==================== div_rem_unit
$ cat config.mk
export PLATFORM = sky130hd
export DESIGN_NAME = div_rem_unit
export DESIGN_NICKNAME = d
export VERILOG_FILES = /design/src/rtl/div_rem_unit.sv
export SDC_FILE = /design/constraint.sdc
export NUM_CORES = 1
export LEC_CHECK = 0
export CAP_MARGIN = 40
export CORE_ASPECT_RATIO = 1.5
export CORE_MARGIN = 10
export CORE_UTILIZATION = 55
export DETAILED_ROUTE_END_ITERATION = 7
export PLACE_DENSITY = 0.77
export SLEW_MARGIN = 20
export SYNTH_ARGS = -nofsm -noshare
export SYNTH_HDL_FRONTEND = slang
export SYNTH_SLANG_ARGS = --single-unit
$ cat constraint.sdc
create_clock -name clk -period 10.1 [get_ports clk]
set_clock_uncertainty 0.1 [all_clocks]
set_input_delay 1.515 -clock clk [delete_from_list [all_inputs] [get_ports clk]]
set_output_delay 1.515 -clock clk [all_outputs]
set_load 0.01 [all_outputs]
$ cat src/rtl/div_rem_unit.sv
// div_rem_unit: iterative RV32M divider (DIV/DIVU/REM/REMU) for the EX stage.
// Radix-2 restoring divide, one quotient bit per cycle. Divide-by-zero and
// signed overflow resolve on a single-cycle fast path.
//
// Ports:
//   clk, reset         core clock (rising edge), synchronous active-high reset
//   div_valid          EX stage holds a valid divide/remainder instruction
//   div_op             funct3[1:0]: 00 DIV, 01 DIVU, 10 REM, 11 REMU
//   rs1_data/rs2_data  dividend / divisor (post-forwarding)
//   kill               abort the in-flight op (EX flush)
//   hold               EX frozen; result must stay stable, not consumed
//   exe_stall_div_rem  divide not complete: stall upstream, bubble EX
//   div_done           div_result valid this cycle
//   div_result         registered quotient or remainder
//   busy               iterating
module div_rem_unit #(
   parameter int XLEN  = 32,
   parameter int CNT_W = 6
) (
   input  logic            clk,
   input  logic            reset,
   input  logic            div_valid,
   input  logic [1:0]      div_op,
   input  logic [XLEN-1:0] rs1_data,
   input  logic [XLEN-1:0] rs2_data,
   input  logic            kill,
   input  logic            hold,
   output logic            exe_stall_div_rem,
   output logic            div_done,
   output logic [XLEN-1:0] div_result,
   output logic            busy
);

   typedef enum logic [1:0] {IDLE, BUSY, DONE} state_t;

   localparam logic [XLEN-1:0] MIN_NEG = {1'b1, {(XLEN-1){1'b0}}};

   state_t            state_reg, state_next;
   logic [CNT_W-1:0]  cnt_reg, cnt_next;
   logic [XLEN-1:0]   rem_reg, rem_next;
   logic [XLEN-1:0]   quot_reg, quot_next;
   logic [XLEN-1:0]   dvsr_reg, dvsr_next;
   logic [XLEN-1:0]   result_reg, result_next;
   logic              is_rem_reg, is_rem_next;
   logic              neg_q_reg, neg_q_next;
   logic              neg_r_reg, neg_r_next;

   // Operand preparation for the accept cycle
   logic              op_signed, op_rem, sign1, sign2, overflow;
   logic [XLEN-1:0]   abs1, abs2;

   assign op_signed = ~div_op[0];
   assign op_rem    = div_op[1];
   assign sign1     = op_signed & rs1_data[XLEN-1];
   assign sign2     = op_signed & rs2_data[XLEN-1];
   // Negating MIN_NEG wraps to itself, which is the correct unsigned magnitude
   assign abs1      = sign1 ? (~rs1_data + 1'b1) : rs1_data;
   assign abs2      = sign2 ? (~rs2_data + 1'b1) : rs2_data;
   assign overflow  = op_signed && (rs1_data == MIN_NEG) && (rs2_data == {XLEN{1'b1}});

   // One restoring step: the dividend is pre-loaded into quot and shifts
   // into rem from the top while quotient bits enter at the bottom.
   logic [XLEN:0]     rem_sh, diff;
   logic              ge;
   logic [XLEN-1:0]   rem_step, quot_step, q_fix, r_fix;

   assign rem_sh    = {rem_reg, quot_reg[XLEN-1]};
   assign diff      = rem_sh - {1'b0, dvsr_reg};
   assign ge        = ~diff[XLEN];
   assign rem_step  = ge ? diff[XLEN-1:0] : rem_sh[XLEN-1:0];
   assign quot_step = {quot_reg[XLEN-2:0], ge};
   assign q_fix     = neg_q_reg ? (~quot_step + 1'b1) : quot_step;
   assign r_fix     = neg_r_reg ? (~rem_step + 1'b1) : rem_step;

   always_comb begin
      state_next  = state_reg;
      cnt_next    = cnt_reg;
      rem_next    = rem_reg;
      quot_next   = quot_reg;
      dvsr_next   = dvsr_reg;
      result_next = result_reg;
      is_rem_next = is_rem_reg;
      neg_q_next  = neg_q_reg;
      neg_r_next  = neg_r_reg;
      if (kill) begin
         // Abort wins everywhere; the previous result stays visible
         state_next = IDLE;
      end else begin
         case (state_reg)
            IDLE: begin
               if (div_valid) begin
                  is_rem_next = op_rem;
                  neg_q_next  = sign1 ^ sign2;
                  neg_r_next  = sign1;
                  if (rs2_data == '0) begin
                     result_next = op_rem ? rs1_data : {XLEN{1'b1}};
                     state_next  = DONE;
                  end else if (overflow) begin
                     result_next = op_rem ? '0 : MIN_NEG;
                     state_next  = DONE;
                  end else begin
                     rem_next   = '0;
                     quot_next  = abs1;
                     dvsr_next  = abs2;
                     cnt_next   = CNT_W'(XLEN);
                     state_next = BUSY;
                  end
               end
            end
            BUSY: begin
               if (!div_valid) begin
                  state_next = IDLE;
               end else begin
                  rem_next  = rem_step;
                  quot_next = quot_step;
                  cnt_next  = cnt_reg - 1'b1;
                  if (cnt_reg == CNT_W'(1)) begin
                     result_next = is_rem_reg ? r_fix : q_fix;
                     state_next  = DONE;
                  end
               end
            end
            DONE: begin
               if (!hold) state_next = IDLE;
            end
            default: state_next = IDLE;
         endcase
      end
   end

   always_ff @(posedge clk) begin
      if (reset) begin
         state_reg  <= IDLE;
         cnt_reg    <= '0;
         rem_reg    <= '0;
         quot_reg   <= '0;
         dvsr_reg   <= '0;
         result_reg <= '0;
         is_rem_reg <= 1'b0;
         neg_q_reg  <= 1'b0;
         neg_r_reg  <= 1'b0;
      end else begin
         state_reg  <= state_next;
         cnt_reg    <= cnt_next;
         rem_reg    <= rem_next;
         quot_reg   <= quot_next;
         dvsr_reg   <= dvsr_next;
         result_reg <= result_next;
         is_rem_reg <= is_rem_next;
         neg_q_reg  <= neg_q_next;
         neg_r_reg  <= neg_r_next;
      end
   end

   // Combinational so the stall appears in the same cycle the op enters EX
   assign exe_stall_div_rem = div_valid & (state_reg != DONE) & ~kill;
   assign div_done          = (state_reg == DONE);
   assign busy              = (state_reg == BUSY);
   assign div_result        = result_reg;

endmodule

div_rem_unit, placement by cell class:
The bar under the picture is 50 um long.
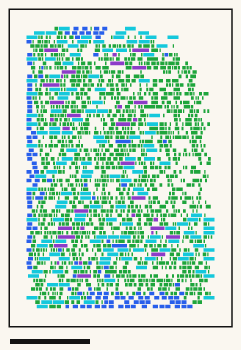
Cyan marks sequential cells, cells 139, share of their area 21%. Blue marks remaining buffers and delay cells, cells 125, share of their area 9.6%. Green marks combinational and other logic, cells 1375, share of their area 65%. Purple marks clock drivers and dummy loads, cells 32, share of their area 4.7%.

div_rem_unit, selected gate families:
The bar under the picture is 50 um long.
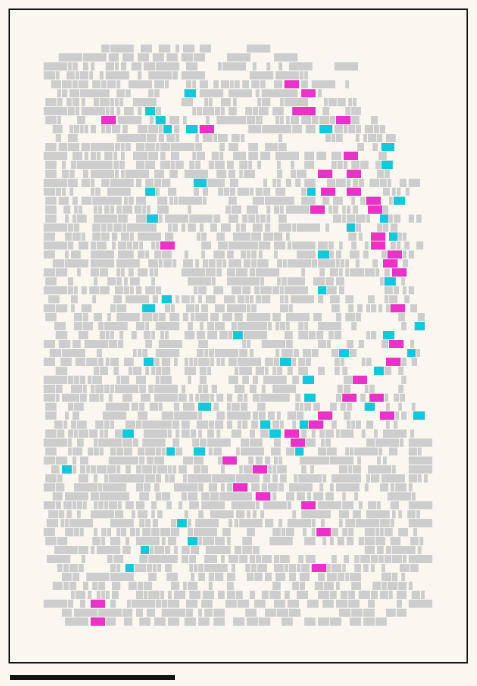
Magenta marks fa/ha/maj cells, cells 40. Cyan marks non-inverting ao/oa cells, cells 46.

## routing by layer
| metal | up-vias | share of wire, % |
|---|---|---|
| met5 | - | 0 |
| met4 | 0 | 6.7 |
| met3 | 131 | 5.7 |
| met2 | 567 | 49 |
| met1 | 5931 | 39 |
| li1 | 5986 | - |
## per-stage QoR
stage	utilization (%)	hold slack [ns]	total power [W]	setup slack (ns)
after CTS	64.1	0.367	0.00162	4.28
after global placement	60.9	0.347	0.000965	4.39
final	64.3	0.365	0.00163	4.31
after detailed placement	61.1	0.359	0.000972	4.32
after global routing	64.3	0.399	0.00169	4.05
after floorplan	-	0.336	0.000846	5.50
## worst register-to-register path: stages (launching register included)
cell and delay (ns):
dfxtp_1 0.50, ha_1 0.23, inv_1 0.06, fa_1 0.45, a211oi_2 0.28, o211ai_1 0.21, nand3_1 0.18, a311o_1 0.25
a21oi_4 0.17, nor2_8 0.58, inv_2 0.35, buf_16 0.27, nand2_1 0.09, o21ai_0 0.14, inv_1 0.09, ha_1 0.18
nand2_1 0.09, mux2_4 0.34, or2_1 0.27, o41a_1 0.42, a2111oi_1 0.33, o21ai_1 0.09
==> deck_impl_summary.md <==
Implementation Results

Run status
  – Outcome: finished clean

Final layout
  – Finished Layout Cells: 1939
  – Fillcell total: 1925
  – Final Instance Area: 13400 um2
  – Flops: 139

Clock tree
  – Worst-path clk slew: 0.06 ns
  – Longest Clk Path Bufs: 2
  – Total clock sinks: 139
  – CTS buffer count: 17
  – CTS tree: built

Pwr
  – PD cells: 121 nW/um2

Setup path
  – Crit Path Max Fanout: 37
  – Reg2reg end: div_result[28]
  – Delay-heaviest family, CP: AND-OR/OR-AND gates

Logic synthesis
  – Most common cell in the netlist: nor2_1
  – Cell count after synthesis: 1616
  – MUX share of area: 3.32%
  – Post-synthesis chip area from yosys: 11600 um2
  – Post-Syn Area per Cell: 7.19 um2

Detailed routing
  – Via count: 12600

STA
  – Max-slew violations: 0

GRT
  – Met2 Usage GRT: 48.8%
  – First-pass GRT wire length: 63700 um
  – Routing usage on met1: 31.9%
  – GR peak layer: met2

==================== calc_op_scheduler
$ cat config.mk
export PLATFORM = sky130hd
export DESIGN_NAME = calc_op_scheduler
export DESIGN_NICKNAME = d
export VERILOG_FILES = /design/src/rtl/calc_pkg.sv /design/src/rtl/calc_muldiv_core.sv /design/src/rtl/calc_op_scheduler.sv
export SDC_FILE = /design/constraint.sdc
export NUM_CORES = 1
export LEC_CHECK = 0
export CAP_MARGIN = 20
export CELL_PAD_IN_SITES_DETAIL_PLACEMENT = 1
export CELL_PAD_IN_SITES_GLOBAL_PLACEMENT = 2
export CORE_ASPECT_RATIO = 0.75
export CORE_MARGIN = 5
export CORE_UTILIZATION = 41
export CTS_CLUSTER_DIAMETER = 150
export DETAILED_ROUTE_END_ITERATION = 7
export PLACE_DENSITY = 0.87
export SYNTH_ARGS = -nofsm -noshare
export SYNTH_HDL_FRONTEND = slang
export SYNTH_SLANG_ARGS = --single-unit
$ cat constraint.sdc
create_clock -name clk -period 4 [get_ports clk]
set_input_delay 0.4 -clock clk [delete_from_list [all_inputs] [get_ports clk]]
set_output_delay 0.4 -clock clk [all_outputs]
set_load 0.005 [all_outputs]
$ cat src/rtl/calc_pkg.sv
`default_nettype none
// +--------------------------------------------------------------------+
// | calc_pkg                                                           |
// | Shared widths, op codes, FSM states and helpers for the calc path. |
// | Revision: 1.0                                                      |
// +--------------------------------------------------------------------+
package calc_pkg;

    localparam int OPW  = 4;
    localparam int RESW = 8;

    localparam logic [1:0] OP_ADD = 2'b00;
    localparam logic [1:0] OP_SUB = 2'b01;
    localparam logic [1:0] OP_MUL = 2'b10;
    localparam logic [1:0] OP_DIV = 2'b11;

    typedef enum logic [2:0] {
        ST_IDLE = 3'd0,
        ST_ABS  = 3'd1,
        ST_EXEC = 3'd2,
        ST_FIX  = 3'd3,
        ST_DONE = 3'd4
    } state_t;

    // Magnitude as unsigned; -8 maps to 4'b1000, which fits unsigned.
    function automatic logic [OPW-1:0] mag(input logic [OPW-1:0] v);
        return v[OPW-1] ? (~v + OPW'(1)) : v;
    endfunction

endpackage
`default_nettype wire

$ cat src/rtl/calc_muldiv_core.sv
`default_nettype none
// +--------------------------------------------------------------------+
// | calc_muldiv_core                                                   |
// | Iterative unsigned 4x4 shift-add multiply / restoring divide.      |
// | Revision: 1.0                                                      |
// +--------------------------------------------------------------------+
module calc_muldiv_core
    import calc_pkg::*;
(
    input  logic            clk,
    input  logic            rst,
    input  logic            clear,
    input  logic            step,
    input  logic            mode_div,
    input  logic [OPW-1:0]  mag_a,
    input  logic [OPW-1:0]  mag_b,
    output logic [RESW-1:0] value,
    output logic            last_step
);

    logic [1:0]      r_cnt;
    logic [RESW-1:0] r_acc;
    logic [OPW-1:0]  r_rem;
    logic [OPW-1:0]  r_quo;

    logic [1:0]      w_bit_idx;
    logic [OPW:0]    w_rem_shift;
    logic [OPW:0]    w_divisor;
    logic [RESW-1:0] w_addend;

    // Divide walks the dividend MSB first; multiply walks the multiplier LSB first.
    assign w_bit_idx   = 2'd3 - r_cnt;
    assign w_rem_shift = {r_rem, mag_a[w_bit_idx]};
    assign w_divisor   = {1'b0, mag_b};
    assign w_addend    = mag_b[r_cnt] ? (RESW'(mag_a) << r_cnt) : '0;

    always_ff @(posedge clk or posedge rst) begin
        if (rst) begin
            r_cnt <= '0;
            r_acc <= '0;
            r_rem <= '0;
            r_quo <= '0;
        end else if (clear) begin
            r_cnt <= '0;
            r_acc <= '0;
            r_rem <= '0;
            r_quo <= '0;
        end else if (step) begin
            r_cnt <= r_cnt + 2'd1;
            if (mode_div) begin
                if (w_rem_shift >= w_divisor) begin
                    r_rem            <= OPW'(w_rem_shift - w_divisor);
                    r_quo[w_bit_idx] <= 1'b1;
                end else begin
                    r_rem <= w_rem_shift[OPW-1:0];
                end
            end else begin
                r_acc <= r_acc + w_addend;
            end
        end
    end

    assign value     = mode_div ? RESW'(r_quo) : r_acc;
    assign last_step = (r_cnt == 2'd3);

endmodule
`default_nettype wire

$ cat src/rtl/calc_op_scheduler.sv
`default_nettype none
// +--------------------------------------------------------------------+
// | calc_op_scheduler                                                  |
// | Sequences one signed 4-bit add/sub/mul/div to an 8-bit result.     |
// | Revision: 1.0                                                      |
// +--------------------------------------------------------------------+
module calc_op_scheduler
    import calc_pkg::*;
(
    input  logic            clk,
    input  logic            rst,
    input  logic            start,
    input  logic [1:0]      op,
    input  logic [OPW-1:0]  a,
    input  logic [OPW-1:0]  b,
    output logic            busy,
    output logic            done,
    output logic [RESW-1:0] result,
    output logic            error
);

    state_t          r_state;
    logic [1:0]      r_op;
    logic [OPW-1:0]  r_a;
    logic [OPW-1:0]  r_b;
    logic [OPW-1:0]  r_mag_a;
    logic [OPW-1:0]  r_mag_b;
    logic            r_neg;
    logic [RESW-1:0] r_sum;

    logic            w_is_md;
    logic            w_clear;
    logic            w_step;
    logic            w_last;
    logic [RESW-1:0] w_core_val;
    logic [RESW-1:0] w_value;
    logic [RESW-1:0] w_ext_a;
    logic [RESW-1:0] w_ext_b;

    assign w_is_md = r_op[1];
    assign w_clear = (r_state == ST_ABS);
    assign w_step  = (r_state == ST_EXEC) && w_is_md;
    assign w_ext_a = {{(RESW-OPW){r_a[OPW-1]}}, r_a};
    assign w_ext_b = {{(RESW-OPW){r_b[OPW-1]}}, r_b};
    assign w_value = w_is_md ? w_core_val : r_sum;

    calc_muldiv_core u_core (
        .clk       (clk),
        .rst       (rst),
        .clear     (w_clear),
        .step      (w_step),
        .mode_div  (r_op == OP_DIV),
        .mag_a     (r_mag_a),
        .mag_b     (r_mag_b),
        .value     (w_core_val),
        .last_step (w_last)
    );

    always_ff @(posedge clk or posedge rst) begin
        if (rst) begin
            r_state <= ST_IDLE;
            r_op    <= OP_ADD;
            r_a     <= '0;
            r_b     <= '0;
            r_mag_a <= '0;
            r_mag_b <= '0;
            r_neg   <= 1'b0;
            r_sum   <= '0;
            busy    <= 1'b0;
            done    <= 1'b0;
            result  <= '0;
            error   <= 1'b0;
        end else begin
            done <= 1'b0;
            unique case (r_state)
                ST_IDLE: begin
                    if (start) begin
                        r_op    <= op;
                        r_a     <= a;
                        r_b     <= b;
                        error   <= 1'b0;
                        busy    <= 1'b1;
                        r_state <= ST_ABS;
                    end
                end
                ST_ABS: begin
                    r_mag_a <= mag(r_a);
                    r_mag_b <= mag(r_b);
                    r_neg   <= r_a[OPW-1] ^ r_b[OPW-1];
                    // Divide-by-zero skips execute and fix entirely.
                    if ((r_op == OP_DIV) && (r_b == '0)) begin
                        result  <= '0;
                        error   <= 1'b1;
                        done    <= 1'b1;
                        r_state <= ST_DONE;
                    end else begin
                        r_state <= ST_EXEC;
                    end
                end
                ST_EXEC: begin
                    if (!w_is_md) begin
                        r_sum   <= (r_op == OP_SUB) ? (w_ext_a - w_ext_b) : (w_ext_a + w_ext_b);
                        r_neg   <= 1'b0;
                        r_state <= ST_FIX;
                    end else if (w_last) begin
                        r_state <= ST_FIX;
                    end
                end
                ST_FIX: begin
                    result  <= r_neg ? (RESW'(0) - w_value) : w_value;
                    done    <= 1'b1;
                    r_state <= ST_DONE;
                end
                ST_DONE: begin
                    busy    <= 1'b0;
                    r_state <= ST_IDLE;
                end
                default: begin
                    busy    <= 1'b0;
                    r_state <= ST_IDLE;
                end
            endcase
        end
    end

endmodule
`default_nettype wire
==> deck_impl_summary.md <==
Implementation Results

Clock tree
  – Postcts setup bufs: 0

Setup path
  – Most frequent CP cell: o21ai_0
  – Worst-path cell chain: mux4_2 -> and2_1 -> ha_1 -> o21ai_0 -> o21bai_1 -> a21oi_1 -> xor2_1 -> o21ai_0
  – Worst Setup EP: u_core.r_acc[5]
  – Worst setup path startpoint: u_core.r_cnt[0]
  – Crit Path Max Fanout: 13

Final layout
  – Ratio of cells with drive above 1 in the final layout: 8.38%
  – Most frequent logic cell in the layout: dfrtp_1
  – Final Instance Area: 4030 um2
  – Sequential share of cell area: 34.8%
  – Finished Layout Cells: 502

Placement
  – # placed instances: 494

Logic synthesis
  – Area leader, netlist: dfrtp_1
  – Post-synthesis sequential area ratio: 39.3%
  – Cell count after synthesis: 376
  – Post-synth EDFFs: 0
  – Most common cell in the netlist: dfrtp_1
  – Primary FF master, synth: dfrtp_1
  – Post-synth top area share: 39.3%

Min path
  – Critical hold path startpoint: result[4]
  – Worst Hold Path Cells: 2
  – Hold EP: result[4]

Flow run
  – Max-cap violations: 0

STA
  – Final hold viol count: 0
  – Achievable Freq: 356 MHz

Floorplanning
  – Top-Level Pins: 24
  – Die Span Y: 90.8 um

Pwr
  – PD cells: 843 nW/um2
  – Maximum resistive drop on vdd: 527 uV
  – Leak: 1.74 nW

Detailed routing
  – Detailed-route DRC error count: 0
  – Drt total wl: 9260 um

Run status
  – Outcome: finished clean
## worst min-delay path: stages (launching register included)
cell     delay (ns)
dfrtp_1        0.34
nand2_1        0.04
o21ai_0        0.06
## cells by family after synthesis
family,after synthesis,synth area share (%)
AND/OR/NAND/NOR,111,16.1
AND-OR/OR-AND,99,17.0
flip-flops,56,39.3
buffers and inverters,43,4.91
adder cells (fa/ha/maj),26,9.74
multiplexers,24,8.45
XOR/XNOR,17,4.56
## registers in the layout, indices dropped and copies added, names as in the netlist
signal        cells
r_state           3
r_neg             1
r_mag_a           4
r_mag_b           4
result            8
u_core.r_rem      4
u_core.r_acc      8
r_b               4
r_sum             5
u_core.r_quo      4
done              1
busy              1
error             1
r_a               4
u_core.r_cnt      2
r_op              2
## per-layer routing
layer  global-route usage (%)  vias up  part of all wire [%]
met2                     26.0       33                    44
met4                     3.25        0                  0.76
met1                     27.5     1424                    52
met5                        0        -                     0
met3                     2.94        6                   2.6
li1                         -     1377                     -
## where the power goes
group	switching [W]	leakage [nW]	internal, W	total (W)
clock network	0.000212	0.0671	0.000234	0.000446
logic	0.000983	0.950	0.000852	0.00184
registers	0.000334	0.720	0.000782	0.00112
calc_op_scheduler, selected gate families:
The bar under the picture is 20 um long.
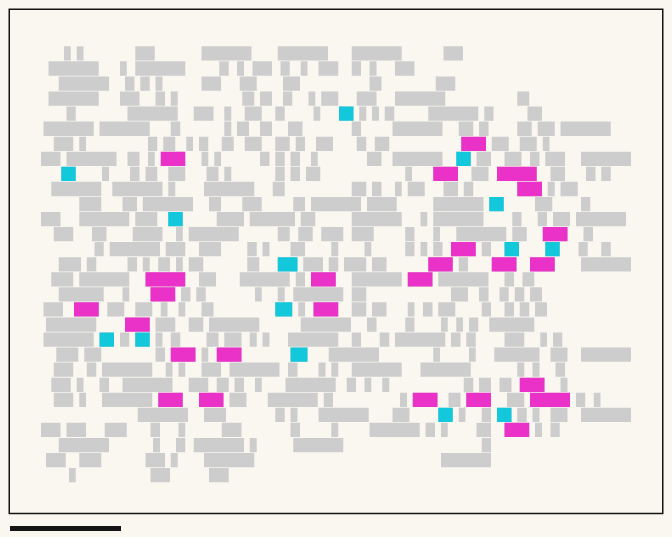
Magenta marks fa/ha/maj cells, cells 26. Cyan marks non-inverting ao/oa cells, cells 14.

calc_op_scheduler, sizing map:
The bar under the picture is 20 um long.
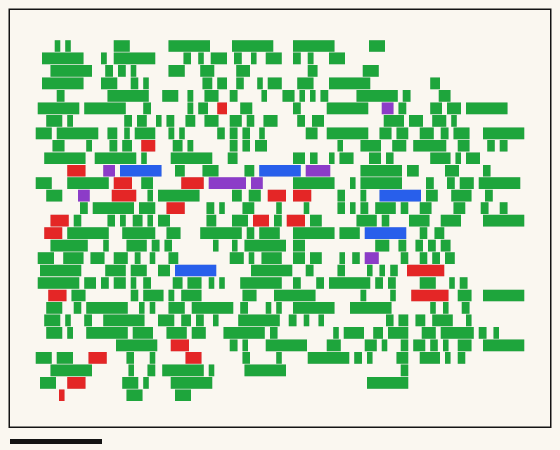
Purple marks _3 and _4 cells, cells 7. Green marks _0 and _1 cells, cells 361. Blue marks _6 and larger, cells 5. Red marks _2 cells, cells 21.


==================== playlist_sequencer
### config.mk
export PLATFORM = sky130hd
export DESIGN_NAME = playlist_sequencer
export DESIGN_NICKNAME = d
export VERILOG_FILES = /design/src/rtl/playlist_sequencer.sv
export SDC_FILE = /design/constraint.sdc
export NUM_CORES = 1
export LEC_CHECK = 0
export CAP_MARGIN = 20
export CELL_PAD_IN_SITES_DETAIL_PLACEMENT = 0
export CELL_PAD_IN_SITES_GLOBAL_PLACEMENT = 1
export CORE_MARGIN = 2
export CORE_UTILIZATION = 35
export CTS_CLUSTER_DIAMETER = 40
export DETAILED_ROUTE_END_ITERATION = 7
export PLACE_DENSITY = 0.78
export REMOVE_ABC_BUFFERS = 1
export SLEW_MARGIN = 20
export SYNTH_ARGS = -nofsm -noshare
export SYNTH_HDL_FRONTEND = slang
export SYNTH_SLANG_ARGS = --single-unit
### constraint.sdc
create_clock -name clk -period 1.95 [get_ports clk]
set_input_delay 0.195 -clock clk [delete_from_list [all_inputs] [get_ports clk]]
set_output_delay 0.195 -clock clk [all_outputs]
set_load 0.01 [all_outputs]
### src/rtl/playlist_sequencer.sv
// playlist_sequencer
//   Walks the song player through a playlist. Turns single-cycle user pulses
//   (play/pause, next, prev) and the player's song_done pulse into the player's
//   play / reset_player / song inputs, inserting a silent gap between songs
//   when advancing automatically.
//
// Ports
//   clk           system clock, rising edge
//   reset         asynchronous, active-high
//   play_pause    pulse: start, pause or resume
//   next_btn      pulse: skip to the next song
//   prev_btn      pulse: back to the previous song
//   repeat_mode   level: 1 = wrap after the last song, 0 = stop after it
//   song_done     pulse from the player: current song finished
//   play          registered, 1 while PLAYING
//   reset_player  registered, 1 during the single LOAD cycle
//   song          registered, current song index
//   status        current state code (IDLE=0 LOAD=1 PLAYING=2 PAUSED=3 GAP=4)
//
// Handshake: there is no valid/ready flow control here. Every input pulse is
// sampled on exactly one rising edge and either acts or is dropped; nothing is
// queued or back-pressured.
module playlist_sequencer #(
   parameter int NUM_SONGS  = 16,
   parameter int SONG_W     = 4,
   parameter int GAP_CYCLES = 4800
) (
   input  logic              clk,
   input  logic              reset,
   input  logic              play_pause,
   input  logic              next_btn,
   input  logic              prev_btn,
   input  logic              repeat_mode,
   input  logic              song_done,
   output logic              play,
   output logic              reset_player,
   output logic [SONG_W-1:0] song,
   output logic [2:0]        status
);

   localparam int CNT_W = (GAP_CYCLES > 1) ? $clog2(GAP_CYCLES) : 1;
   localparam logic [SONG_W-1:0] LAST_SONG = SONG_W'(NUM_SONGS - 1);
   localparam logic [CNT_W-1:0]  GAP_LOAD  = CNT_W'(GAP_CYCLES - 1);

   typedef enum logic [2:0] {
      S_IDLE    = 3'd0,
      S_LOAD    = 3'd1,
      S_PLAYING = 3'd2,
      S_PAUSED  = 3'd3,
      S_GAP     = 3'd4
   } state_t;

   state_t            state, state_n;
   logic [SONG_W-1:0] song_n, song_inc, song_dec;
   logic [CNT_W-1:0]  gap_cnt, gap_n;
   logic              play_n, reset_player_n;
   logic              sel_next, sel_prev, sel_done, sel_pp;

   // Only the highest-ranked pulse survives; lower ones are dropped even if the
   // winner turns out to be meaningless in the current state.
   assign sel_next = next_btn;
   assign sel_prev = !next_btn && prev_btn;
   assign sel_done = !next_btn && !prev_btn && song_done;
   assign sel_pp   = !next_btn && !prev_btn && !song_done && play_pause;

   // Wrap at NUM_SONGS, which need not be a power of two.
   assign song_inc = (song == LAST_SONG) ? '0 : song + 1'b1;
   assign song_dec = (song == '0) ? LAST_SONG : song - 1'b1;

   assign status = state;

   always_comb begin
      state_n = state;
      song_n  = song;
      gap_n   = gap_cnt;
      case (state)
         S_IDLE: begin
            if (sel_next)      song_n  = song_inc;
            else if (sel_prev) song_n  = song_dec;
            else if (sel_pp)   state_n = S_LOAD;
         end
         S_LOAD: state_n = S_PLAYING;
         S_PLAYING: begin
            if (sel_next || sel_prev) begin
               song_n  = sel_next ? song_inc : song_dec;
               state_n = S_LOAD;
            end else if (sel_done) begin
               state_n = S_GAP;
               gap_n   = GAP_LOAD;
            end else if (sel_pp) begin
               state_n = S_PAUSED;
            end
         end
         S_PAUSED: begin
            if (sel_next || sel_prev) begin
               song_n  = sel_next ? song_inc : song_dec;
               state_n = S_LOAD;
            end else if (sel_pp) begin
               // Resume without reset_player so the player continues mid-song.
               state_n = S_PLAYING;
            end
         end
         S_GAP: begin
            if (sel_next || sel_prev) begin
               song_n  = sel_next ? song_inc : song_dec;
               state_n = S_LOAD;
            end else if (sel_pp) begin
               state_n = S_IDLE;
            end else if (gap_cnt == '0) begin
               // repeat_mode only matters on this expiry cycle.
               if (song == LAST_SONG && !repeat_mode) begin
                  song_n  = '0;
                  state_n = S_IDLE;
               end else begin
                  song_n  = song_inc;
                  state_n = S_LOAD;
               end
            end else begin
               gap_n = gap_cnt - CNT_W'(1);
            end
         end
         default: state_n = S_IDLE;
      endcase
      play_n         = (state_n == S_PLAYING);
      reset_player_n = (state_n == S_LOAD);
   end

   always_ff @(posedge clk or posedge reset) begin
      if (reset) begin
         state        <= S_IDLE;
         song         <= '0;
         gap_cnt      <= '0;
         play         <= 1'b0;
         reset_player <= 1'b0;
      end else begin
         state        <= state_n;
         song         <= song_n;
         gap_cnt      <= gap_n;
         play         <= play_n;
         reset_player <= reset_player_n;
      end
   end

endmodule

playlist_sequencer, track usage over the die:
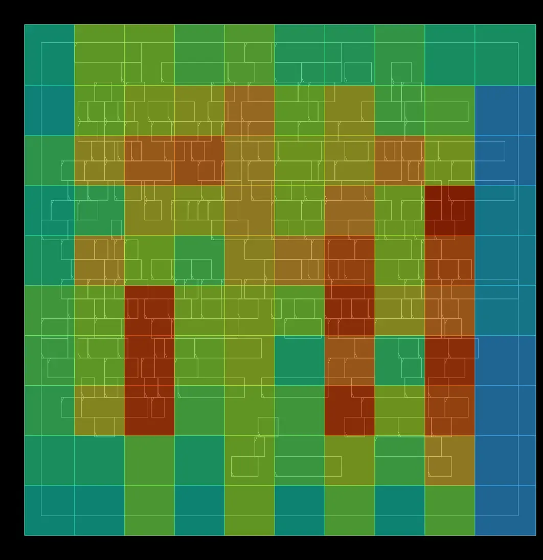
met2 Usage GRT: 26.5%
WL/cell: 15.3 um

-- placed cells by master, fill, tap and decap left out, drive strengths merged --
master / Yosys / final
o211ai: 7 / 7
o31ai: 8 / 8
or4: 7 / 7
nor4b: 3 / 3
nand3: 5 / 5
nand4b: 1 / 1
nand4: 2 / 2
nor4: 6 / 6
a21oi: 11 / 11
clkbuf: 3 / 3
nor2: 7 / 7
o311ai: 1 / 1
o31a: 2 / 2
and3: 1 / 1
buf: 6 / 34
o32a: 1 / 1
mux2i: 4 / 4
nor3: 2 / 2
or2: 3 / 3
o21a: 4 / 4
o21ai: 4 / 4
dfrtp: 22 / 22
and4: 1 / 1
or4b: 2 / 2
and2: 4 / 4
nand2b: 5 / 5
nor3b: 2 / 2
o41ai: 1 / 1
a211oi: 2 / 2
nor2b: 2 / 2
mux2: 4 / 4
or3: 5 / 5
inv: 10 / 10
ha: 4 / 4
o21bai: 1 / 1
o32ai: 1 / 1
clkdlybuf4s50: 0 / 15
nand2: 9 / 9
-- timing repair --
action                                  in CTS  in global routing
endpoints found under the setup margin       4                 12
buffers inserted                             1                  7
pin swaps                                    0                  5
resized                                      2                 10
==> deck_impl_summary.md <==
Implementation Results

Run status
  – Outcome: finished, violations left
  – Failing checks: negative setup slack

Final layout
  – Clock buffer count: 3
  – Nonclk buf count: 49
  – Largest class: combinational gates
  – Final #Nets: 219
  – ANT cells: 0
  – Final Instance Area: 2060 um2
  – Logic area: 950 um2

Placement
  – Post-DP Area: 1900 um2

STA
  – Final setup violating endpoints: 2
  – Final setup margin: -0.00490 ns

Setup path
  – Worst setup path startpoint: gap_cnt[0]
  – Worst r2r path cells: 8
  – Worst path max stage delay: 0.41 ns
  – Worst Path Arrival: 2.14 ns

Logic synthesis
  – Aoi share: 19.7%
  – Yosys cell count: 163
  – Most common cell in the netlist: dfrtp_1
  – Post-synth EDFFs: 0
  – Yosys warning tally: 0
  – Cell count after synthesis: 163
  – MUX share of area: 5.98%
  – Commonest cells post-synth: 22 x dfrtp_1, 11 x a21oi_1, 10 x inv_1
  – Synthesized area: 1550 um2

Pwr
  – PD cells: 1130 nW/um2
  – Clock net power: 0.000285 W

Detailed routing
  – Detailed-route DRC error count: 0
  – WL met2: 1960 um

==================== ritc_bit_control_sequencer
ritc_bit_control_sequencer, where the registers sit:
The bar under the picture is 20 um long. Other sequential cells in the stronger gray, the rest of the logic in the fainter gray.
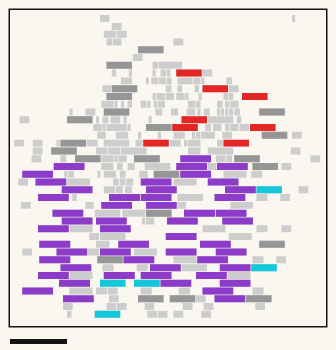
[src/rtl/ritc_bit_control_sequencer.sv]
`default_nettype none
// ============================================================================
// Module   : ritc_bit_control_sequencer
// Purpose  : Queues per-bit delay-load / bitslip commands in a small FIFO and
//            issues them one at a time to a downstream loader. For each
//            command it waits for the loader's busy handshake and reports
//            completion, a missing busy response, or a busy timeout.
// Revision : 1.0  initial release
// ----------------------------------------------------------------------------
// Ports
//   clk_i, rst_n_i          clock, asynchronous active-low reset
//   cmd_valid_i/cmd_ready_o command handshake (transfer when both high)
//   cmd_bit_i/chan_i/delay_i/bitslip_i  command fields
//   bit_addr_o/chan_addr_o/delay_o      registered fields to the loader
//   load_o / bitslip_o      one-cycle strobes to the loader
//   loader_busy_i           loader busy flag
//   done_o                  one-cycle completion pulse
//   pending_o               queued + in-flight command count
//   err_o                   sticky errors: [0] bad channel, [1] loader timeout
//   err_clr_i               clears err_o (wins over a same-cycle set)
// ============================================================================
module ritc_bit_control_sequencer #(
    parameter int FIFO_DEPTH = 4,
    parameter int TIMEOUT    = 200
) (
    input  logic       clk_i,
    input  logic       rst_n_i,
    input  logic       cmd_valid_i,
    output logic       cmd_ready_o,
    input  logic [3:0] cmd_bit_i,
    input  logic [2:0] cmd_chan_i,
    input  logic [4:0] cmd_delay_i,
    input  logic       cmd_bitslip_i,
    output logic [3:0] bit_addr_o,
    output logic [2:0] chan_addr_o,
    output logic [4:0] delay_o,
    output logic       load_o,
    output logic       bitslip_o,
    input  logic       loader_busy_i,
    output logic       done_o,
    output logic [4:0] pending_o,
    output logic [1:0] err_o,
    input  logic       err_clr_i
);

    localparam int               c_AW       = $clog2(FIFO_DEPTH);
    localparam logic [c_AW:0]    c_DEPTH    = FIFO_DEPTH[c_AW:0];
    localparam logic [c_AW:0]    c_CNT_ONE  = 1;
    localparam logic [c_AW-1:0]  c_PTR_ONE  = 1;
    localparam logic [7:0]       c_TO_LAST  = 8'(TIMEOUT - 1);
    localparam logic [2:0]       c_MAX_CHAN = 3'd2;

    typedef enum logic [1:0] {
        S_IDLE      = 2'd0,
        S_ISSUE     = 2'd1,
        S_WAIT_BUSY = 2'd2,
        S_WAIT_DONE = 2'd3
    } state_t;

    // ---------------------------------------------------------------- FIFO
    // Entry layout: {bitslip, delay[4:0], chan[2:0], bit[3:0]}
    logic [12:0]     r_mem [FIFO_DEPTH];
    logic [c_AW-1:0] r_wptr;
    logic [c_AW-1:0] r_rptr;
    logic [c_AW:0]   r_count;
    logic            r_rdy_en;   // holds ready low until the first edge out of reset

    logic            w_full;
    logic            w_accept;
    logic            w_push;
    logic            w_reject;
    logic            w_pop;
    logic [12:0]     w_head;

    assign w_full      = (r_count == c_DEPTH);
    assign cmd_ready_o = r_rdy_en & ~w_full;
    assign w_accept    = cmd_valid_i & cmd_ready_o;
    // Out-of-range channels still complete the handshake but are dropped.
    assign w_push      = w_accept & (cmd_chan_i <= c_MAX_CHAN);
    assign w_reject    = w_accept & (cmd_chan_i >  c_MAX_CHAN);
    assign w_head      = r_mem[r_rptr];

    always_ff @(posedge clk_i) begin
        if (w_push) begin
            r_mem[r_wptr] <= {cmd_bitslip_i, cmd_delay_i, cmd_chan_i, cmd_bit_i};
        end
    end

    // ----------------------------------------------------------------- FSM
    state_t     r_state;
    state_t     w_state_nxt;
    logic [7:0] r_cnt;
    logic [7:0] w_cnt_nxt;
    logic       w_load_nxt;
    logic       w_slip_nxt;
    logic       w_done_nxt;
    logic       w_err_to;

    logic [3:0] r_bit;
    logic [2:0] r_chan;
    logic [4:0] r_delay;
    logic       r_load;
    logic       r_slip;
    logic       r_done;
    logic [1:0] r_err;

    always_comb begin
        w_state_nxt = r_state;
        w_cnt_nxt   = r_cnt;
        w_pop       = 1'b0;
        w_load_nxt  = 1'b0;
        w_slip_nxt  = 1'b0;
        w_done_nxt  = 1'b0;
        w_err_to    = 1'b0;
        case (r_state)
            S_IDLE: begin
                if ((r_count != '0) && !loader_busy_i) begin
                    w_pop       = 1'b1;
                    w_load_nxt  = ~w_head[12];
                    w_slip_nxt  = w_head[12];
                    w_cnt_nxt   = 8'd0;
                    w_state_nxt = S_ISSUE;
                end
            end
            S_ISSUE: begin
                w_cnt_nxt   = 8'd0;
                w_state_nxt = S_WAIT_BUSY;
            end
            S_WAIT_BUSY: begin
                // The loader gets two cycles after the strobe to raise busy.
                if (loader_busy_i) begin
                    w_cnt_nxt   = 8'd0;
                    w_state_nxt = S_WAIT_DONE;
                end else if (r_cnt == 8'd1) begin
                    w_err_to    = 1'b1;
                    w_state_nxt = S_IDLE;
                end else begin
                    w_cnt_nxt = r_cnt + 8'd1;
                end
            end
            S_WAIT_DONE: begin
                if (!loader_busy_i) begin
                    w_done_nxt  = 1'b1;
                    w_state_nxt = S_IDLE;
                end else if (r_cnt == c_TO_LAST) begin
                    w_err_to    = 1'b1;
                    w_state_nxt = S_IDLE;
                end else begin
                    w_cnt_nxt = r_cnt + 8'd1;
                end
            end
            default: w_state_nxt = S_IDLE;
        endcase
    end

    always_ff @(posedge clk_i or negedge rst_n_i) begin
        if (!rst_n_i) begin
            r_state  <= S_IDLE;
            r_cnt    <= 8'd0;
            r_wptr   <= '0;
            r_rptr   <= '0;
            r_count  <= '0;
            r_rdy_en <= 1'b0;
            r_bit    <= 4'd0;
            r_chan   <= 3'd0;
            r_delay  <= 5'd0;
            r_load   <= 1'b0;
            r_slip   <= 1'b0;
            r_done   <= 1'b0;
            r_err    <= 2'b00;
        end else begin
            r_state  <= w_state_nxt;
            r_cnt    <= w_cnt_nxt;
            r_rdy_en <= 1'b1;
            r_load   <= w_load_nxt;
            r_slip   <= w_slip_nxt;
            r_done   <= w_done_nxt;
            if (w_push) begin
                r_wptr <= r_wptr + c_PTR_ONE;
            end
            if (w_pop) begin
                r_rptr  <= r_rptr + c_PTR_ONE;
                // Fields stay put until the next pop, keeping them stable
                // for the whole loader transaction.
                r_bit   <= w_head[3:0];
                r_chan  <= w_head[6:4];
                r_delay <= w_head[11:7];
            end
            case ({w_push, w_pop})
                2'b10:   r_count <= r_count + c_CNT_ONE;
                2'b01:   r_count <= r_count - c_CNT_ONE;
                default: r_count <= r_count;
            endcase
            if (err_clr_i) begin
                r_err <= 2'b00;
            end else begin
                r_err <= r_err | {w_err_to, w_reject};
            end
        end
    end

    assign bit_addr_o  = r_bit;
    assign chan_addr_o = r_chan;
    assign delay_o     = r_delay;
    assign load_o      = r_load;
    assign bitslip_o   = r_slip;
    assign done_o      = r_done;
    assign err_o       = r_err;
    // The in-flight command has already left the FIFO, so add it back.
    assign pending_o   = 5'(r_count) + {4'd0, (r_state != S_IDLE)};

endmodule
`default_nettype wire

[config.mk]
export PLATFORM = sky130hd
export DESIGN_NAME = ritc_bit_control_sequencer
export DESIGN_NICKNAME = d
export VERILOG_FILES = /design/src/rtl/ritc_bit_control_sequencer.sv
export SDC_FILE = /design/constraint.sdc
export NUM_CORES = 1
export LEC_CHECK = 0
export CAP_MARGIN = 10
export CORE_UTILIZATION = 31
export CTS_CLUSTER_DIAMETER = 200
export DETAILED_ROUTE_END_ITERATION = 12
export MAX_ROUTING_LAYER = met4
export REMOVE_ABC_BUFFERS = 1
export SYNTH_ARGS = -nofsm -noshare
export SYNTH_HDL_FRONTEND = slang
export SYNTH_SLANG_ARGS = --single-unit
[constraint.sdc]
create_clock -name clk_i -period 3.7 [get_ports clk_i]
set_input_delay 1.11 -clock clk_i [delete_from_list [all_inputs] [get_ports clk_i]]
set_output_delay 1.11 -clock clk_i [all_outputs]
set_load 0.01 [all_outputs]
==> deck_impl_summary.md <==
Implementation Results

Detailed routing
  – First DRT Iteration DRCs: 98
  – Pre-Repair DR Iteration Count: 4
  – Post-route antenna net violation count: 0
  – Highest routed layer: met4
  – WL/cell: 15.0 um

Setup path
  – Worst path max stage delay: 0.55 ns
  – Crit Path Max Fanout: 9
  – Worst r2r path cells: 10
  – Critical R2R Launch: r_state[0]
  – Worst setup path startpoint: r_state[0]
  – Worst Setup EP: pending_o[2]
  – CP required: 2.59 ns
  – Delay-heaviest family, CP: buffers and inverters

Clock tree
  – Hold-fix buffers, CTS: 0
  – CTS buffer count: 9
  – Total clock sinks: 87
  – Late-Pin Clk Latency: 0.33 ns
  – Htree depth: 3

Logic synthesis
  – Yosys warning tally: 0
  – Cell count after synthesis: 226
  – XOR Share, Synth: 1.68%
  – Aoi share: 5.18%
  – Simple share: 6.83%

Floorplanning
  – Die Span Y: 110 um
  – Well Taps: 143
  – Core outline area: 11400 um2

Final layout
  – Final Instance Area: 4510 um2
  – Flops: 87
  – Nonclk buf count: 45
  – Finished Layout Cells: 421

STA
  – Min Tclk post-route: 3.29 ns
  – Least-Margin Pin Slew: 0.901 ns
  – Final hold viol count: 0
  – Achievable Freq: 304 MHz

Placement
  – Place WS: 0.403 ns
  – Post-DP Area: 4210 um2
  – Input/output buffers: 39

Pwr
  – Top Consumer: registers
  – Switching power total: 0.000960 W
  – PD cells: 716 nW/um2
  – Logic power comb: 0.000957 W
  – Clock power share: 27.4%

Run status
  – Outcome: finished clean

GRT
  – Met2 Usage GRT: 17.6%
  – Largest net degree at the start of global routing: 36
  – Initial antenna violation count: 0

Min path
  – Hold EP: delay_o[4]
About 'where the registers sit' of ritc_bit_control_sequencer:
Purple marks `r_mem`, flops 52. Cyan marks `delay_o`, flops 5. Red marks `r_cnt`, flops 8.
Another 22 sequential cells are not colored.

## cells in the mapped netlist
cell type,number,area [um2]
and2b_2,1,8.76
o21a_4,1,15.0
nor3_1,4,20.0
o32a_4,1,22.5
xnor2_1,3,26.3
a31oi_1,2,12.5
o31ai_1,1,7.51
a21oi_1,2,10.0
and3_1,4,25.0
a21boi_0,1,7.51
nand2_1,7,26.3
nand4_1,1,6.26
inv_1,13,48.8
nor2b_1,1,6.26
fa_1,1,20.0
conb_1,2,7.51
a211oi_1,2,15.0
nand2b_1,2,12.5
dfrtp_1,35,876
ha_1,9,113
nor3b_1,1,7.51
a21o_2,1,8.76
clkinv_1,1,3.75
o211ai_1,1,7.51
buf_4,2,15.0
mux2_2,15,169
and2_1,5,31.3
clkbuf_1,4,15.0
xor2_1,4,35.0
or4b_4,1,13.8
buf_2,3,15.0
and3b_1,2,17.5
nand3_1,3,15.0
o21ai_0,4,20.0
a22o_2,4,40.0
mux4_2,13,293
o21ai_1,1,5.00
edfxtp_1,52,1560
o311ai_0,1,8.76
mux2i_1,1,10.0
or3_1,2,12.5
nor4_1,2,12.5
a22o_1,1,8.76
nor2_1,9,33.8

==================== rot_cmd_sequencer
rot_cmd_sequencer, selected gate families:
The bar under the picture is 20 um long.
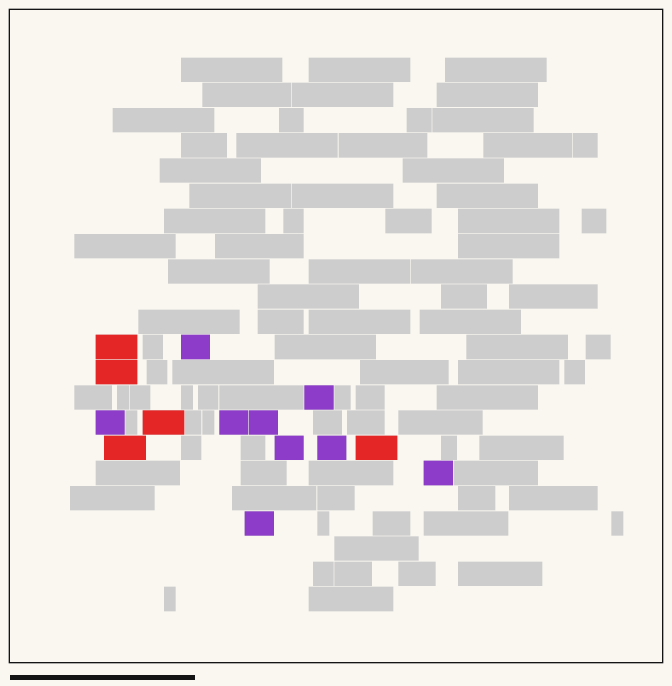
rot_cmd_sequencer, track usage over the die:
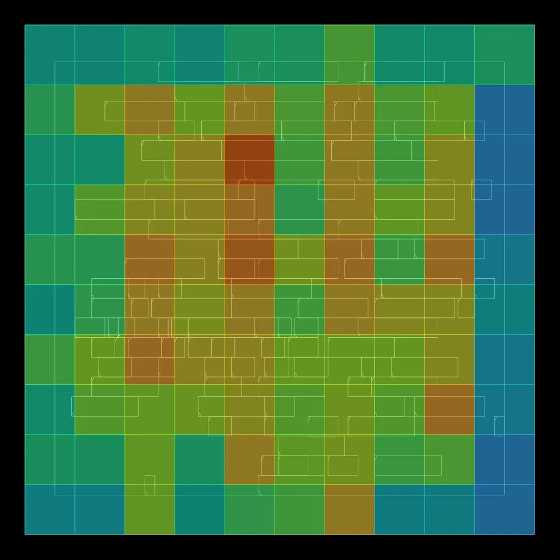
$ cat config.mk
export PLATFORM = sky130hd
export DESIGN_NAME = rot_cmd_sequencer
export DESIGN_NICKNAME = d
export VERILOG_FILES = /design/src/rtl/rot_pkg.sv /design/src/rtl/rot_cmd_fifo.sv /design/src/rtl/rot_cmd_sequencer.sv
export SDC_FILE = /design/constraint.sdc
export NUM_CORES = 1
export LEC_CHECK = 0
export CORE_MARGIN = 4
export CORE_UTILIZATION = 45
export DETAILED_ROUTE_END_ITERATION = 10
export DONT_BUFFER_PORTS = 1
export PLACE_DENSITY = 0.67
export RECOVER_POWER = 100
export SLEW_MARGIN = 20
export SYNTH_ARGS = -nofsm -noshare
export SYNTH_HDL_FRONTEND = slang
export SYNTH_SLANG_ARGS = --single-unit
$ cat constraint.sdc
create_clock -name clk -period 4.6 [get_ports clk]
set_input_delay 0.92 -clock clk [delete_from_list [all_inputs] [get_ports clk]]
set_output_delay 0.92 -clock clk [all_outputs]
set_load 0.02 [all_outputs]
$ cat src/rtl/rot_pkg.sv
// rot_pkg: shared definitions for the rotate-command issue path.
//   ROT_W / ROT_AMT_W : rotator operand and count widths
//   DIR_RIGHT/DIR_LEFT: encoding of the direction control
//   rot_cmd_t         : one queued command, amount already reduced mod 4
package rot_pkg;

  localparam int   ROT_W     = 4;
  localparam int   ROT_AMT_W = 3;
  localparam logic DIR_RIGHT = 1'b0;
  localparam logic DIR_LEFT  = 1'b1;

  typedef struct packed {
    logic [ROT_W-1:0] operand;
    logic             dir;
    logic [1:0]       amount;
  } rot_cmd_t;

endpackage

$ cat src/rtl/rot_cmd_fifo.sv
// rot_cmd_fifo: synchronous FIFO of rot_cmd_t entries.
// Ports:
//   clk, rst   : clock, asynchronous active-high reset
//   push, data : write request and entry (ignored while full)
//   pop        : read request (ignored while empty)
//   head       : entry at the read pointer (undefined content while empty)
//   full/empty : occupancy flags
//   level      : current occupancy, 0..DEPTH
// Handshake: a push takes effect only when !full, a pop only when !empty;
// both may occur in the same cycle.
module rot_cmd_fifo
  import rot_pkg::*;
#(
  parameter int DEPTH = 4
) (
  input  logic                     clk,
  input  logic                     rst,
  input  logic                     push,
  input  rot_cmd_t                 data,
  input  logic                     pop,
  output rot_cmd_t                 head,
  output logic                     full,
  output logic                     empty,
  output logic [$clog2(DEPTH):0]   level
);

  localparam int PW = $clog2(DEPTH);

  // Pointers carry one extra wrap bit so full and empty are distinguishable.
  logic [PW:0] wr_ptr;
  logic [PW:0] rd_ptr;
  rot_cmd_t    mem [DEPTH];
  logic        do_push;
  logic        do_pop;

  assign empty   = (wr_ptr == rd_ptr);
  assign full    = (wr_ptr[PW] != rd_ptr[PW]) && (wr_ptr[PW-1:0] == rd_ptr[PW-1:0]);
  assign level   = wr_ptr - rd_ptr;
  assign do_push = push && !full;
  assign do_pop  = pop && !empty;
  assign head    = mem[rd_ptr[PW-1:0]];

  always_ff @(posedge clk or posedge rst) begin
    if (rst) begin
      wr_ptr <= '0;
      rd_ptr <= '0;
    end else begin
      if (do_push) wr_ptr <= wr_ptr + 1'b1;
      if (do_pop)  rd_ptr <= rd_ptr + 1'b1;
    end
  end

  // Storage needs no reset: contents are never observed while empty.
  always_ff @(posedge clk) begin
    if (do_push) mem[wr_ptr[PW-1:0]] <= data;
  end

endmodule

$ cat src/rtl/rot_cmd_sequencer.sv
// rot_cmd_sequencer: queues rotate commands and issues one per cycle to an
// external combinational 4-bit rotator, registering its result.
// Ports:
//   clk, rst                         : clock, asynchronous active-high reset
//   in_valid/in_ready                : command handshake (in_ready = FIFO not full)
//   in_operand/in_dir/in_amount      : command fields; amount is taken mod 4
//   rot_operand/rot_dir/rot_amount   : rotator inputs, FIFO head or all 0 when empty
//   rot_result                       : rotator output
//   out_valid/out_ready              : result handshake
//   out_data/out_dir                 : registered result and its direction
// Handshakes: a transfer happens on a rising edge where valid && ready; a
// valid side holds its data stable until the transfer.
// Optional build macro ROT_SEQ_STATS_EN adds cmd_count (issues, wraps at
// 16 bits) and fifo_level (current occupancy).
module rot_cmd_sequencer
  import rot_pkg::*;
#(
  parameter int DEPTH = 4,
  parameter int AMT_W = 3
) (
  input  logic                   clk,
  input  logic                   rst,
  input  logic                   in_valid,
  output logic                   in_ready,
  input  logic [ROT_W-1:0]       in_operand,
  input  logic                   in_dir,
  input  logic [AMT_W-1:0]       in_amount,
  output logic [ROT_W-1:0]       rot_operand,
  output logic                   rot_dir,
  output logic [ROT_AMT_W-1:0]   rot_amount,
  input  logic [ROT_W-1:0]       rot_result,
  output logic                   out_valid,
  input  logic                   out_ready,
  output logic [ROT_W-1:0]       out_data,
  output logic                   out_dir
`ifdef ROT_SEQ_STATS_EN
  ,
  output logic [15:0]            cmd_count,
  output logic [$clog2(DEPTH):0] fifo_level
`endif
);

  rot_cmd_t                 push_cmd;
  rot_cmd_t                 head;
  logic                     full;
  logic                     empty;
  logic                     issue;
  logic [$clog2(DEPTH):0]   level;

  // Only the low two amount bits matter: rotating a 4-bit value by n is
  // the same as rotating by n mod 4.
  assign push_cmd.operand = in_operand;
  assign push_cmd.dir     = in_dir;
  assign push_cmd.amount  = in_amount[1:0];

  generate
    if (AMT_W > 2) begin : g_amt_hi
      logic unused_amt_hi;
      assign unused_amt_hi = ^in_amount[AMT_W-1:2];
    end
  endgenerate

  rot_cmd_fifo #(.DEPTH(DEPTH)) u_fifo (
    .clk   (clk),
    .rst   (rst),
    .push  (in_valid),
    .data  (push_cmd),
    .pop   (issue),
    .head  (head),
    .full  (full),
    .empty (empty),
    .level (level)
  );

  assign in_ready = !full;

  // Rotator lines are forced to zero while empty so no stale entry shows.
  assign rot_operand = empty ? '0   : head.operand;
  assign rot_dir     = empty ? 1'b0 : head.dir;
  assign rot_amount  = empty ? '0   : {1'b0, head.amount};

  // Issue whenever the output register is free or being drained this cycle.
  assign issue = !empty && (!out_valid || out_ready);

  always_ff @(posedge clk or posedge rst) begin
    if (rst) begin
      out_valid <= 1'b0;
      out_data  <= '0;
      out_dir   <= 1'b0;
    end else if (issue) begin
      out_valid <= 1'b1;
      out_data  <= rot_result;
      out_dir   <= head.dir;
    end else if (out_ready) begin
      out_valid <= 1'b0;
    end
  end

`ifdef ROT_SEQ_STATS_EN
  always_ff @(posedge clk or posedge rst) begin
    if (rst) begin
      cmd_count <= '0;
    end else if (issue) begin
      cmd_count <= cmd_count + 16'd1;
    end
  end

  assign fifo_level = level;
`else
  logic [$clog2(DEPTH):0] unused_level;
  assign unused_level = level;
`endif

endmodule

==> deck_impl_summary.md <==
Implementation Results

Run status
  – Outcome: finished clean

Placement
  – Input/output buffers: 0
  – Place WS: 1.62 ns
  – Post-DP Area: 1770 um2
  – # placed instances: 140

STA
  – Final hold slack: 0.495 ns
  – Final setup margin: 1.41 ns
  – Achievable Freq: 314 MHz
  – Max-slew violations: 0
  – Final setup TNS: 0 ns
  – Max-slew headroom: 30.3%
  – Least-Margin Pin Slew: 1.04 ns
  – Final hold viol count: 0

Setup path
  – Worst Setup EP: rot_operand[3]
  – Worst setup SP type: register
  – Crit Path Max Fanout: 11
  – Slack of the worst reg-to-reg path: 2.35 ns
  – Crit-path slowest cell: dfrtp_1
  – Worst Path Arrival: 2.27 ns
  – Worst path bufs/invs: 0
  – Reg2reg end: u_fifo.mem[0][1]

Clock tree
  – Htree depth: 2
  – Hold-fix buffers, CTS: 0

Min path
  – Hold EP: u_fifo.wr_ptr[2]

Logic synthesis
  – XOR Share, Synth: 4.50%
  – Simple share: 5.29%
  – Post-Syn Area per Cell: 18.2 um2
  – Post-synth ARST share: 30.0%
  – Post-synth EDFFs: 28
  – Commonest cells post-synth: 28 x edfxtp_1, 12 x dfrtp_1, 7 x mux4_1
  – Distinct cell type count after synthesis: 22
  – Yosys warning tally: 0

Final layout
  – Most frequent cells in the layout: 28 x edfxtp_1, 12 x dfrtp_1, 7 x mux4_1
  – Final Instance Area: 1860 um2
  – ANT cells: 0
  – Finished Layout Cells: 148
  – Ratio of cells with drive above 1 in the final layout: 9.00%

Detailed routing
  – Via count: 786

GRT
  – Initial antenna violation count: 0
  – GRT Util Overall: 12.7%

Pwr
  – Maximum resistive drop on vdd: 324 uV
## Picture notes: 'selected gate families' of rot_cmd_sequencer
Red marks fa/ha/maj cells, cells 5. Purple marks xor and xnor cells, cells 9.

## Picture notes: 'track usage over the die' of rot_cmd_sequencer
routing usage on met1: 14.8%
WL/cell: 19.1 um
GR peak layer: met2
Final Core Density: 50.0%

flip-flops by register name (all words and copies together) (netlist names):
| signal | cells |
|---|---|
| u_fifo.mem | 28 |
| out_dir | 1 |
| u_fifo.rd_ptr | 3 |
| u_fifo.wr_ptr | 3 |
| out_data | 4 |
| out_valid | 1 |
routing by layer:
| metal | track usage [%] | vias to the layer above | routed length [um] |
|---|---|---|---|
| li1 | - | 363 | - |
| met1 | 14.8 | 399 | 1090 |
| met2 | 20.4 | 19 | 1490 |
| met3 | 4.89 | 5 | 194 |
| met4 | 6.38 | 0 | 53 |
| met5 | 0 | - | 0 |
cell type report:
class	instances	area, um2	share of cell area [%]
Clock buffer	5	68.8	3.70
Inverter	4	15.0	0.808
Clock inverter	3	42.5	2.29
Multi-Input combinational cell	48	531	28.6
Sequential cell	40	1140	61.4
Tap cell	48	60.1	3.23
cells by family (layout without fill, tap and decap cells):
group           Yosys count  count (layout)
compound gates            4               4
buf+inv                   8              12
simple gates             15              15
flops                    40              40
xor+xnor                  9               9
mux                      14              14
other cells               1               1
fa+ha+maj                 5               5
where the power goes:
group,switching (W),internal (W)
clock,0.000118,0.000160
combinational,0.000282,0.000192
sequential,0.000129,0.000506
total,0.000529,0.000858

==================== freqdiv_ctrl
freqdiv_ctrl, met1 routing:
The bar under the picture is 50 um long. Supply wires on this layer in gray.
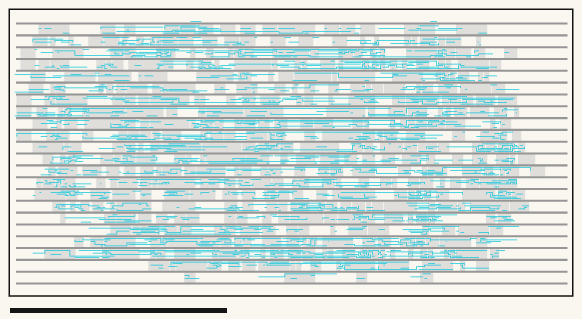
freqdiv_ctrl, selected gate families:
The bar under the picture is 50 um long.
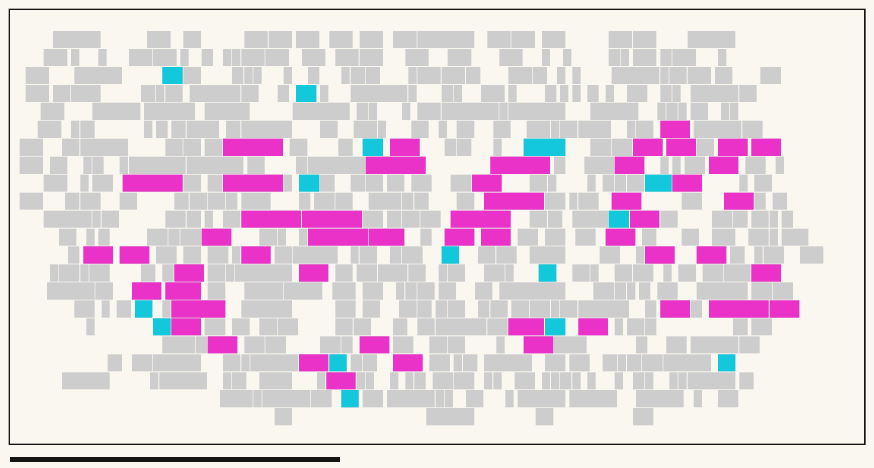
[src/rtl/freqdiv_pkg.sv]
// Shared types and constants for the programmable frequency-divider controller.
package freqdiv_pkg;

  typedef enum logic {
    S_IDLE = 1'b0,
    S_RUN  = 1'b1
  } state_t;

  // Smallest divisor that still yields a distinct low and high half.
  localparam int unsigned MIN_DIV             = 2;
  localparam int unsigned FREQDIV_DEFAULT_DIV = 100;

endpackage

[src/rtl/freqdiv_core.sv]
// Period counter: wraps at div-1 and derives the divided level from the count.
module freqdiv_core #(
  parameter int unsigned WIDTH = 16
) (
  input  logic             clk,
  input  logic             rst,
  input  logic             en,
  input  logic             clr,
  input  logic [WIDTH-1:0] div,
  output logic             wrap,
  output logic [WIDTH-1:0] count,
  output logic             clk_out
);

  logic [WIDTH-1:0] r_count;
  logic [WIDTH-1:0] w_last;
  logic [WIDTH-1:0] w_high_from;

  assign w_last      = div - WIDTH'(1);
  // Low half gets the extra cycle for odd divisors (5 -> 3 low, 2 high).
  assign w_high_from = div - (div >> 1);

  assign wrap    = (r_count == w_last);
  assign count   = r_count;
  assign clk_out = (r_count >= w_high_from);

  // NOTE: sequential state is written with <= only, so every register samples
  // the pre-edge values of its inputs regardless of statement order.
  always_ff @(posedge clk) begin
    if (rst) begin
      r_count <= '0;
    end else if (clr) begin
      r_count <= '0;
    end else if (en) begin
      r_count <= wrap ? '0 : r_count + WIDTH'(1);
    end
  end

endmodule

[src/rtl/freqdiv_ctrl.sv]
// Run control, divisor configuration handshake and tick/done pulse generation
// around the period counter.
module freqdiv_ctrl
  import freqdiv_pkg::*;
#(
  parameter int unsigned WIDTH       = 16,
  parameter int unsigned DEFAULT_DIV = FREQDIV_DEFAULT_DIV
) (
  input  logic             clk,
  input  logic             rst,
  input  logic             cfg_valid,
  input  logic [WIDTH-1:0] cfg_div,
  output logic             cfg_ready,
  input  logic             start,
  input  logic             oneshot,
  input  logic             stop,
  output logic             tick,
  output logic             done,
  output logic             clk_out,
  output logic             busy,
  output logic [WIDTH-1:0] div_active
);

  state_t           r_state;
  state_t           w_state_nxt;
  logic [WIDTH-1:0] r_div;
  logic             r_os;
  logic             r_tick;
  logic             r_done;

  logic             w_en;
  logic             w_clr;
  logic             w_cfg_load;
  logic             w_os_load;
  logic             w_tick_nxt;
  logic             w_done_nxt;
  logic             w_wrap;
  logic             w_core_clk;
  logic [WIDTH-1:0] w_count;
  logic [WIDTH-1:0] w_cfg_div;

  assign w_cfg_div = (cfg_div < WIDTH'(MIN_DIV)) ? WIDTH'(MIN_DIV) : cfg_div;

  freqdiv_core #(
    .WIDTH(WIDTH)
  ) u_core (
    .clk    (clk),
    .rst    (rst),
    .en     (w_en),
    .clr    (w_clr),
    .div    (r_div),
    .wrap   (w_wrap),
    .count  (w_count),
    .clk_out(w_core_clk)
  );

  always_ff @(posedge clk) begin
    if (rst) r_state <= S_IDLE;
    else     r_state <= w_state_nxt;
  end

  // NOTE: every signal driven here gets a default first, so no path through
  // the case statement can leave one unassigned and infer a latch.
  always_comb begin
    w_state_nxt = r_state;
    w_en        = 1'b0;
    w_clr       = 1'b0;
    w_cfg_load  = 1'b0;
    w_os_load   = 1'b0;
    w_tick_nxt  = 1'b0;
    w_done_nxt  = 1'b0;
    case (r_state)
      S_IDLE: begin
        w_cfg_load = cfg_valid;
        if (start && !stop) begin
          w_state_nxt = S_RUN;
          w_clr       = 1'b1;
          w_os_load   = 1'b1;
        end
      end
      S_RUN: begin
        // Stop takes priority over a wrap on the same edge.
        if (stop) begin
          w_state_nxt = S_IDLE;
          w_clr       = 1'b1;
        end else begin
          w_en = 1'b1;
          if (w_wrap) begin
            w_tick_nxt = 1'b1;
            if (r_os) begin
              w_done_nxt  = 1'b1;
              w_state_nxt = S_IDLE;
            end
          end
        end
      end
      default: w_state_nxt = S_IDLE;
    endcase
  end

  always_ff @(posedge clk) begin
    if (rst) begin
      r_div  <= WIDTH'(DEFAULT_DIV);
      r_os   <= 1'b0;
      r_tick <= 1'b0;
      r_done <= 1'b0;
    end else begin
      if (w_cfg_load) r_div <= w_cfg_div;
      if (w_os_load)  r_os  <= oneshot;
      r_tick <= w_tick_nxt;
      r_done <= w_done_nxt;
    end
  end

  a_count_in_range : assert property (@(posedge clk) disable iff (rst) w_count < r_div);

  assign busy       = (r_state == S_RUN);
  assign cfg_ready  = (r_state == S_IDLE);
  assign clk_out    = busy & w_core_clk;
  assign tick       = r_tick;
  assign done       = r_done;
  assign div_active = r_div;

endmodule

[config.mk]
export PLATFORM = sky130hd
export DESIGN_NAME = freqdiv_ctrl
export DESIGN_NICKNAME = d
export VERILOG_FILES = /design/src/rtl/freqdiv_pkg.sv /design/src/rtl/freqdiv_core.sv /design/src/rtl/freqdiv_ctrl.sv
export SDC_FILE = /design/constraint.sdc
export NUM_CORES = 1
export LEC_CHECK = 0
export CAP_MARGIN = 20
export CELL_PAD_IN_SITES_DETAIL_PLACEMENT = 0
export CELL_PAD_IN_SITES_GLOBAL_PLACEMENT = 1
export CORE_ASPECT_RATIO = 0.5
export CORE_UTILIZATION = 39
export CTS_BUF_LIST = sky130_fd_sc_hd__clkbuf_2 sky130_fd_sc_hd__clkbuf_4 sky130_fd_sc_hd__clkbuf_8
export DETAILED_ROUTE_END_ITERATION = 16
export GPL_ROUTABILITY_DRIVEN = 0
export PLACE_DENSITY = 0.8
export SYNTH_ARGS = -nofsm -noshare
export SYNTH_HDL_FRONTEND = slang
export SYNTH_SLANG_ARGS = --single-unit
[constraint.sdc]
create_clock -name clk -period 3.3 [get_ports clk]
set_input_delay 0.495 -clock clk [delete_from_list [all_inputs] [get_ports clk]]
set_output_delay 0.495 -clock clk [all_outputs]
set_load 0.02 [all_outputs]
==> deck_impl_summary.md <==
Implementation Results

Pwr
  – PD cells: 316 nW/um2
  – Power Internal: 0.000947 W
  – Logic power comb: 0.000687 W
  – Maximum resistive drop on vdd: 171 uV
  – Leak: 2.00 nW

Logic synthesis
  – Yosys warning tally: 0
  – Mapped Nets: 460
  – Cell count after synthesis: 387
  – Primary FF master, synth: dfxtp_1
  – Post-Syn Area per Cell: 8.17 um2
  – Simple share: 21.6%
  – Post-synth EDFFs: 0

Placement
  – Input/output buffers: 42
  – # placed instances: 591
  – Place WS: -0.746 ns
  – Post-DP Area: 4320 um2

Run status
  – Failing checks: negative setup slack
  – Outcome: finished, violations left

Setup path
  – Worst path max stage delay: 0.42 ns
  – Worst setup path startpoint: div_active[1]
  – Worst r2r path cells: 10
  – Worst Setup EP: clk_out
  – Slack of the worst reg-to-reg path: 0.45 ns
  – Worst Path Arrival: 3.35 ns

Clock tree
  – Late-Pin Clk Latency: 0.31 ns
  – Htree depth: 2
  – Clock root buffer: clkbuf_8
  – Hold-fix buffers, CTS: 0
  – CTS tree: built
  – Total clock sinks: 36
  – Worst-path clk slew: 0.07 ns

Final layout
  – Most frequent logic cell in the layout: buf_4
  – Sequential share of cell area: 16.2%
  – Final Core Density: 61.3%
  – Ratio of cells with drive above 1 in the final layout: 29.8%
  – Comb area share: 56.0%
  – Clock buffer count: 5
  – Nonclk buf count: 110

Min path
  – Critical hold path startpoint: r_os
  – Hold Crit Class: register to register

GRT
  – First-pass GRT wire length: 14800 um
  – Vias in the first global route: 3080
  – Largest net degree at the start of global routing: 22
  – GRT Util Overall: 23.1%

STA
  – Final setup TNS: -0.542 ns
  – Final setup margin: -0.542 ns
  – Final hold viol count: 0
  – Least-Margin Pin Slew: 0.729 ns
  – Final clock skew: 0.00476 ns
  – Final setup violating endpoints: 1

Floorplanning
  – Site Rows: 22
  – Top-Level Pins: 43
## Picture notes: 'met1 routing' of freqdiv_ctrl
526 nets have wire on it. The layer carries 4610 um of wire. The longest straight run is 74.5 um.

## Picture notes: 'selected gate families' of freqdiv_ctrl
Cyan marks non-inverting ao/oa cells, cells 15. Magenta marks fa/ha/maj cells, cells 51.

## metal layers
layer  track usage [%]  wire (um)  vias to the layer above  part of all wire (%)
met5                 0          0                        -                     0
met4              6.03        112                        0                   1.2
met3              4.80        338                       10                   3.6
met2              37.9       4220                       42                    45
met1              30.6       4610                     1429                    50
li1                  -          -                     1545                     -
## cells in the mapped netlist, drive strengths merged, types with 2 or more instances
cell / number / area, um2
buf: 2 / 12.5
ha: 50 / 626
or3: 2 / 12.5
a211o: 4 / 35.0
nor3: 11 / 55.1
a211oi: 2 / 15.0
o21bai: 3 / 22.5
o2111ai: 2 / 17.5
or2: 2 / 17.5
a21oi: 25 / 125
nor2b: 4 / 25.0
nand2: 42 / 158
clkbuf: 6 / 22.5
o21ai: 7 / 42.5
xnor2: 29 / 262
o31ai: 3 / 22.5
xor2: 23 / 201
nor4: 5 / 31.3
nand4: 6 / 43.8
a31oi: 5 / 31.3
dfxtp: 36 / 721
nor2: 34 / 128
a221oi: 2 / 17.5
inv: 33 / 124
and3: 5 / 32.5
nor4b: 2 / 17.5
nand3: 9 / 45.0
nand2b: 6 / 37.5
nor3b: 4 / 35.0
a21o: 8 / 61.3

==================== idex_stage
idex_stage, sizing map:
The bar under the picture is 50 um long.
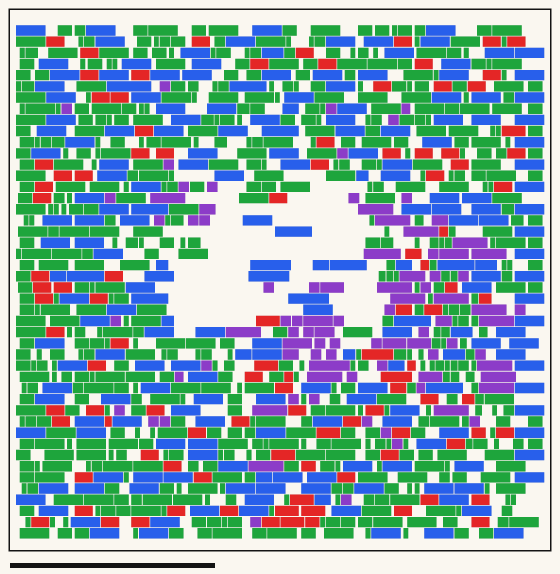
idex_stage, where the registers sit:
The bar under the picture is 50 um long. Other sequential cells in the stronger gray, the rest of the logic in the fainter gray.
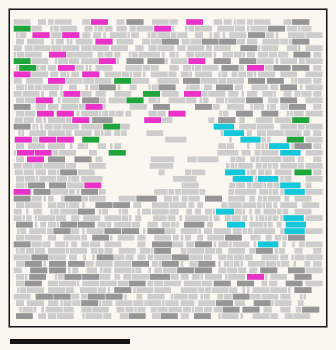
idex_stage, placement by cell class:
The bar under the picture is 50 um long.
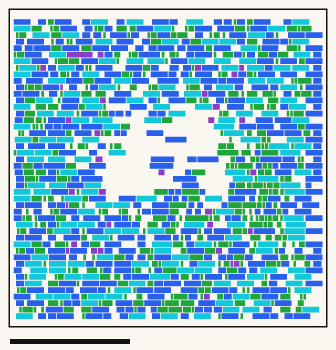
==> config.mk <==
export PLATFORM = sky130hd
export DESIGN_NAME = idex_stage
export DESIGN_NICKNAME = d
export VERILOG_FILES = /design/src/rtl/cpu_pkg.sv /design/src/rtl/load_use_detect.sv /design/src/rtl/idex_stage.sv
export SDC_FILE = /design/constraint.sdc
export NUM_CORES = 1
export LEC_CHECK = 0
export ABC_CLOCK_PERIOD_IN_PS = 1730
export CORE_UTILIZATION = 36
export CTS_BUF_LIST = sky130_fd_sc_hd__clkbuf_4
export CTS_CLUSTER_SIZE = 24
export DETAILED_ROUTE_END_ITERATION = 6
export GPL_ROUTABILITY_DRIVEN = 0
export PLACE_DENSITY_LB_ADDON = 0.3
export SYNTH_ARGS = -nofsm -noshare
export SYNTH_HDL_FRONTEND = slang
export SYNTH_SLANG_ARGS = --single-unit
==> constraint.sdc <==
create_clock -name clk -period 1.73 [get_ports clk]
set_input_delay 0.4325 -clock clk [delete_from_list [all_inputs] [get_ports clk]]
set_output_delay 0.4325 -clock clk [all_outputs]
set_load 0.1 [all_outputs]
==> src/rtl/cpu_pkg.sv <==
// cpu_pkg
//   Types and constants shared by the decode/execute pipeline register and
//   the ControlUnit: the packed control bundle, the bubble (NOP) value and
//   the ALU / immediate-extension encodings.
package cpu_pkg;

    // Field order matches the ControlUnit output bundle, MSB first.
    typedef struct packed {
        logic       wmem;
        logic       rmem;
        logic       wreg;
        logic       wpc;
        logic       cond_en;
        logic [1:0] jmp_f;
        logic [2:0] alu_ins;
        logic [1:0] extnd_sel;
    } ctrl_t;

    // An all-zero bundle writes nothing, reads nothing and never branches.
    localparam ctrl_t CTRL_NOP = '0;

    localparam logic [2:0] ALU_STR  = 3'b111;
    localparam logic [2:0] ALU_MOVI = 3'b101;
    localparam logic [2:0] ALU_DDR  = 3'b100;
    localparam logic [2:0] ALU_JMP  = 3'b000;

    localparam logic [1:0] EXT_ZERO = 2'b00;
    localparam logic [1:0] EXT_SIGN = 2'b01;
    localparam logic [1:0] EXT_HIGH = 2'b10;

    // True when the bundle has no architectural side effect.
    function automatic logic ctrl_is_inert(input ctrl_t c);
        return !(c.wmem || c.rmem || c.wreg || c.wpc);
    endfunction

endpackage

==> src/rtl/load_use_detect.sv <==
// load_use_detect
//   Purely combinational load-use hazard detector. Flags when the instruction
//   in EX is a valid load that writes a register which the valid instruction
//   in ID actually reads. Register 0 is compared like any other register.
//   Ports:
//     ex_valid_i, ex_rmem_i, ex_wreg_i, ex_rd_i : state of the EX slot
//     id_valid_i, id_rs*_i, id_use*_i          : sources of the ID instruction
//     haz_o                                      : hazard present
module load_use_detect #(
    parameter int REG_AW = 4
) (
    input  logic              ex_valid_i,
    input  logic              ex_rmem_i,
    input  logic              ex_wreg_i,
    input  logic [REG_AW-1:0] ex_rd_i,
    input  logic              id_valid_i,
    input  logic [REG_AW-1:0] id_rs1_i,
    input  logic              id_use1_i,
    input  logic [REG_AW-1:0] id_rs2_i,
    input  logic              id_use2_i,
    output logic              haz_o
);

    logic ex_is_load;
    logic src_match;

    always_comb begin
        ex_is_load = ex_valid_i & ex_rmem_i & ex_wreg_i;
        src_match  = (id_use1_i & (id_rs1_i == ex_rd_i)) |
                     (id_use2_i & (id_rs2_i == ex_rd_i));
        haz_o      = ex_is_load & id_valid_i & src_match;
    end

endmodule

==> src/rtl/idex_stage.sv <==
// idex_stage
//   Decode->Execute pipeline register with load-use interlock.
//   Ports:
//     clk, rst          : clock, synchronous active-high reset
//     hold_i            : freeze every flop (memory busy)
//     flush_i           : kill the instruction entering EX (branch taken)
//     id_*_i            : decoded instruction from ID
//     stall_if_o        : combinational load-use stall request to PC and IF/ID
//     ex_*_o            : registered instruction in EX
//     bubble_cnt_o      : saturating count of injected bubbles
module idex_stage
    import cpu_pkg::*;
#(
    parameter int DATA_W = 32,
    parameter int REG_AW = 4,
    parameter int CNT_W  = 16
) (
    input  logic              clk,
    input  logic              rst,
    input  logic              hold_i,
    input  logic              flush_i,
    input  logic              id_valid_i,
    input  ctrl_t             id_ctrl_i,
    input  logic [DATA_W-1:0] id_rd1_i,
    input  logic [DATA_W-1:0] id_rd2_i,
    input  logic [DATA_W-1:0] id_imm_i,
    input  logic [DATA_W-1:0] id_pc_i,
    input  logic [REG_AW-1:0] id_rs1_i,
    input  logic              id_use1_i,
    input  logic [REG_AW-1:0] id_rs2_i,
    input  logic              id_use2_i,
    input  logic [REG_AW-1:0] id_rd_i,
    output logic              stall_if_o,
    output logic              ex_valid_o,
    output ctrl_t             ex_ctrl_o,
    output logic [DATA_W-1:0] ex_rd1_o,
    output logic [DATA_W-1:0] ex_rd2_o,
    output logic [DATA_W-1:0] ex_imm_o,
    output logic [DATA_W-1:0] ex_pc_o,
    output logic [REG_AW-1:0] ex_rs1_o,
    output logic [REG_AW-1:0] ex_rs2_o,
    output logic [REG_AW-1:0] ex_rd_o,
    output logic [CNT_W-1:0]  bubble_cnt_o
);

    localparam logic [CNT_W-1:0] CNT_MAX = '1;

    logic              valid_q, valid_d;
    ctrl_t             ctrl_q, ctrl_d;
    logic [DATA_W-1:0] rd1_q, rd1_d, rd2_q, rd2_d, imm_q, imm_d, pc_q, pc_d;
    logic [REG_AW-1:0] rs1_q, rs1_d, rs2_q, rs2_d, rd_q, rd_d;
    logic [CNT_W-1:0]  cnt_q, cnt_d;
    logic              haz;

    load_use_detect #(.REG_AW(REG_AW)) u_load_use_detect (
        .ex_valid_i (valid_q),
        .ex_rmem_i  (ctrl_q.rmem),
        .ex_wreg_i  (ctrl_q.wreg),
        .ex_rd_i    (rd_q),
        .id_valid_i (id_valid_i),
        .id_rs1_i   (id_rs1_i),
        .id_use1_i  (id_use1_i),
        .id_rs2_i   (id_rs2_i),
        .id_use2_i  (id_use2_i),
        .haz_o      (haz)
    );

    // A flushed ID instruction is dead anyway, so it never needs to wait.
    assign stall_if_o = haz & ~flush_i;

    // Priority: hold freezes everything, then flush/hazard bubbles, then load.
    always_comb begin
        valid_d = valid_q;
        ctrl_d  = ctrl_q;
        rd1_d   = rd1_q;
        rd2_d   = rd2_q;
        imm_d   = imm_q;
        pc_d    = pc_q;
        rs1_d   = rs1_q;
        rs2_d   = rs2_q;
        rd_d    = rd_q;
        cnt_d   = cnt_q;
        if (hold_i) begin
            // keep current state
        end else if (flush_i || haz) begin
            valid_d = 1'b0;
            ctrl_d  = CTRL_NOP;
            rd1_d   = '0;
            rd2_d   = '0;
            imm_d   = '0;
            pc_d    = '0;
            rs1_d   = '0;
            rs2_d   = '0;
            rd_d    = '0;
            if (cnt_q != CNT_MAX) begin
                cnt_d = cnt_q + CNT_W'(1);
            end
        end else begin
            valid_d = id_valid_i;
            // An empty ID slot must not carry side effects into EX.
            ctrl_d  = id_valid_i ? id_ctrl_i : CTRL_NOP;
            rd1_d   = id_rd1_i;
            rd2_d   = id_rd2_i;
            imm_d   = id_imm_i;
            pc_d    = id_pc_i;
            rs1_d   = id_rs1_i;
            rs2_d   = id_rs2_i;
            rd_d    = id_rd_i;
        end
    end

    always_ff @(posedge clk) begin
        if (rst) begin
            valid_q <= 1'b0;
            ctrl_q  <= CTRL_NOP;
            rd1_q   <= '0;
            rd2_q   <= '0;
            imm_q   <= '0;
            pc_q    <= '0;
            rs1_q   <= '0;
            rs2_q   <= '0;
            rd_q    <= '0;
            cnt_q   <= '0;
        end else begin
            valid_q <= valid_d;
            ctrl_q  <= ctrl_d;
            rd1_q   <= rd1_d;
            rd2_q   <= rd2_d;
            imm_q   <= imm_d;
            pc_q    <= pc_d;
            rs1_q   <= rs1_d;
            rs2_q   <= rs2_d;
            rd_q    <= rd_d;
            cnt_q   <= cnt_d;
        end
    end

    assign ex_valid_o   = valid_q;
    assign ex_ctrl_o    = ctrl_q;
    assign ex_rd1_o     = rd1_q;
    assign ex_rd2_o     = rd2_q;
    assign ex_imm_o     = imm_q;
    assign ex_pc_o      = pc_q;
    assign ex_rs1_o     = rs1_q;
    assign ex_rs2_o     = rs2_q;
    assign ex_rd_o      = rd_q;
    assign bubble_cnt_o = cnt_q;

endmodule

==> deck_impl_summary.md <==
Implementation Results

Logic synthesis
  – Post-synthesis sequential area ratio: 56.1%
  – Top cells by area: dfxtp_1 56%, a22oi_1 18%, nor2_1 10%
  – Distinct cell type count after synthesis: 39
  – Cell count after synthesis: 629
  – Area leader, netlist: dfxtp_1
  – Yosys warning tally: 0
  – Yosys cell count: 629
  – Synth Register Bits: 169

Floorplanning
  – Die area: 17300 um2
  – FP Util: 37.4%
  – Core outline area: 16100 um2
  – Site Rows: 46
  – Top-Level Pins: 329
  – Die width: 131 um

Run status
  – Outcome: finished, violations left
  – Failing checks: negative setup slack

GRT
  – Grt ovf: 0
  – Largest net degree at the start of global routing: 87

Detailed routing
  – Via count: 6383
  – First DRT Iteration DRCs: 305
  – WL/cell: 20.3 um

Setup path
  – Setup CP Type: input port to output pin
  – Delay-heaviest family, CP: buffers and inverters

Clock tree
  – CTS tree: built
  – CTS buffer count: 17
  – Resized cells post-CTS: 17

STA
  – Final setup margin: -0.562 ns
  – Final setup violating endpoints: 170
  – Final setup TNS: -30.86 ns
  – Min Tclk post-route: 2.29 ns

Final layout
  – Ratio of cells with drive above 1 in the final layout: 40.0%
  – Logic area: 2960 um2
  – Final Core Density: 79.0%
  – Final #Nets: 1138
  – Most frequent logic cell in the layout: buf_12

Placement
  – Post-DP Area: 11500 um2
  – # placed instances: 1148
  – Dpl hpwl: 15300 um

Pwr
  – Power Internal: 0.00587 W
  – Leak: 4.77 nW
  – PD cells: 709 nW/um2
  – Total Power: 0.00902 W
About 'sizing map' of idex_stage:
Blue marks _6 and larger, cells 205. Red marks _2 cells, cells 103. Green marks _0 and _1 cells, cells 595. Purple marks _3 and _4 cells, cells 88.

About 'where the registers sit' of idex_stage:
Green marks `ex_ctrl_o`, flops 12. Magenta marks `ex_imm_o`, flops 32. Cyan marks `bubble_cnt_o`, flops 16, where middle right.
Another 109 sequential cells are not colored.

About 'placement by cell class' of idex_stage:
Blue marks remaining buffers and delay cells, cells 387, share of their area 46%. Cyan marks sequential cells, cells 169, share of their area 28%. Green marks combinational and other logic, cells 403, share of their area 24%. Purple marks clock drivers and dummy loads, cells 32, share of their area 2.0%.

## registers in the layout, indices dropped and copies added, names as in the netlist
name,flops
bubble_cnt_o,16
ex_ctrl_o,12
ex_imm_o,32
ex_pc_o,32
ex_rd1_o,32
ex_rd2_o,32
ex_rd_o,4
ex_rs1_o,4
ex_rs2_o,4
ex_valid_o,1
## logic make-up (layout without fill, tap and decap cells)
logic type,Yosys count,count (layout),share of synthesized area [%]
other,0,2,0
and+or+nand+nor,207,207,14.3
DFF,169,169,56.1
xor gates and xnor gates,10,10,1.45
adders and majority gates,1,1,0.207
muxes,4,4,0.726
AOI/OAI and AO/OA,178,178,22.1
buffers and inverters,60,422,5.14
## worst paths after layout
kind | from | end | slack, ns | cells after the start
setup reg to reg | ex_rd_o[2] | bubble_cnt_o[13] | -0.29 | 9
hold reg to reg | bubble_cnt_o[9] | bubble_cnt_o[9] | 0.53 | 2
setup / recovery | id_rs2_i[2] | stall_if_o | -0.56 | 6
hold / removal | rst | ex_rd1_o[2] | 0.24 | 2
## cell type report
cell class	count	area share (%)
well taps	216	2.12
repair buffers	387	45.4
diodes	2	0.0393
clock inverters	15	0.963
inverters	3	0.0884
clock buffers	17	1.00
flip-flops and latches	169	27.2
multi-input cells	400	23.2

==================== rf_read_port_arbiter
`config.mk`:
```
export PLATFORM = sky130hd
export DESIGN_NAME = rf_read_port_arbiter
export DESIGN_NICKNAME = d
export VERILOG_FILES = /design/src/rtl/rf_read_port_arbiter.sv
export SDC_FILE = /design/constraint.sdc
export NUM_CORES = 1
export LEC_CHECK = 0
export CORE_ASPECT_RATIO = 0.6
export CORE_MARGIN = 1
export CORE_UTILIZATION = 40
export DETAILED_ROUTE_END_ITERATION = 7
export GPL_TIMING_DRIVEN = 0
export HOLD_SLACK_MARGIN = 0.03
export PLACE_DENSITY = 0.79
export SYNTH_ARGS = -nofsm -noshare
export SYNTH_HDL_FRONTEND = slang
export SYNTH_SLANG_ARGS = --single-unit
```
`constraint.sdc`:
```
create_clock -name clk -period 2.8 [get_ports clk]
set_input_delay 0.42 -clock clk [delete_from_list [all_inputs] [get_ports clk]]
set_output_delay 0.42 -clock clk [all_outputs]
set_load 0.01 [all_outputs]
```
`src/rtl/rf_read_port_arbiter.sv`:
```
// Round-robin arbiter sharing one register-file read port among NREQ requesters,
// with a single-entry response register under a valid/ready handshake.
module rf_read_port_arbiter #(
  parameter int DATA_W = 64,
  parameter int ADDR_W = 2,
  parameter int NREQ   = 4
) (
  input  logic                   clk,
  input  logic                   rst_n,
  input  logic [NREQ-1:0]        req_valid,
  input  logic [NREQ*ADDR_W-1:0] req_addr,
  output logic [NREQ-1:0]        req_ready,
  output logic [ADDR_W-1:0]      mux_addr,
  input  logic [DATA_W-1:0]      mux_data,
  output logic                   rsp_valid,
  output logic [1:0]             rsp_id,
  output logic [ADDR_W-1:0]      rsp_addr,
  output logic [DATA_W-1:0]      rsp_data,
  input  logic                   rsp_ready,
  output logic [7:0]             busy_cnt
);

  localparam int ID_W = 2;

  typedef enum logic {S_EMPTY, S_FULL} state_t;

  state_t              r_state, w_state_nxt;
  logic [ID_W-1:0]     r_last_grant;
  logic [ID_W-1:0]     w_winner, w_idx;
  logic [ADDR_W-1:0]   r_mux_addr, w_win_addr;
  logic [ADDR_W-1:0]   r_rsp_addr;
  logic [1:0]          r_rsp_id;
  logic [DATA_W-1:0]   r_rsp_data;
  logic [7:0]          r_busy_cnt;
  logic [NREQ-1:0]     w_ready;
  logic                w_slot_free, w_grant;

  assign rsp_valid   = (r_state == S_FULL);
  assign w_slot_free = !rsp_valid || rsp_ready;

  // Search starts just past the last winner so every requester gets a turn.
  always_comb begin
    w_grant  = 1'b0;
    w_winner = '0;
    w_idx    = '0;
    for (int k = 1; k <= NREQ; k++) begin
      w_idx = r_last_grant + ID_W'(k);
      if (!w_grant && w_slot_free && req_valid[w_idx]) begin
        w_grant  = 1'b1;
        w_winner = w_idx;
      end
    end
  end

  assign w_win_addr = req_addr[w_winner*ADDR_W +: ADDR_W];
  assign w_ready    = w_grant ? (NREQ'(1) << w_winner) : '0;

  // Outputs are forced quiet while reset is held, even if requests are pending.
  assign req_ready = rst_n ? w_ready : '0;
  assign mux_addr  = !rst_n ? '0 : (w_grant ? w_win_addr : r_mux_addr);

  always_comb begin
    w_state_nxt = r_state;
    case (r_state)
      S_EMPTY: if (w_grant) w_state_nxt = S_FULL;
      S_FULL:  if (rsp_ready && !w_grant) w_state_nxt = S_EMPTY;
      default: w_state_nxt = S_EMPTY;
    endcase
  end

  always_ff @(posedge clk or negedge rst_n) begin
    if (!rst_n) begin
      r_state      <= S_EMPTY;
      r_last_grant <= ID_W'(NREQ - 1);
      r_mux_addr   <= '0;
      r_rsp_id     <= '0;
      r_rsp_addr   <= '0;
      r_rsp_data   <= '0;
      r_busy_cnt   <= '0;
    end else begin
      r_state <= w_state_nxt;
      if (w_grant) begin
        r_last_grant <= w_winner;
        r_mux_addr   <= w_win_addr;
        r_rsp_id     <= w_winner;
        r_rsp_addr   <= w_win_addr;
        r_rsp_data   <= mux_data;
      end
      if (|req_valid && !w_slot_free && r_busy_cnt != 8'hFF)
        r_busy_cnt <= r_busy_cnt + 8'd1;
    end
  end

  assign rsp_id   = r_rsp_id;
  assign rsp_addr = r_rsp_addr;
  assign rsp_data = r_rsp_data;
  assign busy_cnt = r_busy_cnt;

endmodule

```
rf_read_port_arbiter, sizing map:
The bar under the picture is 20 um long.
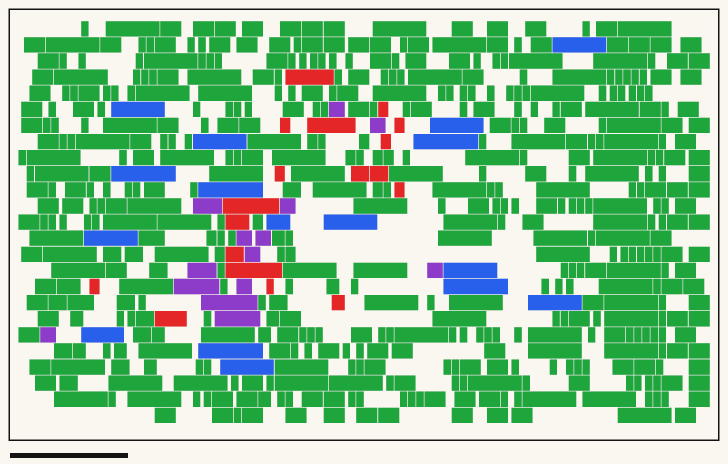
Red marks _2 cells, cells 18. Blue marks _6 and larger, cells 16. Green marks _0 and _1 cells, cells 502. Purple marks _3 and _4 cells, cells 14.

==> deck_impl_summary.md <==
Implementation Results

GRT
  – Routing usage on met1: 28.0%
  – GR peak layer: met2
  – GRT Util Overall: 22.0%
  – Grt ovf: 0

Final layout
  – Multi-input comb cells: 257
  – P&R area growth vs syn: 67.2%
  – Final clock-cell share: 6.86%
  – Clock buffer count: 9
  – ANT cells: 0
  – Nonclk buf count: 186
  – Flops: 81

Logic synthesis
  – Post-synthesis sequential area ratio: 61.2%
  – MUX share of area: 2.00%
  – Aoi share: 3.58%
  – Post-Syn Area per Cell: 9.09 um2
  – XOR Share, Synth: 1.85%

Detailed routing
  – Post-route antenna net violation count: 0
  – Drt total wl: 9280 um
  – Via count: 3075
  – First DRT Iteration DRCs: 86

Setup path
  – Setup CP Type: register to output pin
  – Worst path max stage delay: 0.58 ns
  – Slack of the worst reg-to-reg path: 0.74 ns

Placement
  – # placed instances: 635
  – Final Wtd Congestion: 0.808

Pwr
  – Power Internal: 0.00292 W

Floorplanning
  – Well Taps: 108

Run status
  – Outcome: finished clean

STA
  – Final hold slack: 0.0735 ns
## what timing repair did
action                                  in CTS  in global routing
endpoints found under the setup margin       4                  2
pin swaps                                    2                  3
buffers inserted                             5                  3
gates resized                               16                  8
## how the worst max path moves through the flow
stage | cells after the start | to | startpoint
2_1_floorplan | 5 | mux_addr[0] | r_last_grant[1]
3_3_place_gp | 4 | req_ready[0] | rst_n
3_5_place_dp | 7 | mux_addr[1] | req_valid[2]
4_1_cts | 7 | mux_addr[1] | r_last_grant[1]
5_1_grt | 7 | mux_addr[1] | r_last_grant[1]
6_report | 7 | req_ready[1] | r_last_grant[1]
## power groups by stage
stage                     clock network [W]  registers, W  logic (W)
final                               0.00149       0.00148   0.000926
after global routing                0.00157       0.00150    0.00100
after CTS                           0.00153       0.00148   0.000915
after detailed placement                  0       0.00149   0.000895
after global placement                    0       0.00149   0.000873
after floorplan                           0       0.00156   0.000268
## critical path, delay by kind of cell, from the launching register on
kind	cells	cell delay, ns
buffers and inverters	3	0.72
flip-flops	1	0.58
AND-OR/OR-AND	1	0.29
AND/OR/NAND/NOR	2	0.25
multiplexers	1	0.16

==================== muldiv_unit
muldiv_unit, where the registers sit:
The bar under the picture is 100 um long. Other sequential cells in the stronger gray, the rest of the logic in the fainter gray.
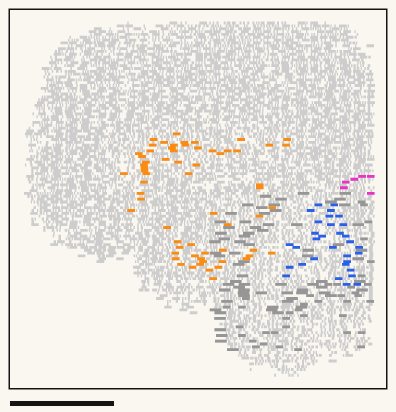
muldiv_unit, placement by cell class:
The bar under the picture is 100 um long.
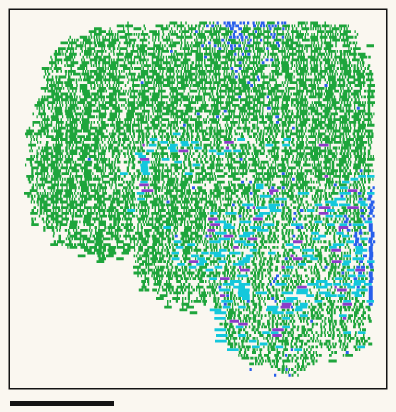
muldiv_unit, sizing map:
The bar under the picture is 100 um long.
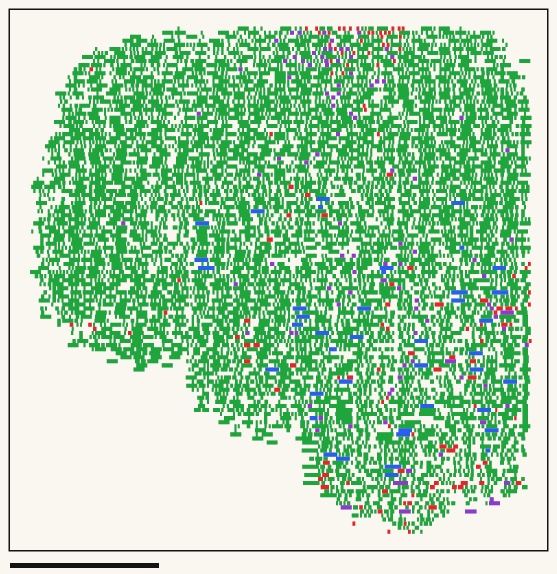
<file path="config.mk">
export PLATFORM = sky130hd
export DESIGN_NAME = muldiv_unit
export DESIGN_NICKNAME = d
export VERILOG_FILES = /design/src/rtl/muldiv_unit.sv
export SDC_FILE = /design/constraint.sdc
export NUM_CORES = 2
export LEC_CHECK = 0
export CELL_PAD_IN_SITES_DETAIL_PLACEMENT = 1
export CELL_PAD_IN_SITES_GLOBAL_PLACEMENT = 1
export CORE_AREA = 10 10 350 352
export CTS_CLUSTER_SIZE = 30
export DETAILED_ROUTE_END_ITERATION = 16
export DIE_AREA = 0 0 360 362
export MAX_ROUTING_LAYER = met4
export PLACE_DENSITY = 0.81
export SETUP_SLACK_MARGIN = 0.15
export SLEW_MARGIN = 0
export SYNTH_ARGS = -nofsm -noshare
export SYNTH_HDL_FRONTEND = slang
export SYNTH_SLANG_ARGS = --single-unit
</file>
<file path="constraint.sdc">
create_clock -name clk -period 13.8 [get_ports clk]
set_input_delay 4.14 -clock clk [delete_from_list [all_inputs] [get_ports clk]]
set_output_delay 4.14 -clock clk [all_outputs]
set_load 0.005 [all_outputs]
</file>
<file path="src/rtl/muldiv_unit.sv">
// Multi-cycle RV32M/RV64M multiply/divide unit beside the EX-stage ALU.
// Stalls EX while iterating, then presents a registered result for one cycle.
module muldiv_unit #(
  parameter int XLEN    = 32,
  parameter int MUL_LAT = 2,
  parameter int DIV_BPC = 1
) (
  input  logic            clk,
  input  logic            rst_pipe,
  input  logic            req_ex,
  input  logic [2:0]      op_ex,
  input  logic [XLEN-1:0] rs1_ex,
  input  logic [XLEN-1:0] rs2_ex,
  input  logic [4:0]      rd_adr_ex,
  input  logic            kill,
  output logic            stall_req,
  output logic            done,
  output logic [XLEN-1:0] result,
  output logic [4:0]      rd_adr_out
);

  localparam int NIT     = XLEN / DIV_BPC;
  localparam int CNT_W   = $clog2(NIT + MUL_LAT + 1);
  localparam int PW      = 2 * XLEN + 2;
  localparam int MP_D    = (MUL_LAT > 1) ? MUL_LAT - 1 : 1;
  localparam int MP_LAST = MP_D - 1;

  localparam logic [1:0] S_IDLE = 2'd0;
  localparam logic [1:0] S_MUL  = 2'd1;
  localparam logic [1:0] S_DIV  = 2'd2;
  localparam logic [1:0] S_DONE = 2'd3;

  logic [1:0]        r_state;
  logic [CNT_W-1:0]  r_cnt;
  logic [1:0]        r_op;
  logic [4:0]        r_rd;
  logic [XLEN-1:0]   r_dvs;
  logic [XLEN-1:0]   r_quo;
  logic [XLEN-1:0]   r_rem;
  logic              r_neg_q;
  logic              r_neg_r;
  logic signed [PW-1:0] r_prod_p [MP_D];
  logic [XLEN-1:0]   r_result;
  logic [4:0]        r_rd_out;

  logic              w_sgn_div;
  logic              w_dvs_zero;
  logic              w_ovf;
  logic [XLEN-1:0]   w_a_mag;
  logic [XLEN-1:0]   w_b_mag;
  logic [XLEN-1:0]   w_fast_res;
  logic              w_a_sgn;
  logic              w_b_sgn;
  logic signed [PW-1:0] w_ma;
  logic signed [PW-1:0] w_mb;
  logic signed [PW-1:0] w_prod;
  logic signed [PW-1:0] w_mul_src;
  logic [1:0]        w_mul_op;
  logic [XLEN-1:0]   w_mul_res;
  logic [2*XLEN-1:0] w_div_nx;
  logic [XLEN-1:0]   w_div_res;
  logic              w_unused_prod;

  function automatic logic [XLEN-1:0] mul_sel(input logic [2*XLEN-1:0] p, input logic [1:0] op);
    return (op == 2'b00) ? p[XLEN-1:0] : p[2*XLEN-1:XLEN];
  endfunction

  // Restoring step(s): shift one dividend bit into the partial remainder, subtract if it fits.
  function automatic logic [2*XLEN-1:0] div_iter(input logic [XLEN-1:0] rem,
                                                 input logic [XLEN-1:0] quo,
                                                 input logic [XLEN-1:0] dvs);
    logic [XLEN:0]   t;
    logic [XLEN-1:0] r;
    logic [XLEN-1:0] q;
    r = rem;
    q = quo;
    for (int b = 0; b < DIV_BPC; b++) begin
      t = {r, q[XLEN-1]};
      q = {q[XLEN-2:0], 1'b0};
      if (t >= {1'b0, dvs}) begin
        t    = t - {1'b0, dvs};
        q[0] = 1'b1;
      end
      r = t[XLEN-1:0];
    end
    return {r, q};
  endfunction

  function automatic logic [XLEN-1:0] div_fix(input logic [XLEN-1:0] rem,
                                              input logic [XLEN-1:0] quo,
                                              input logic [1:0]      op,
                                              input logic            neg_q,
                                              input logic            neg_r);
    logic [XLEN-1:0] q;
    logic [XLEN-1:0] r;
    q = neg_q ? -quo : quo;
    r = neg_r ? -rem : rem;
    return op[1] ? r : q;
  endfunction

  // Divide operand conditioning and the divide-by-zero / overflow shortcut
  assign w_sgn_div  = ~op_ex[0];
  assign w_dvs_zero = (rs2_ex == '0);
  assign w_ovf      = w_sgn_div & (rs1_ex == {1'b1, {(XLEN-1){1'b0}}}) & (&rs2_ex);
  assign w_a_mag    = (w_sgn_div & rs1_ex[XLEN-1]) ? -rs1_ex : rs1_ex;
  assign w_b_mag    = (w_sgn_div & rs2_ex[XLEN-1]) ? -rs2_ex : rs2_ex;
  assign w_fast_res = w_dvs_zero ? (op_ex[1] ? rs1_ex : '1)
                                 : (op_ex[1] ? '0 : rs1_ex);

  // MULHSU treats rs1 as signed and rs2 as unsigned; MULHU both unsigned
  assign w_a_sgn = (op_ex[1:0] != 2'b11);
  assign w_b_sgn = ~op_ex[1];
  assign w_ma    = {{(XLEN+2){w_a_sgn & rs1_ex[XLEN-1]}}, rs1_ex};
  assign w_mb    = {{(XLEN+2){w_b_sgn & rs2_ex[XLEN-1]}}, rs2_ex};
  assign w_prod  = w_ma * w_mb;

  assign w_mul_src     = (MUL_LAT == 1) ? w_prod : r_prod_p[MP_LAST];
  assign w_mul_op      = (MUL_LAT == 1) ? op_ex[1:0] : r_op;
  assign w_mul_res     = mul_sel(w_mul_src[2*XLEN-1:0], w_mul_op);
  assign w_unused_prod = ^w_mul_src[PW-1:2*XLEN];

  assign w_div_nx  = div_iter(r_rem, r_quo, r_dvs);
  assign w_div_res = div_fix(w_div_nx[2*XLEN-1:XLEN], w_div_nx[XLEN-1:0], r_op, r_neg_q, r_neg_r);

  // Control: state, iteration counter and the retiring result
  always_ff @(posedge clk) begin
    if (rst_pipe) begin
      r_state  <= S_IDLE;
      r_cnt    <= '0;
      r_result <= '0;
      r_rd_out <= '0;
    end else if (kill) begin
      r_state <= S_IDLE;
    end else begin
      case (r_state)
        S_IDLE: begin
          if (req_ex) begin
            if (!op_ex[2]) begin
              if (MUL_LAT == 1) begin
                r_state  <= S_DONE;
                r_result <= w_mul_res;
                r_rd_out <= rd_adr_ex;
              end else begin
                r_state <= S_MUL;
                r_cnt   <= CNT_W'(MUL_LAT - 2);
              end
            end else if (w_dvs_zero | w_ovf) begin
              r_state  <= S_DONE;
              r_result <= w_fast_res;
              r_rd_out <= rd_adr_ex;
            end else begin
              r_state <= S_DIV;
              r_cnt   <= CNT_W'(NIT - 1);
            end
          end
        end
        S_MUL: begin
          if (r_cnt == '0) begin
            r_state  <= S_DONE;
            r_result <= w_mul_res;
            r_rd_out <= r_rd;
          end else begin
            r_cnt <= r_cnt - 1'b1;
          end
        end
        S_DIV: begin
          if (r_cnt == '0) begin
            r_state  <= S_DONE;
            r_result <= w_div_res;
            r_rd_out <= r_rd;
          end else begin
            r_cnt <= r_cnt - 1'b1;
          end
        end
        default: r_state <= S_IDLE;
      endcase
    end
  end

  // Datapath stage: operand capture, divider iteration, multiplier pipeline
  always_ff @(posedge clk) begin
    if (r_state == S_IDLE && req_ex) begin
      r_op    <= op_ex[1:0];
      r_rd    <= rd_adr_ex;
      r_dvs   <= w_b_mag;
      r_quo   <= w_a_mag;
      r_rem   <= '0;
      r_neg_q <= w_sgn_div & (rs1_ex[XLEN-1] ^ rs2_ex[XLEN-1]);
      r_neg_r <= w_sgn_div & rs1_ex[XLEN-1];
    end else if (r_state == S_DIV) begin
      r_rem <= w_div_nx[2*XLEN-1:XLEN];
      r_quo <= w_div_nx[XLEN-1:0];
    end
    r_prod_p[0] <= w_prod;
    for (int i = 1; i < MP_D; i++) begin
      r_prod_p[i] <= r_prod_p[i-1];
    end
  end

  assign stall_req  = ~kill & (((r_state == S_IDLE) & req_ex) | (r_state == S_MUL) | (r_state == S_DIV));
  assign done       = (r_state == S_DONE) & ~kill;
  assign result     = r_result;
  assign rd_adr_out = r_rd_out;

endmodule

</file>
==> deck_impl_summary.md <==
Implementation Results

Logic synthesis
  – Post-synthesis chip area from yosys: 51600 um2
  – Cell count after synthesis: 5796
  – Post-synth top area share: 43.7%
  – Area leader, netlist: fa_1
  – Simple share: 15.5%
  – Yosys warning tally: 0
  – Post-synth ARST share: 0%

Detailed routing
  – Routed met1 length: 69400 um
  – Via count: 42000
  – Highest routed layer: met4
  – WL met2: 88900 um

STA
  – RSZ-0062 raised after global routing: no
  – Final setup margin: 0.836 ns
  – Max-slew headroom: 13.2%

Setup path
  – CP required: 14.26 ns
  – Most frequent CP cell: fa_1
  – Slack of the worst reg-to-reg path: 7.89 ns
  – CP Capture Type: register

Clock tree
  – Resized cells post-CTS: 0
  – Total clock sinks: 214
  – CTS tree: built
  – Longest Clk Path Bufs: 3

Flow run
  – Max-cap violations: 0
  – Log Warnings: 32

Placement
  – Input/output buffers: 114

GRT
  – GRT Util Overall: 29.7%
  – First-pass GRT wire length: 289000 um
  – GR peak layer: met2
  – GR Util met3: 5.07%

Final layout
  – P&R area growth vs syn: 6.03%

Run status
  – Outcome: finished clean

Floorplanning
  – Site Rows: 125

Min path
  – Hold Crit Class: register to register
## Picture notes: 'where the registers sit' of muldiv_unit
Magenta marks `r_cnt`, flops 6, where middle right. Blue marks `result`, flops 32. Orange marks `r_prod_p`, flops 64, where center.

## Picture notes: 'placement by cell class' of muldiv_unit
Blue marks remaining buffers and delay cells, cells 201, share of their area 2.9%. Purple marks clock drivers and dummy loads, cells 49, share of their area 1.9%. Cyan marks sequential cells, cells 214, share of their area 9.5%. Green marks combinational and other logic, cells 5226, share of their area 86%.

## Picture notes: 'sizing map' of muldiv_unit
Purple marks _3 and _4 cells, cells 101. Blue marks _6 and larger, cells 41. Green marks _0 and _1 cells, cells 5424. Red marks _2 cells, cells 124.

[how the worst max path moves through the flow]
stage | end | cells after the start | startpoint
CTS | r_prod_p[0][62] | 29 | op_ex[1]
floorplan | r_prod_p[0][62] | 31 | rs1_ex[31]
global placement | r_prod_p[0][62] | 29 | op_ex[1]
finish | r_prod_p[0][62] | 29 | op_ex[1]
detailed placement | r_prod_p[0][62] | 29 | op_ex[1]
global route | r_prod_p[0][62] | 29 | op_ex[1]
[state kept, by name (all words and copies together), names as in the netlist]
register    count
r_cnt           6
r_dvs          32
r_neg_q         1
r_neg_r         1
r_op            2
r_prod_p       64
r_quo          32
r_rd            5
r_rem          32
r_state         2
rd_adr_out      5
result         32
[cell type report]
cell class | count | area [um2]
Timing Repair Buffer | 201 | 1530
Antenna cell | 12 | 30.0
Multi-Input combinational cell | 4039 | 40800
Inverter | 1187 | 4460
Fill cell | 13500 | 60700
Clock inverter | 16 | 218
Sequential cell | 214 | 5010
Clock buffer | 33 | 782
Tap cell | 1524 | 1910
[critical path, delay by kind of cell]
family          cells  cell delay (ns)
xor+xnor            1             0.16
compound gates     10             2.56
simple gates        1             0.16
buf+inv             8             1.57
fa+ha+maj           9             4.81

==================== rv32i_rf_wb_arbiter
rv32i_rf_wb_arbiter, where the registers sit:
The bar under the picture is 20 um long. Other sequential cells in the stronger gray, the rest of the logic in the fainter gray.
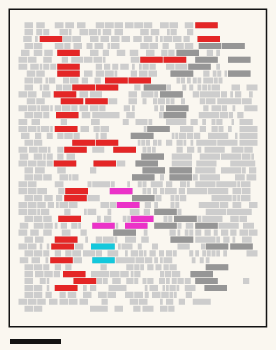
==> src/rtl/rv32i_rf_wb_arbiter.sv <==
// rv32i register-file writeback arbiter with pending-write scoreboard.
// Round-robin shares the single write port; the scoreboard flags RAW/WAW.
module rv32i_rf_wb_arbiter #(
  parameter int NUM_REQ = 3,
  parameter int XLEN    = 32
) (
  input  logic                    clk,
  input  logic                    rst_n,
  input  logic [NUM_REQ-1:0]      req_valid,
  output logic [NUM_REQ-1:0]      req_ready,
  input  logic [NUM_REQ*5-1:0]    req_rd,
  input  logic [NUM_REQ*XLEN-1:0] req_data,
  output logic [4:0]              write_reg,
  output logic [XLEN-1:0]         write_data,
  output logic                    write_enable,
  input  logic                    issue_valid,
  input  logic [4:0]              issue_rd,
  output logic                    issue_ready,
  input  logic [4:0]              chk_rs1,
  input  logic [4:0]              chk_rs2,
  output logic                    hazard
);

  localparam int PW = (NUM_REQ > 1) ? $clog2(NUM_REQ) : 1;

  logic [PW-1:0]   rr_ptr;
  logic [PW-1:0]   gnt_idx;
  logic            xfer;
  logic [4:0]      sel_rd;
  logic [XLEN-1:0] sel_data;
  logic [31:0]     pending;
  logic [31:0]     pending_nxt;

  // Round-robin search starting just above the last winner.
  always_comb begin
    req_ready = '0;
    gnt_idx   = '0;
    xfer      = 1'b0;
    for (int k = 1; k <= NUM_REQ; k++) begin
      automatic int idx = (int'(rr_ptr) + k) % NUM_REQ;
      if (!xfer && req_valid[idx]) begin
        xfer           = 1'b1;
        req_ready[idx] = 1'b1;
        gnt_idx        = idx[PW-1:0];
      end
    end
  end

  assign sel_rd   = req_rd[int'(gnt_idx)*5 +: 5];
  assign sel_data = req_data[int'(gnt_idx)*XLEN +: XLEN];

  // Registered write port; x0 writes complete the handshake silently.
  always_ff @(posedge clk or negedge rst_n) begin
    if (!rst_n) begin
      rr_ptr       <= PW'(NUM_REQ - 1);
      write_reg    <= '0;
      write_data   <= '0;
      write_enable <= 1'b0;
    end else if (xfer) begin
      rr_ptr       <= gnt_idx;
      write_reg    <= sel_rd;
      write_data   <= sel_data;
      write_enable <= (sel_rd != 5'd0);
    end else begin
      write_enable <= 1'b0;
    end
  end

  assign issue_ready = ~pending[issue_rd];

  assign hazard = ((chk_rs1 != 5'd0) && pending[chk_rs1]) ||
                  ((chk_rs2 != 5'd0) && pending[chk_rs2]);

  // Release on committed write, reserve on accepted issue.
  always_comb begin
    pending_nxt = pending;
    if (write_enable)
      pending_nxt[write_reg] = 1'b0;
    if (issue_valid && issue_ready && (issue_rd != 5'd0))
      pending_nxt[issue_rd] = 1'b1;
  end

  // Scoreboard state register.
  always_ff @(posedge clk or negedge rst_n) begin
    if (!rst_n)
      pending <= '0;
    else
      pending <= pending_nxt;
  end

endmodule

==> config.mk <==
export PLATFORM = sky130hd
export DESIGN_NAME = rv32i_rf_wb_arbiter
export DESIGN_NICKNAME = d
export VERILOG_FILES = /design/src/rtl/rv32i_rf_wb_arbiter.sv
export SDC_FILE = /design/constraint.sdc
export NUM_CORES = 1
export LEC_CHECK = 0
export CAP_MARGIN = 0
export CORE_ASPECT_RATIO = 1.25
export CORE_MARGIN = 3
export CORE_UTILIZATION = 42
export CTS_BUF_LIST = sky130_fd_sc_hd__clkbuf_8
export DETAILED_ROUTE_END_ITERATION = 10
export HOLD_SLACK_MARGIN = 0.12
export PLACE_DENSITY_LB_ADDON = 0.15
export SLEW_MARGIN = 20
export SYNTH_ARGS = -nofsm -noshare
export SYNTH_HDL_FRONTEND = slang
export SYNTH_SLANG_ARGS = --single-unit
==> constraint.sdc <==
create_clock -name clk -period 4.2 [get_ports clk]
set_input_delay 1.26 -clock clk [delete_from_list [all_inputs] [get_ports clk]]
set_output_delay 1.26 -clock clk [all_outputs]
set_load 0.05 [all_outputs]
==> deck_impl_summary.md <==
Implementation Results

Logic synthesis
  – Adder Share, Synth: 1.06%
  – Post-synth ARST share: 100%
  – Post-synth EDFFs: 0
  – MUX share of area: 22.7%
  – Commonest cells post-synth: 71 x dfrtp_1, 41 x mux2i_1, 39 x nor2_1
  – Synth Register Bits: 72
  – Synthesized area: 4700 um2
  – Simple share: 10.8%

Detailed routing
  – WL/cell: 19.5 um
  – First DRT Iteration DRCs: 324
  – Post-route antenna net violation count: 0
  – Pre-Repair DR Iteration Count: 5

Setup path
  – Delay-heaviest family, CP: AND-OR/OR-AND gates
  – Critical R2R Launch: rr_ptr[1]
  – Crit Path Max Fanout: 5
  – Reg2reg end: write_enable
  – Crit-path slowest cell: clkdlybuf4s50_1
  – Worst Path Arrival: 2.89 ns
  – CP Capture Type: output pin

Final layout
  – Most frequent cells in the layout: 158 x clkdlybuf4s50_1, 71 x dfrtp_1, 40 x mux2i_1
  – ANT cells: 0
  – Ratio of cells with drive above 1 in the final layout: 16.1%

Min path
  – Hold Crit Class: register to register

Floorplanning
  – Die width: 101 um
  – FP Util: 43.7%
  – Site Rows: 42

Flow run
  – Log Warnings: 30
  – Max-cap violations: 0

Pwr
  – Power Internal: 0.00332 W
  – Maximum resistive drop on vdd: 448 uV
  – Top Consumer: combinational logic
  – Sw frac: 47.7%
  – Sequential power share: 23.2%
  – Leak: 3.03 nW

STA
  – Tcrit/Tclk final: 98.7%
  – Max-slew violations: 0
  – Max-slew headroom: 20.4%
  – Least-Margin Pin Slew: 1.18 ns
  – Min Tclk post-route: 4.15 ns

GRT
  – Met2 Usage GRT: 40.1%
  – GR peak layer: met2
  – First-pass GRT wire length: 24500 um
  – Initial antenna violation count: 0
  – GRT Util Overall: 24.8%

Clock tree
  – CTS tree: built
  – Late-Pin Clk Latency: 0.35 ns
  – CTS buffer count: 9

Placement
  – Post-DP Area: 6820 um2
  – Dpl hpwl: 11600 um
  – Input/output buffers: 174
  – Final Wtd Congestion: 1.04

Run status
  – Outcome: finished clean
## Picture notes: 'where the registers sit' of rv32i_rf_wb_arbiter
Cyan marks `rr_ptr`, flops 2. Magenta marks `write_reg`, flops 5. Red marks `write_data`, flops 32.

[per-layer routing]
layer  part of all wire (%)  vias up
met5                      0        -
met4                    3.3        0
met3                    9.0       45
met2                     49      261
met1                     38     2125
li1                       -     2119
[how the worst max path moves through the flow]
stage                    to          from  depth (start not counted)
6_report       req_ready[1]  req_valid[1]                          6
5_1_grt        req_ready[1]  req_valid[1]                          6
4_1_cts         issue_ready   issue_rd[1]                          7
3_5_place_dp         hazard    chk_rs2[0]                          7
3_3_place_gp         hazard    chk_rs1[0]                          7
2_1_floorplan        hazard    chk_rs1[0]                          5
[area by class of cell]
cell class	instances	area, um2
repair buffers	213	2190
fillers	868	3640
multi-input cells	341	2740
inverters	10	37.5
flip-flops and latches	72	1800
clock buffers	11	151
well taps	132	165
clock inverters	5	47.5
[through the flow]
step / util (%) / cells / hold WS, ns / worst slack (ns)
5_1_grt: 66.2 / 784 / 0.494 / -0.0775
6_report: 66.2 / 784 / 0.477 / 0.0531
3_3_place_gp: 63.3 / 763 / 0.459 / -0.342
3_5_place_dp: 63.3 / 763 / 0.465 / -0.360
2_1_floorplan: - / 457 / 0.450 / 0.0334
4_1_cts: 65.9 / 782 / 0.481 / 0.000101

==================== jtag_sequencer
$ cat config.mk
export PLATFORM = sky130hd
export DESIGN_NAME = jtag_sequencer
export DESIGN_NICKNAME = d
export VERILOG_FILES = /design/src/rtl/jtag_sequencer.sv
export SDC_FILE = /design/constraint.sdc
export NUM_CORES = 1
export LEC_CHECK = 0
export ABC_AREA = 1
export CAP_MARGIN = 10
export CORE_MARGIN = 2
export CORE_UTILIZATION = 46
export DETAILED_ROUTE_END_ITERATION = 12
export GPL_TIMING_DRIVEN = 0
export PLACE_DENSITY = 0.76
export SKIP_LAST_GASP = 1
export SYNTH_ARGS = -nofsm -noshare
export SYNTH_HDL_FRONTEND = slang
export SYNTH_SLANG_ARGS = --single-unit
$ cat constraint.sdc
create_clock -name clk -period 1.8 [get_ports clk]
set_clock_uncertainty 0.2 [all_clocks]
set_input_delay 0.54 -clock clk [delete_from_list [all_inputs] [get_ports clk]]
set_output_delay 0.54 -clock clk [all_outputs]
set_load 0.01 [all_outputs]
$ cat src/rtl/jtag_sequencer.sv
// JTAG sequencer: drains out_seq words into TCK/TMS/TDI shifts, pushes TDO bytes to in_seq.
// Build option: define JTAG_TDO_SYNC_EN to add a 2-flop TDO synchronizer (needs TCK_DIV>=3).
module jtag_sequencer #(
  parameter int TCK_DIV = 4
) (
  input  logic       clk,
  input  logic       rst_n,
  input  logic       seq_rst,
  input  logic       out_seq_empty,
  input  logic [4:0] out_seq_command,
  input  logic [2:0] out_seq_bits,
  input  logic [7:0] out_seq_read,
  input  logic [7:0] out_seq_tdi,
  input  logic [7:0] out_seq_tms,
  output logic       out_seq_re,
  input  logic       in_seq_full,
  output logic       in_seq_we,
  output logic [7:0] in_seq_tdo,
  output logic       in_seq_flushed,
  output logic       busy,
  output logic       TCK,
  output logic       TMS,
  output logic       TDI,
  input  logic       TDO
);

  localparam logic [4:0] CMD_WR    = 5'd1;
  localparam logic [4:0] CMD_FLUSH = 5'd2;

  localparam logic [7:0] DIV_LAST = 8'(TCK_DIV - 1);

  typedef enum logic [1:0] {
    S_IDLE,
    S_LOW,
    S_HIGH,
    S_PUSH
  } state_t;

  state_t r_state;
  state_t w_nxt;

  logic       r_tck;
  logic       r_tms;
  logic       r_tdi;
  logic       r_flushed;
  logic [7:0] r_div;
  logic [2:0] r_idx;
  logic [2:0] r_last;
  logic       r_rd;
  logic [7:0] r_tms_w;
  logic [7:0] r_tdi_w;
  logic [7:0] r_cap;

  logic       w_pop;
  logic       w_we;
  logic       w_is_wr;
  logic       w_is_fl;
  logic       w_div_end;
  logic       w_bit_end;
  logic [2:0] w_idx_nx;
  logic       w_cap_en;
  logic       w_tdo;

  assign w_is_wr   = (out_seq_command == CMD_WR);
  assign w_is_fl   = (out_seq_command == CMD_FLUSH);
  assign w_div_end = (r_div == DIV_LAST);
  assign w_bit_end = (r_idx == r_last);
  assign w_idx_nx  = r_idx + 3'd1;

`ifdef JTAG_TDO_SYNC_EN
  logic [1:0] r_tdo_s;

  if (TCK_DIV < 3) begin : g_cfg_err
    $error("jtag_sequencer: TCK_DIV must be >= 3 with TDO sync");
  end

  always_ff @(posedge clk or negedge rst_n) begin
    if (!rst_n) begin
      r_tdo_s <= 2'b00;
    end else begin
      r_tdo_s <= {r_tdo_s[0], TDO};
    end
  end

  // synchronized TDO settles late, so sample at the end of HIGH
  assign w_tdo    = r_tdo_s[1];
  assign w_cap_en = (r_state == S_HIGH) && w_div_end;
`else
  assign w_tdo    = TDO;
  assign w_cap_en = (r_state == S_HIGH) && (r_div == 8'd0);
`endif

  always_ff @(posedge clk or negedge rst_n) begin
    if (!rst_n) begin
      r_state <= S_IDLE;
    end else begin
      r_state <= w_nxt;
    end
  end

  always_comb begin
    w_nxt = r_state;
    w_pop = 1'b0;
    w_we  = 1'b0;
    unique case (r_state)
      S_IDLE: begin
        if (!out_seq_empty) begin
          w_pop = 1'b1;
          if (w_is_wr) w_nxt = S_LOW;
        end
      end
      S_LOW: begin
        if (w_div_end) w_nxt = S_HIGH;
      end
      S_HIGH: begin
        if (w_div_end) begin
          if (!w_bit_end) w_nxt = S_LOW;
          else if (r_rd)  w_nxt = S_PUSH;
          else            w_nxt = S_IDLE;
        end
      end
      S_PUSH: begin
        if (!in_seq_full) begin
          w_we  = 1'b1;
          w_nxt = S_IDLE;
        end
      end
      default: w_nxt = S_IDLE;
    endcase
    // abort wins over everything, including a pending pop or push
    if (seq_rst) begin
      w_nxt = S_IDLE;
      w_pop = 1'b0;
      w_we  = 1'b0;
    end
  end

  always_ff @(posedge clk or negedge rst_n) begin
    if (!rst_n) begin
      r_tck     <= 1'b0;
      r_tms     <= 1'b1;
      r_tdi     <= 1'b0;
      r_flushed <= 1'b0;
      r_div     <= 8'd0;
      r_idx     <= 3'd0;
      r_last    <= 3'd0;
      r_rd      <= 1'b0;
      r_tms_w   <= 8'd0;
      r_tdi_w   <= 8'd0;
      r_cap     <= 8'd0;
    end else if (seq_rst) begin
      r_tck     <= 1'b0;
      r_tms     <= 1'b1;
      r_tdi     <= 1'b0;
      r_flushed <= 1'b0;
      r_div     <= 8'd0;
      r_idx     <= 3'd0;
      r_last    <= 3'd0;
      r_rd      <= 1'b0;
      r_tms_w   <= 8'd0;
      r_tdi_w   <= 8'd0;
      r_cap     <= 8'd0;
    end else begin
      r_tck <= (w_nxt == S_HIGH);
      if (r_state == S_LOW || r_state == S_HIGH) begin
        r_div <= w_div_end ? 8'd0 : r_div + 8'd1;
      end else begin
        r_div <= 8'd0;
      end
      if (w_pop && w_is_wr) begin
        // bits==0 wraps to 7, i.e. an 8-bit word
        r_last    <= out_seq_bits - 3'd1;
        r_rd      <= |out_seq_read;
        r_tms_w   <= out_seq_tms;
        r_tdi_w   <= out_seq_tdi;
        r_tms     <= out_seq_tms[0];
        r_tdi     <= out_seq_tdi[0];
        r_idx     <= 3'd0;
        r_cap     <= 8'd0;
        r_flushed <= 1'b0;
      end
      if (w_pop && w_is_fl) begin
        r_flushed <= 1'b1;
      end
      if (w_cap_en) begin
        r_cap[r_idx] <= w_tdo;
      end
      if (r_state == S_HIGH && w_div_end && !w_bit_end) begin
        r_idx <= w_idx_nx;
        r_tms <= r_tms_w[w_idx_nx];
        r_tdi <= r_tdi_w[w_idx_nx];
      end
    end
  end

  assign out_seq_re     = w_pop & rst_n;
  assign in_seq_we      = w_we;
  assign in_seq_tdo     = r_cap;
  assign in_seq_flushed = r_flushed;
  assign busy           = (r_state != S_IDLE);
  assign TCK            = r_tck;
  assign TMS            = r_tms;
  assign TDI            = r_tdi;

endmodule

jtag_sequencer, selected gate families:
The bar under the picture is 20 um long.
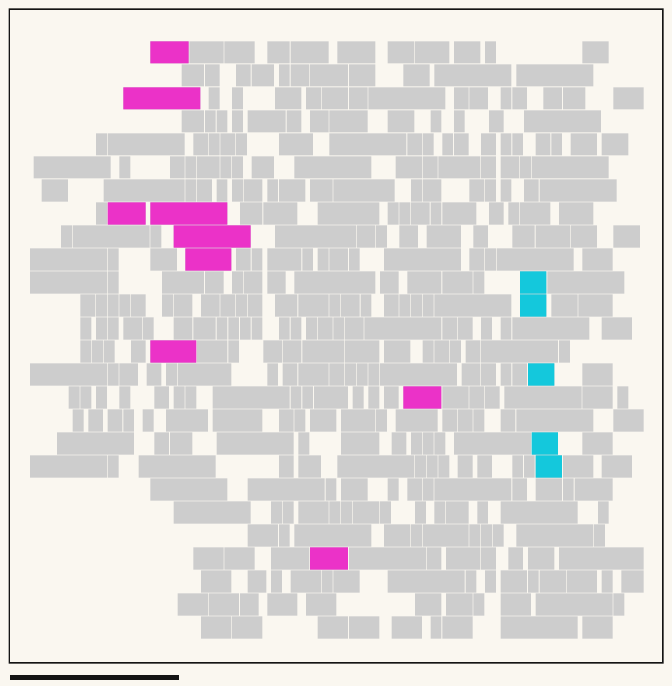
Magenta marks fa/ha/maj cells, cells 9. Cyan marks non-inverting ao/oa cells, cells 5, where middle right.

jtag_sequencer, where the registers sit:
The bar under the picture is 20 um long. Other sequential cells in the stronger gray, the rest of the logic in the fainter gray.
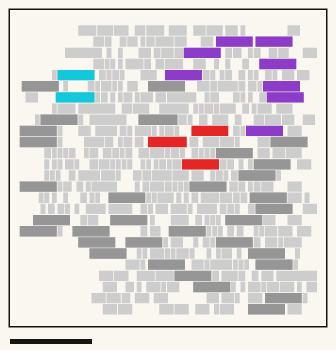
Cyan marks `r_state`, flops 2. Red marks `r_idx`, flops 3. Purple marks `in_seq_tdo`, flops 8, where upper right.

jtag_sequencer, track usage over the die:
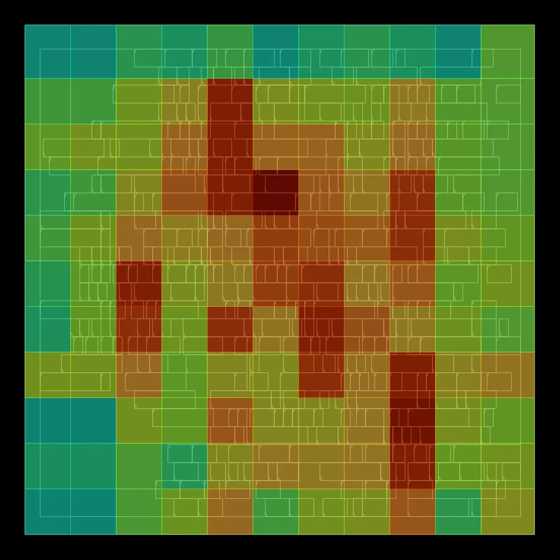
GR Util met3: 5.18%
Final Core Density: 69.8%
WL/cell: 14.3 um
GRT Util Overall: 22.6%

[what timing repair did]
item,CTS,global route
endpoints found under the hold margin,20,0
gates cloned,1,1
pin swaps,8,20
hold buffers,1,0
setup endpoints to repair,54,65
gates resized,49,71
setup buffers,12,5
[per-stage QoR]
step                      std cells  util (%)  power [W]
after floorplan                 319         -    0.00145
after global placement          441      59.7    0.00168
after CTS                       464      64.6    0.00245
after global routing            470      69.8    0.00271
final                           470      69.8    0.00258
after detailed placement        442      60.2    0.00171
[kinds of logic after synthesis]
| family | count (synthesis) | share of synthesized area, % |
|---|---|---|
| compound gates | 42 | 9.78 |
| xor+xnor | 3 | 1.07 |
| fa+ha+maj | 9 | 4.58 |
| buf+inv | 53 | 8.35 |
| flops | 45 | 45.9 |
| simple gates | 167 | 30.3 |
[critical path: stages (launching register included)]
cell and delay (ns):
dfrtp_2 0.43, inv_2 0.09, ha_4 0.14, nand2_4 0.05, nor3b_2 0.13, buf_2 0.15
[flip-flops by register name, summed over array words and instances, names as in the netlist]
name	count
r_tms_w	8
r_div	8
in_seq_tdo	8
in_seq_flushed	1
TCK	1
TDI	1
r_idx	3
TMS	1
r_tdi_w	8
r_state	2
r_rd	1
r_last	3
==> deck_impl_summary.md <==
Implementation Results

Pwr
  – Switching power total: 0.000861 W
  – Comb power frac: 32.7%
  – Top Consumer: registers
  – Seq group: 0.00108 W
  – Power Internal: 0.00172 W

Flow run
  – Log Warnings: 33
  – Max-cap violations: 0

Final layout
  – Fillcell total: 424
  – Register area: 1130 um2
  – Ratio of cells with drive above 1 in the final layout: 25.3%
  – Final clock-cell share: 2.51%
  – Most frequent logic cell in the layout: nand2_1
  – ANT cells: 0
  – Non-clk invs: 48
  – Most frequent cells in the layout: 72 x nand2_1, 42 x dfrtp_1, 39 x inv_1

Run status
  – Outcome: finished, violations left
  – Failing checks: negative setup slack

Logic synthesis
  – Post-Syn Area per Cell: 7.70 um2
  – Post-synth ARST share: 100%
  – Post-synthesis chip area from yosys: 2460 um2
  – Commonest cells post-synth: 81 x nand2_1, 46 x inv_1, 44 x dfrtp_1

Detailed routing
  – Pre-Repair DR Iteration Count: 4
  – First DRT Iteration DRCs: 231
  – Met3 WL: 323 um

Setup path
  – CP Capture Type: output pin
  – Worst r2r path cells: 12

STA
  – Final setup margin: -0.236 ns
  – RSZ-0062 raised after global routing: yes
  – Final setup violating endpoints: 32

Clock tree
  – Worst-path clk slew: 0.10 ns
  – Late-Pin Clk Latency: 0.31 ns
  – Longest Clk Path Bufs: 2

GRT
  – GR peak layer: met2
  – Met2 Usage GRT: 40.3%
  – Initial antenna violation count: 0

Min path
  – Hold Crit Class: input port to async pin

==================== fp16_unpack_flat
--- src/rtl/fp16_unpack_if.sv ---
`default_nettype none
// +--------------------------------------------------------------------------+
// | fp16_unpack_if                                                           |
// | Operand-in / unpacked-result-out handshake bundle for fp16_unpack.       |
// | Revision: 1.0                                                            |
// +--------------------------------------------------------------------------+
interface fp16_unpack_if;
    logic        in_valid;
    logic        in_ready;
    logic [15:0] in_data;
    logic        out_valid;
    logic        out_ready;
    logic        sign_out;
    logic [6:0]  exp_out;
    logic [10:0] norm_out;
    logic        is_zero;
    logic        is_special;

    modport master (
        output in_valid, in_data, out_ready,
        input  in_ready, out_valid, sign_out, exp_out, norm_out, is_zero, is_special
    );

    modport slave (
        input  in_valid, in_data, out_ready,
        output in_ready, out_valid, sign_out, exp_out, norm_out, is_zero, is_special
    );
endinterface
`default_nettype wire

--- src/rtl/fp16_unpack.sv ---
`default_nettype none
// +--------------------------------------------------------------------------+
// | fp16_unpack                                                              |
// | FP16 word -> {sign, 7-bit 2's-complement exp, 11-bit normalized signif}. |
// | Build option: FP16_UNPACK_FAST_NORM_EN selects single-edge subnormal     |
// | renormalization instead of the 1-bit-per-cycle NORM loop.                |
// | Revision: 1.0                                                            |
// +--------------------------------------------------------------------------+
module fp16_unpack (
    input  wire logic    clk,
    input  wire logic    rst_n,
    fp16_unpack_if.slave bus
);

`ifdef FP16_UNPACK_FAST_NORM_EN
    typedef enum logic [1:0] {
        S_IDLE = 2'd0,
        S_HOLD = 2'd2
    } state_t;
`else
    typedef enum logic [1:0] {
        S_IDLE = 2'd0,
        S_NORM = 2'd1,
        S_HOLD = 2'd2
    } state_t;
`endif

    state_t      state_q, state_d;
    logic        sign_q, sign_d;
    logic [6:0]  exp_q, exp_d;
    logic [10:0] norm_q, norm_d;
    logic        zero_q, zero_d;
    logic        special_q, special_d;

    logic        in_ready;
    logic        accept;
    logic [4:0]  exp_field;
    logic [9:0]  man;

    assign exp_field = bus.in_data[14:10];
    assign man       = bus.in_data[9:0];

`ifdef FP16_UNPACK_FAST_NORM_EN
    assign in_ready = (state_q != S_HOLD) || bus.out_ready;

    logic [3:0]  sub_shift;
    logic [10:0] sub_norm;

    // Last set bit scanned wins, so sub_shift ends up as 10 - (leading-one index).
    always_comb begin
        sub_shift = 4'd0;
        for (int i = 0; i < 10; i++) begin
            if (man[i]) begin
                sub_shift = 4'(10 - i);
            end
        end
        sub_norm = {1'b0, man} << sub_shift;
    end
`else
    assign in_ready = (state_q == S_IDLE) || ((state_q == S_HOLD) && bus.out_ready);
`endif

    assign accept = bus.in_valid && in_ready;

    always_comb begin
        state_d   = state_q;
        sign_d    = sign_q;
        exp_d     = exp_q;
        norm_d    = norm_q;
        zero_d    = zero_q;
        special_d = special_q;

        case (state_q)
            S_HOLD: begin
                if (bus.out_ready) begin
                    state_d = S_IDLE;
                end
            end
`ifndef FP16_UNPACK_FAST_NORM_EN
            // norm_q/exp_q double as the shift working registers while out_valid is low.
            S_NORM: begin
                norm_d = {norm_q[9:0], 1'b0};
                exp_d  = exp_q - 7'd1;
                if (norm_q[9]) begin
                    state_d = S_HOLD;
                end
            end
`endif
            default: ;
        endcase

        if (accept) begin
            sign_d    = bus.in_data[15];
            zero_d    = 1'b0;
            special_d = 1'b0;
            state_d   = S_HOLD;
            if (exp_field != 5'd0) begin
                exp_d     = {2'b00, exp_field};
                norm_d    = {1'b1, man};
                special_d = (exp_field == 5'd31);
            end else if (man == 10'd0) begin
                exp_d  = 7'd0;
                norm_d = 11'd0;
                zero_d = 1'b1;
            end else begin
`ifdef FP16_UNPACK_FAST_NORM_EN
                exp_d  = 7'd0 - {3'b000, sub_shift};
                norm_d = sub_norm;
`else
                // The accept edge performs the first shift, giving latency s overall.
                exp_d  = 7'h7F;
                norm_d = {man, 1'b0};
                if (!man[9]) begin
                    state_d = S_NORM;
                end
`endif
            end
        end
    end

    always_ff @(posedge clk or negedge rst_n) begin
        if (!rst_n) begin
            state_q   <= S_IDLE;
            sign_q    <= 1'b0;
            exp_q     <= 7'd0;
            norm_q    <= 11'd0;
            zero_q    <= 1'b0;
            special_q <= 1'b0;
        end else begin
            state_q   <= state_d;
            sign_q    <= sign_d;
            exp_q     <= exp_d;
            norm_q    <= norm_d;
            zero_q    <= zero_d;
            special_q <= special_d;
        end
    end

    assign bus.in_ready   = in_ready;
    assign bus.out_valid  = (state_q == S_HOLD);
    assign bus.sign_out   = sign_q;
    assign bus.exp_out    = exp_q;
    assign bus.norm_out   = norm_q;
    assign bus.is_zero    = zero_q;
    assign bus.is_special = special_q;

endmodule
`default_nettype wire

--- src/flat_wrapper.sv ---
// flat-port wrapper written by rule: the top's interface ports become plain ports
module fp16_unpack_flat 
  (clk, rst_n, bus_in_valid, bus_in_data, bus_out_ready, bus_in_ready, bus_out_valid, bus_sign_out, bus_exp_out, bus_norm_out, bus_is_zero, bus_is_special);
  fp16_unpack_if bus_i ();
  input  wire logic clk;
  input  wire logic rst_n;
  input wire logic [$bits(bus_i.in_valid)-1:0] bus_in_valid;
  input wire logic [$bits(bus_i.in_data)-1:0] bus_in_data;
  input wire logic [$bits(bus_i.out_ready)-1:0] bus_out_ready;
  output wire logic [$bits(bus_i.in_ready)-1:0] bus_in_ready;
  output wire logic [$bits(bus_i.out_valid)-1:0] bus_out_valid;
  output wire logic [$bits(bus_i.sign_out)-1:0] bus_sign_out;
  output wire logic [$bits(bus_i.exp_out)-1:0] bus_exp_out;
  output wire logic [$bits(bus_i.norm_out)-1:0] bus_norm_out;
  output wire logic [$bits(bus_i.is_zero)-1:0] bus_is_zero;
  output wire logic [$bits(bus_i.is_special)-1:0] bus_is_special;
  assign bus_i.in_valid = bus_in_valid;
  assign bus_i.in_data = bus_in_data;
  assign bus_i.out_ready = bus_out_ready;
  assign bus_in_ready = bus_i.in_ready;
  assign bus_out_valid = bus_i.out_valid;
  assign bus_sign_out = bus_i.sign_out;
  assign bus_exp_out = bus_i.exp_out;
  assign bus_norm_out = bus_i.norm_out;
  assign bus_is_zero = bus_i.is_zero;
  assign bus_is_special = bus_i.is_special;
  fp16_unpack u_core (.clk(clk), .rst_n(rst_n), .bus(bus_i));
endmodule
--- config.mk ---
export PLATFORM = sky130hd
export DESIGN_NAME = fp16_unpack_flat
export DESIGN_NICKNAME = d
export VERILOG_FILES = /design/src/rtl/fp16_unpack_if.sv /design/src/rtl/fp16_unpack.sv /design/src/flat_wrapper.sv
export SDC_FILE = /design/constraint.sdc
export NUM_CORES = 1
export LEC_CHECK = 0
export ABC_AREA = 1
export CELL_PAD_IN_SITES_DETAIL_PLACEMENT = 0
export CELL_PAD_IN_SITES_GLOBAL_PLACEMENT = 1
export CORE_MARGIN = 2
export CORE_UTILIZATION = 30
export CTS_CLUSTER_SIZE = 8
export DETAILED_ROUTE_END_ITERATION = 6
export PLACE_DENSITY_LB_ADDON = 0.05
export SLEW_MARGIN = 40
export SYNTH_ARGS = -nofsm -noshare
export SYNTH_HDL_FRONTEND = slang
export SYNTH_SLANG_ARGS = --single-unit
--- constraint.sdc ---
create_clock -name clk -period 1.4 [get_ports clk]
set_input_delay 0.35 -clock clk [delete_from_list [all_inputs] [get_ports clk]]
set_output_delay 0.35 -clock clk [all_outputs]
set_load 0.01 [all_outputs]
fp16_unpack_flat, where the registers sit:
The bar under the picture is 20 um long. Other sequential cells in the stronger gray, the rest of the logic in the fainter gray.
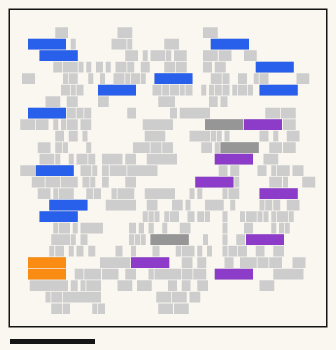
Purple marks `u_core.bus.exp_out`, flops 7. Blue marks `u_core.bus.norm_out`, flops 11. Orange marks `u_core.state_q`, flops 2.

==> deck_impl_summary.md <==
Implementation Results

Final layout
  – Largest class: combinational gates
  – Final Core Density: 50.6%

Pwr
  – Comb power frac: 64.7%
  – Total Power: 0.00451 W

Min path
  – Hold Crit Class: input port to async pin

Detailed routing
  – Drt total wl: 3900 um

GRT
  – Grt ovf: 0
  – Vias in the first global route: 1472

Setup path
  – Delay-heaviest family, CP: buffers and inverters
  – Crit Path Max Fanout: 8
  – CP required: 1.57 ns

Logic synthesis
  – Post-synth ARST share: 100%
  – Post-synth top area share: 38.4%
  – Adder Share, Synth: 4.17%
  – Top cells by area: dfrtp_1 38%, nand2_1 16%, nand3_1 8.0%

STA
  – Final setup violating endpoints: 23
  – Final setup margin: -0.142 ns

Run status
  – Outcome: finished, violations left
  – Failing checks: negative setup slack

Floorplanning
  – Die width: 74.7 um

Placement
  – Dpl hpwl: 2960 um
  – Input/output buffers: 42
==> power by group through the flow <==
stage / Sequential (W) / Combinational (W) / Clock (W)
after CTS: 0.00116 / 0.00293 / 0.000447
after global routing: 0.00121 / 0.00324 / 0.000473
after global placement: 0.00116 / 0.00287 / 0
after floorplan: 0.00130 / 0.00145 / 0
final: 0.00117 / 0.00292 / 0.000421
after detailed placement: 0.00117 / 0.00289 / 0
==> state kept, by name, summed over array words and instances, names as in the netlist <==
signal                 flops
u_core.bus.is_zero         1
u_core.bus.norm_out       11
u_core.bus.sign_out        1
u_core.state_q             2
u_core.bus.exp_out         7
u_core.bus.is_special      1
==> stage by stage <==
stage               instance area [um2]  setup TNS, ns
floorplan                          1520              0
global placement                   2300          -7.93
detailed placement                 2300          -8.21
CTS                                2400          -2.73
global route                       2420          -4.27
finish                             2420          -2.14
==> timing repair <==
| action | 4_1_cts | 5_1_grt |
|---|---|---|
| pin swaps | 11 | 1 |
| endpoints found under the setup margin | 45 | 25 |
| resized | 50 | 4 |
| hold buffers | 0 | 0 |
| buffers inserted | 3 | 0 |
==> routing by layer <==
metal	vias to the layer above	wire, um
li1	791	-
met1	704	1810
met3	2	165
met4	0	17
met2	36	1900
met5	-	0

==================== multicycle_ctrl
multicycle_ctrl, where the registers sit:
The bar under the picture is 20 um long. Other sequential cells in the stronger gray, the rest of the logic in the fainter gray.
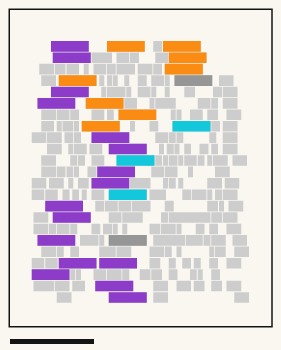
--- config.mk ---
export PLATFORM = sky130hd
export DESIGN_NAME = multicycle_ctrl
export DESIGN_NICKNAME = d
export VERILOG_FILES = /design/src/rtl/multicycle_ctrl.sv
export SDC_FILE = /design/constraint.sdc
export NUM_CORES = 1
export LEC_CHECK = 0
export CORE_ASPECT_RATIO = 1.25
export CORE_MARGIN = 5
export CORE_UTILIZATION = 50
export CTS_BUF_LIST = sky130_fd_sc_hd__clkbuf_8
export DETAILED_ROUTE_END_ITERATION = 8
export PLACE_DENSITY = 0.82
export SKIP_CTS_REPAIR_TIMING = 1
export SYNTH_ARGS = -nofsm -noshare
export SYNTH_HDL_FRONTEND = slang
export SYNTH_SLANG_ARGS = --single-unit
--- constraint.sdc ---
create_clock -name clk -period 3.5 [get_ports clk]
set_input_delay 0.35 -clock clk [delete_from_list [all_inputs] [get_ports clk]]
set_output_delay 0.35 -clock clk [all_outputs]
set_load 0.02 [all_outputs]
--- src/rtl/multicycle_ctrl.sv ---
// multicycle_ctrl: FSM sequencer time-sharing one ALU and one memory port.
// In: clk, rst_n, opcode, mem_ack. Out: datapath strobes, illegal, bus_err, state, retired.
module multicycle_ctrl #(
  parameter int CNT_W    = 16,
  parameter int MAX_WAIT = 15
) (
  input  logic             clk,
  input  logic             rst_n,
  input  logic [5:0]       opcode,
  input  logic             mem_ack,
  output logic             mem_req,
  output logic             mem_we,
  output logic             iord,
  output logic             ir_write,
  output logic             pc_write,
  output logic             pc_write_cond,
  output logic [1:0]       pc_src,
  output logic             alu_src_a,
  output logic [1:0]       alu_src_b,
  output logic [1:0]       alu_op,
  output logic             reg_dst,
  output logic             mem_to_reg,
  output logic             reg_write,
  output logic             illegal,
  output logic             bus_err,
  output logic [2:0]       state,
  output logic [CNT_W-1:0] retired
);

  typedef enum logic [2:0] {
    IDLE   = 3'd0,
    FETCH  = 3'd1,
    DECODE = 3'd2,
    EXEC   = 3'd3,
    MEM    = 3'd4,
    WB     = 3'd5,
    HALT   = 3'd6
  } state_t;

  state_t     cur, nxt;
  logic [7:0] wcnt, wcnt_nxt;
  logic       retire, set_ill, set_berr;
  logic       timeout;
  logic       is_r, is_i, is_ld, is_st;
  logic       is_br, is_j, is_ill;

  assign is_r   = (opcode == 6'd0);
  assign is_i   = (opcode >= 6'd1) && (opcode <= 6'd5);
  assign is_ld  = (opcode == 6'd6);
  assign is_st  = (opcode == 6'd7);
  assign is_br  = (opcode >= 6'd8) && (opcode <= 6'd13);
  assign is_j   = (opcode >= 6'd14) && (opcode <= 6'd16);
  assign is_ill = (opcode >= 6'd17);

  // Last permitted waiting cycle; an ack here still wins.
  assign timeout = (wcnt == 8'(MAX_WAIT - 1));

  assign state = cur;

  always_comb begin
    nxt           = cur;
    retire        = 1'b0;
    set_ill       = 1'b0;
    set_berr      = 1'b0;
    mem_req       = 1'b0;
    mem_we        = 1'b0;
    iord          = 1'b0;
    ir_write      = 1'b0;
    pc_write      = 1'b0;
    pc_write_cond = 1'b0;
    pc_src        = 2'd0;
    alu_src_a     = 1'b0;
    alu_src_b     = 2'd0;
    alu_op        = 2'd0;
    reg_dst       = 1'b0;
    mem_to_reg    = 1'b0;
    reg_write     = 1'b0;
    unique case (cur)
      IDLE: nxt = FETCH;
      FETCH: begin
        mem_req = 1'b1;
        if (mem_ack) begin
          ir_write  = 1'b1;
          pc_write  = 1'b1;
          alu_src_b = 2'd1;
          nxt       = DECODE;
        end else if (timeout) begin
          nxt      = HALT;
          set_berr = 1'b1;
        end
      end
      DECODE: begin
        alu_src_b = 2'd3;
        if (is_j) begin
          pc_write = 1'b1;
          pc_src   = 2'd2;
          alu_op   = 2'd2;
          retire   = 1'b1;
          nxt      = FETCH;
        end else if (is_ill) begin
          set_ill = 1'b1;
          nxt     = HALT;
        end else begin
          nxt = EXEC;
        end
      end
      EXEC: begin
        alu_src_a = 1'b1;
        unique case (1'b1)
          is_r: begin
            alu_op = 2'd3;
            nxt    = WB;
          end
          is_i, is_ld, is_st: begin
            alu_src_b = 2'd2;
            alu_op    = 2'd1;
            nxt       = is_i ? WB : MEM;
          end
          is_br: begin
            pc_write_cond = 1'b1;
            pc_src        = 2'd1;
            retire        = 1'b1;
            nxt           = FETCH;
          end
          default: begin
            set_ill = 1'b1;
            nxt     = HALT;
          end
        endcase
      end
      MEM: begin
        mem_req = 1'b1;
        iord    = 1'b1;
        mem_we  = is_st;
        if (mem_ack) begin
          retire = is_st;
          nxt    = is_st ? FETCH : WB;
        end else if (timeout) begin
          nxt      = HALT;
          set_berr = 1'b1;
        end
      end
      WB: begin
        reg_write  = 1'b1;
        reg_dst    = is_r;
        mem_to_reg = is_ld;
        retire     = 1'b1;
        nxt        = FETCH;
      end
      HALT: nxt = HALT;
      default: nxt = IDLE;
    endcase
  end

  // Counts only while holding in FETCH/MEM; any exit or ack clears it.
  always_comb begin
    wcnt_nxt = 8'd0;
    if ((cur == FETCH || cur == MEM) && nxt == cur)
      wcnt_nxt = wcnt + 8'd1;
  end

  always_ff @(posedge clk or negedge rst_n) begin
    if (!rst_n) begin
      cur     <= IDLE;
      wcnt    <= 8'd0;
      retired <= '0;
      illegal <= 1'b0;
      bus_err <= 1'b0;
    end else begin
      cur  <= nxt;
      wcnt <= wcnt_nxt;
      if (retire)
        retired <= retired + CNT_W'(1);
      if (set_ill)
        illegal <= 1'b1;
      if (set_berr)
        bus_err <= 1'b1;
    end
  end

endmodule

==> deck_impl_summary.md <==
Implementation Results

Run status
  – Outcome: finished clean

STA
  – Final setup TNS: 0 ns
  – Min Tclk post-route: 2.94 ns

Placement
  – Place WS: 0.563 ns

Logic synthesis
  – Synth Register Bits: 29
  – Post-Syn Area per Cell: 9.69 um2

Pwr
  – Sw frac: 40.9%
  – PD cells: 618 nW/um2

Detailed routing
  – WL/cell: 16.0 um
  – Drt total wl: 4210 um
  – Via count: 1517

Final layout
  – Nonclk buf count: 48
  – Final clock-cell share: 3.67%
  – Non-clock buffer share: 21.0%

GRT
  – Largest net degree at the start of global routing: 30

Flow run
  – Log Warnings: 27

Setup path
  – Stages on worst setup path: 6
  – Worst path max stage delay: 0.60 ns

Floorplanning
  – Die width: 62.2 um
Notes on 'where the registers sit' of multicycle_ctrl above:
Cyan marks `state`, flops 3. Purple marks `retired`, flops 16. Orange marks `wcnt`, flops 8, where top center.

-- flip-flops by register name, indices dropped and copies added (netlist names) --
| register | flops |
|---|---|
| bus_err | 1 |
| illegal | 1 |
| retired | 16 |
| state | 3 |
| wcnt | 8 |
-- stage by stage --
| step | utilization, % | std cells | area (um2) | total power [W] |
|---|---|---|---|---|
| floorplan | - | 176 | 1710 | 0.000895 |
| global placement | 66.7 | 255 | 2170 | 0.00112 |
| detailed placement | 66.7 | 255 | 2170 | 0.00114 |
| CTS | 69.2 | 263 | 2250 | 0.00140 |
| global route | 69.2 | 263 | 2250 | 0.00149 |
| finish | 69.2 | 263 | 2250 | 0.00139 |
-- logic make-up (layout without fill, tap and decap cells) --
group / after synthesis / in the layout
adder cells (fa/ha/maj): 4 / 4
XOR/XNOR: 21 / 21
flip-flops: 29 / 29
buffers and inverters: 12 / 62
AND-OR/OR-AND: 21 / 21
AND/OR/NAND/NOR: 88 / 88
multiplexers: 1 / 1
-- routing by layer --
layer	GRT usage, %	up-vias	routed length [um]
met5	0	-	0
met3	7.82	11	261
met2	35.1	50	2080
li1	-	728	-
met1	23.0	728	1780
met4	9.40	0	90

==================== pixel_frame_writer
$ cat src/rtl/pixel_frame_pkg.sv
// pixel_frame_pkg: constants and helpers shared by the 5x7 pixel frame
// writer and the 35:1 pixel-select mux that reads its frame.
//   ROWS/COLS/AW/NPIX : frame geometry and select-code width
//   state_t           : writer FSM states
//   pix_locate()      : 1-based (row,col) -> flat index plus legality bit
package pixel_frame_pkg;

  localparam int unsigned ROWS  = 5;
  localparam int unsigned COLS  = 7;
  localparam int unsigned AW    = 3;
  localparam int unsigned NPIX  = ROWS * COLS;
  localparam int unsigned IDX_W = $clog2(NPIX);

  typedef enum logic [1:0] {
    IDLE,
    CLEAR,
    COMMIT
  } state_t;

  typedef struct packed {
    logic             legal;
    logic [IDX_W-1:0] idx;
  } pix_loc_t;

  // Flat index is (row-1)*cols + (col-1); codes 0 and codes beyond the
  // geometry are illegal and return index 0.
  function automatic pix_loc_t pix_locate(input int unsigned row,
                                          input int unsigned col,
                                          input int unsigned rows,
                                          input int unsigned cols);
    pix_loc_t loc;
    loc.legal = (row != 0) && (row <= rows) && (col != 0) && (col <= cols);
    loc.idx   = '0;
    if (loc.legal) begin
      loc.idx = IDX_W'((row - 1) * cols + (col - 1));
    end
    return loc;
  endfunction

endpackage

$ cat src/rtl/pixel_frame_writer_addr_decode.sv
// pixel_addr_decode: maps a 1-based (row,col) select pair to a one-hot
// pixel enable and a legal flag. Shared by the write/clear path and the
// optional readback path of pixel_frame_writer.
//   row, col : 1-based select codes
//   onehot   : one bit per pixel, all zero when the address is illegal
//   legal    : address lies inside the ROWS x COLS frame
module pixel_addr_decode
  import pixel_frame_pkg::*;
#(
  parameter int unsigned ROWS = pixel_frame_pkg::ROWS,
  parameter int unsigned COLS = pixel_frame_pkg::COLS,
  parameter int unsigned AW   = pixel_frame_pkg::AW
) (
  input  logic [AW-1:0]        row,
  input  logic [AW-1:0]        col,
  output logic [ROWS*COLS-1:0] onehot,
  output logic                 legal
);

  pix_loc_t loc;

  always_comb begin
    loc    = pix_locate(32'(row), 32'(col), ROWS, COLS);
    legal  = loc.legal;
    onehot = '0;
    if (loc.legal) begin
      onehot[loc.idx] = 1'b1;
    end
  end

endmodule

$ cat src/rtl/pixel_frame_writer.sv
// pixel_frame_writer: double-buffered owner of the 5x7 one-bit pixel frame
// read by the 35:1 pixel-select mux.
//   CLK, RESET_N        : clock (rising edge), async active-low reset
//   WR_VALID/WR_READY   : single-pixel write handshake
//   WR_ROW/WR_COL       : 1-based row/column codes, WR_DATA : pixel value
//   CLR_REQ             : pulse, zero the back buffer one pixel per cycle
//   SWAP_REQ            : pulse, copy back buffer to FRAME atomically
//   FRAME               : front buffer, bit (r-1)*COLS+(c-1) is pixel (r,c)
//   BUSY                : clear running or commit pending/active
//   ERR / ERR_CLR       : sticky illegal-address flag and its clear
// Optional macro PIXEL_FRAME_READBACK_EN adds RD_ROW/RD_COL/RD_DATA, a
// registered back-buffer read port (illegal addresses read 0).
module pixel_frame_writer
#(
  parameter int unsigned ROWS = pixel_frame_pkg::ROWS,
  parameter int unsigned COLS = pixel_frame_pkg::COLS,
  parameter int unsigned AW   = pixel_frame_pkg::AW
) (
  input  logic                 CLK,
  input  logic                 RESET_N,
  input  logic                 WR_VALID,
  output logic                 WR_READY,
  input  logic [AW-1:0]        WR_ROW,
  input  logic [AW-1:0]        WR_COL,
  input  logic                 WR_DATA,
  input  logic                 CLR_REQ,
  input  logic                 SWAP_REQ,
  output logic [ROWS*COLS-1:0] FRAME,
  output logic                 BUSY,
  output logic                 ERR,
`ifdef PIXEL_FRAME_READBACK_EN
  input  logic [AW-1:0]        RD_ROW,
  input  logic [AW-1:0]        RD_COL,
  output logic                 RD_DATA,
`endif
  input  logic                 ERR_CLR
);

  import pixel_frame_pkg::*;

  localparam int unsigned NPIX_L = ROWS * COLS;

  state_t              state_q, state_d;
  logic [AW-1:0]       clr_row_q, clr_col_q;
  logic                swap_pend_q;
  logic                wr_ready_q;
  logic                err_q;
  logic [NPIX_L-1:0]   back_q, frame_q;

  logic [AW-1:0]       dec_row, dec_col;
  logic [NPIX_L-1:0]   dec_onehot;
  logic                dec_legal;
  logic                wr_fire;
  logic                clr_last;

  // One decoder serves both the write path and the clear walk; the two
  // never need it in the same cycle.
  assign dec_row = (state_q == CLEAR) ? clr_row_q : WR_ROW;
  assign dec_col = (state_q == CLEAR) ? clr_col_q : WR_COL;

  pixel_addr_decode #(.ROWS(ROWS), .COLS(COLS), .AW(AW)) u_wr_decode (
    .row    (dec_row),
    .col    (dec_col),
    .onehot (dec_onehot),
    .legal  (dec_legal)
  );

  assign wr_fire  = WR_VALID & wr_ready_q;
  assign clr_last = (clr_row_q == AW'(ROWS)) && (clr_col_q == AW'(COLS));

  always_comb begin
    state_d = state_q;
    case (state_q)
      IDLE: begin
        if (CLR_REQ) begin
          state_d = CLEAR;
        end else if (SWAP_REQ) begin
          state_d = COMMIT;
        end
      end
      CLEAR: begin
        if (clr_last) begin
          state_d = (swap_pend_q || SWAP_REQ) ? COMMIT : IDLE;
        end
      end
      COMMIT:  state_d = IDLE;
      default: state_d = IDLE;
    endcase
  end

  always_ff @(posedge CLK or negedge RESET_N) begin
    if (!RESET_N) begin
      state_q     <= IDLE;
      clr_row_q   <= AW'(1);
      clr_col_q   <= AW'(1);
      swap_pend_q <= 1'b0;
      wr_ready_q  <= 1'b0;
      err_q       <= 1'b0;
      back_q      <= '0;
      frame_q     <= '0;
    end else begin
      state_q <= state_d;
      // Registered ready tracks "next state is IDLE", so it equals
      // state==IDLE while still reading 0 throughout reset.
      wr_ready_q <= (state_d == IDLE);

      if (state_q == CLEAR) begin
        back_q <= back_q & ~dec_onehot;
        if (clr_col_q == AW'(COLS)) begin
          clr_col_q <= AW'(1);
          clr_row_q <= clr_row_q + AW'(1);
        end else begin
          clr_col_q <= clr_col_q + AW'(1);
        end
      end else begin
        clr_row_q <= AW'(1);
        clr_col_q <= AW'(1);
        if (wr_fire && dec_legal) begin
          back_q <= (back_q & ~dec_onehot) | (WR_DATA ? dec_onehot : '0);
        end
      end

      case (state_q)
        IDLE:    swap_pend_q <= CLR_REQ & SWAP_REQ;
        CLEAR:   swap_pend_q <= clr_last ? 1'b0 : (swap_pend_q | SWAP_REQ);
        default: swap_pend_q <= 1'b0;
      endcase

      if (state_q == COMMIT) begin
        frame_q <= back_q;
      end

      if (ERR_CLR) begin
        err_q <= 1'b0;
      end else if (wr_fire && !dec_legal) begin
        err_q <= 1'b1;
      end
    end
  end

  assign WR_READY = wr_ready_q;
  assign FRAME    = frame_q;
  assign BUSY     = (state_q != IDLE) | swap_pend_q;
  assign ERR      = err_q;

`ifdef PIXEL_FRAME_READBACK_EN
  logic [NPIX_L-1:0] rd_onehot;
  logic              rd_legal;
  logic              rd_data_q;

  pixel_addr_decode #(.ROWS(ROWS), .COLS(COLS), .AW(AW)) u_rd_decode (
    .row    (RD_ROW),
    .col    (RD_COL),
    .onehot (rd_onehot),
    .legal  (rd_legal)
  );

  always_ff @(posedge CLK or negedge RESET_N) begin
    if (!RESET_N) begin
      rd_data_q <= 1'b0;
    end else begin
      rd_data_q <= rd_legal & (|(back_q & rd_onehot));
    end
  end

  assign RD_DATA = rd_data_q;
`endif

endmodule

$ cat config.mk
export PLATFORM = sky130hd
export DESIGN_NAME = pixel_frame_writer
export DESIGN_NICKNAME = d
export VERILOG_FILES = /design/src/rtl/pixel_frame_pkg.sv /design/src/rtl/pixel_frame_writer_addr_decode.sv /design/src/rtl/pixel_frame_writer.sv
export SDC_FILE = /design/constraint.sdc
export NUM_CORES = 1
export LEC_CHECK = 0
export CELL_PAD_IN_SITES_DETAIL_PLACEMENT = 0
export CELL_PAD_IN_SITES_GLOBAL_PLACEMENT = 1
export CORE_ASPECT_RATIO = 0.8
export CORE_UTILIZATION = 40
export DETAILED_ROUTE_END_ITERATION = 16
export GPL_TIMING_DRIVEN = 1
export PLACE_DENSITY_LB_ADDON = 0.1
export SLEW_MARGIN = 20
export SYNTH_ARGS = -nofsm -noshare
export SYNTH_HDL_FRONTEND = slang
export SYNTH_SLANG_ARGS = --single-unit
$ cat constraint.sdc
create_clock -name CLK -period 4.5 [get_ports CLK]
set_input_delay 0.9 -clock CLK [delete_from_list [all_inputs] [get_ports CLK]]
set_output_delay 0.9 -clock CLK [all_outputs]
set_load 0.01 [all_outputs]
pixel_frame_writer, track usage over the die:
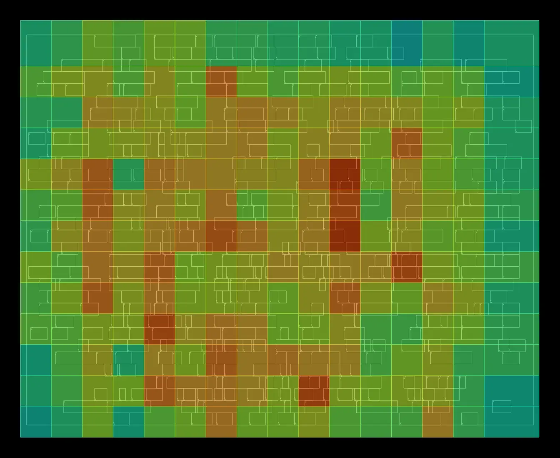
GR Util met3: 4.67%
GR peak layer: met1
WL/cell: 17.3 um
GRT Util Overall: 19.7%

pixel_frame_writer, selected gate families:
The bar under the picture is 20 um long.
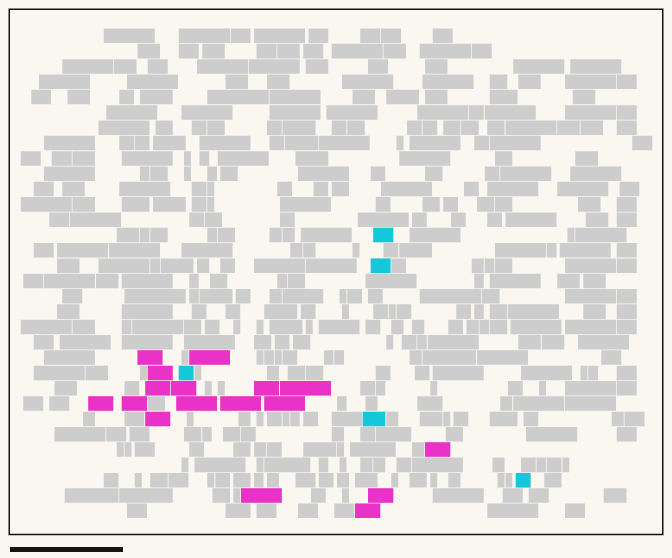
Magenta marks fa/ha/maj cells, cells 17. Cyan marks non-inverting ao/oa cells, cells 5.

==> deck_impl_summary.md <==
Implementation Results

Final layout
  – Nonclk buf count: 86
  – Register area: 2030 um2
  – Most frequent cells in the layout: 79 x dfrtp_1, 48 x clkdlybuf4s50_1, 35 x mux2_2
  – ANT cells: 0
  – Most frequent logic cell in the layout: dfrtp_1

Detailed routing
  – Post-route antenna net violation count: 0
  – Drt total wl: 9770 um

Floorplanning
  – Site Rows: 32
  – Well Taps: 136
  – Die Span Y: 93.0 um

Logic synthesis
  – Top cells by area: dfrtp_1 48%, mux2_2 9.5%, o41ai_1 7.0%
  – Post-synthesis sequential area ratio: 49.0%
  – Post-Syn Area per Cell: 11.9 um2
  – Mapped Nets: 378

GRT
  – First-pass GRT wire length: 16100 um

Setup path
  – Worst setup path startpoint: WR_ROW[1]
  – Slack of the worst reg-to-reg path: 0.23 ns
  – Setup CP Type: input port to register
  – Worst r2r path cells: 15
  – Worst Path Arrival: 4.55 ns

STA
  – Final setup violating endpoints: 0
  – Max-slew headroom: 50.0%
  – Max-slew violations: 0
  – Final setup TNS: 0 ns
  – Achievable Freq: 231 MHz
  – Min Tclk post-route: 4.33 ns

Clock tree
  – Total clock sinks: 81

Placement
  – Input/output buffers: 50
  – # placed instances: 548

Run status
  – Outcome: finished clean
==> routing by layer <==
layer | vias up | global-route usage, % | wire (um) | share of wire (%)
met2 | 84 | 27.3 | 4090 | 42
met3 | 8 | 4.67 | 539 | 5.5
met5 | - | 0 | 0 | 0
met1 | 1498 | 30.7 | 5040 | 52
met4 | 0 | 4.81 | 98 | 1.0
li1 | 1464 | - | - | -
==> logic make-up (layout without fill, tap and decap cells) <==
| logic type | count (synthesis) | in the layout | share of synthesized area, % |
|---|---|---|---|
| DFF | 81 | 81 | 49.0 |
| AOI/OAI and AO/OA | 90 | 90 | 16.9 |
| xor gates and xnor gates | 15 | 15 | 3.36 |
| muxes | 41 | 41 | 11.6 |
| buffers and inverters | 34 | 114 | 3.66 |
| adders and majority gates | 17 | 17 | 6.05 |
| and+or+nand+nor | 70 | 70 | 9.40 |

==================== encoder4to2_hs_flat
encoder4to2_hs_flat, sizing map:
The bar under the picture is 20 um long.
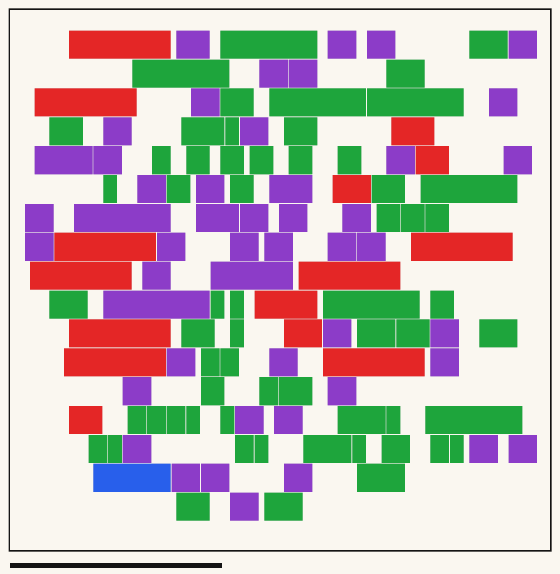
encoder4to2_hs_flat, placement by cell class:
The bar under the picture is 20 um long.
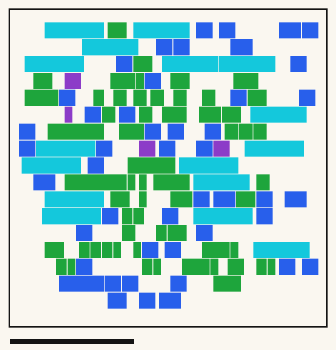
encoder4to2_hs_flat, selected gate families:
The bar under the picture is 20 um long.
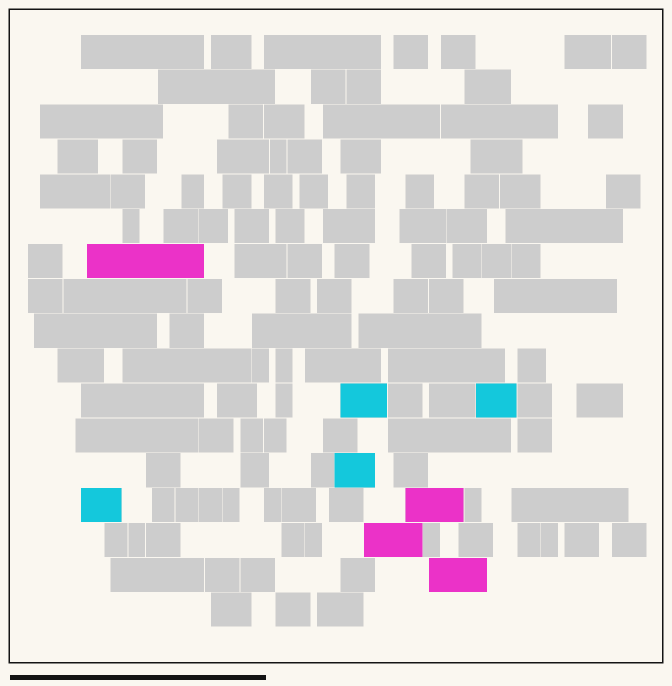
--- src/rtl/encoder4to2_hs_pkg.sv ---
// Shared constants, FSM state type and helpers for the 4-to-2 handshake encoder.
package enc4_pkg;

    localparam int unsigned NREQ   = 4;
    localparam int unsigned CODE_W = 2;

    typedef enum logic {
        ST_IDLE,
        ST_HOLD
    } state_t;

    function automatic logic [2:0] popcount4(input logic [NREQ-1:0] v);
        logic [2:0] n;
        n = '0;
        for (int unsigned i = 0; i < NREQ; i++) begin
            n = n + 3'(v[i]);
        end
        return n;
    endfunction

endpackage

--- src/rtl/encoder4to2_hs_if.sv ---
// Request capture and valid/ready code handshake bundle for encoder4to2_hs.
interface encoder4to2_hs_if;
    import enc4_pkg::*;

    logic              en;
    logic [NREQ-1:0]   req;
    logic              ready;
    logic              valid;
    logic [CODE_W-1:0] code;
    logic              multi;

    modport master (
        output en, req, ready,
        input  valid, code, multi
    );

    modport slave (
        input  en, req, ready,
        output valid, code, multi
    );

endinterface

--- src/rtl/encoder4to2_hs_prio_sel4.sv ---
// Combinational 4-input priority selector; direction chosen by hi_wins.
module prio_sel4
    import enc4_pkg::*;
(
    input  logic [NREQ-1:0]   vec,
    input  logic              hi_wins,
    output logic [CODE_W-1:0] idx,
    output logic              any
);

    // Last matching assignment wins: ascending scan keeps the highest set
    // index, descending scan keeps the lowest.
    always_comb begin
        idx = '0;
        any = |vec;
        if (hi_wins) begin
            for (int unsigned i = 0; i < NREQ; i++) begin
                if (vec[i]) idx = CODE_W'(i);
            end
        end else begin
            for (int unsigned i = NREQ; i > 0; i--) begin
                if (vec[i-1]) idx = CODE_W'(i - 1);
            end
        end
    end

endmodule

--- src/rtl/encoder4to2_hs.sv ---
// Sequential 4-to-2 priority encoder: latches request pulses, presents the
// winning index over valid/ready and counts requests that hit a pending bit.
module encoder4to2_hs
    import enc4_pkg::*;
#(
    parameter int unsigned CNT_W   = 8,
    parameter bit          HI_WINS = 1'b1
) (
    input  logic              clk,
    input  logic              rst_n,
    encoder4to2_hs_if.slave   bus,
    output logic [NREQ-1:0]   pending,
    output logic [CNT_W-1:0]  drop_cnt
);

    state_t            state, state_nxt;
    logic [CODE_W-1:0] code_q, code_nxt;
    logic              multi_q, multi_nxt;
    logic              accept;
    logic [NREQ-1:0]   set_vec, clr_vec, drop_vec, pending_nxt;
    logic [CODE_W-1:0] sel_idx;
    logic              sel_any;

    prio_sel4 u_sel (
        .vec     (pending),
        .hi_wins (HI_WINS),
        .idx     (sel_idx),
        .any     (sel_any)
    );

    // A set on the same edge as the handshake clear wins and is not a drop.
    always_comb begin
        accept  = (state == ST_HOLD) && bus.ready;
        clr_vec = '0;
        if (accept) clr_vec[code_q] = 1'b1;
        set_vec     = bus.en ? bus.req : '0;
        drop_vec    = set_vec & pending & ~clr_vec;
        pending_nxt = (pending & ~clr_vec) | set_vec;
    end

    always_comb begin
        state_nxt = state;
        code_nxt  = code_q;
        multi_nxt = multi_q;
        case (state)
            ST_IDLE: begin
                if (sel_any) begin
                    code_nxt  = sel_idx;
                    multi_nxt = popcount4(pending) > 3'd1;
                    state_nxt = ST_HOLD;
                end
            end
            ST_HOLD: begin
                if (bus.ready) state_nxt = ST_IDLE;
            end
            default: state_nxt = ST_IDLE;
        endcase
    end

    always_ff @(posedge clk or negedge rst_n) begin
        if (!rst_n) begin
            state   <= ST_IDLE;
            code_q  <= '0;
            multi_q <= 1'b0;
        end else begin
            state   <= state_nxt;
            code_q  <= code_nxt;
            multi_q <= multi_nxt;
        end
    end

    always_ff @(posedge clk or negedge rst_n) begin
        if (!rst_n) begin
            pending  <= '0;
            drop_cnt <= '0;
        end else begin
            pending <= pending_nxt;
            if ((|drop_vec) && (drop_cnt != '1)) drop_cnt <= drop_cnt + CNT_W'(1);
        end
    end

    assign bus.valid = (state == ST_HOLD);
    assign bus.code  = code_q;
    assign bus.multi = multi_q;

endmodule

--- src/flat_wrapper.sv ---
// flat-port wrapper written by rule: the top's interface ports become plain ports
module encoder4to2_hs_flat import enc4_pkg::*;
#(
    parameter int unsigned CNT_W   = 8,
    parameter bit          HI_WINS = 1'b1
)
  (clk, rst_n, pending, drop_cnt, bus_en, bus_req, bus_ready, bus_valid, bus_code, bus_multi);
  encoder4to2_hs_if bus_i ();
  input  logic clk;
  input  logic rst_n;
  output logic [NREQ-1:0] pending;
  output logic [CNT_W-1:0] drop_cnt;
  input wire logic [$bits(bus_i.en)-1:0] bus_en;
  input wire logic [$bits(bus_i.req)-1:0] bus_req;
  input wire logic [$bits(bus_i.ready)-1:0] bus_ready;
  output wire logic [$bits(bus_i.valid)-1:0] bus_valid;
  output wire logic [$bits(bus_i.code)-1:0] bus_code;
  output wire logic [$bits(bus_i.multi)-1:0] bus_multi;
  assign bus_i.en = bus_en;
  assign bus_i.req = bus_req;
  assign bus_i.ready = bus_ready;
  assign bus_valid = bus_i.valid;
  assign bus_code = bus_i.code;
  assign bus_multi = bus_i.multi;
  encoder4to2_hs #(.CNT_W(CNT_W), .HI_WINS(HI_WINS)) u_core (.clk(clk), .rst_n(rst_n), .bus(bus_i), .pending(pending), .drop_cnt(drop_cnt));
endmodule
--- config.mk ---
export PLATFORM = sky130hd
export DESIGN_NAME = encoder4to2_hs_flat
export DESIGN_NICKNAME = d
export VERILOG_FILES = /design/src/rtl/encoder4to2_hs_pkg.sv /design/src/rtl/encoder4to2_hs_if.sv /design/src/rtl/encoder4to2_hs_prio_sel4.sv /design/src/rtl/encoder4to2_hs.sv /design/src/flat_wrapper.sv
export SDC_FILE = /design/constraint.sdc
export NUM_CORES = 1
export LEC_CHECK = 0
export ABC_CLOCK_PERIOD_IN_PS = 1600
export CORE_MARGIN = 1
export CORE_UTILIZATION = 35
export CTS_CLUSTER_DIAMETER = 100
export DETAILED_ROUTE_END_ITERATION = 8
export HOLD_SLACK_MARGIN = 0.02
export PLACE_DENSITY = 0.62
export SYNTH_ARGS = -nofsm -noshare
export SYNTH_HDL_FRONTEND = slang
export SYNTH_SLANG_ARGS = --single-unit
--- constraint.sdc ---
create_clock -name clk -period 1.6 [get_ports clk]
set_input_delay 0.24 -clock clk [delete_from_list [all_inputs] [get_ports clk]]
set_output_delay 0.24 -clock clk [all_outputs]
set_load 0.05 [all_outputs]
==> deck_impl_summary.md <==
Implementation Results

Pwr
  – Sequential power share: 28.3%
  – Logic power comb: 0.00172 W
  – PD cells: 2060 nW/um2

STA
  – Final clock skew: 0.00321 ns
  – Final setup margin: 0.0100 ns

Floorplanning
  – Well Taps: 28

GRT
  – Initial antenna violation count: 0
  – GRT Util Overall: 16.8%

Logic synthesis
  – Top cells by area: dfrtp_1 48%, ha_1 6.0%, a21oi_1 3.6%
  – Area leader, netlist: dfrtp_1

Final layout
  – Finished Layout Cells: 152
  – Multi-input comb cells: 53
  – Final #Nets: 137

Setup path
  – Worst setup SP type: register
  – CP required: 1.78 ns
  – Setup CP Type: register to register

Clock tree
  – Total clock sinks: 16
  – Late-Pin Clk Latency: 0.29 ns
  – Worst-path clk slew: 0.09 ns
  – Clock root buffer: clkbuf_4

Run status
  – Outcome: finished clean
## Picture notes: 'sizing map' of encoder4to2_hs_flat
Red marks _2 cells, cells 15. Green marks _0 and _1 cells, cells 60. Blue marks _6 and larger, cells 1. Purple marks _3 and _4 cells, cells 48.

## Picture notes: 'placement by cell class' of encoder4to2_hs_flat
Green marks combinational and other logic, cells 58, share of their area 37%. Purple marks clock drivers and dummy loads, cells 4, share of their area 2.1%. Cyan marks sequential cells, cells 16, share of their area 32%. Blue marks remaining buffers and delay cells, cells 46, share of their area 29%.

## Picture notes: 'selected gate families' of encoder4to2_hs_flat
Magenta marks fa/ha/maj cells, cells 4. Cyan marks non-inverting ao/oa cells, cells 4.

-- cell families (layout without fill, tap and decap cells) --
kind of cell | Yosys count | in the layout
DFF | 16 | 16
xor gates and xnor gates | 3 | 3
muxes | 2 | 2
adders and majority gates | 4 | 4
and+or+nand+nor | 24 | 24
AOI/OAI and AO/OA | 20 | 20
buffers and inverters | 6 | 55
-- routing by layer --
metal  vias up  wire length [um]  global-route usage, %  share of wire [%]
met3         4                62                   4.46                3.2
met2        13               902                   26.0                 46
met5         -                 0                      0                  0
met1       349               964                   23.3                 49
li1        380                 -                      -                  -
met4         0                23                   4.17                1.2
-- state kept, by name, summed over array words and instances, names as in the netlist --
register,cells
u_core.bus.code,2
u_core.bus.multi,1
u_core.bus.valid,1
u_core.drop_cnt,8
u_core.pending,4
-- critical path: cells and delay by family, from the launching register on --
| kind | cells | cell delay, ns |
|---|---|---|
| adders and majority gates | 1 | 0.16 |
| and+or+nand+nor | 4 | 0.60 |
| muxes | 1 | 0.29 |
| DFF | 1 | 0.43 |
-- cells in the final DEF (no fill, tap or decap), types with 4 or more instances in the layout --
master,instances
buf_4,38
dfrtp_2,9
dfrtp_1,7
clkdlybuf4s50_1,6
inv_1,5
a21oi_1,5
nand4_1,4

==================== unit_slave_regfile
unit_slave_regfile, placement by cell class:
The bar under the picture is 50 um long.
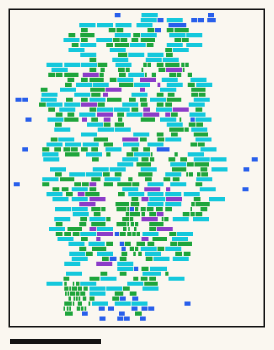
### src/rtl/unit_slave_pkg.sv
// Shared types and constants for the unit slave register file.
package unit_slave_pkg;

  localparam int unsigned DATA_W        = 8;
  localparam int unsigned ADDR_W        = 8;
  localparam int unsigned NUM_UNITS_DEF = 6;
  localparam int unsigned CNT_W         = 4;

  localparam logic [DATA_W-1:0] RD_OOR_VAL = 8'h00;

  typedef enum logic [1:0] {IDLE, WAIT, ACK, HOLD} slave_state_e;

  // Request fields frozen at capture time.
  typedef struct packed {
    logic              wr;
    logic [ADDR_W-1:0] addr;
    logic [DATA_W-1:0] data;
  } slave_req_t;

endpackage

### src/rtl/unit_regfile.sv
// DEPTH x DATA_W register array: async read, sync write, async active-low clear.
module unit_regfile
  import unit_slave_pkg::*;
#(
  parameter int unsigned DEPTH = 16,
  parameter int unsigned IDX_W = $clog2(DEPTH)
) (
  input  logic              i_clk,
  input  logic              i_rst_n,
  input  logic              i_we,
  input  logic [IDX_W-1:0]  i_waddr,
  input  logic [DATA_W-1:0] i_wdata,
  input  logic [IDX_W-1:0]  i_raddr,
  output logic [DATA_W-1:0] o_rdata_c
);

  logic [DATA_W-1:0] r_mem [DEPTH];

  always_ff @(posedge i_clk or negedge i_rst_n) begin
    if (!i_rst_n) begin
      for (int unsigned i = 0; i < DEPTH; i++) begin
        r_mem[i] <= '0;
      end
    end else if (i_we) begin
      r_mem[i_waddr] <= i_wdata;
    end
  end

  assign o_rdata_c = r_mem[i_raddr];

endmodule

### src/rtl/unit_slave_regfile.sv
// Decoder-facing slave: captures a request, waits WAIT_CYCLES, then acks once
// and holds until the select is released.
module unit_slave_regfile
  import unit_slave_pkg::*;
#(
  parameter int unsigned UNIT_IDX    = 0,
  parameter int unsigned NUM_UNITS   = NUM_UNITS_DEF,
  parameter int unsigned DEPTH       = 16,
  parameter int unsigned WAIT_CYCLES = 2
) (
  input  logic                 clock,
  input  logic                 reset_n,
  input  logic [NUM_UNITS-1:0] sel_en_in,
  input  logic                 wr_rd_d_in,
  input  logic [ADDR_W-1:0]    addr_in,
  input  logic [DATA_W-1:0]    wr_data_in,
  output logic                 ack_out,
  output logic [DATA_W-1:0]    rd_data_out
);

  localparam int unsigned IDX_W = $clog2(DEPTH);
  localparam int unsigned CMP_W = ADDR_W + 1;
  localparam logic [CNT_W-1:0] WAIT_INIT = CNT_W'(WAIT_CYCLES);

  slave_state_e      r_state, w_state_next;
  logic [CNT_W-1:0]  r_cnt, w_cnt_next;
  slave_req_t        r_req;
  logic              w_req;
  logic              w_capture;
  logic              w_we;
  logic              w_in_range;
  logic              w_ack_d;
  logic [DATA_W-1:0] w_rd_d;
  logic [DATA_W-1:0] w_rdata;
  logic              w_unused;

  assign w_req      = sel_en_in[UNIT_IDX];
  assign w_in_range = CMP_W'(r_req.addr) < CMP_W'(DEPTH);
  assign w_unused   = ^sel_en_in;

  unit_regfile #(
    .DEPTH (DEPTH),
    .IDX_W (IDX_W)
  ) u_regfile (
    .i_clk     (clock),
    .i_rst_n   (reset_n),
    .i_we      (w_we),
    .i_waddr   (r_req.addr[IDX_W-1:0]),
    .i_wdata   (r_req.data),
    .i_raddr   (r_req.addr[IDX_W-1:0]),
    .o_rdata_c (w_rdata)
  );

  // Next-state, counter and registered-output decode.
  always_comb begin
    w_state_next = r_state;
    w_cnt_next   = r_cnt;
    w_capture    = 1'b0;
    w_we         = 1'b0;
    w_ack_d      = 1'b0;
    w_rd_d       = RD_OOR_VAL;
    case (r_state)
      IDLE: begin
        if (w_req) begin
          w_capture    = 1'b1;
          w_cnt_next   = WAIT_INIT;
          w_state_next = (WAIT_CYCLES == 0) ? ACK : WAIT;
        end
      end
      WAIT: begin
        if (!w_req) begin
          w_state_next = IDLE;
          w_cnt_next   = '0;
        end else if (r_cnt <= CNT_W'(1)) begin
          w_state_next = ACK;
          w_cnt_next   = '0;
        end else begin
          w_cnt_next = r_cnt - CNT_W'(1);
        end
      end
      ACK: begin
        w_state_next = HOLD;
        w_ack_d      = 1'b1;
        w_we         = r_req.wr && w_in_range;
        if (!r_req.wr && w_in_range) begin
          w_rd_d = w_rdata;
        end
      end
      HOLD: begin
        if (!w_req) begin
          w_state_next = IDLE;
        end
      end
      default: w_state_next = IDLE;
    endcase
  end

  always_ff @(posedge clock or negedge reset_n) begin
    if (!reset_n) begin
      r_state     <= IDLE;
      r_cnt       <= '0;
      ack_out     <= 1'b0;
      rd_data_out <= RD_OOR_VAL;
    end else begin
      r_state     <= w_state_next;
      r_cnt       <= w_cnt_next;
      ack_out     <= w_ack_d;
      rd_data_out <= w_rd_d;
    end
  end

  // Request fields are frozen at the capture edge; later bus activity is ignored.
  always_ff @(posedge clock or negedge reset_n) begin
    if (!reset_n) begin
      r_req <= '0;
    end else if (w_capture) begin
      r_req <= '{wr: wr_rd_d_in, addr: addr_in, data: wr_data_in};
    end
  end

endmodule

### config.mk
export PLATFORM = sky130hd
export DESIGN_NAME = unit_slave_regfile
export DESIGN_NICKNAME = d
export VERILOG_FILES = /design/src/rtl/unit_slave_pkg.sv /design/src/rtl/unit_regfile.sv /design/src/rtl/unit_slave_regfile.sv
export SDC_FILE = /design/constraint.sdc
export NUM_CORES = 1
export LEC_CHECK = 0
export CAP_MARGIN = 20
export CORE_ASPECT_RATIO = 1.25
export CORE_MARGIN = 1
export CORE_UTILIZATION = 31
export DETAILED_ROUTE_END_ITERATION = 6
export HOLD_SLACK_MARGIN = 0.03
export PLACE_DENSITY = 0.59
export SETUP_SLACK_MARGIN = 0.05
export SLEW_MARGIN = 40
export SYNTH_ARGS = -nofsm -noshare
export SYNTH_HDL_FRONTEND = slang
export SYNTH_HIERARCHICAL = 1
export SYNTH_SLANG_ARGS = --single-unit
### constraint.sdc
create_clock -name clock -period 3.8 [get_ports clock]
set_input_delay 0.38 -clock clock [delete_from_list [all_inputs] [get_ports clock]]
set_output_delay 0.38 -clock clock [all_outputs]
set_load 0.02 [all_outputs]
==> deck_impl_summary.md <==
Implementation Results

Detailed routing
  – Met3 WL: 335 um
  – Pre-Repair DR Iteration Count: 6
  – Detailed-route DRC error count: 2

Final layout
  – Most frequent logic cell in the layout: dfrtp_1

Floorplanning
  – Die Span Y: 173 um
  – Die area: 24000 um2
  – Die width: 139 um

Setup path
  – Crit-path slowest cell: nor4_4
  – Worst setup SP type: register
  – Delay-heaviest family, CP: simple AND/OR/NAND/NOR gates

STA
  – Final hold viol count: 0

Placement
  – Final Wtd Congestion: 0.763

Logic synthesis
  – Area leader, netlist: dfrtp_1
  – Adder Share, Synth: 0.346%
  – Post-Syn Area per Cell: 15.7 um2
  – MUX share of area: 33.1%
  – Post-synth EDFFs: 0
  – Cell count after synthesis: 461
  – Mapped Nets: 488
  – Post-synthesis chip area from yosys: 7240 um2
  – Top cells by area: dfrtp_1 55%, mux2_2 21%, mux4_2 10%

Pwr
  – Power Internal: 0.00345 W

Run status
  – Failing checks: design-rule violations
  – Outcome: finished, violations left

Clock tree
  – Total clock sinks: 160
  – Longest Clk Path Bufs: 2

Flow run
  – Max-cap violations: 0
Notes on 'placement by cell class' of unit_slave_regfile above:
Green marks combinational and other logic, cells 273, share of their area 38%. Purple marks clock drivers and dummy loads, cells 32, share of their area 7.1%. Cyan marks sequential cells, cells 160, share of their area 50%. Blue marks remaining buffers and delay cells, cells 38, share of their area 4.9%.

[power groups by stage]
stage	Sequential (W)	Clock, W	Combinational [W]
finish	0.00253	0.00164	0.00104
global route	0.00260	0.00175	0.00112
CTS	0.00252	0.00169	0.00105
detailed placement	0.00256	0	0.00105
global placement	0.00251	0	0.00101
floorplan	0.00220	0	0.00107
[path summary, 6_finish.rpt]
| check | to | slack (ns) | depth (start not counted) | start |
|---|---|---|---|---|
| worst max-delay path | u_regfile/r_mem[119] | 0.87 | 6 | r_state[0] |
| worst min-delay path | rd_data_out[4] | 0.40 | 2 | reset_n |
| worst max register to register | u_regfile/r_mem[119] | 0.87 | 6 | r_state[0] |
| worst min register to register | u_regfile/r_mem[78] | 0.50 | 1 | u_regfile/r_mem[78] |
| max in group asynchronous | u_regfile/r_mem[65] | 2.38 | 4 | reset_n |
| min in group clock | u_regfile/r_mem[78] | 0.50 | 1 | u_regfile/r_mem[78] |
[layout make-up]
cell class	count	area share [%]
multi-input cells	267	36.4
inverters	6	0.267
clock inverters	15	1.72
clock buffers	17	5.05
well taps	288	4.28
flip-flops and latches	160	47.6
repair buffers	38	4.72

==================== addmul_pipe_hs
addmul_pipe_hs, selected gate families:
The bar under the picture is 20 um long.
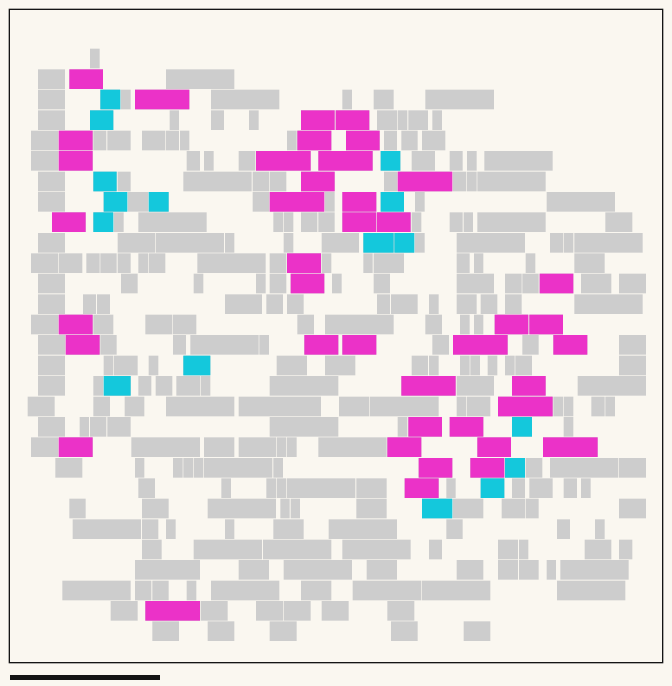
addmul_pipe_hs, track usage over the die:
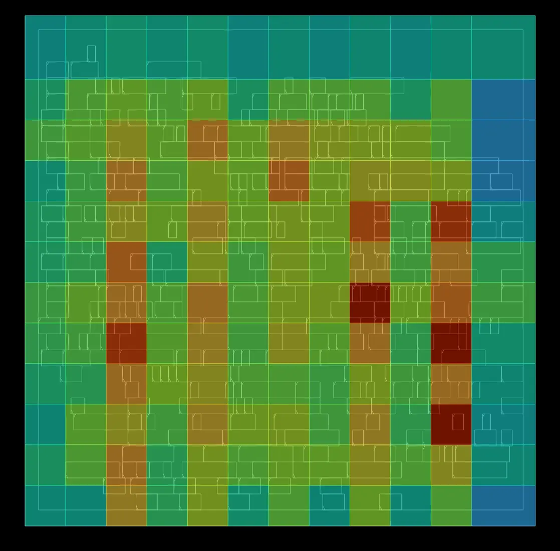
addmul_pipe_hs, placement by cell class:
The bar under the picture is 20 um long.
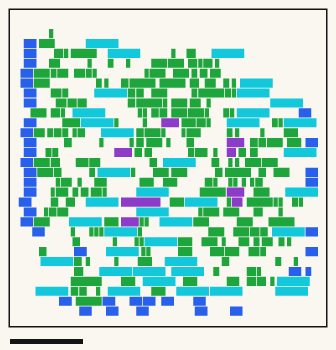
File: src/rtl/addmul_pipe_hs.sv
// Three-stage elastic add / half-word-multiply pipeline with valid/ready handshake.
// Optional build macro ADDMUL_SAT_EN makes the stage-1 sum saturate instead of wrap.
module addmul_pipe_hs #(
   parameter int W     = 8,
   parameter int TAG_W = 4
) (
   input  logic             clk,
   input  logic             rst_n,
   input  logic             in_valid,
   output logic             in_ready,
   input  logic [W-1:0]     in_a,
   input  logic [W-1:0]     in_b,
   input  logic [TAG_W-1:0] in_tag,
   output logic             out_valid,
   input  logic             out_ready,
   output logic [W-1:0]     out_c,
   output logic [TAG_W-1:0] out_tag,
   output logic [1:0]       occ
);

   localparam int H = W / 2;

   logic             r_v1, r_v2, r_v3;
   logic [W-1:0]     r_d1, r_d2, r_d3;
   logic [TAG_W-1:0] r_t1, r_t2, r_t3;

   logic             w_ld1, w_ld2, w_ld3;
   logic [W:0]       w_sum_full;
   logic [W-1:0]     w_sum;
   logic [W-1:0]     w_prod2;
   logic [W-1:0]     w_prod3;

   // A stage may load when it is empty or when its own content moves on this cycle.
   assign w_ld3 = !r_v3 | out_ready;
   assign w_ld2 = !r_v2 | w_ld3;
   assign w_ld1 = !r_v1 | w_ld2;

   assign w_sum_full = {1'b0, in_a} + {1'b0, in_b};
`ifdef ADDMUL_SAT_EN
   assign w_sum = w_sum_full[W] ? {W{1'b1}} : w_sum_full[W-1:0];
`else
   assign w_sum = w_sum_full[W-1:0];
`endif

   assign w_prod2 = {{H{1'b0}}, r_d1[H-1:0]} * {{H{1'b0}}, r_d1[W-1:H]};
   assign w_prod3 = {{H{1'b0}}, r_d2[H-1:0]} * {{H{1'b0}}, r_d2[W-1:H]};

   // NOTE: non-blocking assignments keep every stage sampling the pre-edge value of its upstream neighbour.
   always_ff @(posedge clk or negedge rst_n) begin
      if (!rst_n) begin
         r_v1 <= 1'b0;
         r_d1 <= '0;
         r_t1 <= '0;
      end else if (w_ld1) begin
         r_v1 <= in_valid;
         if (in_valid) begin
            r_d1 <= w_sum;
            r_t1 <= in_tag;
         end
      end
   end

   always_ff @(posedge clk or negedge rst_n) begin
      if (!rst_n) begin
         r_v2 <= 1'b0;
         r_d2 <= '0;
         r_t2 <= '0;
      end else if (w_ld2) begin
         r_v2 <= r_v1;
         if (r_v1) begin
            r_d2 <= w_prod2;
            r_t2 <= r_t1;
         end
      end
   end

   always_ff @(posedge clk or negedge rst_n) begin
      if (!rst_n) begin
         r_v3 <= 1'b0;
         r_d3 <= '0;
         r_t3 <= '0;
      end else if (w_ld3) begin
         r_v3 <= r_v2;
         if (r_v2) begin
            r_d3 <= w_prod3;
            r_t3 <= r_t2;
         end
      end
   end

   assign in_ready  = w_ld1;
   assign out_valid = r_v3;
   assign out_c     = r_d3;
   assign out_tag   = r_t3;
   assign occ       = {1'b0, r_v1} + {1'b0, r_v2} + {1'b0, r_v3};

endmodule
File: config.mk
export PLATFORM = sky130hd
export DESIGN_NAME = addmul_pipe_hs
export DESIGN_NICKNAME = d
export VERILOG_FILES = /design/src/rtl/addmul_pipe_hs.sv
export SDC_FILE = /design/constraint.sdc
export NUM_CORES = 1
export LEC_CHECK = 0
export CORE_MARGIN = 2
export CORE_UTILIZATION = 40
export CTS_CLUSTER_DIAMETER = 200
export CTS_CLUSTER_SIZE = 28
export DETAILED_ROUTE_END_ITERATION = 8
export SKIP_CTS_REPAIR_TIMING = 1
export SLEW_MARGIN = 5
export SYNTH_ARGS = -nofsm -noshare
export SYNTH_HDL_FRONTEND = slang
export SYNTH_SLANG_ARGS = --single-unit
File: constraint.sdc
create_clock -name clk -period 3.8 [get_ports clk]
set_clock_uncertainty 0.2 [all_clocks]
set_input_delay 0.38 -clock clk [delete_from_list [all_inputs] [get_ports clk]]
set_output_delay 0.38 -clock clk [all_outputs]
set_load 0.02 [all_outputs]
==> deck_impl_summary.md <==
Implementation Results

Logic synthesis
  – Simple share: 19.9%
  – XOR Share, Synth: 2.24%
  – Synth Register Bits: 39
  – Adder Share, Synth: 21.5%

GRT
  – First-pass GRT wire length: 8770 um
  – Grt ovf: 0

Setup path
  – Worst path bufs/invs: 1
  – Worst setup path startpoint: r_d1[0]
  – Worst path max stage delay: 0.61 ns
  – Slack of the worst reg-to-reg path: 0.68 ns

Detailed routing
  – Post-route antenna net violation count: 0
  – Pre-Repair DR Iteration Count: 4

Clock tree
  – Htree depth: 2
  – Clock root buffer: clkbuf_8
  – Total clock sinks: 39
  – CTS buffer count: 5

Floorplanning
  – Die width: 86.7 um

Run status
  – Outcome: finished, violations left
  – Failing checks: negative hold slack

STA
  – Final hold viol count: 19
  – Achievable Freq: 320 MHz
  – Final hold slack: -0.00626 ns
  – Max-slew violations: 0

Pwr
  – Leak: 1.61 nW
## Picture notes: 'selected gate families' of addmul_pipe_hs
Magenta marks fa/ha/maj cells, cells 41. Cyan marks non-inverting ao/oa cells, cells 16.

## Picture notes: 'track usage over the die' of addmul_pipe_hs
routing usage on met1: 17.1%
met2 Usage GRT: 26.6%

## Picture notes: 'placement by cell class' of addmul_pipe_hs
Purple marks clock drivers and dummy loads, cells 8, share of their area 3.6%. Cyan marks sequential cells, cells 39, share of their area 30%. Green marks combinational and other logic, cells 229, share of their area 54%. Blue marks remaining buffers and delay cells, cells 39, share of their area 12%.

==> layout by cell type (no fill, tap or decap), types with 3 or more instances in the layout <==
master	count
inv_1	23
nor2_1	4
o21ai_0	16
a21oi_1	5
nor2b_1	4
and2_1	21
nand2b_1	4
a21o_1	6
nand3_1	4
clkdlybuf4s50_1	38
ha_1	31
xor2_1	6
mux2_2	12
nand4_1	3
clkbuf_8	5
dfrtp_1	39
nand2_1	44
fa_1	10
==> where the power goes <==
group,switching (W),leakage (nW),internal [W]
clock,0.000160,0.0548,0.000198
combinational,0.000333,1.07,0.000335
sequential,0.0000937,0.485,0.000525
total,0.000586,1.61,0.00106
==> area by class of cell <==
cell class | count | share of cell area (%)
sequential | 39 | 29.4
tap | 80 | 3.02
timing repair buffer | 39 | 11.6
inverter | 23 | 2.60
multi-input combinational | 206 | 49.9
clock buffer | 5 | 2.07
clock inverter | 3 | 1.40
==> worst min-delay path by stage <==
stage | start | end | cells past startpoint
2_1_floorplan | rst_n | out_c[0] | 0
3_3_place_gp | r_t1[3] | r_t1[3] | 2
3_5_place_dp | r_t1[3] | r_t1[3] | 2
4_1_cts | rst_n | out_tag[2] | 1
5_1_grt | rst_n | out_tag[2] | 1
6_report | rst_n | out_tag[2] | 1

==================== mdu_iterative
mdu_iterative, track usage over the die:
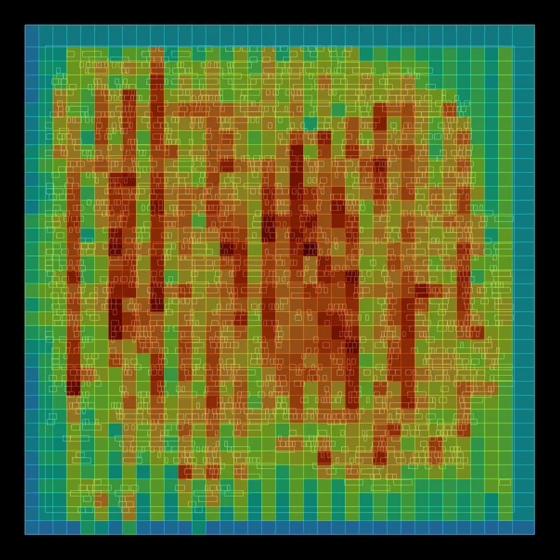
mdu_iterative, selected gate families:
The bar under the picture is 100 um long.
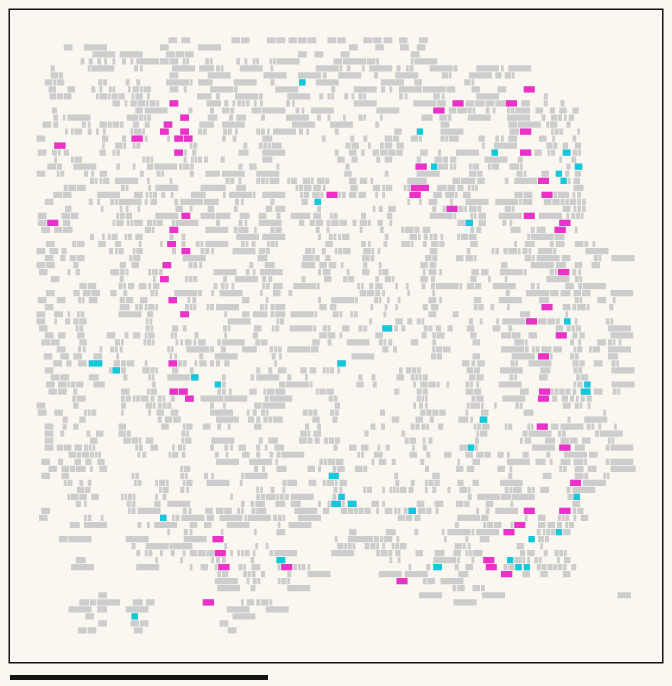
mdu_iterative, where the registers sit:
The bar under the picture is 100 um long. Other sequential cells in the stronger gray, the rest of the logic in the fainter gray.
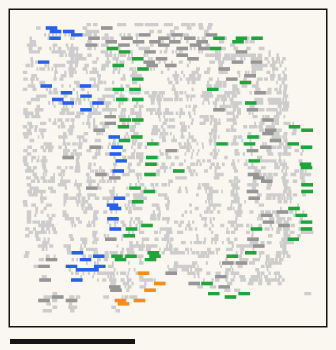
**src/rtl/mdu_pkg.sv**
```systemverilog
// rtl/mdu_pkg.sv - shared constants and state encoding for the iterative multiply/divide unit
package mdu_pkg;

  localparam int XLEN = 32;

  localparam logic [2:0] F3_MUL    = 3'b000;
  localparam logic [2:0] F3_MULH   = 3'b001;
  localparam logic [2:0] F3_MULHSU = 3'b010;
  localparam logic [2:0] F3_MULHU  = 3'b011;
  localparam logic [2:0] F3_DIV    = 3'b100;
  localparam logic [2:0] F3_DIVU   = 3'b101;
  localparam logic [2:0] F3_REM    = 3'b110;
  localparam logic [2:0] F3_REMU   = 3'b111;

  typedef enum logic [1:0] {
    ST_IDLE = 2'd0,
    ST_RUN  = 2'd1,
    ST_FIX  = 2'd2,
    ST_DONE = 2'd3
  } state_t;

endpackage

```
**src/rtl/mdu_iterative.sv**
```systemverilog
// rtl/mdu_iterative.sv - radix-2 iterative RV32M multiply/divide unit
module mdu_iterative #(
  parameter int XLEN  = 32,
  parameter int CNT_W = 6
) (
  input  logic            clk,
  input  logic            rst_n,
  input  logic            start,
  input  logic [2:0]      funct3,
  input  logic [XLEN-1:0] rs1_data,
  input  logic [XLEN-1:0] rs2_data,
  input  logic [4:0]      rd_addr,
  output logic            busy,
  output logic            done,
  output logic [XLEN-1:0] result,
  output logic [4:0]      wb_addr,
  output logic            wb_en
);
  import mdu_pkg::*;

  state_t            state, state_nxt;
  logic [2*XLEN-1:0] work;     // multiply: {acc, multiplier}; divide: low half dividend -> quotient
  logic [XLEN-1:0]   rem;      // restored partial remainder, always below the divisor
  logic [XLEN-1:0]   opnd;     // |A| for multiply, |B| for divide
  logic [CNT_W-1:0]  cnt;
  logic              sign_a, sign_b;
  logic [2:0]        op;

  logic              a_signed, b_signed, sa, sb, is_div, div_zero, div_ovf, special;
  logic [XLEN-1:0]   a_mag, b_mag, special_res;

  // Decode the incoming request: operand magnitudes, signs and the divide corner cases.
  always_comb begin
    is_div   = funct3[2];
    a_signed = (funct3 == F3_MUL) || (funct3 == F3_MULH) || (funct3 == F3_MULHSU) ||
               (funct3 == F3_DIV) || (funct3 == F3_REM);
    b_signed = (funct3 == F3_MUL) || (funct3 == F3_MULH) ||
               (funct3 == F3_DIV) || (funct3 == F3_REM);
    sa       = a_signed & rs1_data[XLEN-1];
    sb       = b_signed & rs2_data[XLEN-1];
    a_mag    = sa ? -rs1_data : rs1_data;
    b_mag    = sb ? -rs2_data : rs2_data;
    div_zero = (rs2_data == '0);
    div_ovf  = ((funct3 == F3_DIV) || (funct3 == F3_REM)) &&
               (rs1_data == {1'b1, {(XLEN-1){1'b0}}}) && (rs2_data == '1);
    special  = is_div & (div_zero | div_ovf);
    if (div_zero) special_res = funct3[1] ? rs1_data : '1;
    else          special_res = funct3[1] ? '0 : rs1_data;
  end

  logic [XLEN:0]   add_x, add_y;
  logic            add_sub;
  logic [XLEN+1:0] add_sum;

  // Shared adder: accumulate for multiply, trial subtract for divide (top bit = no borrow).
  always_comb begin
    add_y   = {1'b0, opnd};
    add_sub = op[2];
    if (op[2]) add_x = {rem, work[XLEN-1]};
    else       add_x = {1'b0, work[2*XLEN-1:XLEN]};
    add_sum = {1'b0, add_x} + {1'b0, add_sub ? ~add_y : add_y} +
              {{(XLEN+1){1'b0}}, add_sub};
  end

  logic [2*XLEN-1:0] prod_fix;
  logic [XLEN-1:0]   quo_fix, rem_fix, fix_res;

  // Sign correction and result selection for the FIX step.
  always_comb begin
    prod_fix = (sign_a ^ sign_b) ? -work : work;
    quo_fix  = (sign_a ^ sign_b) ? -work[XLEN-1:0] : work[XLEN-1:0];
    rem_fix  = sign_a ? -rem : rem;
    case (op)
      F3_MUL:                       fix_res = prod_fix[XLEN-1:0];
      F3_MULH, F3_MULHSU, F3_MULHU: fix_res = prod_fix[2*XLEN-1:XLEN];
      F3_DIV, F3_DIVU:              fix_res = quo_fix;
      default:                      fix_res = rem_fix;
    endcase
  end

  // State register.
  always_ff @(posedge clk or negedge rst_n) begin
    if (!rst_n) state <= ST_IDLE;
    else        state <= state_nxt;
  end

  // Next-state and status outputs.
  always_comb begin
    state_nxt = state;
    busy      = 1'b0;
    done      = 1'b0;
    case (state)
      ST_IDLE: if (start) state_nxt = special ? ST_DONE : ST_RUN;
      ST_RUN: begin
        busy = 1'b1;
        if (cnt == CNT_W'(XLEN-1)) state_nxt = ST_FIX;
      end
      ST_FIX: begin
        busy      = 1'b1;
        state_nxt = ST_DONE;
      end
      ST_DONE: begin
        done      = 1'b1;
        state_nxt = ST_IDLE;
      end
    endcase
  end

  assign wb_en = done & (wb_addr != 5'd0);

  // Datapath: latch the request, iterate one bit per cycle, load the corrected result.
  always_ff @(posedge clk or negedge rst_n) begin
    if (!rst_n) begin
      work    <= '0;
      rem     <= '0;
      opnd    <= '0;
      cnt     <= '0;
      sign_a  <= 1'b0;
      sign_b  <= 1'b0;
      op      <= '0;
      result  <= '0;
      wb_addr <= '0;
    end else begin
      case (state)
        ST_IDLE: if (start) begin
          op      <= funct3;
          wb_addr <= rd_addr;
          cnt     <= '0;
          sign_a  <= sa;
          sign_b  <= sb;
          rem     <= '0;
          if (special) begin
            result <= special_res;
          end else if (is_div) begin
            work <= {{XLEN{1'b0}}, a_mag};
            opnd <= b_mag;
          end else begin
            work <= {{XLEN{1'b0}}, b_mag};
            opnd <= a_mag;
          end
        end
        ST_RUN: begin
          cnt <= cnt + CNT_W'(1);
          if (op[2]) begin
            rem  <= add_sum[XLEN+1] ? add_sum[XLEN-1:0] : add_x[XLEN-1:0];
            work <= {work[2*XLEN-1:XLEN], work[XLEN-2:0], add_sum[XLEN+1]};
          end else begin
            work <= {(work[0] ? add_sum[XLEN:0] : {1'b0, work[2*XLEN-1:XLEN]}),
                     work[XLEN-1:1]};
          end
        end
        ST_FIX: result <= fix_res;
        default: ;
      endcase
    end
  end

endmodule
```
**config.mk**
```make
export PLATFORM = sky130hd
export DESIGN_NAME = mdu_iterative
export DESIGN_NICKNAME = d
export VERILOG_FILES = /design/src/rtl/mdu_pkg.sv /design/src/rtl/mdu_iterative.sv
export SDC_FILE = /design/constraint.sdc
export NUM_CORES = 1
export LEC_CHECK = 0
export CORE_MARGIN = 10
export CORE_UTILIZATION = 29
export DETAILED_ROUTE_END_ITERATION = 16
export GPL_TIMING_DRIVEN = 0
export PLACE_DENSITY = 0.42
export SLEW_MARGIN = 25
export SYNTH_ARGS = -nofsm -noshare
export SYNTH_HDL_FRONTEND = slang
export SYNTH_SLANG_ARGS = --single-unit
```
**constraint.sdc**
```tcl
create_clock -name clk -period 5.8 [get_ports clk]
set_clock_uncertainty 0.2 [all_clocks]
set_input_delay 1.74 -clock clk [delete_from_list [all_inputs] [get_ports clk]]
set_output_delay 1.74 -clock clk [all_outputs]
set_load 0.05 [all_outputs]
```
==> deck_impl_summary.md <==
Implementation Results

Detailed routing
  – Via count: 16100
  – Highest routed layer: met5
  – Met3 WL: 4210 um
  – Post-route antenna net violation count: 0
  – Routed met1 length: 33900 um
  – First DRT Iteration DRCs: 1464
  – Vias per std cell: 5.66

Logic synthesis
  – Area leader, netlist: dfrtp_1
  – Yosys cell count: 1998
  – MUX share of area: 7.65%
  – Simple share: 18.5%
  – XOR Share, Synth: 11.2%
  – Adder Share, Synth: 4.68%
  – Cell count after synthesis: 1998
  – Aoi share: 24.7%

Min path
  – Hold Crit Class: register to register
  – Hold EP: result[26]
  – Critical hold path startpoint: result[26]

Run status
  – Outcome: finished clean

Clock tree
  – CTS buffer count: 17
  – Clock root buffer: clkbuf_16
  – Hold-fix buffers, CTS: 0
  – Longest Clk Path Bufs: 2
  – Resized cells post-CTS: 21
  – Worst-path clk slew: 0.08 ns
  – Total clock sinks: 178

Setup path
  – CP Capture Type: register
  – Critical R2R Launch: op[2]
  – Setup CP Type: register to register
  – Worst r2r path cells: 15
  – Worst-path cell chain: clkbuf_2 -> buf_6 -> clkbuf_2 -> clkbuf_4 -> xor2_2 -> fa_1 -> a211oi_2 -> o2111ai_1 -> a211oi_2 -> o311ai_0 -> a31oi_1 -> o21ai_0 -> a31oi_1 -> o211ai_1 -> a32o_1
  – Worst setup path startpoint: op[2]
  – Worst setup SP type: register
  – Slack of the worst reg-to-reg path: 0.16 ns
  – Worst Path Arrival: 5.84 ns

Pwr
  – Clock net power: 0.00124 W
  – Logic power comb: 0.00868 W
  – Comb power frac: 71.0%
  – Seq group: 0.00231 W
  – Maximum resistive drop on vdd: 250 uV
  – Leak: 7.16 nW

STA
  – Max-slew headroom: 36.5%
  – RSZ-0062 raised after global routing: no
  – Max-slew violations: 0
  – Final setup margin: 0.157 ns
  – Least-Margin Pin Slew: 0.952 ns

Final layout
  – Most frequent logic cell in the layout: nand2_1
  – ANT cells: 0
  – Most frequent cells in the layout: 222 x nand2_1, 200 x nor2_1, 199 x o21ai_0

Floorplanning
  – Top-Level Pins: 115
  – Core outline area: 53700 um2
  – Site Rows: 85
  – Die area: 63700 um2

GRT
  – Routing usage on met1: 30.6%
  – Largest net degree at the start of global routing: 82
  – Initial antenna violation count: 1
  – Vias in the first global route: 16000

Placement
  – Final Wtd Congestion: 0.950
  – # placed instances: 2808
Notes on 'track usage over the die' of mdu_iterative above:
WL/cell: 26.7 um
met2 Usage GRT: 38.2%
GRT Util Overall: 23.6%

Notes on 'selected gate families' of mdu_iterative above:
Cyan marks non-inverting ao/oa cells, cells 36, where all over the die. Magenta marks fa/ha/maj cells, cells 62.

Notes on 'where the registers sit' of mdu_iterative above:
Blue marks `opnd`, flops 32, where a column on the left. Green marks `work`, flops 64. Orange marks `cnt`, flops 6, where bottom center.
Another 76 sequential cells are not colored.

[layout make-up]
class / instances / area (um2)
Multi-Input combinational cell: 1632 / 10600
Buffer: 153 / 654
Tap cell: 696 / 871
Timing Repair Buffer: 115 / 1190
Inverter: 33 / 124
Clock buffer: 18 / 429
Clock inverter: 14 / 155
Fill cell: 5659 / 35200
Sequential cell: 178 / 4450
[worst max-delay path, delay by kind of cell, from the launching register on]
family,cells,cell delay [ns]
fa+ha+maj,1,0.50
compound gates,9,2.70
xor+xnor,1,0.17
flops,1,0.51
buf+inv,4,1.43
[per-stage QoR]
step	hold WS (ns)	util [%]	cell area (um2)
final	0.283	34.4	18500
after global routing	0.321	34.4	18500
after CTS	0.289	34.3	18400
after detailed placement	0.270	33.0	17700
after global placement	0.277	32.9	17700
after floorplan	0.268	-	15700
[synth_stat cells, types with 19 or more instances]
cell	n
a211oi_1	41
a21oi_1	178
a31oi_1	21
buf_2	23
clkbuf_1	112
dfrtp_1	178
ha_1	41
inv_1	32
maj3_1	20
mux2_2	62
mux2i_1	50
nand2_1	222
nand3_1	27
nor2_1	200
nor3_1	44
o21ai_0	200
o31ai_1	44
o41ai_1	19
or4_1	21
xnor2_1	85
xor2_1	115

==================== instr_fetch_flat
===== config.mk =====
export PLATFORM = sky130hd
export DESIGN_NAME = instr_fetch_flat
export DESIGN_NICKNAME = d
export VERILOG_FILES = /design/src/rtl/mips_pkg.sv /design/src/rtl/instr_fetch_if.sv /design/src/rtl/next_pc_calc.sv /design/src/rtl/instr_fetch.sv /design/src/flat_wrapper.sv
export SDC_FILE = /design/constraint.sdc
export NUM_CORES = 1
export LEC_CHECK = 0
export CAP_MARGIN = 20
export CORE_MARGIN = 1
export CORE_UTILIZATION = 35
export CTS_BUF_LIST = sky130_fd_sc_hd__clkbuf_8
export DETAILED_ROUTE_END_ITERATION = 8
export GPL_TIMING_DRIVEN = 0
export PLACE_DENSITY_LB_ADDON = 0.15
export SYNTH_ARGS = -nofsm -noshare
export SYNTH_HDL_FRONTEND = slang
export SYNTH_SLANG_ARGS = --single-unit

===== constraint.sdc =====
create_clock -name clk -period 4.7 [get_ports clk]
set_input_delay 0.47 -clock clk [delete_from_list [all_inputs] [get_ports clk]]
set_output_delay 0.47 -clock clk [all_outputs]
set_load 0.05 [all_outputs]

===== src/rtl/mips_pkg.sv =====
// Shared definitions for the MIPS-style fetch path: fetch FSM states,
// instruction width and the opcode values the control decoder recognises.
package mips_pkg;

   localparam int INSTR_W = 32;

   typedef enum logic [1:0] {
      BOOT  = 2'd0,
      FETCH = 2'd1,
      HOLD  = 2'd2
   } fetch_state_e;

   localparam logic [5:0] OP_RTYPE = 6'h00;
   localparam logic [5:0] OP_J     = 6'h02;
   localparam logic [5:0] OP_JAL   = 6'h03;
   localparam logic [5:0] OP_BEQ   = 6'h04;
   localparam logic [5:0] OP_BNE   = 6'h05;
   localparam logic [5:0] OP_ADDI  = 6'h08;
   localparam logic [5:0] OP_LW    = 6'h23;
   localparam logic [5:0] OP_SW    = 6'h2B;

endpackage


===== src/rtl/instr_fetch_if.sv =====
// Instruction-memory request/ready port: the fetch unit is the master,
// the memory (or its model) is the slave.
interface instr_fetch_if #(
   parameter int ADDR_W = 32
);
   import mips_pkg::*;

   logic               imem_req;
   logic [ADDR_W-1:0]  imem_addr;
   logic               imem_ready;
   logic [INSTR_W-1:0] imem_rdata;

   modport master (
      output imem_req,
      output imem_addr,
      input  imem_ready,
      input  imem_rdata
   );

   modport slave (
      input  imem_req,
      input  imem_addr,
      output imem_ready,
      output imem_rdata
   );

endinterface


===== src/rtl/next_pc_calc.sv =====
// Combinational next-PC selection: jump target, taken beq/bne target, or
// fall-through. All arithmetic is modulo 2^ADDR_W.
module next_pc_calc
   import mips_pkg::*;
#(
   parameter int ADDR_W = 32
) (
   input  logic [ADDR_W-1:0]  pc_plus4,
   input  logic [INSTR_W-1:0] ins,
   input  logic               jump,
   input  logic               branch,
   input  logic               equal,
   input  logic               zero,
   output logic [ADDR_W-1:0]  next_pc
);

   logic [ADDR_W-1:0] jump_target;
   logic [ADDR_W-1:0] branch_offset;
   logic              branch_taken;

   // The opcode field is decoded upstream; only the immediates matter here.
   logic unused_opcode;
   assign unused_opcode = ^ins[31:26];

   assign jump_target   = {pc_plus4[ADDR_W-1:28], ins[25:0], 2'b00};
   assign branch_offset = {{(ADDR_W-18){ins[15]}}, ins[15:0], 2'b00};
   // equal=1 selects beq (taken on zero), equal=0 selects bne (taken on !zero).
   assign branch_taken  = branch && (zero == equal);

   always_comb begin
      if (jump) begin
         next_pc = jump_target;
      end else if (branch_taken) begin
         next_pc = pc_plus4 + branch_offset;
      end else begin
         next_pc = pc_plus4;
      end
   end

endmodule


===== src/rtl/instr_fetch.sv =====
// Instruction fetch unit: owns the PC, fetches over a request/ready port and
// holds each instruction for the core until it is accepted.
module instr_fetch
   import mips_pkg::*;
#(
   parameter int                ADDR_W   = 32,
   parameter logic [ADDR_W-1:0] RESET_PC = 32'h0000_0000
) (
   input  logic               clk,
   input  logic               rst_n,
   instr_fetch_if.master      imem,
   output logic               ins_valid,
   output logic [INSTR_W-1:0] ins,
   output logic [5:0]         opcode,
   output logic [ADDR_W-1:0]  pc_plus4,
   input  logic               ins_accept,
   input  logic               jump,
   input  logic               branch,
   input  logic               equal,
   input  logic               zero
);

   fetch_state_e       state_q, state_d;
   logic [ADDR_W-1:0]  pc_q, pc_d;
   logic [INSTR_W-1:0] ins_q, ins_d;
   logic [ADDR_W-1:0]  next_pc;

   assign pc_plus4       = pc_q + ADDR_W'(4);
   assign ins            = ins_q;
   assign opcode         = ins_q[31:26];
   assign ins_valid      = (state_q == HOLD);
   // Request is decoded from state so an async reset drops it immediately.
   assign imem.imem_req  = (state_q == FETCH);
   assign imem.imem_addr = pc_q;

   next_pc_calc #(
      .ADDR_W (ADDR_W)
   ) u_next_pc_calc (
      .pc_plus4 (pc_plus4),
      .ins      (ins_q),
      .jump     (jump),
      .branch   (branch),
      .equal    (equal),
      .zero     (zero),
      .next_pc  (next_pc)
   );

   always_comb begin
      // NOTE: every always_comb output gets a default first so no path infers a latch.
      state_d = state_q;
      pc_d    = pc_q;
      ins_d   = ins_q;
      unique case (state_q)
         BOOT: state_d = FETCH;
         FETCH: begin
            if (imem.imem_ready) begin
               ins_d   = imem.imem_rdata;
               state_d = HOLD;
            end
         end
         HOLD: begin
            if (ins_accept) begin
               pc_d    = next_pc;
               state_d = FETCH;
            end
         end
         default: state_d = BOOT;
      endcase
   end

   always_ff @(posedge clk or negedge rst_n) begin
      // NOTE: sequential state uses non-blocking assignments so every flop samples pre-edge values.
      if (!rst_n) begin
         state_q <= BOOT;
         pc_q    <= RESET_PC;
         ins_q   <= '0;
      end else begin
         state_q <= state_d;
         pc_q    <= pc_d;
         ins_q   <= ins_d;
      end
   end

endmodule

===== src/flat_wrapper.sv =====
// flat-port wrapper written by rule: the top's interface ports become plain ports
module instr_fetch_flat import mips_pkg::*;
#(
   parameter int                ADDR_W   = 32,
   parameter logic [ADDR_W-1:0] RESET_PC = 32'h0000_0000
)
  (clk, rst_n, ins_valid, ins, opcode, pc_plus4, ins_accept, jump, branch, equal, zero, imem_imem_req, imem_imem_addr, imem_imem_ready, imem_imem_rdata);
  instr_fetch_if #(.ADDR_W(ADDR_W)) imem_i ();
  input  logic clk;
  input  logic rst_n;
  output logic ins_valid;
  output logic [INSTR_W-1:0] ins;
  output logic [5:0] opcode;
  output logic [ADDR_W-1:0] pc_plus4;
  input  logic ins_accept;
  input  logic jump;
  input  logic branch;
  input  logic equal;
  input  logic zero;
  output wire logic [$bits(imem_i.imem_req)-1:0] imem_imem_req;
  output wire logic [$bits(imem_i.imem_addr)-1:0] imem_imem_addr;
  input wire logic [$bits(imem_i.imem_ready)-1:0] imem_imem_ready;
  input wire logic [$bits(imem_i.imem_rdata)-1:0] imem_imem_rdata;
  assign imem_imem_req = imem_i.imem_req;
  assign imem_imem_addr = imem_i.imem_addr;
  assign imem_i.imem_ready = imem_imem_ready;
  assign imem_i.imem_rdata = imem_imem_rdata;
  instr_fetch #(.ADDR_W(ADDR_W), .RESET_PC(RESET_PC)) u_core (.clk(clk), .rst_n(rst_n), .imem(imem_i), .ins_valid(ins_valid), .ins(ins), .opcode(opcode), .pc_plus4(pc_plus4), .ins_accept(ins_accept), .jump(jump), .branch(branch), .equal(equal), .zero(zero));
endmodule

==> deck_impl_summary.md <==
Implementation Results

GRT
  – Largest net degree at the start of global routing: 65
  – GR Util met3: 3.07%
  – Vias in the first global route: 5107
  – Initial antenna violation count: 0

Logic synthesis
  – Cell count after synthesis: 588
  – Post-synthesis chip area from yosys: 5190 um2
  – Yosys warning tally: 0
  – Top cells by area: dfrtp_1 31%, ha_1 8.7%, mux2_2 7.2%
  – Post-synth EDFFs: 0
  – Post-synth top area share: 30.8%
  – Synthesized area: 5190 um2
  – Area leader, netlist: dfrtp_1
  – Most common cell in the netlist: dfrtp_1

Final layout
  – Flops: 64
  – Largest class: combinational gates
  – Final Core Density: 48.9%
  – Register area: 1600 um2
  – Non-clk invs: 14
  – Logic area: 3380 um2
  – Finished Layout Cells: 930
  – Final Instance Area: 7080 um2
  – P&R area growth vs syn: 36.4%
  – Non-clock buffer share: 22.0%

Setup path
  – Most frequent CP cell: ha_1
  – Worst path bufs/invs: 1
  – CP Capture Type: register
  – Slack of the worst reg-to-reg path: 0.32 ns
  – Crit-path slowest cell: dfrtp_1
  – Stages on worst setup path: 14
  – Setup CP Type: register to register
  – Worst Setup EP: u_core.imem.imem_addr[31]
  – Worst Path Arrival: 4.64 ns

Detailed routing
  – Via count: 5176
  – Post-route antenna net violation count: 0
  – Highest routed layer: met4
  – Met3 WL: 836 um
  – First DRT Iteration DRCs: 256
  – WL met2: 8650 um
  – Pre-Repair DR Iteration Count: 5
  – Detailed-route DRC error count: 0

STA
  – Max-slew headroom: 35.5%
  – Tcrit/Tclk final: 93.1%
  – Final setup TNS: 0 ns
  – Final setup violating endpoints: 0
  – Min Tclk post-route: 4.38 ns
  – Max-slew violations: 0

Placement
  – # placed instances: 914
  – Input/output buffers: 139
  – Dpl hpwl: 13600 um
  – Final Wtd Congestion: 0.944
  – Place WS: 0.237 ns
  – Post-DP Area: 6820 um2

Floorplanning
  – Die area: 15300 um2
  – Die width: 124 um
  – Well Taps: 184
  – Top-Level Pins: 144
  – Core outline area: 14500 um2

Clock tree
  – Clock root buffer: clkbuf_8
  – Postcts setup bufs: 0
  – Worst-path clk slew: 0.09 ns
  – Late-Pin Clk Latency: 0.36 ns
  – CTS tree: built

Flow run
  – Log Warnings: 32

Run status
  – Outcome: finished clean
[repair_timing]
| item | in CTS | in global routing |
|---|---|---|
| endpoints found under the hold margin | 0 | 0 |
| resized | 0 | 1 |
| setup endpoints to repair | 0 | 1 |
| hold buffers | 0 | 0 |
[cells by family (layout without fill, tap and decap cells)]
kind of cell	count (synthesis)	after routing	share of synthesized area (%)
other cells	1	4	0.0722
xor+xnor	48	48	8.09
buf+inv	46	201	4.34
fa+ha+maj	37	37	9.06
flops	64	64	30.8
compound gates	171	171	21.3
simple gates	182	182	18.0
mux	39	39	8.31
[cells in the final DEF, fill, tap and decap left out, types with 19 or more instances in the layout]
cell / n
o21ai_0: 41
ha_1: 36
nor2_1: 34
nand2_1: 56
a21oi_1: 50
mux2_2: 33
nand3_1: 22
clkbuf_1: 19
xnor2_1: 32
dfrtp_1: 64
clkdlybuf4s50_1: 138
[flip-flops by register name (all words and copies together), names as in the netlist]
register / count
u_core.imem.imem_addr: 30
u_core.ins: 32
u_core.state_q: 2
instr_fetch_flat, placement by cell class:
The bar under the picture is 20 um long.
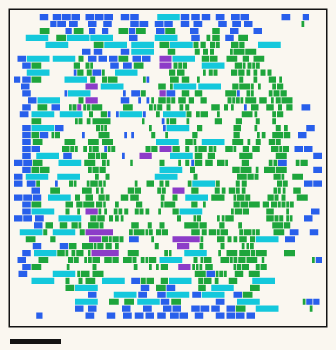
Green marks combinational and other logic, cells 495, share of their area 50%. Blue marks remaining buffers and delay cells, cells 171, share of their area 23%. Cyan marks sequential cells, cells 64, share of their area 23%. Purple marks clock drivers and dummy loads, cells 16, share of their area 3.7%.

instr_fetch_flat, sizing map:
The bar under the picture is 20 um long.
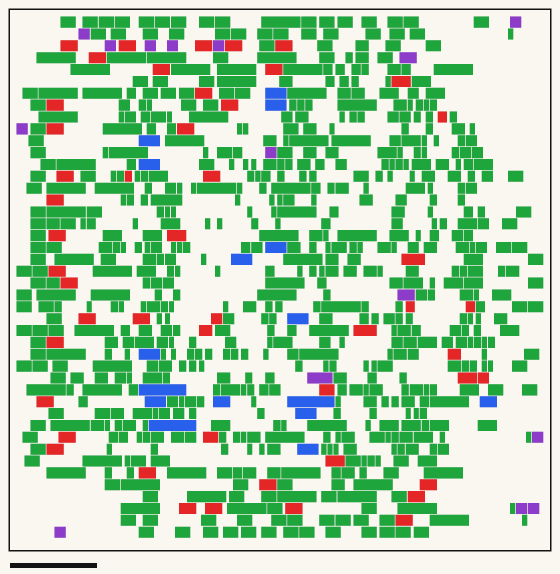
Green marks _0 and _1 cells, cells 666. Purple marks _3 and _4 cells, cells 15. Red marks _2 cells, cells 49. Blue marks _6 and larger, cells 16.


==================== fanctrl_cfg_loader
--- src/rtl/fanctrl_cfg_loader.sv ---
// fanctrl_cfg_loader
//   Byte-serial configuration loader for the fan-control loop. Framed bytes from the host
//   are assembled into shadow registers (PID a0..b2, SET value, PWM min, PWM period). A
//   COMMIT frame copies every shadow to the active outputs together on the next PID step
//   pulse, so the PID core and PWM never see a partially updated set.
//
//   Optional build macro: FANCTRL_CFG_CHECKSUM_EN
//     When defined, every frame ends with an XOR checksum byte covering the command and the
//     data bytes. A COMMIT frame's checksum is therefore 0xC0.
//
// Ports
//   clk_i                     system clock
//   rst_i                     asynchronous active-high reset
//   config_en_i               configuration mode; frames are accepted only while high
//   dataVaild_STRB_i          one-cycle byte strobe
//   data_i[7:0]               byte, sampled on strobe
//   sync_i                    PID step pulse; commit point
//   a0_o..b2_o                active coefficients, two's complement
//   SET_value_o               active setpoint
//   PWM_minCounterValue_o     active PWM minimum
//   PWM_periodCounterValue_o  active PWM period (ADC_BITWIDTH+1 bits)
//   busy_o                    state is not idle
//   commit_pending_o          waiting for sync_i to apply a commit
//   commit_STRB_o             one-cycle pulse on the cycle the actives update
//   cfg_err_o                 sticky error, cleared by the next valid command byte

module fanctrl_cfg_loader #(
    parameter int unsigned REG_BITWIDTH   = 32,
    parameter int unsigned ADC_BITWIDTH   = 8,
    parameter int unsigned TIMEOUT_CYCLES = 65535
) (
    input  logic                    clk_i,
    input  logic                    rst_i,
    input  logic                    config_en_i,
    input  logic                    dataVaild_STRB_i,
    input  logic [7:0]              data_i,
    input  logic                    sync_i,
    output logic [REG_BITWIDTH-1:0] a0_o,
    output logic [REG_BITWIDTH-1:0] a1_o,
    output logic [REG_BITWIDTH-1:0] b0_o,
    output logic [REG_BITWIDTH-1:0] b1_o,
    output logic [REG_BITWIDTH-1:0] b2_o,
    output logic [ADC_BITWIDTH-1:0] SET_value_o,
    output logic [ADC_BITWIDTH-1:0] PWM_minCounterValue_o,
    output logic [ADC_BITWIDTH:0]   PWM_periodCounterValue_o,
    output logic                    busy_o,
    output logic                    commit_pending_o,
    output logic                    commit_STRB_o,
    output logic                    cfg_err_o
);

    localparam int unsigned NB = REG_BITWIDTH / 8;
    // The assembly path must also hold the 2-byte PWM period.
    localparam int unsigned AW = (REG_BITWIDTH < 16) ? 16 : REG_BITWIDTH;
    localparam int unsigned TW = $clog2(TIMEOUT_CYCLES + 1);
    localparam logic [TW-1:0] TMO_LAST = TW'(TIMEOUT_CYCLES - 1);
    localparam logic [7:0] CMD_COMMIT = 8'hC0;

`ifdef FANCTRL_CFG_CHECKSUM_EN
    localparam int unsigned CS = 1;
    // Checksum byte arrives after the last data byte, so the full word is held.
    localparam int unsigned SW = AW;
`else
    localparam int unsigned CS = 0;
    // The last data byte is merged on the fly, so only AW-8 bits need storage.
    localparam int unsigned SW = AW - 8;
`endif

    typedef enum logic [1:0] {StIdle, StData, StCommitWait} state_e;

    state_e                  state;
    logic [2:0]              cmd;
    logic [7:0]              cnt;
    logic [TW-1:0]           tmo;
    logic [SW-1:0]           assy;
    logic [AW-1:0]           assy_shift;
    logic [AW-1:0]           wr_val;
    logic [7:0]              cmd_len;
    logic                    strobe;
    logic                    last_byte;
    logic                    do_write;

    logic [REG_BITWIDTH-1:0] sh_coef [5];
    logic [ADC_BITWIDTH-1:0] sh_set;
    logic [ADC_BITWIDTH-1:0] sh_min;
    logic [ADC_BITWIDTH:0]   sh_period;

`ifdef FANCTRL_CFG_CHECKSUM_EN
    logic [7:0]              csum;
    logic                    is_commit;
`endif

    assign busy_o           = (state != StIdle);
    assign commit_pending_o = (state == StCommitWait);

    assign strobe    = dataVaild_STRB_i && config_en_i;
    assign last_byte = (state == StData) && strobe && (cnt == 8'd1);

`ifdef FANCTRL_CFG_CHECKSUM_EN
    assign assy_shift = {assy[AW-9:0], data_i};
    assign wr_val     = assy;
    assign do_write   = last_byte && (data_i == csum) && !is_commit;
`else
    assign assy_shift = {assy, data_i};
    assign wr_val     = assy_shift;
    assign do_write   = last_byte;
`endif

    // Bytes still to come after a write command byte (data plus optional checksum).
    always_comb begin
        cmd_len = 8'd1;
        if (data_i[2:0] < 3'd5) begin
            cmd_len = 8'(NB);
        end else if (data_i[2:0] == 3'd7) begin
            cmd_len = 8'd2;
        end
        cmd_len = cmd_len + 8'(CS);
    end

    always_ff @(posedge clk_i or posedge rst_i) begin
        if (rst_i) begin
            state                    <= StIdle;
            cmd                      <= '0;
            cnt                      <= '0;
            tmo                      <= '0;
            assy                     <= '0;
            for (int i = 0; i < 5; i++) begin
                sh_coef[i] <= '0;
            end
            sh_set                   <= '0;
            sh_min                   <= '0;
            sh_period                <= '0;
            a0_o                     <= '0;
            a1_o                     <= '0;
            b0_o                     <= '0;
            b1_o                     <= '0;
            b2_o                     <= '0;
            SET_value_o              <= '0;
            PWM_minCounterValue_o    <= '0;
            PWM_periodCounterValue_o <= '0;
            commit_STRB_o            <= 1'b0;
            cfg_err_o                <= 1'b0;
`ifdef FANCTRL_CFG_CHECKSUM_EN
            csum                     <= '0;
            is_commit                <= 1'b0;
`endif
        end else begin
            commit_STRB_o <= 1'b0;

            case (state)
                StIdle: begin
                    if (strobe) begin
                        if (data_i <= 8'h07) begin
                            cmd       <= data_i[2:0];
                            cnt       <= cmd_len;
                            tmo       <= '0;
                            assy      <= '0;
                            cfg_err_o <= 1'b0;
                            state     <= StData;
`ifdef FANCTRL_CFG_CHECKSUM_EN
                            csum      <= data_i;
                            is_commit <= 1'b0;
`endif
                        end else if (data_i == CMD_COMMIT) begin
                            cfg_err_o <= 1'b0;
`ifdef FANCTRL_CFG_CHECKSUM_EN
                            // Only the checksum byte remains before the commit arms.
                            cnt       <= 8'd1;
                            tmo       <= '0;
                            csum      <= data_i;
                            is_commit <= 1'b1;
                            state     <= StData;
`else
                            state     <= StCommitWait;
`endif
                        end else begin
                            cfg_err_o <= 1'b1;
                        end
                    end
                end

                StData: begin
                    if (!config_en_i) begin
                        // Leaving config mode mid-frame silently discards the frame.
                        state <= StIdle;
                    end else if (dataVaild_STRB_i) begin
                        tmo <= '0;
                        cnt <= cnt - 8'd1;
                        if (cnt == 8'd1) begin
                            state <= StIdle;
`ifdef FANCTRL_CFG_CHECKSUM_EN
                            if (data_i != csum) begin
                                cfg_err_o <= 1'b1;
                            end else if (is_commit) begin
                                state <= StCommitWait;
                            end
`endif
                        end else begin
                            assy <= SW'(assy_shift);
`ifdef FANCTRL_CFG_CHECKSUM_EN
                            csum <= csum ^ data_i;
`endif
                        end
                    end else if (tmo == TMO_LAST) begin
                        state     <= StIdle;
                        cfg_err_o <= 1'b1;
                    end else begin
                        tmo <= tmo + 1'b1;
                    end
                end

                StCommitWait: begin
                    // A strobe here is dropped and flagged; it never blocks the commit.
                    if (dataVaild_STRB_i) begin
                        cfg_err_o <= 1'b1;
                    end
                    if (sync_i) begin
                        a0_o                     <= sh_coef[0];
                        a1_o                     <= sh_coef[1];
                        b0_o                     <= sh_coef[2];
                        b1_o                     <= sh_coef[3];
                        b2_o                     <= sh_coef[4];
                        SET_value_o              <= sh_set;
                        PWM_minCounterValue_o    <= sh_min;
                        PWM_periodCounterValue_o <= sh_period;
                        commit_STRB_o            <= 1'b1;
                        state                    <= StIdle;
                    end
                end

                default: state <= StIdle;
            endcase

            if (do_write) begin
                case (cmd)
                    3'd5:    sh_set    <= wr_val[ADC_BITWIDTH-1:0];
                    3'd6:    sh_min    <= wr_val[ADC_BITWIDTH-1:0];
                    3'd7:    sh_period <= wr_val[ADC_BITWIDTH:0];
                    default: sh_coef[cmd] <= wr_val[REG_BITWIDTH-1:0];
                endcase
            end
        end
    end

endmodule

--- config.mk ---
export PLATFORM = sky130hd
export DESIGN_NAME = fanctrl_cfg_loader
export DESIGN_NICKNAME = d
export VERILOG_FILES = /design/src/rtl/fanctrl_cfg_loader.sv
export SDC_FILE = /design/constraint.sdc
export NUM_CORES = 1
export LEC_CHECK = 0
export CAP_MARGIN = 30
export CORE_MARGIN = 2
export CORE_UTILIZATION = 55
export CTS_CLUSTER_SIZE = 14
export DETAILED_ROUTE_END_ITERATION = 8
export PLACE_DENSITY = 0.79
export SLEW_MARGIN = 20
export SYNTH_ARGS = -nofsm -noshare
export SYNTH_HDL_FRONTEND = slang
export SYNTH_SLANG_ARGS = --single-unit
--- constraint.sdc ---
create_clock -name clk_i -period 17.05 [get_ports clk_i]
set_clock_uncertainty 0.15 [all_clocks]
set_input_delay 3.41 -clock clk_i [delete_from_list [all_inputs] [get_ports clk_i]]
set_output_delay 3.41 -clock clk_i [all_outputs]
set_load 0.03 [all_outputs]
fanctrl_cfg_loader, track usage over the die:
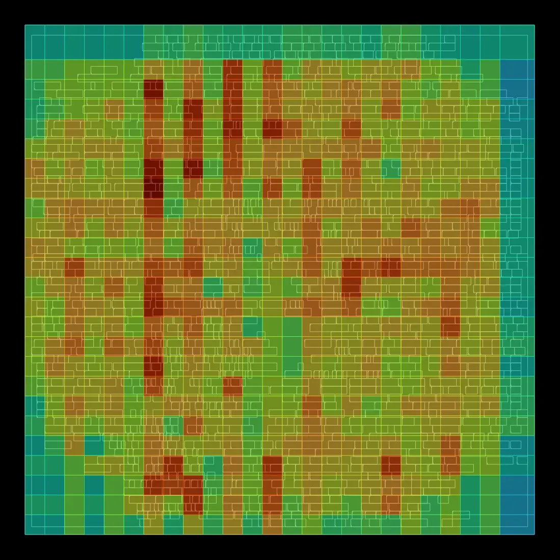
GR peak layer: met2
met2 Usage GRT: 36.9%

fanctrl_cfg_loader, where the registers sit:
The bar under the picture is 50 um long. Other sequential cells in the stronger gray, the rest of the logic in the fainter gray.
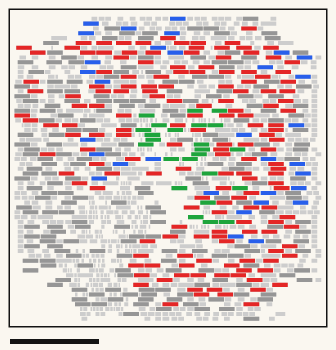
Blue marks `a0_o`, flops 32. Red marks `sh_coef`, flops 160. Green marks `assy`, flops 24, where center.
Another 209 sequential cells are not colored.

==> deck_impl_summary.md <==
Implementation Results

Setup path
  – Worst-path cell chain: clkdlybuf4s50_1 -> clkinv_8 -> buf_4 -> buf_4 -> buf_12 -> buf_4
  – CP Capture Type: async pin

Pwr
  – Comb power frac: 6.1%

GRT
  – GR Util met3: 5.10%
  – Largest net degree at the start of global routing: 149

Logic synthesis
  – Cell count after synthesis: 1113
  – Synthesized area: 16600 um2

STA
  – Final setup margin: 10.65 ns

Final layout
  – ANT cells: 0
  – Ratio of cells with drive above 1 in the final layout: 28.5%

Clock tree
  – Resized cells post-CTS: 0
  – Late-Pin Clk Latency: 0.52 ns
  – CTS tree: built

Run status
  – Outcome: finished clean

Floorplanning
  – Top-Level Pins: 202

Min path
  – Critical hold path startpoint: sh_coef[66]
fanctrl_cfg_loader, sizing map:
The bar under the picture is 50 um long.
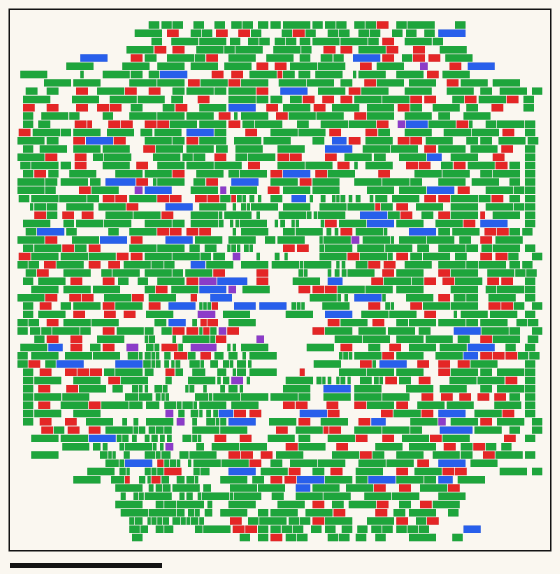
Blue marks _6 and larger, cells 61. Red marks _2 cells, cells 304. Purple marks _3 and _4 cells, cells 18. Green marks _0 and _1 cells, cells 961.

[registers in the layout (all words and copies together), names as in the netlist]
register,cells
sh_coef,160
a0_o,32
a1_o,32
b0_o,32
b1_o,32
b2_o,32
assy,24
tmo,16
PWM_periodCounterValue_o,9
sh_period,9
PWM_minCounterValue_o,8
SET_value_o,8
cnt,8
sh_min,8
sh_set,8
cmd,3
state,2
cfg_err_o,1
commit_STRB_o,1
[kinds of logic after synthesis]
group                      share of synthesized area (%)
AOI/OAI and AO/OA                                   2.77
xor gates and xnor gates                           0.370
adders and majority gates                          0.604
buffers and inverters                               1.78
DFF                                                 64.1
muxes                                               25.5
and+or+nand+nor                                     4.90
[area by class of cell]
cell class | instances | area, um2 | area share, %
inverters | 14 | 67.6 | 0.331
clock inverters | 11 | 93.8 | 0.460
multi-input cells | 616 | 5670 | 27.8
well taps | 390 | 488 | 2.39
repair buffers | 217 | 2210 | 10.8
flip-flops and latches | 425 | 10600 | 52.1
clock buffers | 61 | 1230 | 6.04
[worst max-delay path: cells and delay by family]
family | cells | cell delay (ns)
buf+inv | 6 | 3.24

==================== uart_byte_tx_flat
uart_byte_tx_flat, sizing map:
The bar under the picture is 20 um long.
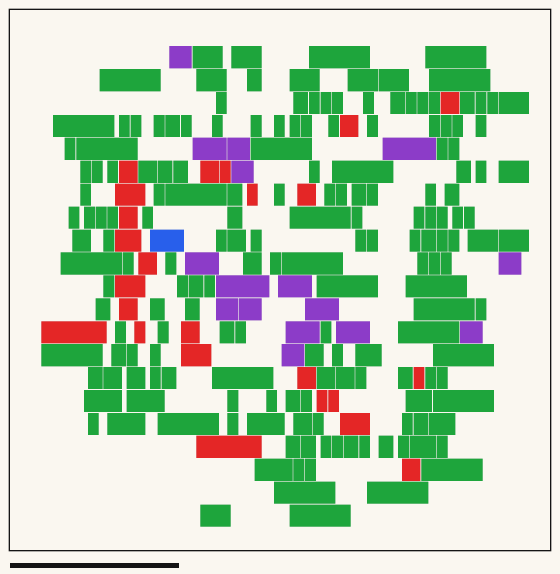
uart_byte_tx_flat, where the registers sit:
The bar under the picture is 20 um long. Other sequential cells in the stronger gray, the rest of the logic in the fainter gray.
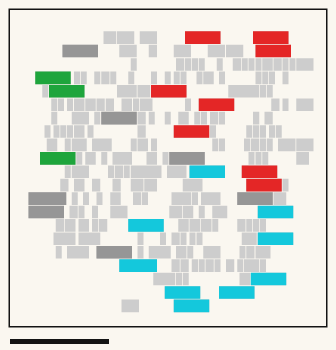
uart_byte_tx_flat, selected gate families:
The bar under the picture is 20 um long.
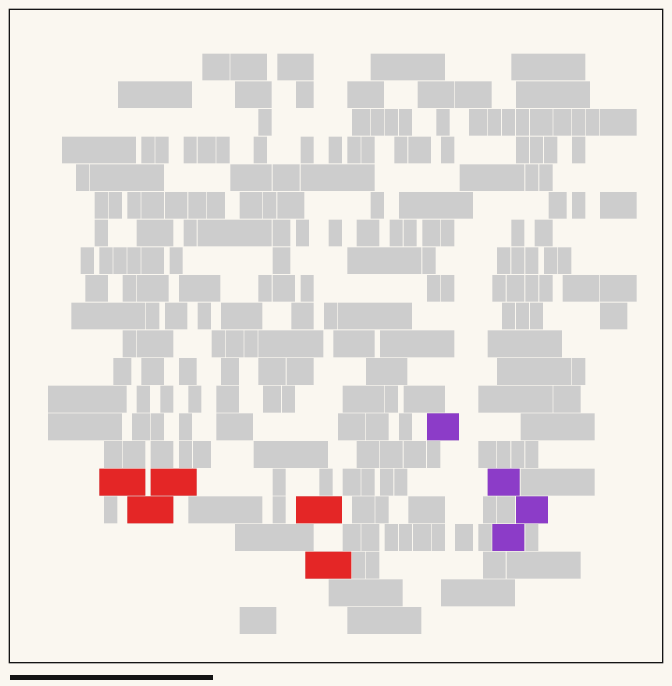
File: config.mk
export PLATFORM = sky130hd
export DESIGN_NAME = uart_byte_tx_flat
export DESIGN_NICKNAME = d
export VERILOG_FILES = /design/src/rtl/uart_byte_tx_if.sv /design/src/rtl/uart_byte_tx.sv /design/src/flat_wrapper.sv
export SDC_FILE = /design/constraint.sdc
export NUM_CORES = 1
export LEC_CHECK = 0
export ABC_AREA = 1
export ABC_CLOCK_PERIOD_IN_PS = 1600
export CORE_MARGIN = 2
export CORE_UTILIZATION = 40
export CTS_CLUSTER_SIZE = 24
export DETAILED_ROUTE_END_ITERATION = 8
export GPL_TIMING_DRIVEN = 1
export SLEW_MARGIN = 20
export SYNTH_ARGS = -nofsm -noshare
export SYNTH_HDL_FRONTEND = slang
export SYNTH_SLANG_ARGS = --single-unit
export TNS_END_PERCENT = 10
File: constraint.sdc
create_clock -name clk -period 1.6 [get_ports clk]
set_input_delay 0.24 -clock clk [delete_from_list [all_inputs] [get_ports clk]]
set_output_delay 0.24 -clock clk [all_outputs]
set_load 0.05 [all_outputs]
File: src/rtl/uart_byte_tx_if.sv
// uart_byte_tx_if: byte handshake between the image sender and the UART
// transmitter, plus the serial line itself.
//
//   tx_data   byte to send, sampled when a request is accepted
//   txEn      transmit enable, qualifies txStart
//   txStart   start request (level, may be held through txDone)
//   txBusy    transmitter is shifting a frame
//   txDone    one-cycle pulse at frame completion
//   uart_txd  serial line, idle high
//
// master: the byte sender. slave: the transmitter.
interface uart_byte_tx_if;
    logic [7:0] tx_data;
    logic       txEn;
    logic       txStart;
    logic       txBusy;
    logic       txDone;
    logic       uart_txd;

    modport master (
        output tx_data, txEn, txStart,
        input  txBusy, txDone, uart_txd
    );

    modport slave (
        input  tx_data, txEn, txStart,
        output txBusy, txDone, uart_txd
    );
endinterface

File: src/rtl/uart_byte_tx.sv
// uart_byte_tx: 8-bit UART transmitter, LSB first, 1 or 2 stop bits.
// A rising edge of (txEn & txStart) while idle latches tx_data and sends a
// frame; a level-held request never retriggers.
//
// Ports:
//   clk    system clock, rising edge
//   rst_n  synchronous active-low reset
//   bus    uart_byte_tx_if.slave (tx_data, txEn, txStart, txBusy, txDone, uart_txd)
//
// Optional build macro UART_TX_PARITY_EN adds an even-parity bit between the
// data bits and the stop bit(s).
//
// state  | meaning
// IDLE   | line high, waiting for a request rising edge
// START  | start bit (line low)
// DATA   | 8 data bits, LSB first
// PARITY | even parity bit (UART_TX_PARITY_EN only)
// STOP   | stop bit(s), line high
module uart_byte_tx #(
    parameter int CLK_FREQ     = 50000000,
    parameter int BAUD         = 115200,
    parameter int CLKS_PER_BIT = CLK_FREQ / BAUD,
    parameter int STOP_BITS    = 1
) (
    input  logic          clk,
    input  logic          rst_n,
    uart_byte_tx_if.slave bus
);

    if (CLKS_PER_BIT < 2) begin : g_bad_cpb
        $error("uart_byte_tx: CLKS_PER_BIT must be >= 2");
    end
    if (STOP_BITS != 1 && STOP_BITS != 2) begin : g_bad_stop
        $error("uart_byte_tx: STOP_BITS must be 1 or 2");
    end

    localparam int              CNT_W     = (CLKS_PER_BIT > 2) ? $clog2(CLKS_PER_BIT) : 1;
    localparam logic [CNT_W-1:0] CNT_LAST = CNT_W'(CLKS_PER_BIT - 1);
    localparam logic [2:0]       STOP_LAST = 3'(STOP_BITS - 1);

`ifdef UART_TX_PARITY_EN
    typedef enum logic [2:0] {
        IDLE = 3'd0, START = 3'd1, DATA = 3'd2, PARITY = 3'd3, STOP = 3'd4
    } state_t;
`else
    typedef enum logic [2:0] {
        IDLE = 3'd0, START = 3'd1, DATA = 3'd2, STOP = 3'd4
    } state_t;
`endif

    state_t           state, state_nxt;
    logic [7:0]       shift_reg, shift_nxt;
    logic [CNT_W-1:0] baud_cnt, cnt_nxt;
    logic [2:0]       bit_idx, idx_nxt;
    logic             txd_r, txd_nxt;
    logic             busy_r, busy_nxt;
    logic             done_r, done_nxt;
    logic             req, req_d;
    logic             bit_end;
`ifdef UART_TX_PARITY_EN
    logic             parity_bit, par_nxt;
`endif

    assign req     = bus.txEn & bus.txStart;
    assign bit_end = (baud_cnt == CNT_LAST);

    assign bus.uart_txd = txd_r;
    assign bus.txBusy   = busy_r;
    assign bus.txDone   = done_r;

    always_ff @(posedge clk) begin
        // req_d follows req even in reset, so a request already held high
        // when reset releases is not mistaken for a fresh rising edge.
        req_d <= req;
        if (!rst_n) begin
            state     <= IDLE;
            shift_reg <= '0;
            baud_cnt  <= '0;
            bit_idx   <= '0;
            txd_r     <= 1'b1;
            busy_r    <= 1'b0;
            done_r    <= 1'b0;
`ifdef UART_TX_PARITY_EN
            parity_bit <= 1'b0;
`endif
        end else begin
            state     <= state_nxt;
            shift_reg <= shift_nxt;
            baud_cnt  <= cnt_nxt;
            bit_idx   <= idx_nxt;
            txd_r     <= txd_nxt;
            busy_r    <= busy_nxt;
            done_r    <= done_nxt;
`ifdef UART_TX_PARITY_EN
            parity_bit <= par_nxt;
`endif
        end
    end

    always_comb begin
        state_nxt = state;
        shift_nxt = shift_reg;
        cnt_nxt   = bit_end ? '0 : baud_cnt + CNT_W'(1);
        idx_nxt   = bit_idx;
        txd_nxt   = txd_r;
        busy_nxt  = busy_r;
        done_nxt  = 1'b0;
`ifdef UART_TX_PARITY_EN
        par_nxt   = parity_bit;
`endif
        case (state)
            IDLE: begin
                cnt_nxt = '0;
                idx_nxt = '0;
                if (req && !req_d) begin
                    shift_nxt = bus.tx_data;
                    busy_nxt  = 1'b1;
                    txd_nxt   = 1'b0;
                    state_nxt = START;
`ifdef UART_TX_PARITY_EN
                    par_nxt   = ^bus.tx_data;
`endif
                end
            end
            START: begin
                if (bit_end) begin
                    state_nxt = DATA;
                    txd_nxt   = shift_reg[0];
                    shift_nxt = {1'b0, shift_reg[7:1]};
                    idx_nxt   = '0;
                end
            end
            DATA: begin
                if (bit_end) begin
                    // bit_idx wraps 7 -> 0, which also seeds the stop-bit count
                    idx_nxt = bit_idx + 3'd1;
                    if (bit_idx == 3'd7) begin
`ifdef UART_TX_PARITY_EN
                        state_nxt = PARITY;
                        txd_nxt   = parity_bit;
`else
                        state_nxt = STOP;
                        txd_nxt   = 1'b1;
`endif
                    end else begin
                        txd_nxt   = shift_reg[0];
                        shift_nxt = {1'b0, shift_reg[7:1]};
                    end
                end
            end
`ifdef UART_TX_PARITY_EN
            PARITY: begin
                if (bit_end) begin
                    state_nxt = STOP;
                    txd_nxt   = 1'b1;
                end
            end
`endif
            STOP: begin
                if (bit_end) begin
                    if (bit_idx == STOP_LAST) begin
                        state_nxt = IDLE;
                        busy_nxt  = 1'b0;
                        done_nxt  = 1'b1;
                        txd_nxt   = 1'b1;
                        idx_nxt   = '0;
                    end else begin
                        idx_nxt = bit_idx + 3'd1;
                    end
                end
            end
            default: begin
                state_nxt = IDLE;
                txd_nxt   = 1'b1;
                busy_nxt  = 1'b0;
                cnt_nxt   = '0;
                idx_nxt   = '0;
            end
        endcase
    end

endmodule

File: src/flat_wrapper.sv
// flat-port wrapper written by rule: the top's interface ports become plain ports
module uart_byte_tx_flat 
#(
    parameter int CLK_FREQ     = 50000000,
    parameter int BAUD         = 115200,
    parameter int CLKS_PER_BIT = CLK_FREQ / BAUD,
    parameter int STOP_BITS    = 1
)
  (clk, rst_n, bus_tx_data, bus_txEn, bus_txStart, bus_txBusy, bus_txDone, bus_uart_txd);
  uart_byte_tx_if bus_i ();
  input  logic clk;
  input  logic rst_n;
  input wire logic [$bits(bus_i.tx_data)-1:0] bus_tx_data;
  input wire logic [$bits(bus_i.txEn)-1:0] bus_txEn;
  input wire logic [$bits(bus_i.txStart)-1:0] bus_txStart;
  output wire logic [$bits(bus_i.txBusy)-1:0] bus_txBusy;
  output wire logic [$bits(bus_i.txDone)-1:0] bus_txDone;
  output wire logic [$bits(bus_i.uart_txd)-1:0] bus_uart_txd;
  assign bus_i.tx_data = bus_tx_data;
  assign bus_i.txEn = bus_txEn;
  assign bus_i.txStart = bus_txStart;
  assign bus_txBusy = bus_i.txBusy;
  assign bus_txDone = bus_i.txDone;
  assign bus_uart_txd = bus_i.uart_txd;
  uart_byte_tx #(.CLK_FREQ(CLK_FREQ), .BAUD(BAUD), .CLKS_PER_BIT(CLKS_PER_BIT), .STOP_BITS(STOP_BITS)) u_core (.clk(clk), .rst_n(rst_n), .bus(bus_i));
endmodule
==> deck_impl_summary.md <==
Implementation Results

Final layout
  – Final #Nets: 236
  – Fillcell total: 341
  – Most frequent cells in the layout: 38 x nand2_1, 34 x nor2_1, 25 x dfxtp_1
  – Most frequent logic cell in the layout: nand2_1
  – Final clock-cell share: 1.79%
  – Nonclk buf count: 16
  – Clock buffer count: 3
  – Ratio of cells with drive above 1 in the final layout: 18.8%
  – P&R area growth vs syn: 16.2%
  – Multi-input comb cells: 143
  – Sequential share of cell area: 32.4%
  – Non-clock buffer share: 9.02%

Logic synthesis
  – Main logic family after synthesis: simple AND/OR/NAND/NOR gates
  – Post-synth ARST share: 0%
  – Most common cell in the netlist: nand2_1
  – Cell count after synthesis: 202
  – Area leader, netlist: dfxtp_1
  – Commonest cells post-synth: 39 x nand2_1, 34 x nor2_1, 27 x dfxtp_1
  – Post-Syn Area per Cell: 7.15 um2
  – Synth Register Bits: 27
  – Distinct cell type count after synthesis: 27
  – Post-synth top area share: 37.4%
  – Mapped Nets: 219

Setup path
  – Crit Path Max Fanout: 8
  – Setup CP Type: register to register
  – Worst setup SP type: register

Clock tree
  – Worst-path clk slew: 0.16 ns
  – Hold-fix buffers, CTS: 0
  – Postcts setup bufs: 0
  – Longest Clk Path Bufs: 2
  – CTS buffer count: 3
  – Late-Pin Clk Latency: 0.33 ns
  – Htree depth: 1

STA
  – Max-slew headroom: 77.2%
  – Final setup violating endpoints: 0
  – Final clock skew: 0.00991 ns
  – Final setup TNS: 0 ns
  – RSZ-0062 raised after global routing: yes
  – Tcrit/Tclk final: 96.3%
  – Achievable Freq: 649 MHz

Placement
  – Input/output buffers: 14
  – Final Wtd Congestion: 0.851

Run status
  – Outcome: finished clean

Floorplanning
  – Die Span Y: 64.1 um
  – Die width: 64.1 um
  – Site Rows: 21
  – Core outline area: 3390 um2

GRT
  – First-pass GRT wire length: 4800 um
  – GRT Util Overall: 14.7%
  – Largest net degree at the start of global routing: 17
  – Grt ovf: 0

Detailed routing
  – Pre-Repair DR Iteration Count: 4
  – Via count: 1238
  – Detailed-route DRC error count: 0
  – First DRT Iteration DRCs: 52
  – Drt total wl: 2750 um

Flow run
  – Max-cap violations: 0

Pwr
  – PD cells: 1660 nW/um2
  – Clock net power: 0.000307 W
  – Seq group: 0.000916 W
  – Power Internal: 0.00145 W
  – Clock power share: 11.0%
  – Maximum resistive drop on vdd: 836 uV
  – Comb power frac: 56.0%
Notes on 'sizing map' of uart_byte_tx_flat above:
Purple marks _3 and _4 cells, cells 16. Blue marks _6 and larger, cells 1. Red marks _2 cells, cells 24. Green marks _0 and _1 cells, cells 177.

Notes on 'where the registers sit' of uart_byte_tx_flat above:
Green marks `u_core.state`, flops 3. Cyan marks `u_core.baud_cnt`, flops 9. Red marks `u_core.shift_reg`, flops 8.
Another 7 sequential cells are not colored.

Notes on 'selected gate families' of uart_byte_tx_flat above:
Red marks fa/ha/maj cells, cells 5, where lower left. Purple marks xor and xnor cells, cells 4, where lower right.

-- worst paths after layout --
check,start,endpoint,slack [ns],cells after the start
max,u_core.bit_idx[0],u_core.shift_reg[7],0.06,9
min,bus_txStart,u_core.req_d,0.45,3
max reg2reg,u_core.bit_idx[0],u_core.shift_reg[7],0.06,9
min reg2reg,u_core.baud_cnt[0],u_core.baud_cnt[0],0.46,1
-- metrics by stage --
step / cell area [um2] / instances / setup slack [ns]
after floorplan: 1440 / 202 / 0.0729
after global routing: 1680 / 264 / -0.0574
after global placement: 1610 / 259 / 0.0194
final: 1680 / 264 / 0.0586
after detailed placement: 1610 / 259 / -0.0390
after CTS: 1660 / 264 / -0.00430
-- metal layers --
layer  global-route usage, %  share of wire (%)  vias to the layer above
li1                        -                  -                      663
met1                    19.5                 47                      551
met2                    23.2                 47                       20
met3                    2.99                3.8                        4
met4                    5.71                1.5                        0
met5                       0                  0                        -
-- critical path, stage by stage, from the launching register on --
cell	delay, ns
dfxtp_2	0.36
ha_1	0.19
ha_1	0.19
inv_2	0.07
nand2_1	0.07
a21oi_2	0.13
buf_6	0.14
nand3_4	0.11
a21oi_1	0.14
nor2_1	0.05

==================== div_ratio_ctrl
<file path="src/rtl/div_ratio_ctrl_pkg.sv">
// Shared constants and types for the run-time clock-divider ratio controller.
package div_pkg;

  // Ratio select encodings seen on cfg_sel
  localparam logic [1:0] SEL_DIV9   = 2'd0;
  localparam logic [1:0] SEL_DIV12  = 2'd1;
  localparam logic [1:0] SEL_DIV80  = 2'd2;
  localparam logic [1:0] SEL_CUSTOM = 2'd3;

  // Fixed divide ratios offered by the controller
  localparam int RATIO_9  = 9;
  localparam int RATIO_12 = 12;
  localparam int RATIO_80 = 80;

  // Divider sequencing states
  typedef enum logic [1:0] {
    IDLE = 2'd0,
    HIGH = 2'd1,
    LOW  = 2'd2
  } state_e;

endpackage

</file>
<file path="src/rtl/div_ratio_ctrl_phase_counter.sv">
// Phase counter for the divider: counts cycles within the current HIGH or
// LOW phase and flags the last cycle of that phase.
module div_phase_counter
  import div_pkg::*;
#(
  parameter int W = 7
) (
  input  logic         clk,
  input  logic         rst,
  input  logic         clear,
  input  logic [W-1:0] phase_len,
  output logic         tc
);

  logic [W-1:0] cnt_q;
  logic [W-1:0] cnt_d;

  // Last cycle of a phase: cnt has reached phase_len-1
  assign tc = (cnt_q == (phase_len - W'(1)));

  // Restart at zero when the phase ends (or while idle), else count up
  always_comb begin
    cnt_d = cnt_q + W'(1);
    if (clear) begin
      cnt_d = '0;
    end
  end

  // Counter register, async active-low reset
  always_ff @(posedge clk or negedge rst) begin
    if (!rst) begin
      cnt_q <= '0;
    end else begin
      cnt_q <= cnt_d;
    end
  end

endmodule

</file>
<file path="src/rtl/div_ratio_ctrl.sv">
// Run-time ratio controller for the integer clock dividers. Produces a
// registered divided clock `out` and accepts ratio changes through a
// valid/ready handshake; a new ratio only takes effect at a period boundary
// (or straight away when idle), so `out` never shows a runt pulse.
module div_ratio_ctrl
  import div_pkg::*;
#(
  parameter int W           = 7,
  parameter int DEFAULT_SEL = 1
) (
  input  logic         clk,
  input  logic         rst,
  input  logic         en,
  input  logic         cfg_valid,
  output logic         cfg_ready,
  input  logic [1:0]   cfg_sel,
  input  logic [W-1:0] cfg_div,
  output logic         cfg_err,
  output logic         out,
  output logic         period_done,
  output logic         busy,
  output logic [W-1:0] cur_ratio
);

  localparam logic [W-1:0] DEFAULT_RATIO =
    (DEFAULT_SEL == 0) ? W'(RATIO_9)  :
    (DEFAULT_SEL == 2) ? W'(RATIO_80) : W'(RATIO_12);

  // Map a select code (and custom value) onto an actual divide ratio
  function automatic logic [W-1:0] resolve_ratio(input logic [1:0]   sel,
                                                 input logic [W-1:0] div);
    logic [W-1:0] r;
    case (sel)
      SEL_DIV9:  r = W'(RATIO_9);
      SEL_DIV12: r = W'(RATIO_12);
      SEL_DIV80: r = W'(RATIO_80);
      default:   r = div;
    endcase
    return r;
  endfunction

  state_e       state_q, state_d;
  logic         out_q, out_d;
  logic [W-1:0] cur_ratio_q, cur_ratio_d;
  logic [W-1:0] pend_ratio_q, pend_ratio_d;
  logic         pend_q, pend_d;
  logic         cfg_err_q, cfg_err_d;

  logic [W-1:0] hi_len;
  logic [W-1:0] lo_len;
  logic [W-1:0] phase_len;
  logic         cnt_clear;
  logic         cnt_tc;
  logic         boundary;
  logic         accept;
  logic         apply;

  // HIGH gets the extra cycle on odd ratios: hi = ceil(N/2), lo = floor(N/2)
  assign lo_len    = cur_ratio_q >> 1;
  assign hi_len    = lo_len + {{(W-1){1'b0}}, cur_ratio_q[0]};
  assign phase_len = (state_q == LOW) ? lo_len : hi_len;

  // Counter restarts at every phase change and is held at zero when idle
  assign cnt_clear = (state_q == IDLE) || cnt_tc;
  assign boundary  = (state_q == LOW) && cnt_tc;

  div_phase_counter #(
    .W (W)
  ) u_phase_counter (
    .clk       (clk),
    .rst       (rst),
    .clear     (cnt_clear),
    .phase_len (phase_len),
    .tc        (cnt_tc)
  );

  // FSM state register, plus the registered divided output
  always_ff @(posedge clk or negedge rst) begin
    if (!rst) begin
      state_q <= IDLE;
      out_q   <= 1'b0;
    end else begin
      state_q <= state_d;
      out_q   <= out_d;
    end
  end

  // Next state: phases end on terminal count; en is only looked at in IDLE
  // and at the end of LOW, so dropping en never cuts a period short
  always_comb begin
    state_d = state_q;
    case (state_q)
      IDLE: if (en) state_d = HIGH;
      HIGH: if (cnt_tc) state_d = LOW;
      LOW:  if (cnt_tc) state_d = en ? HIGH : IDLE;
      default: state_d = IDLE;
    endcase
  end

  // Output decode: out is high exactly while the FSM sits in HIGH
  always_comb begin
    out_d = (state_d == HIGH);
  end

  // Handshake and ratio bookkeeping: apply a held ratio first, then accept
  // a new request (accept is only possible when nothing is held, so the two
  // never collide on the pending register)
  always_comb begin
    cur_ratio_d  = cur_ratio_q;
    pend_ratio_d = pend_ratio_q;
    pend_d       = pend_q;
    cfg_err_d    = 1'b0;
    accept       = cfg_valid && !pend_q;
    apply        = pend_q && ((state_q == IDLE) || boundary);
    if (apply) begin
      cur_ratio_d = pend_ratio_q;
      pend_d      = 1'b0;
    end
    if (accept) begin
      if ((cfg_sel == SEL_CUSTOM) && (cfg_div < W'(2))) begin
        cfg_err_d = 1'b1;
      end else begin
        pend_d       = 1'b1;
        pend_ratio_d = resolve_ratio(cfg_sel, cfg_div);
      end
    end
  end

  // Ratio, pending-request and error-pulse registers
  always_ff @(posedge clk or negedge rst) begin
    if (!rst) begin
      cur_ratio_q  <= DEFAULT_RATIO;
      pend_ratio_q <= DEFAULT_RATIO;
      pend_q       <= 1'b0;
      cfg_err_q    <= 1'b0;
    end else begin
      cur_ratio_q  <= cur_ratio_d;
      pend_ratio_q <= pend_ratio_d;
      pend_q       <= pend_d;
      cfg_err_q    <= cfg_err_d;
    end
  end

  assign cfg_ready   = !pend_q;
  assign cfg_err     = cfg_err_q;
  assign out         = out_q;
  assign period_done = boundary;
  assign busy        = (state_q != IDLE);
  assign cur_ratio   = cur_ratio_q;

endmodule

</file>
<file path="config.mk">
export PLATFORM = sky130hd
export DESIGN_NAME = div_ratio_ctrl
export DESIGN_NICKNAME = d
export VERILOG_FILES = /design/src/rtl/div_ratio_ctrl_pkg.sv /design/src/rtl/div_ratio_ctrl_phase_counter.sv /design/src/rtl/div_ratio_ctrl.sv
export SDC_FILE = /design/constraint.sdc
export NUM_CORES = 1
export LEC_CHECK = 0
export ABC_AREA = 1
export CORE_MARGIN = 2
export CORE_UTILIZATION = 55
export CTS_BUF_LIST = sky130_fd_sc_hd__clkbuf_4
export CTS_CLUSTER_DIAMETER = 150
export DETAILED_ROUTE_END_ITERATION = 7
export PLACE_DENSITY_LB_ADDON = 0.1
export SETUP_SLACK_MARGIN = 0.1
export SLEW_MARGIN = 15
export SYNTH_ARGS = -nofsm -noshare
export SYNTH_HDL_FRONTEND = slang
export SYNTH_SLANG_ARGS = --single-unit
</file>
<file path="constraint.sdc">
create_clock -name clk -period 6.1 [get_ports clk]
set_input_delay 1.22 -clock clk [delete_from_list [all_inputs] [get_ports clk]]
set_output_delay 1.22 -clock clk [all_outputs]
set_load 0.005 [all_outputs]
</file>
div_ratio_ctrl, selected gate families:
The bar under the picture is 20 um long.
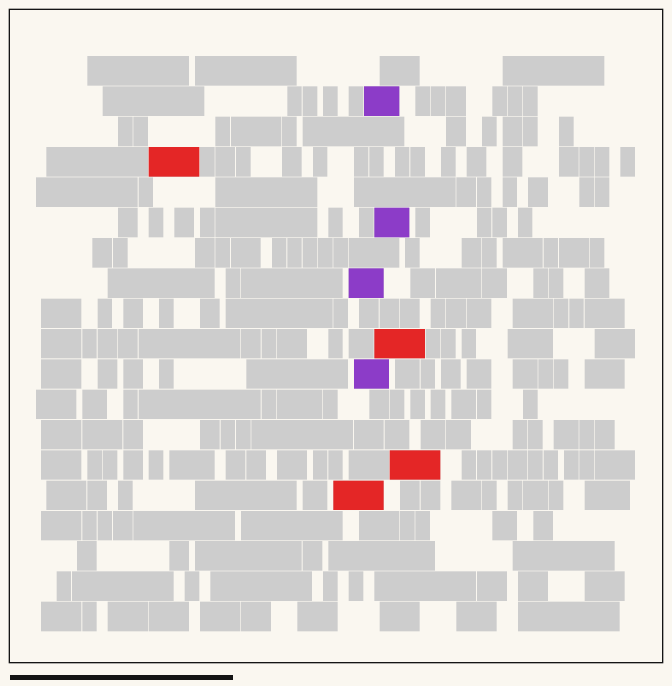
Red marks fa/ha/maj cells, cells 4. Purple marks xor and xnor cells, cells 4.

==> deck_impl_summary.md <==
Implementation Results

Run status
  – Outcome: finished clean

Pwr
  – Sequential power share: 35.3%
  – PD cells: 479 nW/um2

Final layout
  – Nonclk buf count: 25
  – Largest class: combinational gates
  – ANT cells: 0

Flow run
  – Max-cap violations: 0

Detailed routing
  – Highest routed layer: met4
  – Vias per std cell: 5.26
  – Via count: 1452
  – Routed met1 length: 1570 um

Min path
  – Hold EP: cur_ratio[3]

STA
  – Achievable Freq: 240 MHz
  – Final setup margin: 1.93 ns
  – RSZ-0062 raised after global routing: no
  – Max-slew violations: 0

Clock tree
  – Hold-fix buffers, CTS: 0
  – Clock root buffer: clkbuf_4
  – Longest Clk Path Bufs: 2
  – Late-Pin Clk Latency: 0.32 ns

Logic synthesis
  – Synthesized area: 1630 um2
  – Aoi share: 5.97%
  – Post-synth top area share: 33.7%
  – Post-synth ARST share: 100%
  – Simple share: 41.0%
  – XOR Share, Synth: 2.14%

Setup path
  – Worst path bufs/invs: 3
  – CP Capture Type: output pin
  – Worst path max stage delay: 0.50 ns
  – Most frequent CP cell: nand2_1
  – Slack of the worst reg-to-reg path: 3.60 ns
  – Worst Path Arrival: 2.95 ns

Placement
  – Dpl hpwl: 2570 um
  – Input/output buffers: 24
  – Place WS: 2.32 ns

GRT
  – GR Util met3: 2.86%
-- flip-flops by register name, indices dropped and copies added (netlist names) --
signal,flops
cfg_err,1
cur_ratio,7
out,1
pend_q,1
pend_ratio_q,7
state_q,2
u_phase_counter.cnt_q,7
-- per-stage QoR --
step | hold slack (ns) | total power (W) | cell area (um2) | utilization [%]
2_1_floorplan | 0.454 | 0.000680 | 1630 | -
3_3_place_gp | 0.465 | 0.000800 | 1890 | 68.1
3_5_place_dp | 0.480 | 0.000815 | 1890 | 68.1
4_1_cts | 0.501 | 0.000937 | 1950 | 70.0
5_1_grt | 0.525 | 0.00102 | 1950 | 70.0
6_report | 0.497 | 0.000931 | 1950 | 70.0
-- layout by cell type, fill, tap and decap left out, types with 3 or more instances in the layout --
master           netlist  routed
o21ai_0               11      11
clkbuf_4               0       3
inv_1                 21      21
nor2_2                 4       4
a21oi_1                4       4
nor2_1                12      12
dfrtp_1               22      22
nand2_1               73      73
nand2_4                3       3
dfstp_2                4       4
clkdlybuf4s50_1        0      24
nand2_2                8       8
ha_1                   4       4
nand3_1               26      26

==================== dump_configs
==> src/rtl/dump_configs.sv <==
// Readback transmitter: serialises the configuration store, selects and pulse shape into a byte frame for the UART.
// Optional feature: define CHECKSUM_EN to append an XOR checksum byte to every frame.
module dump_configs #(
    parameter logic [7:0] HEADER    = 8'hA5,
    parameter int         NUM_CH    = 8,
    parameter int         NUM_ALINE = 16
) (
    input  logic        clk,
    input  logic        rst,
    input  logic        dump_req,
    input  logic        intaking_configs,
    output logic [6:0]  cfg_addr,
    input  logic [15:0] cfg_data,
    input  logic [7:0]  channel_select,
    input  logic [4:0]  aline_select,
    input  logic [31:0] pulse_shape,
    output logic [7:0]  tx_byte,
    output logic        tx_send,
    input  logic        tx_busy,
    output logic        dumping,
    output logic        dump_done
);

    // Byte index layout: 0 header, 1..2*words store bytes (odd = MSB), then selects and pulse shape.
    localparam logic [8:0] IDX_WORD_LAST = 9'(2 * NUM_CH * NUM_ALINE);
    localparam logic [8:0] IDX_CHSEL     = IDX_WORD_LAST + 9'd1;
    localparam logic [8:0] IDX_ALSEL     = IDX_WORD_LAST + 9'd2;
    localparam logic [8:0] IDX_PULSE     = IDX_WORD_LAST + 9'd3;
`ifdef CHECKSUM_EN
    localparam logic [8:0] IDX_LAST      = IDX_PULSE + 9'd4;
`else
    localparam logic [8:0] IDX_LAST      = IDX_PULSE + 9'd3;
`endif

    typedef enum logic [2:0] {IDLE, LOAD, FETCH, SEND, HOLD, WAIT} state_t;

    state_t      state;
    state_t      next_state;
    logic [8:0]  byte_idx;
    logic [8:0]  next_idx;
    logic [7:0]  word_lsb;
    logic [7:0]  load_byte;
    logic        is_word;
    logic        is_msb;
    logic        next_is_msb;
    logic        accept;
    logic        advance;
    logic        last_byte;
`ifdef CHECKSUM_EN
    logic [7:0]  checksum;
`endif

    assign is_word     = (byte_idx >= 9'd1) && (byte_idx <= IDX_WORD_LAST);
    assign is_msb      = is_word && byte_idx[0];
    assign next_idx    = byte_idx + 9'd1;
    assign next_is_msb = (next_idx >= 9'd1) && (next_idx <= IDX_WORD_LAST) && next_idx[0];
    assign accept      = (state == IDLE) && dump_req && !intaking_configs;
    // A transmitter that never raised tx_busy during HOLD is treated as having taken the byte already.
    assign advance     = ((state == HOLD) || (state == WAIT)) && !tx_busy;
    assign last_byte   = (byte_idx == IDX_LAST);

    always_comb begin
        load_byte = HEADER;
        if (is_word) begin
            load_byte = word_lsb;
        end else if (byte_idx == IDX_CHSEL) begin
            load_byte = channel_select;
        end else if (byte_idx == IDX_ALSEL) begin
            load_byte = {3'b000, aline_select};
        end else if (byte_idx == IDX_PULSE) begin
            load_byte = pulse_shape[31:24];
        end else if (byte_idx == IDX_PULSE + 9'd1) begin
            load_byte = pulse_shape[23:16];
        end else if (byte_idx == IDX_PULSE + 9'd2) begin
            load_byte = pulse_shape[15:8];
        end else if (byte_idx == IDX_PULSE + 9'd3) begin
            load_byte = pulse_shape[7:0];
`ifdef CHECKSUM_EN
        end else if (byte_idx == IDX_LAST) begin
            load_byte = checksum;
`endif
        end
    end

    always_ff @(posedge clk or posedge rst) begin
        if (rst) begin
            state <= IDLE;
        end else begin
            state <= next_state;
        end
    end

    always_comb begin
        next_state = state;
        case (state)
            IDLE:    if (accept) next_state = LOAD;
            LOAD:    next_state = is_msb ? FETCH : SEND;
            FETCH:   next_state = SEND;
            SEND:    next_state = HOLD;
            HOLD,
            WAIT: begin
                if (tx_busy) begin
                    next_state = WAIT;
                end else begin
                    next_state = last_byte ? IDLE : LOAD;
                end
            end
            default: next_state = IDLE;
        endcase
    end

    // cfg_addr is set on entry to LOAD so the registered store read lands during FETCH.
    always_ff @(posedge clk or posedge rst) begin
        if (rst) begin
            cfg_addr  <= 7'd0;
            tx_byte   <= 8'd0;
            tx_send   <= 1'b0;
            dumping   <= 1'b0;
            dump_done <= 1'b0;
            byte_idx  <= 9'd0;
            word_lsb  <= 8'd0;
`ifdef CHECKSUM_EN
            checksum  <= 8'd0;
`endif
        end else begin
            tx_send   <= 1'b0;
            dump_done <= 1'b0;
            if (accept) begin
                dumping  <= 1'b1;
                byte_idx <= 9'd0;
`ifdef CHECKSUM_EN
                checksum <= 8'd0;
`endif
            end
            if (advance && !last_byte) begin
                byte_idx <= next_idx;
                if (next_is_msb) begin
                    cfg_addr <= next_idx[7:1];
                end
            end
            if (advance && last_byte) begin
                dumping   <= 1'b0;
                dump_done <= 1'b1;
            end
            case (state)
                LOAD: begin
                    if (!is_msb) begin
                        tx_byte <= load_byte;
                        tx_send <= 1'b1;
                    end
                end
                // The MSB goes straight out; only the LSB is kept for the following byte.
                FETCH: begin
                    tx_byte  <= cfg_data[15:8];
                    word_lsb <= cfg_data[7:0];
                    tx_send  <= 1'b1;
                end
`ifdef CHECKSUM_EN
                SEND: checksum <= checksum ^ tx_byte;
`endif
                default: ;
            endcase
        end
    end

endmodule

==> config.mk <==
export PLATFORM = sky130hd
export DESIGN_NAME = dump_configs
export DESIGN_NICKNAME = d
export VERILOG_FILES = /design/src/rtl/dump_configs.sv
export SDC_FILE = /design/constraint.sdc
export NUM_CORES = 1
export LEC_CHECK = 0
export CORE_MARGIN = 3
export CORE_UTILIZATION = 45
export CTS_BUF_LIST = sky130_fd_sc_hd__clkbuf_2
export DETAILED_ROUTE_END_ITERATION = 6
export PLACE_DENSITY_LB_ADDON = 0.1
export SLEW_MARGIN = 30
export SYNTH_ARGS = -nofsm -noshare
export SYNTH_HDL_FRONTEND = slang
export SYNTH_SLANG_ARGS = --single-unit
export TNS_END_PERCENT = 10
==> constraint.sdc <==
create_clock -name clk -period 3.34 [get_ports clk]
set_input_delay 0.334 -clock clk [delete_from_list [all_inputs] [get_ports clk]]
set_output_delay 0.334 -clock clk [all_outputs]
set_load 0.01 [all_outputs]
==> deck_impl_summary.md <==
Implementation Results

Run status
  – Outcome: finished clean

Final layout
  – Sequential share of cell area: 28.0%
  – Largest class: combinational gates
  – Most frequent logic cell in the layout: clkdlybuf4s50_1
  – Reg with most FFs: byte_idx

Detailed routing
  – Via count: 2304
  – Pre-Repair DR Iteration Count: 4
  – Detailed-route DRC error count: 0
  – First DRT Iteration DRCs: 102

STA
  – Least-Margin Pin Slew: 0.884 ns

Logic synthesis
  – Yosys warning tally: 0
  – Cell count after synthesis: 265

Clock tree
  – Late-Pin Clk Latency: 0.38 ns
  – Resized cells post-CTS: 0

Min path
  – Hold Crit Class: input port to async pin

Setup path
  – Slack of the worst reg-to-reg path: 0.45 ns

Placement
  – Final Wtd Congestion: 0.879
## tightest hold or removal path: cells and delay by family
family                 cells  cell delay (ns)
buffers and inverters      3             0.85
## final timing paths
| path | from | end | cells after the start |
|---|---|---|---|
| worst max register to register | byte_idx[0] | tx_byte[7] | 6 |
| max in group asynchronous | rst | tx_byte[7] | 3 |
| worst max-delay path | byte_idx[0] | tx_byte[7] | 6 |
| worst min-delay path | rst | dumping | 3 |
| worst min register to register | dumping | dumping | 2 |
| min in group clk | dumping | dumping | 2 |
## logic make-up after synthesis
family                     synth area share [%]
adders and majority gates                  2.44
DFF                                        37.2
buffers and inverters                      9.24
and+or+nand+nor                            15.8
xor gates and xnor gates                   2.40
AOI/OAI and AO/OA                          27.2
muxes                                      5.67
## metrics by stage
| step | cells | util (%) | power, W |
|---|---|---|---|
| floorplan | 265 | - | 0.00213 |
| global placement | 400 | 63.2 | 0.00256 |
| detailed placement | 400 | 63.2 | 0.00259 |
| CTS | 408 | 64.0 | 0.00279 |
| global route | 408 | 64.0 | 0.00302 |
| finish | 408 | 64.0 | 0.00280 |
dump_configs, where the registers sit:
The bar under the picture is 20 um long. Other sequential cells in the stronger gray, the rest of the logic in the fainter gray.
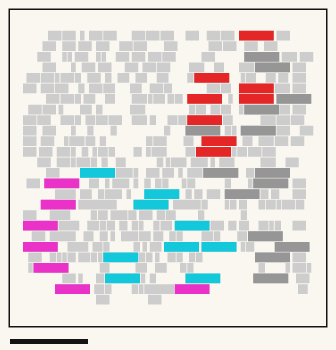
Red marks `tx_byte`, flops 8. Magenta marks `cfg_addr`, flops 7, where lower left. Cyan marks `byte_idx`, flops 9, where bottom center.
Another 14 sequential cells are not colored.

dump_configs, placement by cell class:
The bar under the picture is 20 um long.
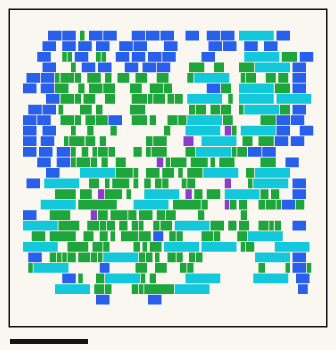
Cyan marks sequential cells, cells 38, share of their area 29%. Green marks combinational and other logic, cells 206, share of their area 44%. Blue marks remaining buffers and delay cells, cells 86, share of their area 26%. Purple marks clock drivers and dummy loads, cells 8, share of their area 1.2%.

dump_configs, track usage over the die:
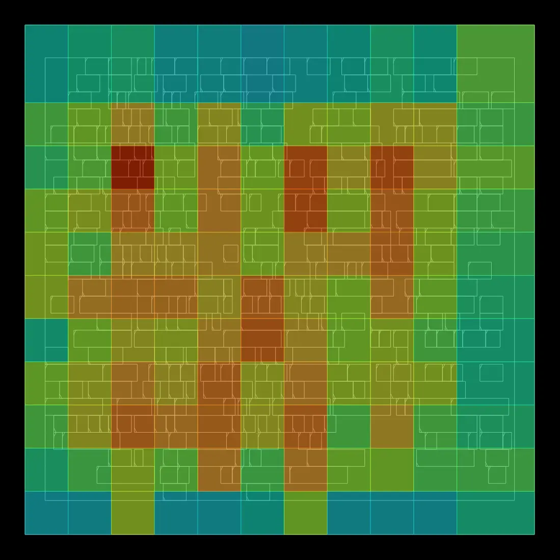
GR peak layer: met1
GRT Util Overall: 20.0%
routing usage on met1: 31.3%



==> screenshots <==
Placement by cell class.
panel A
The bar under the picture is 20 um long.
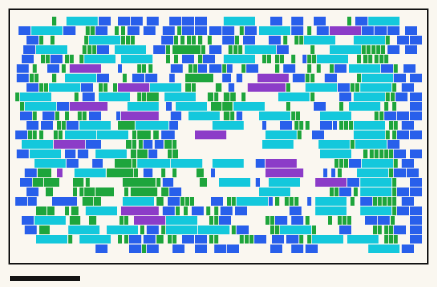
panel B
The bar under the picture is 50 um long.
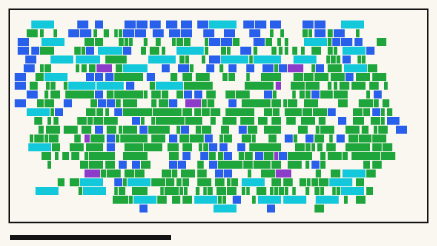
panel C
The bar under the picture is 20 um long.
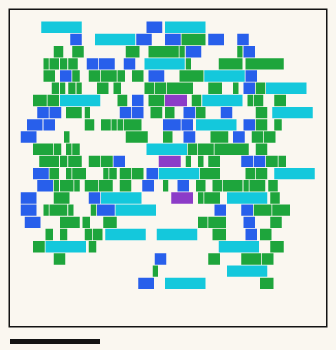
panel D
The bar under the picture is 20 um long.
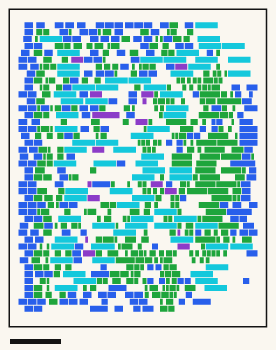
panel E
The bar under the picture is 20 um long.
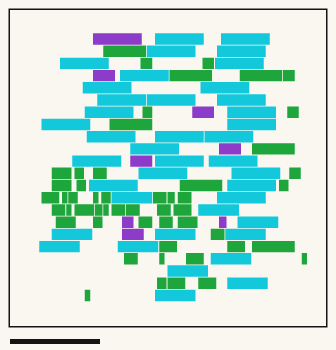
panel F
The bar under the picture is 20 um long.
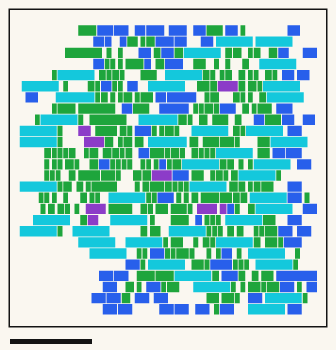
panel A -> rf_read_port_arbiter
panel C -> playlist_sequencer
panel E -> rot_cmd_sequencer
panel D -> rv32i_rf_wb_arbiter
panel B -> freqdiv_ctrl
panel F -> jtag_sequencer

Key to panel D:
Cyan marks sequential cells, cells 72, share of their area 26%. Green marks combinational and other logic, cells 351, share of their area 40%. Purple marks clock drivers and dummy loads, cells 16, share of their area 2.9%. Blue marks remaining buffers and delay cells, cells 213, share of their area 31%.


## Gallery

Sizing map.
picture 1
The bar under the picture is 20 um long.
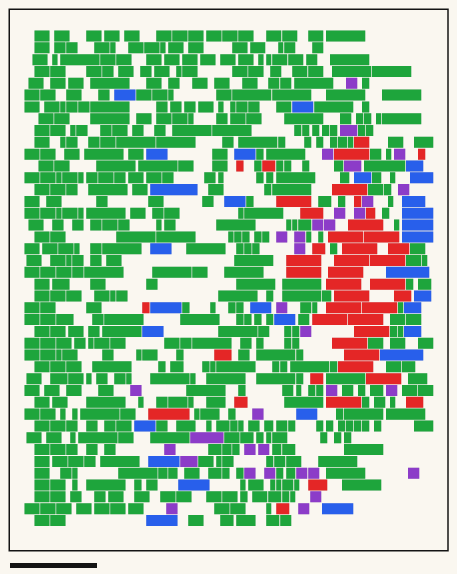
picture 2
The bar under the picture is 20 um long.
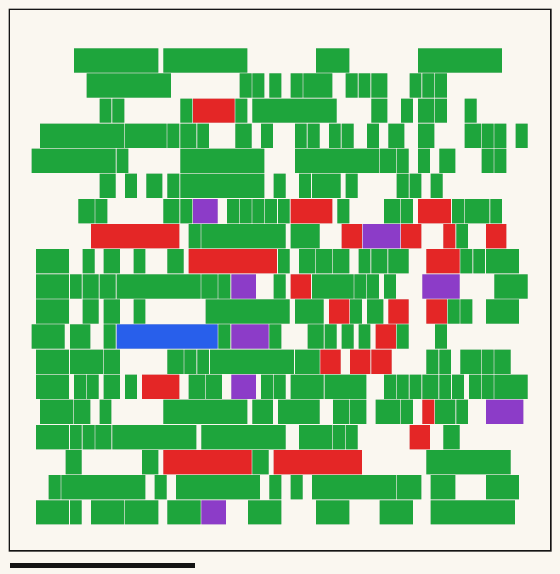
picture 3
The bar under the picture is 20 um long.
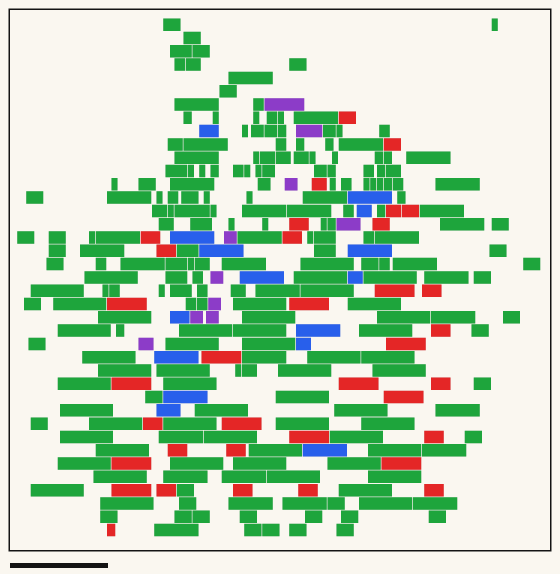
picture 4
The bar under the picture is 20 um long.
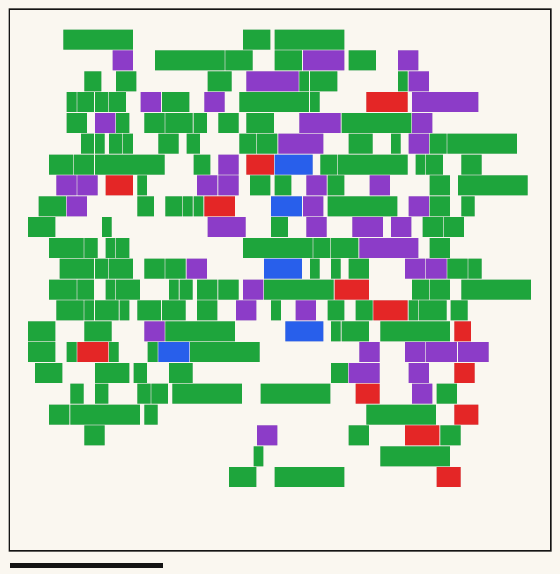
picture 5
The bar under the picture is 50 um long.
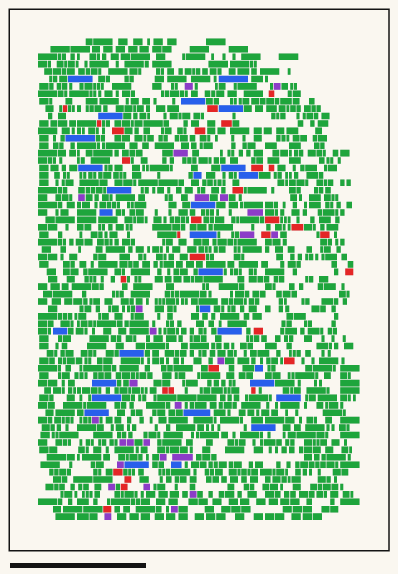
picture 6
The bar under the picture is 20 um long.
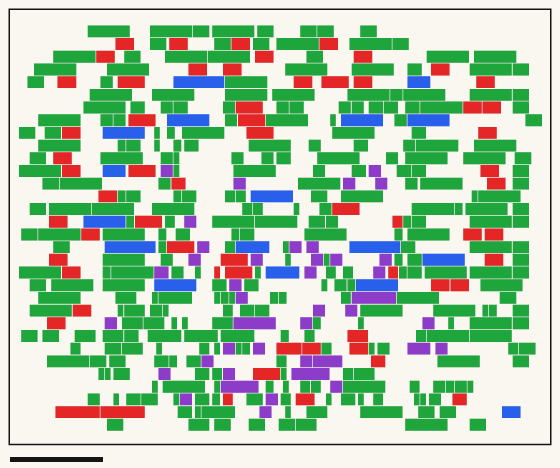
For playlist_sequencer, see picture 4.
For div_rem_unit, see picture 5.
For rv32i_rf_wb_arbiter, see picture 1.
For div_ratio_ctrl, see picture 2.
For ritc_bit_control_sequencer, see picture 3.
For pixel_frame_writer, see picture 6.
The one with the smallest die is picture 2.
The one with the most cells is picture 5.

Key to picture 3:
Purple marks _3 and _4 cells, cells 10. Green marks _0 and _1 cells, cells 218. Red marks _2 cells, cells 35. Blue marks _6 and larger, cells 15.

Power figures rest on the tool's default switching activity, not on a simulated workload.
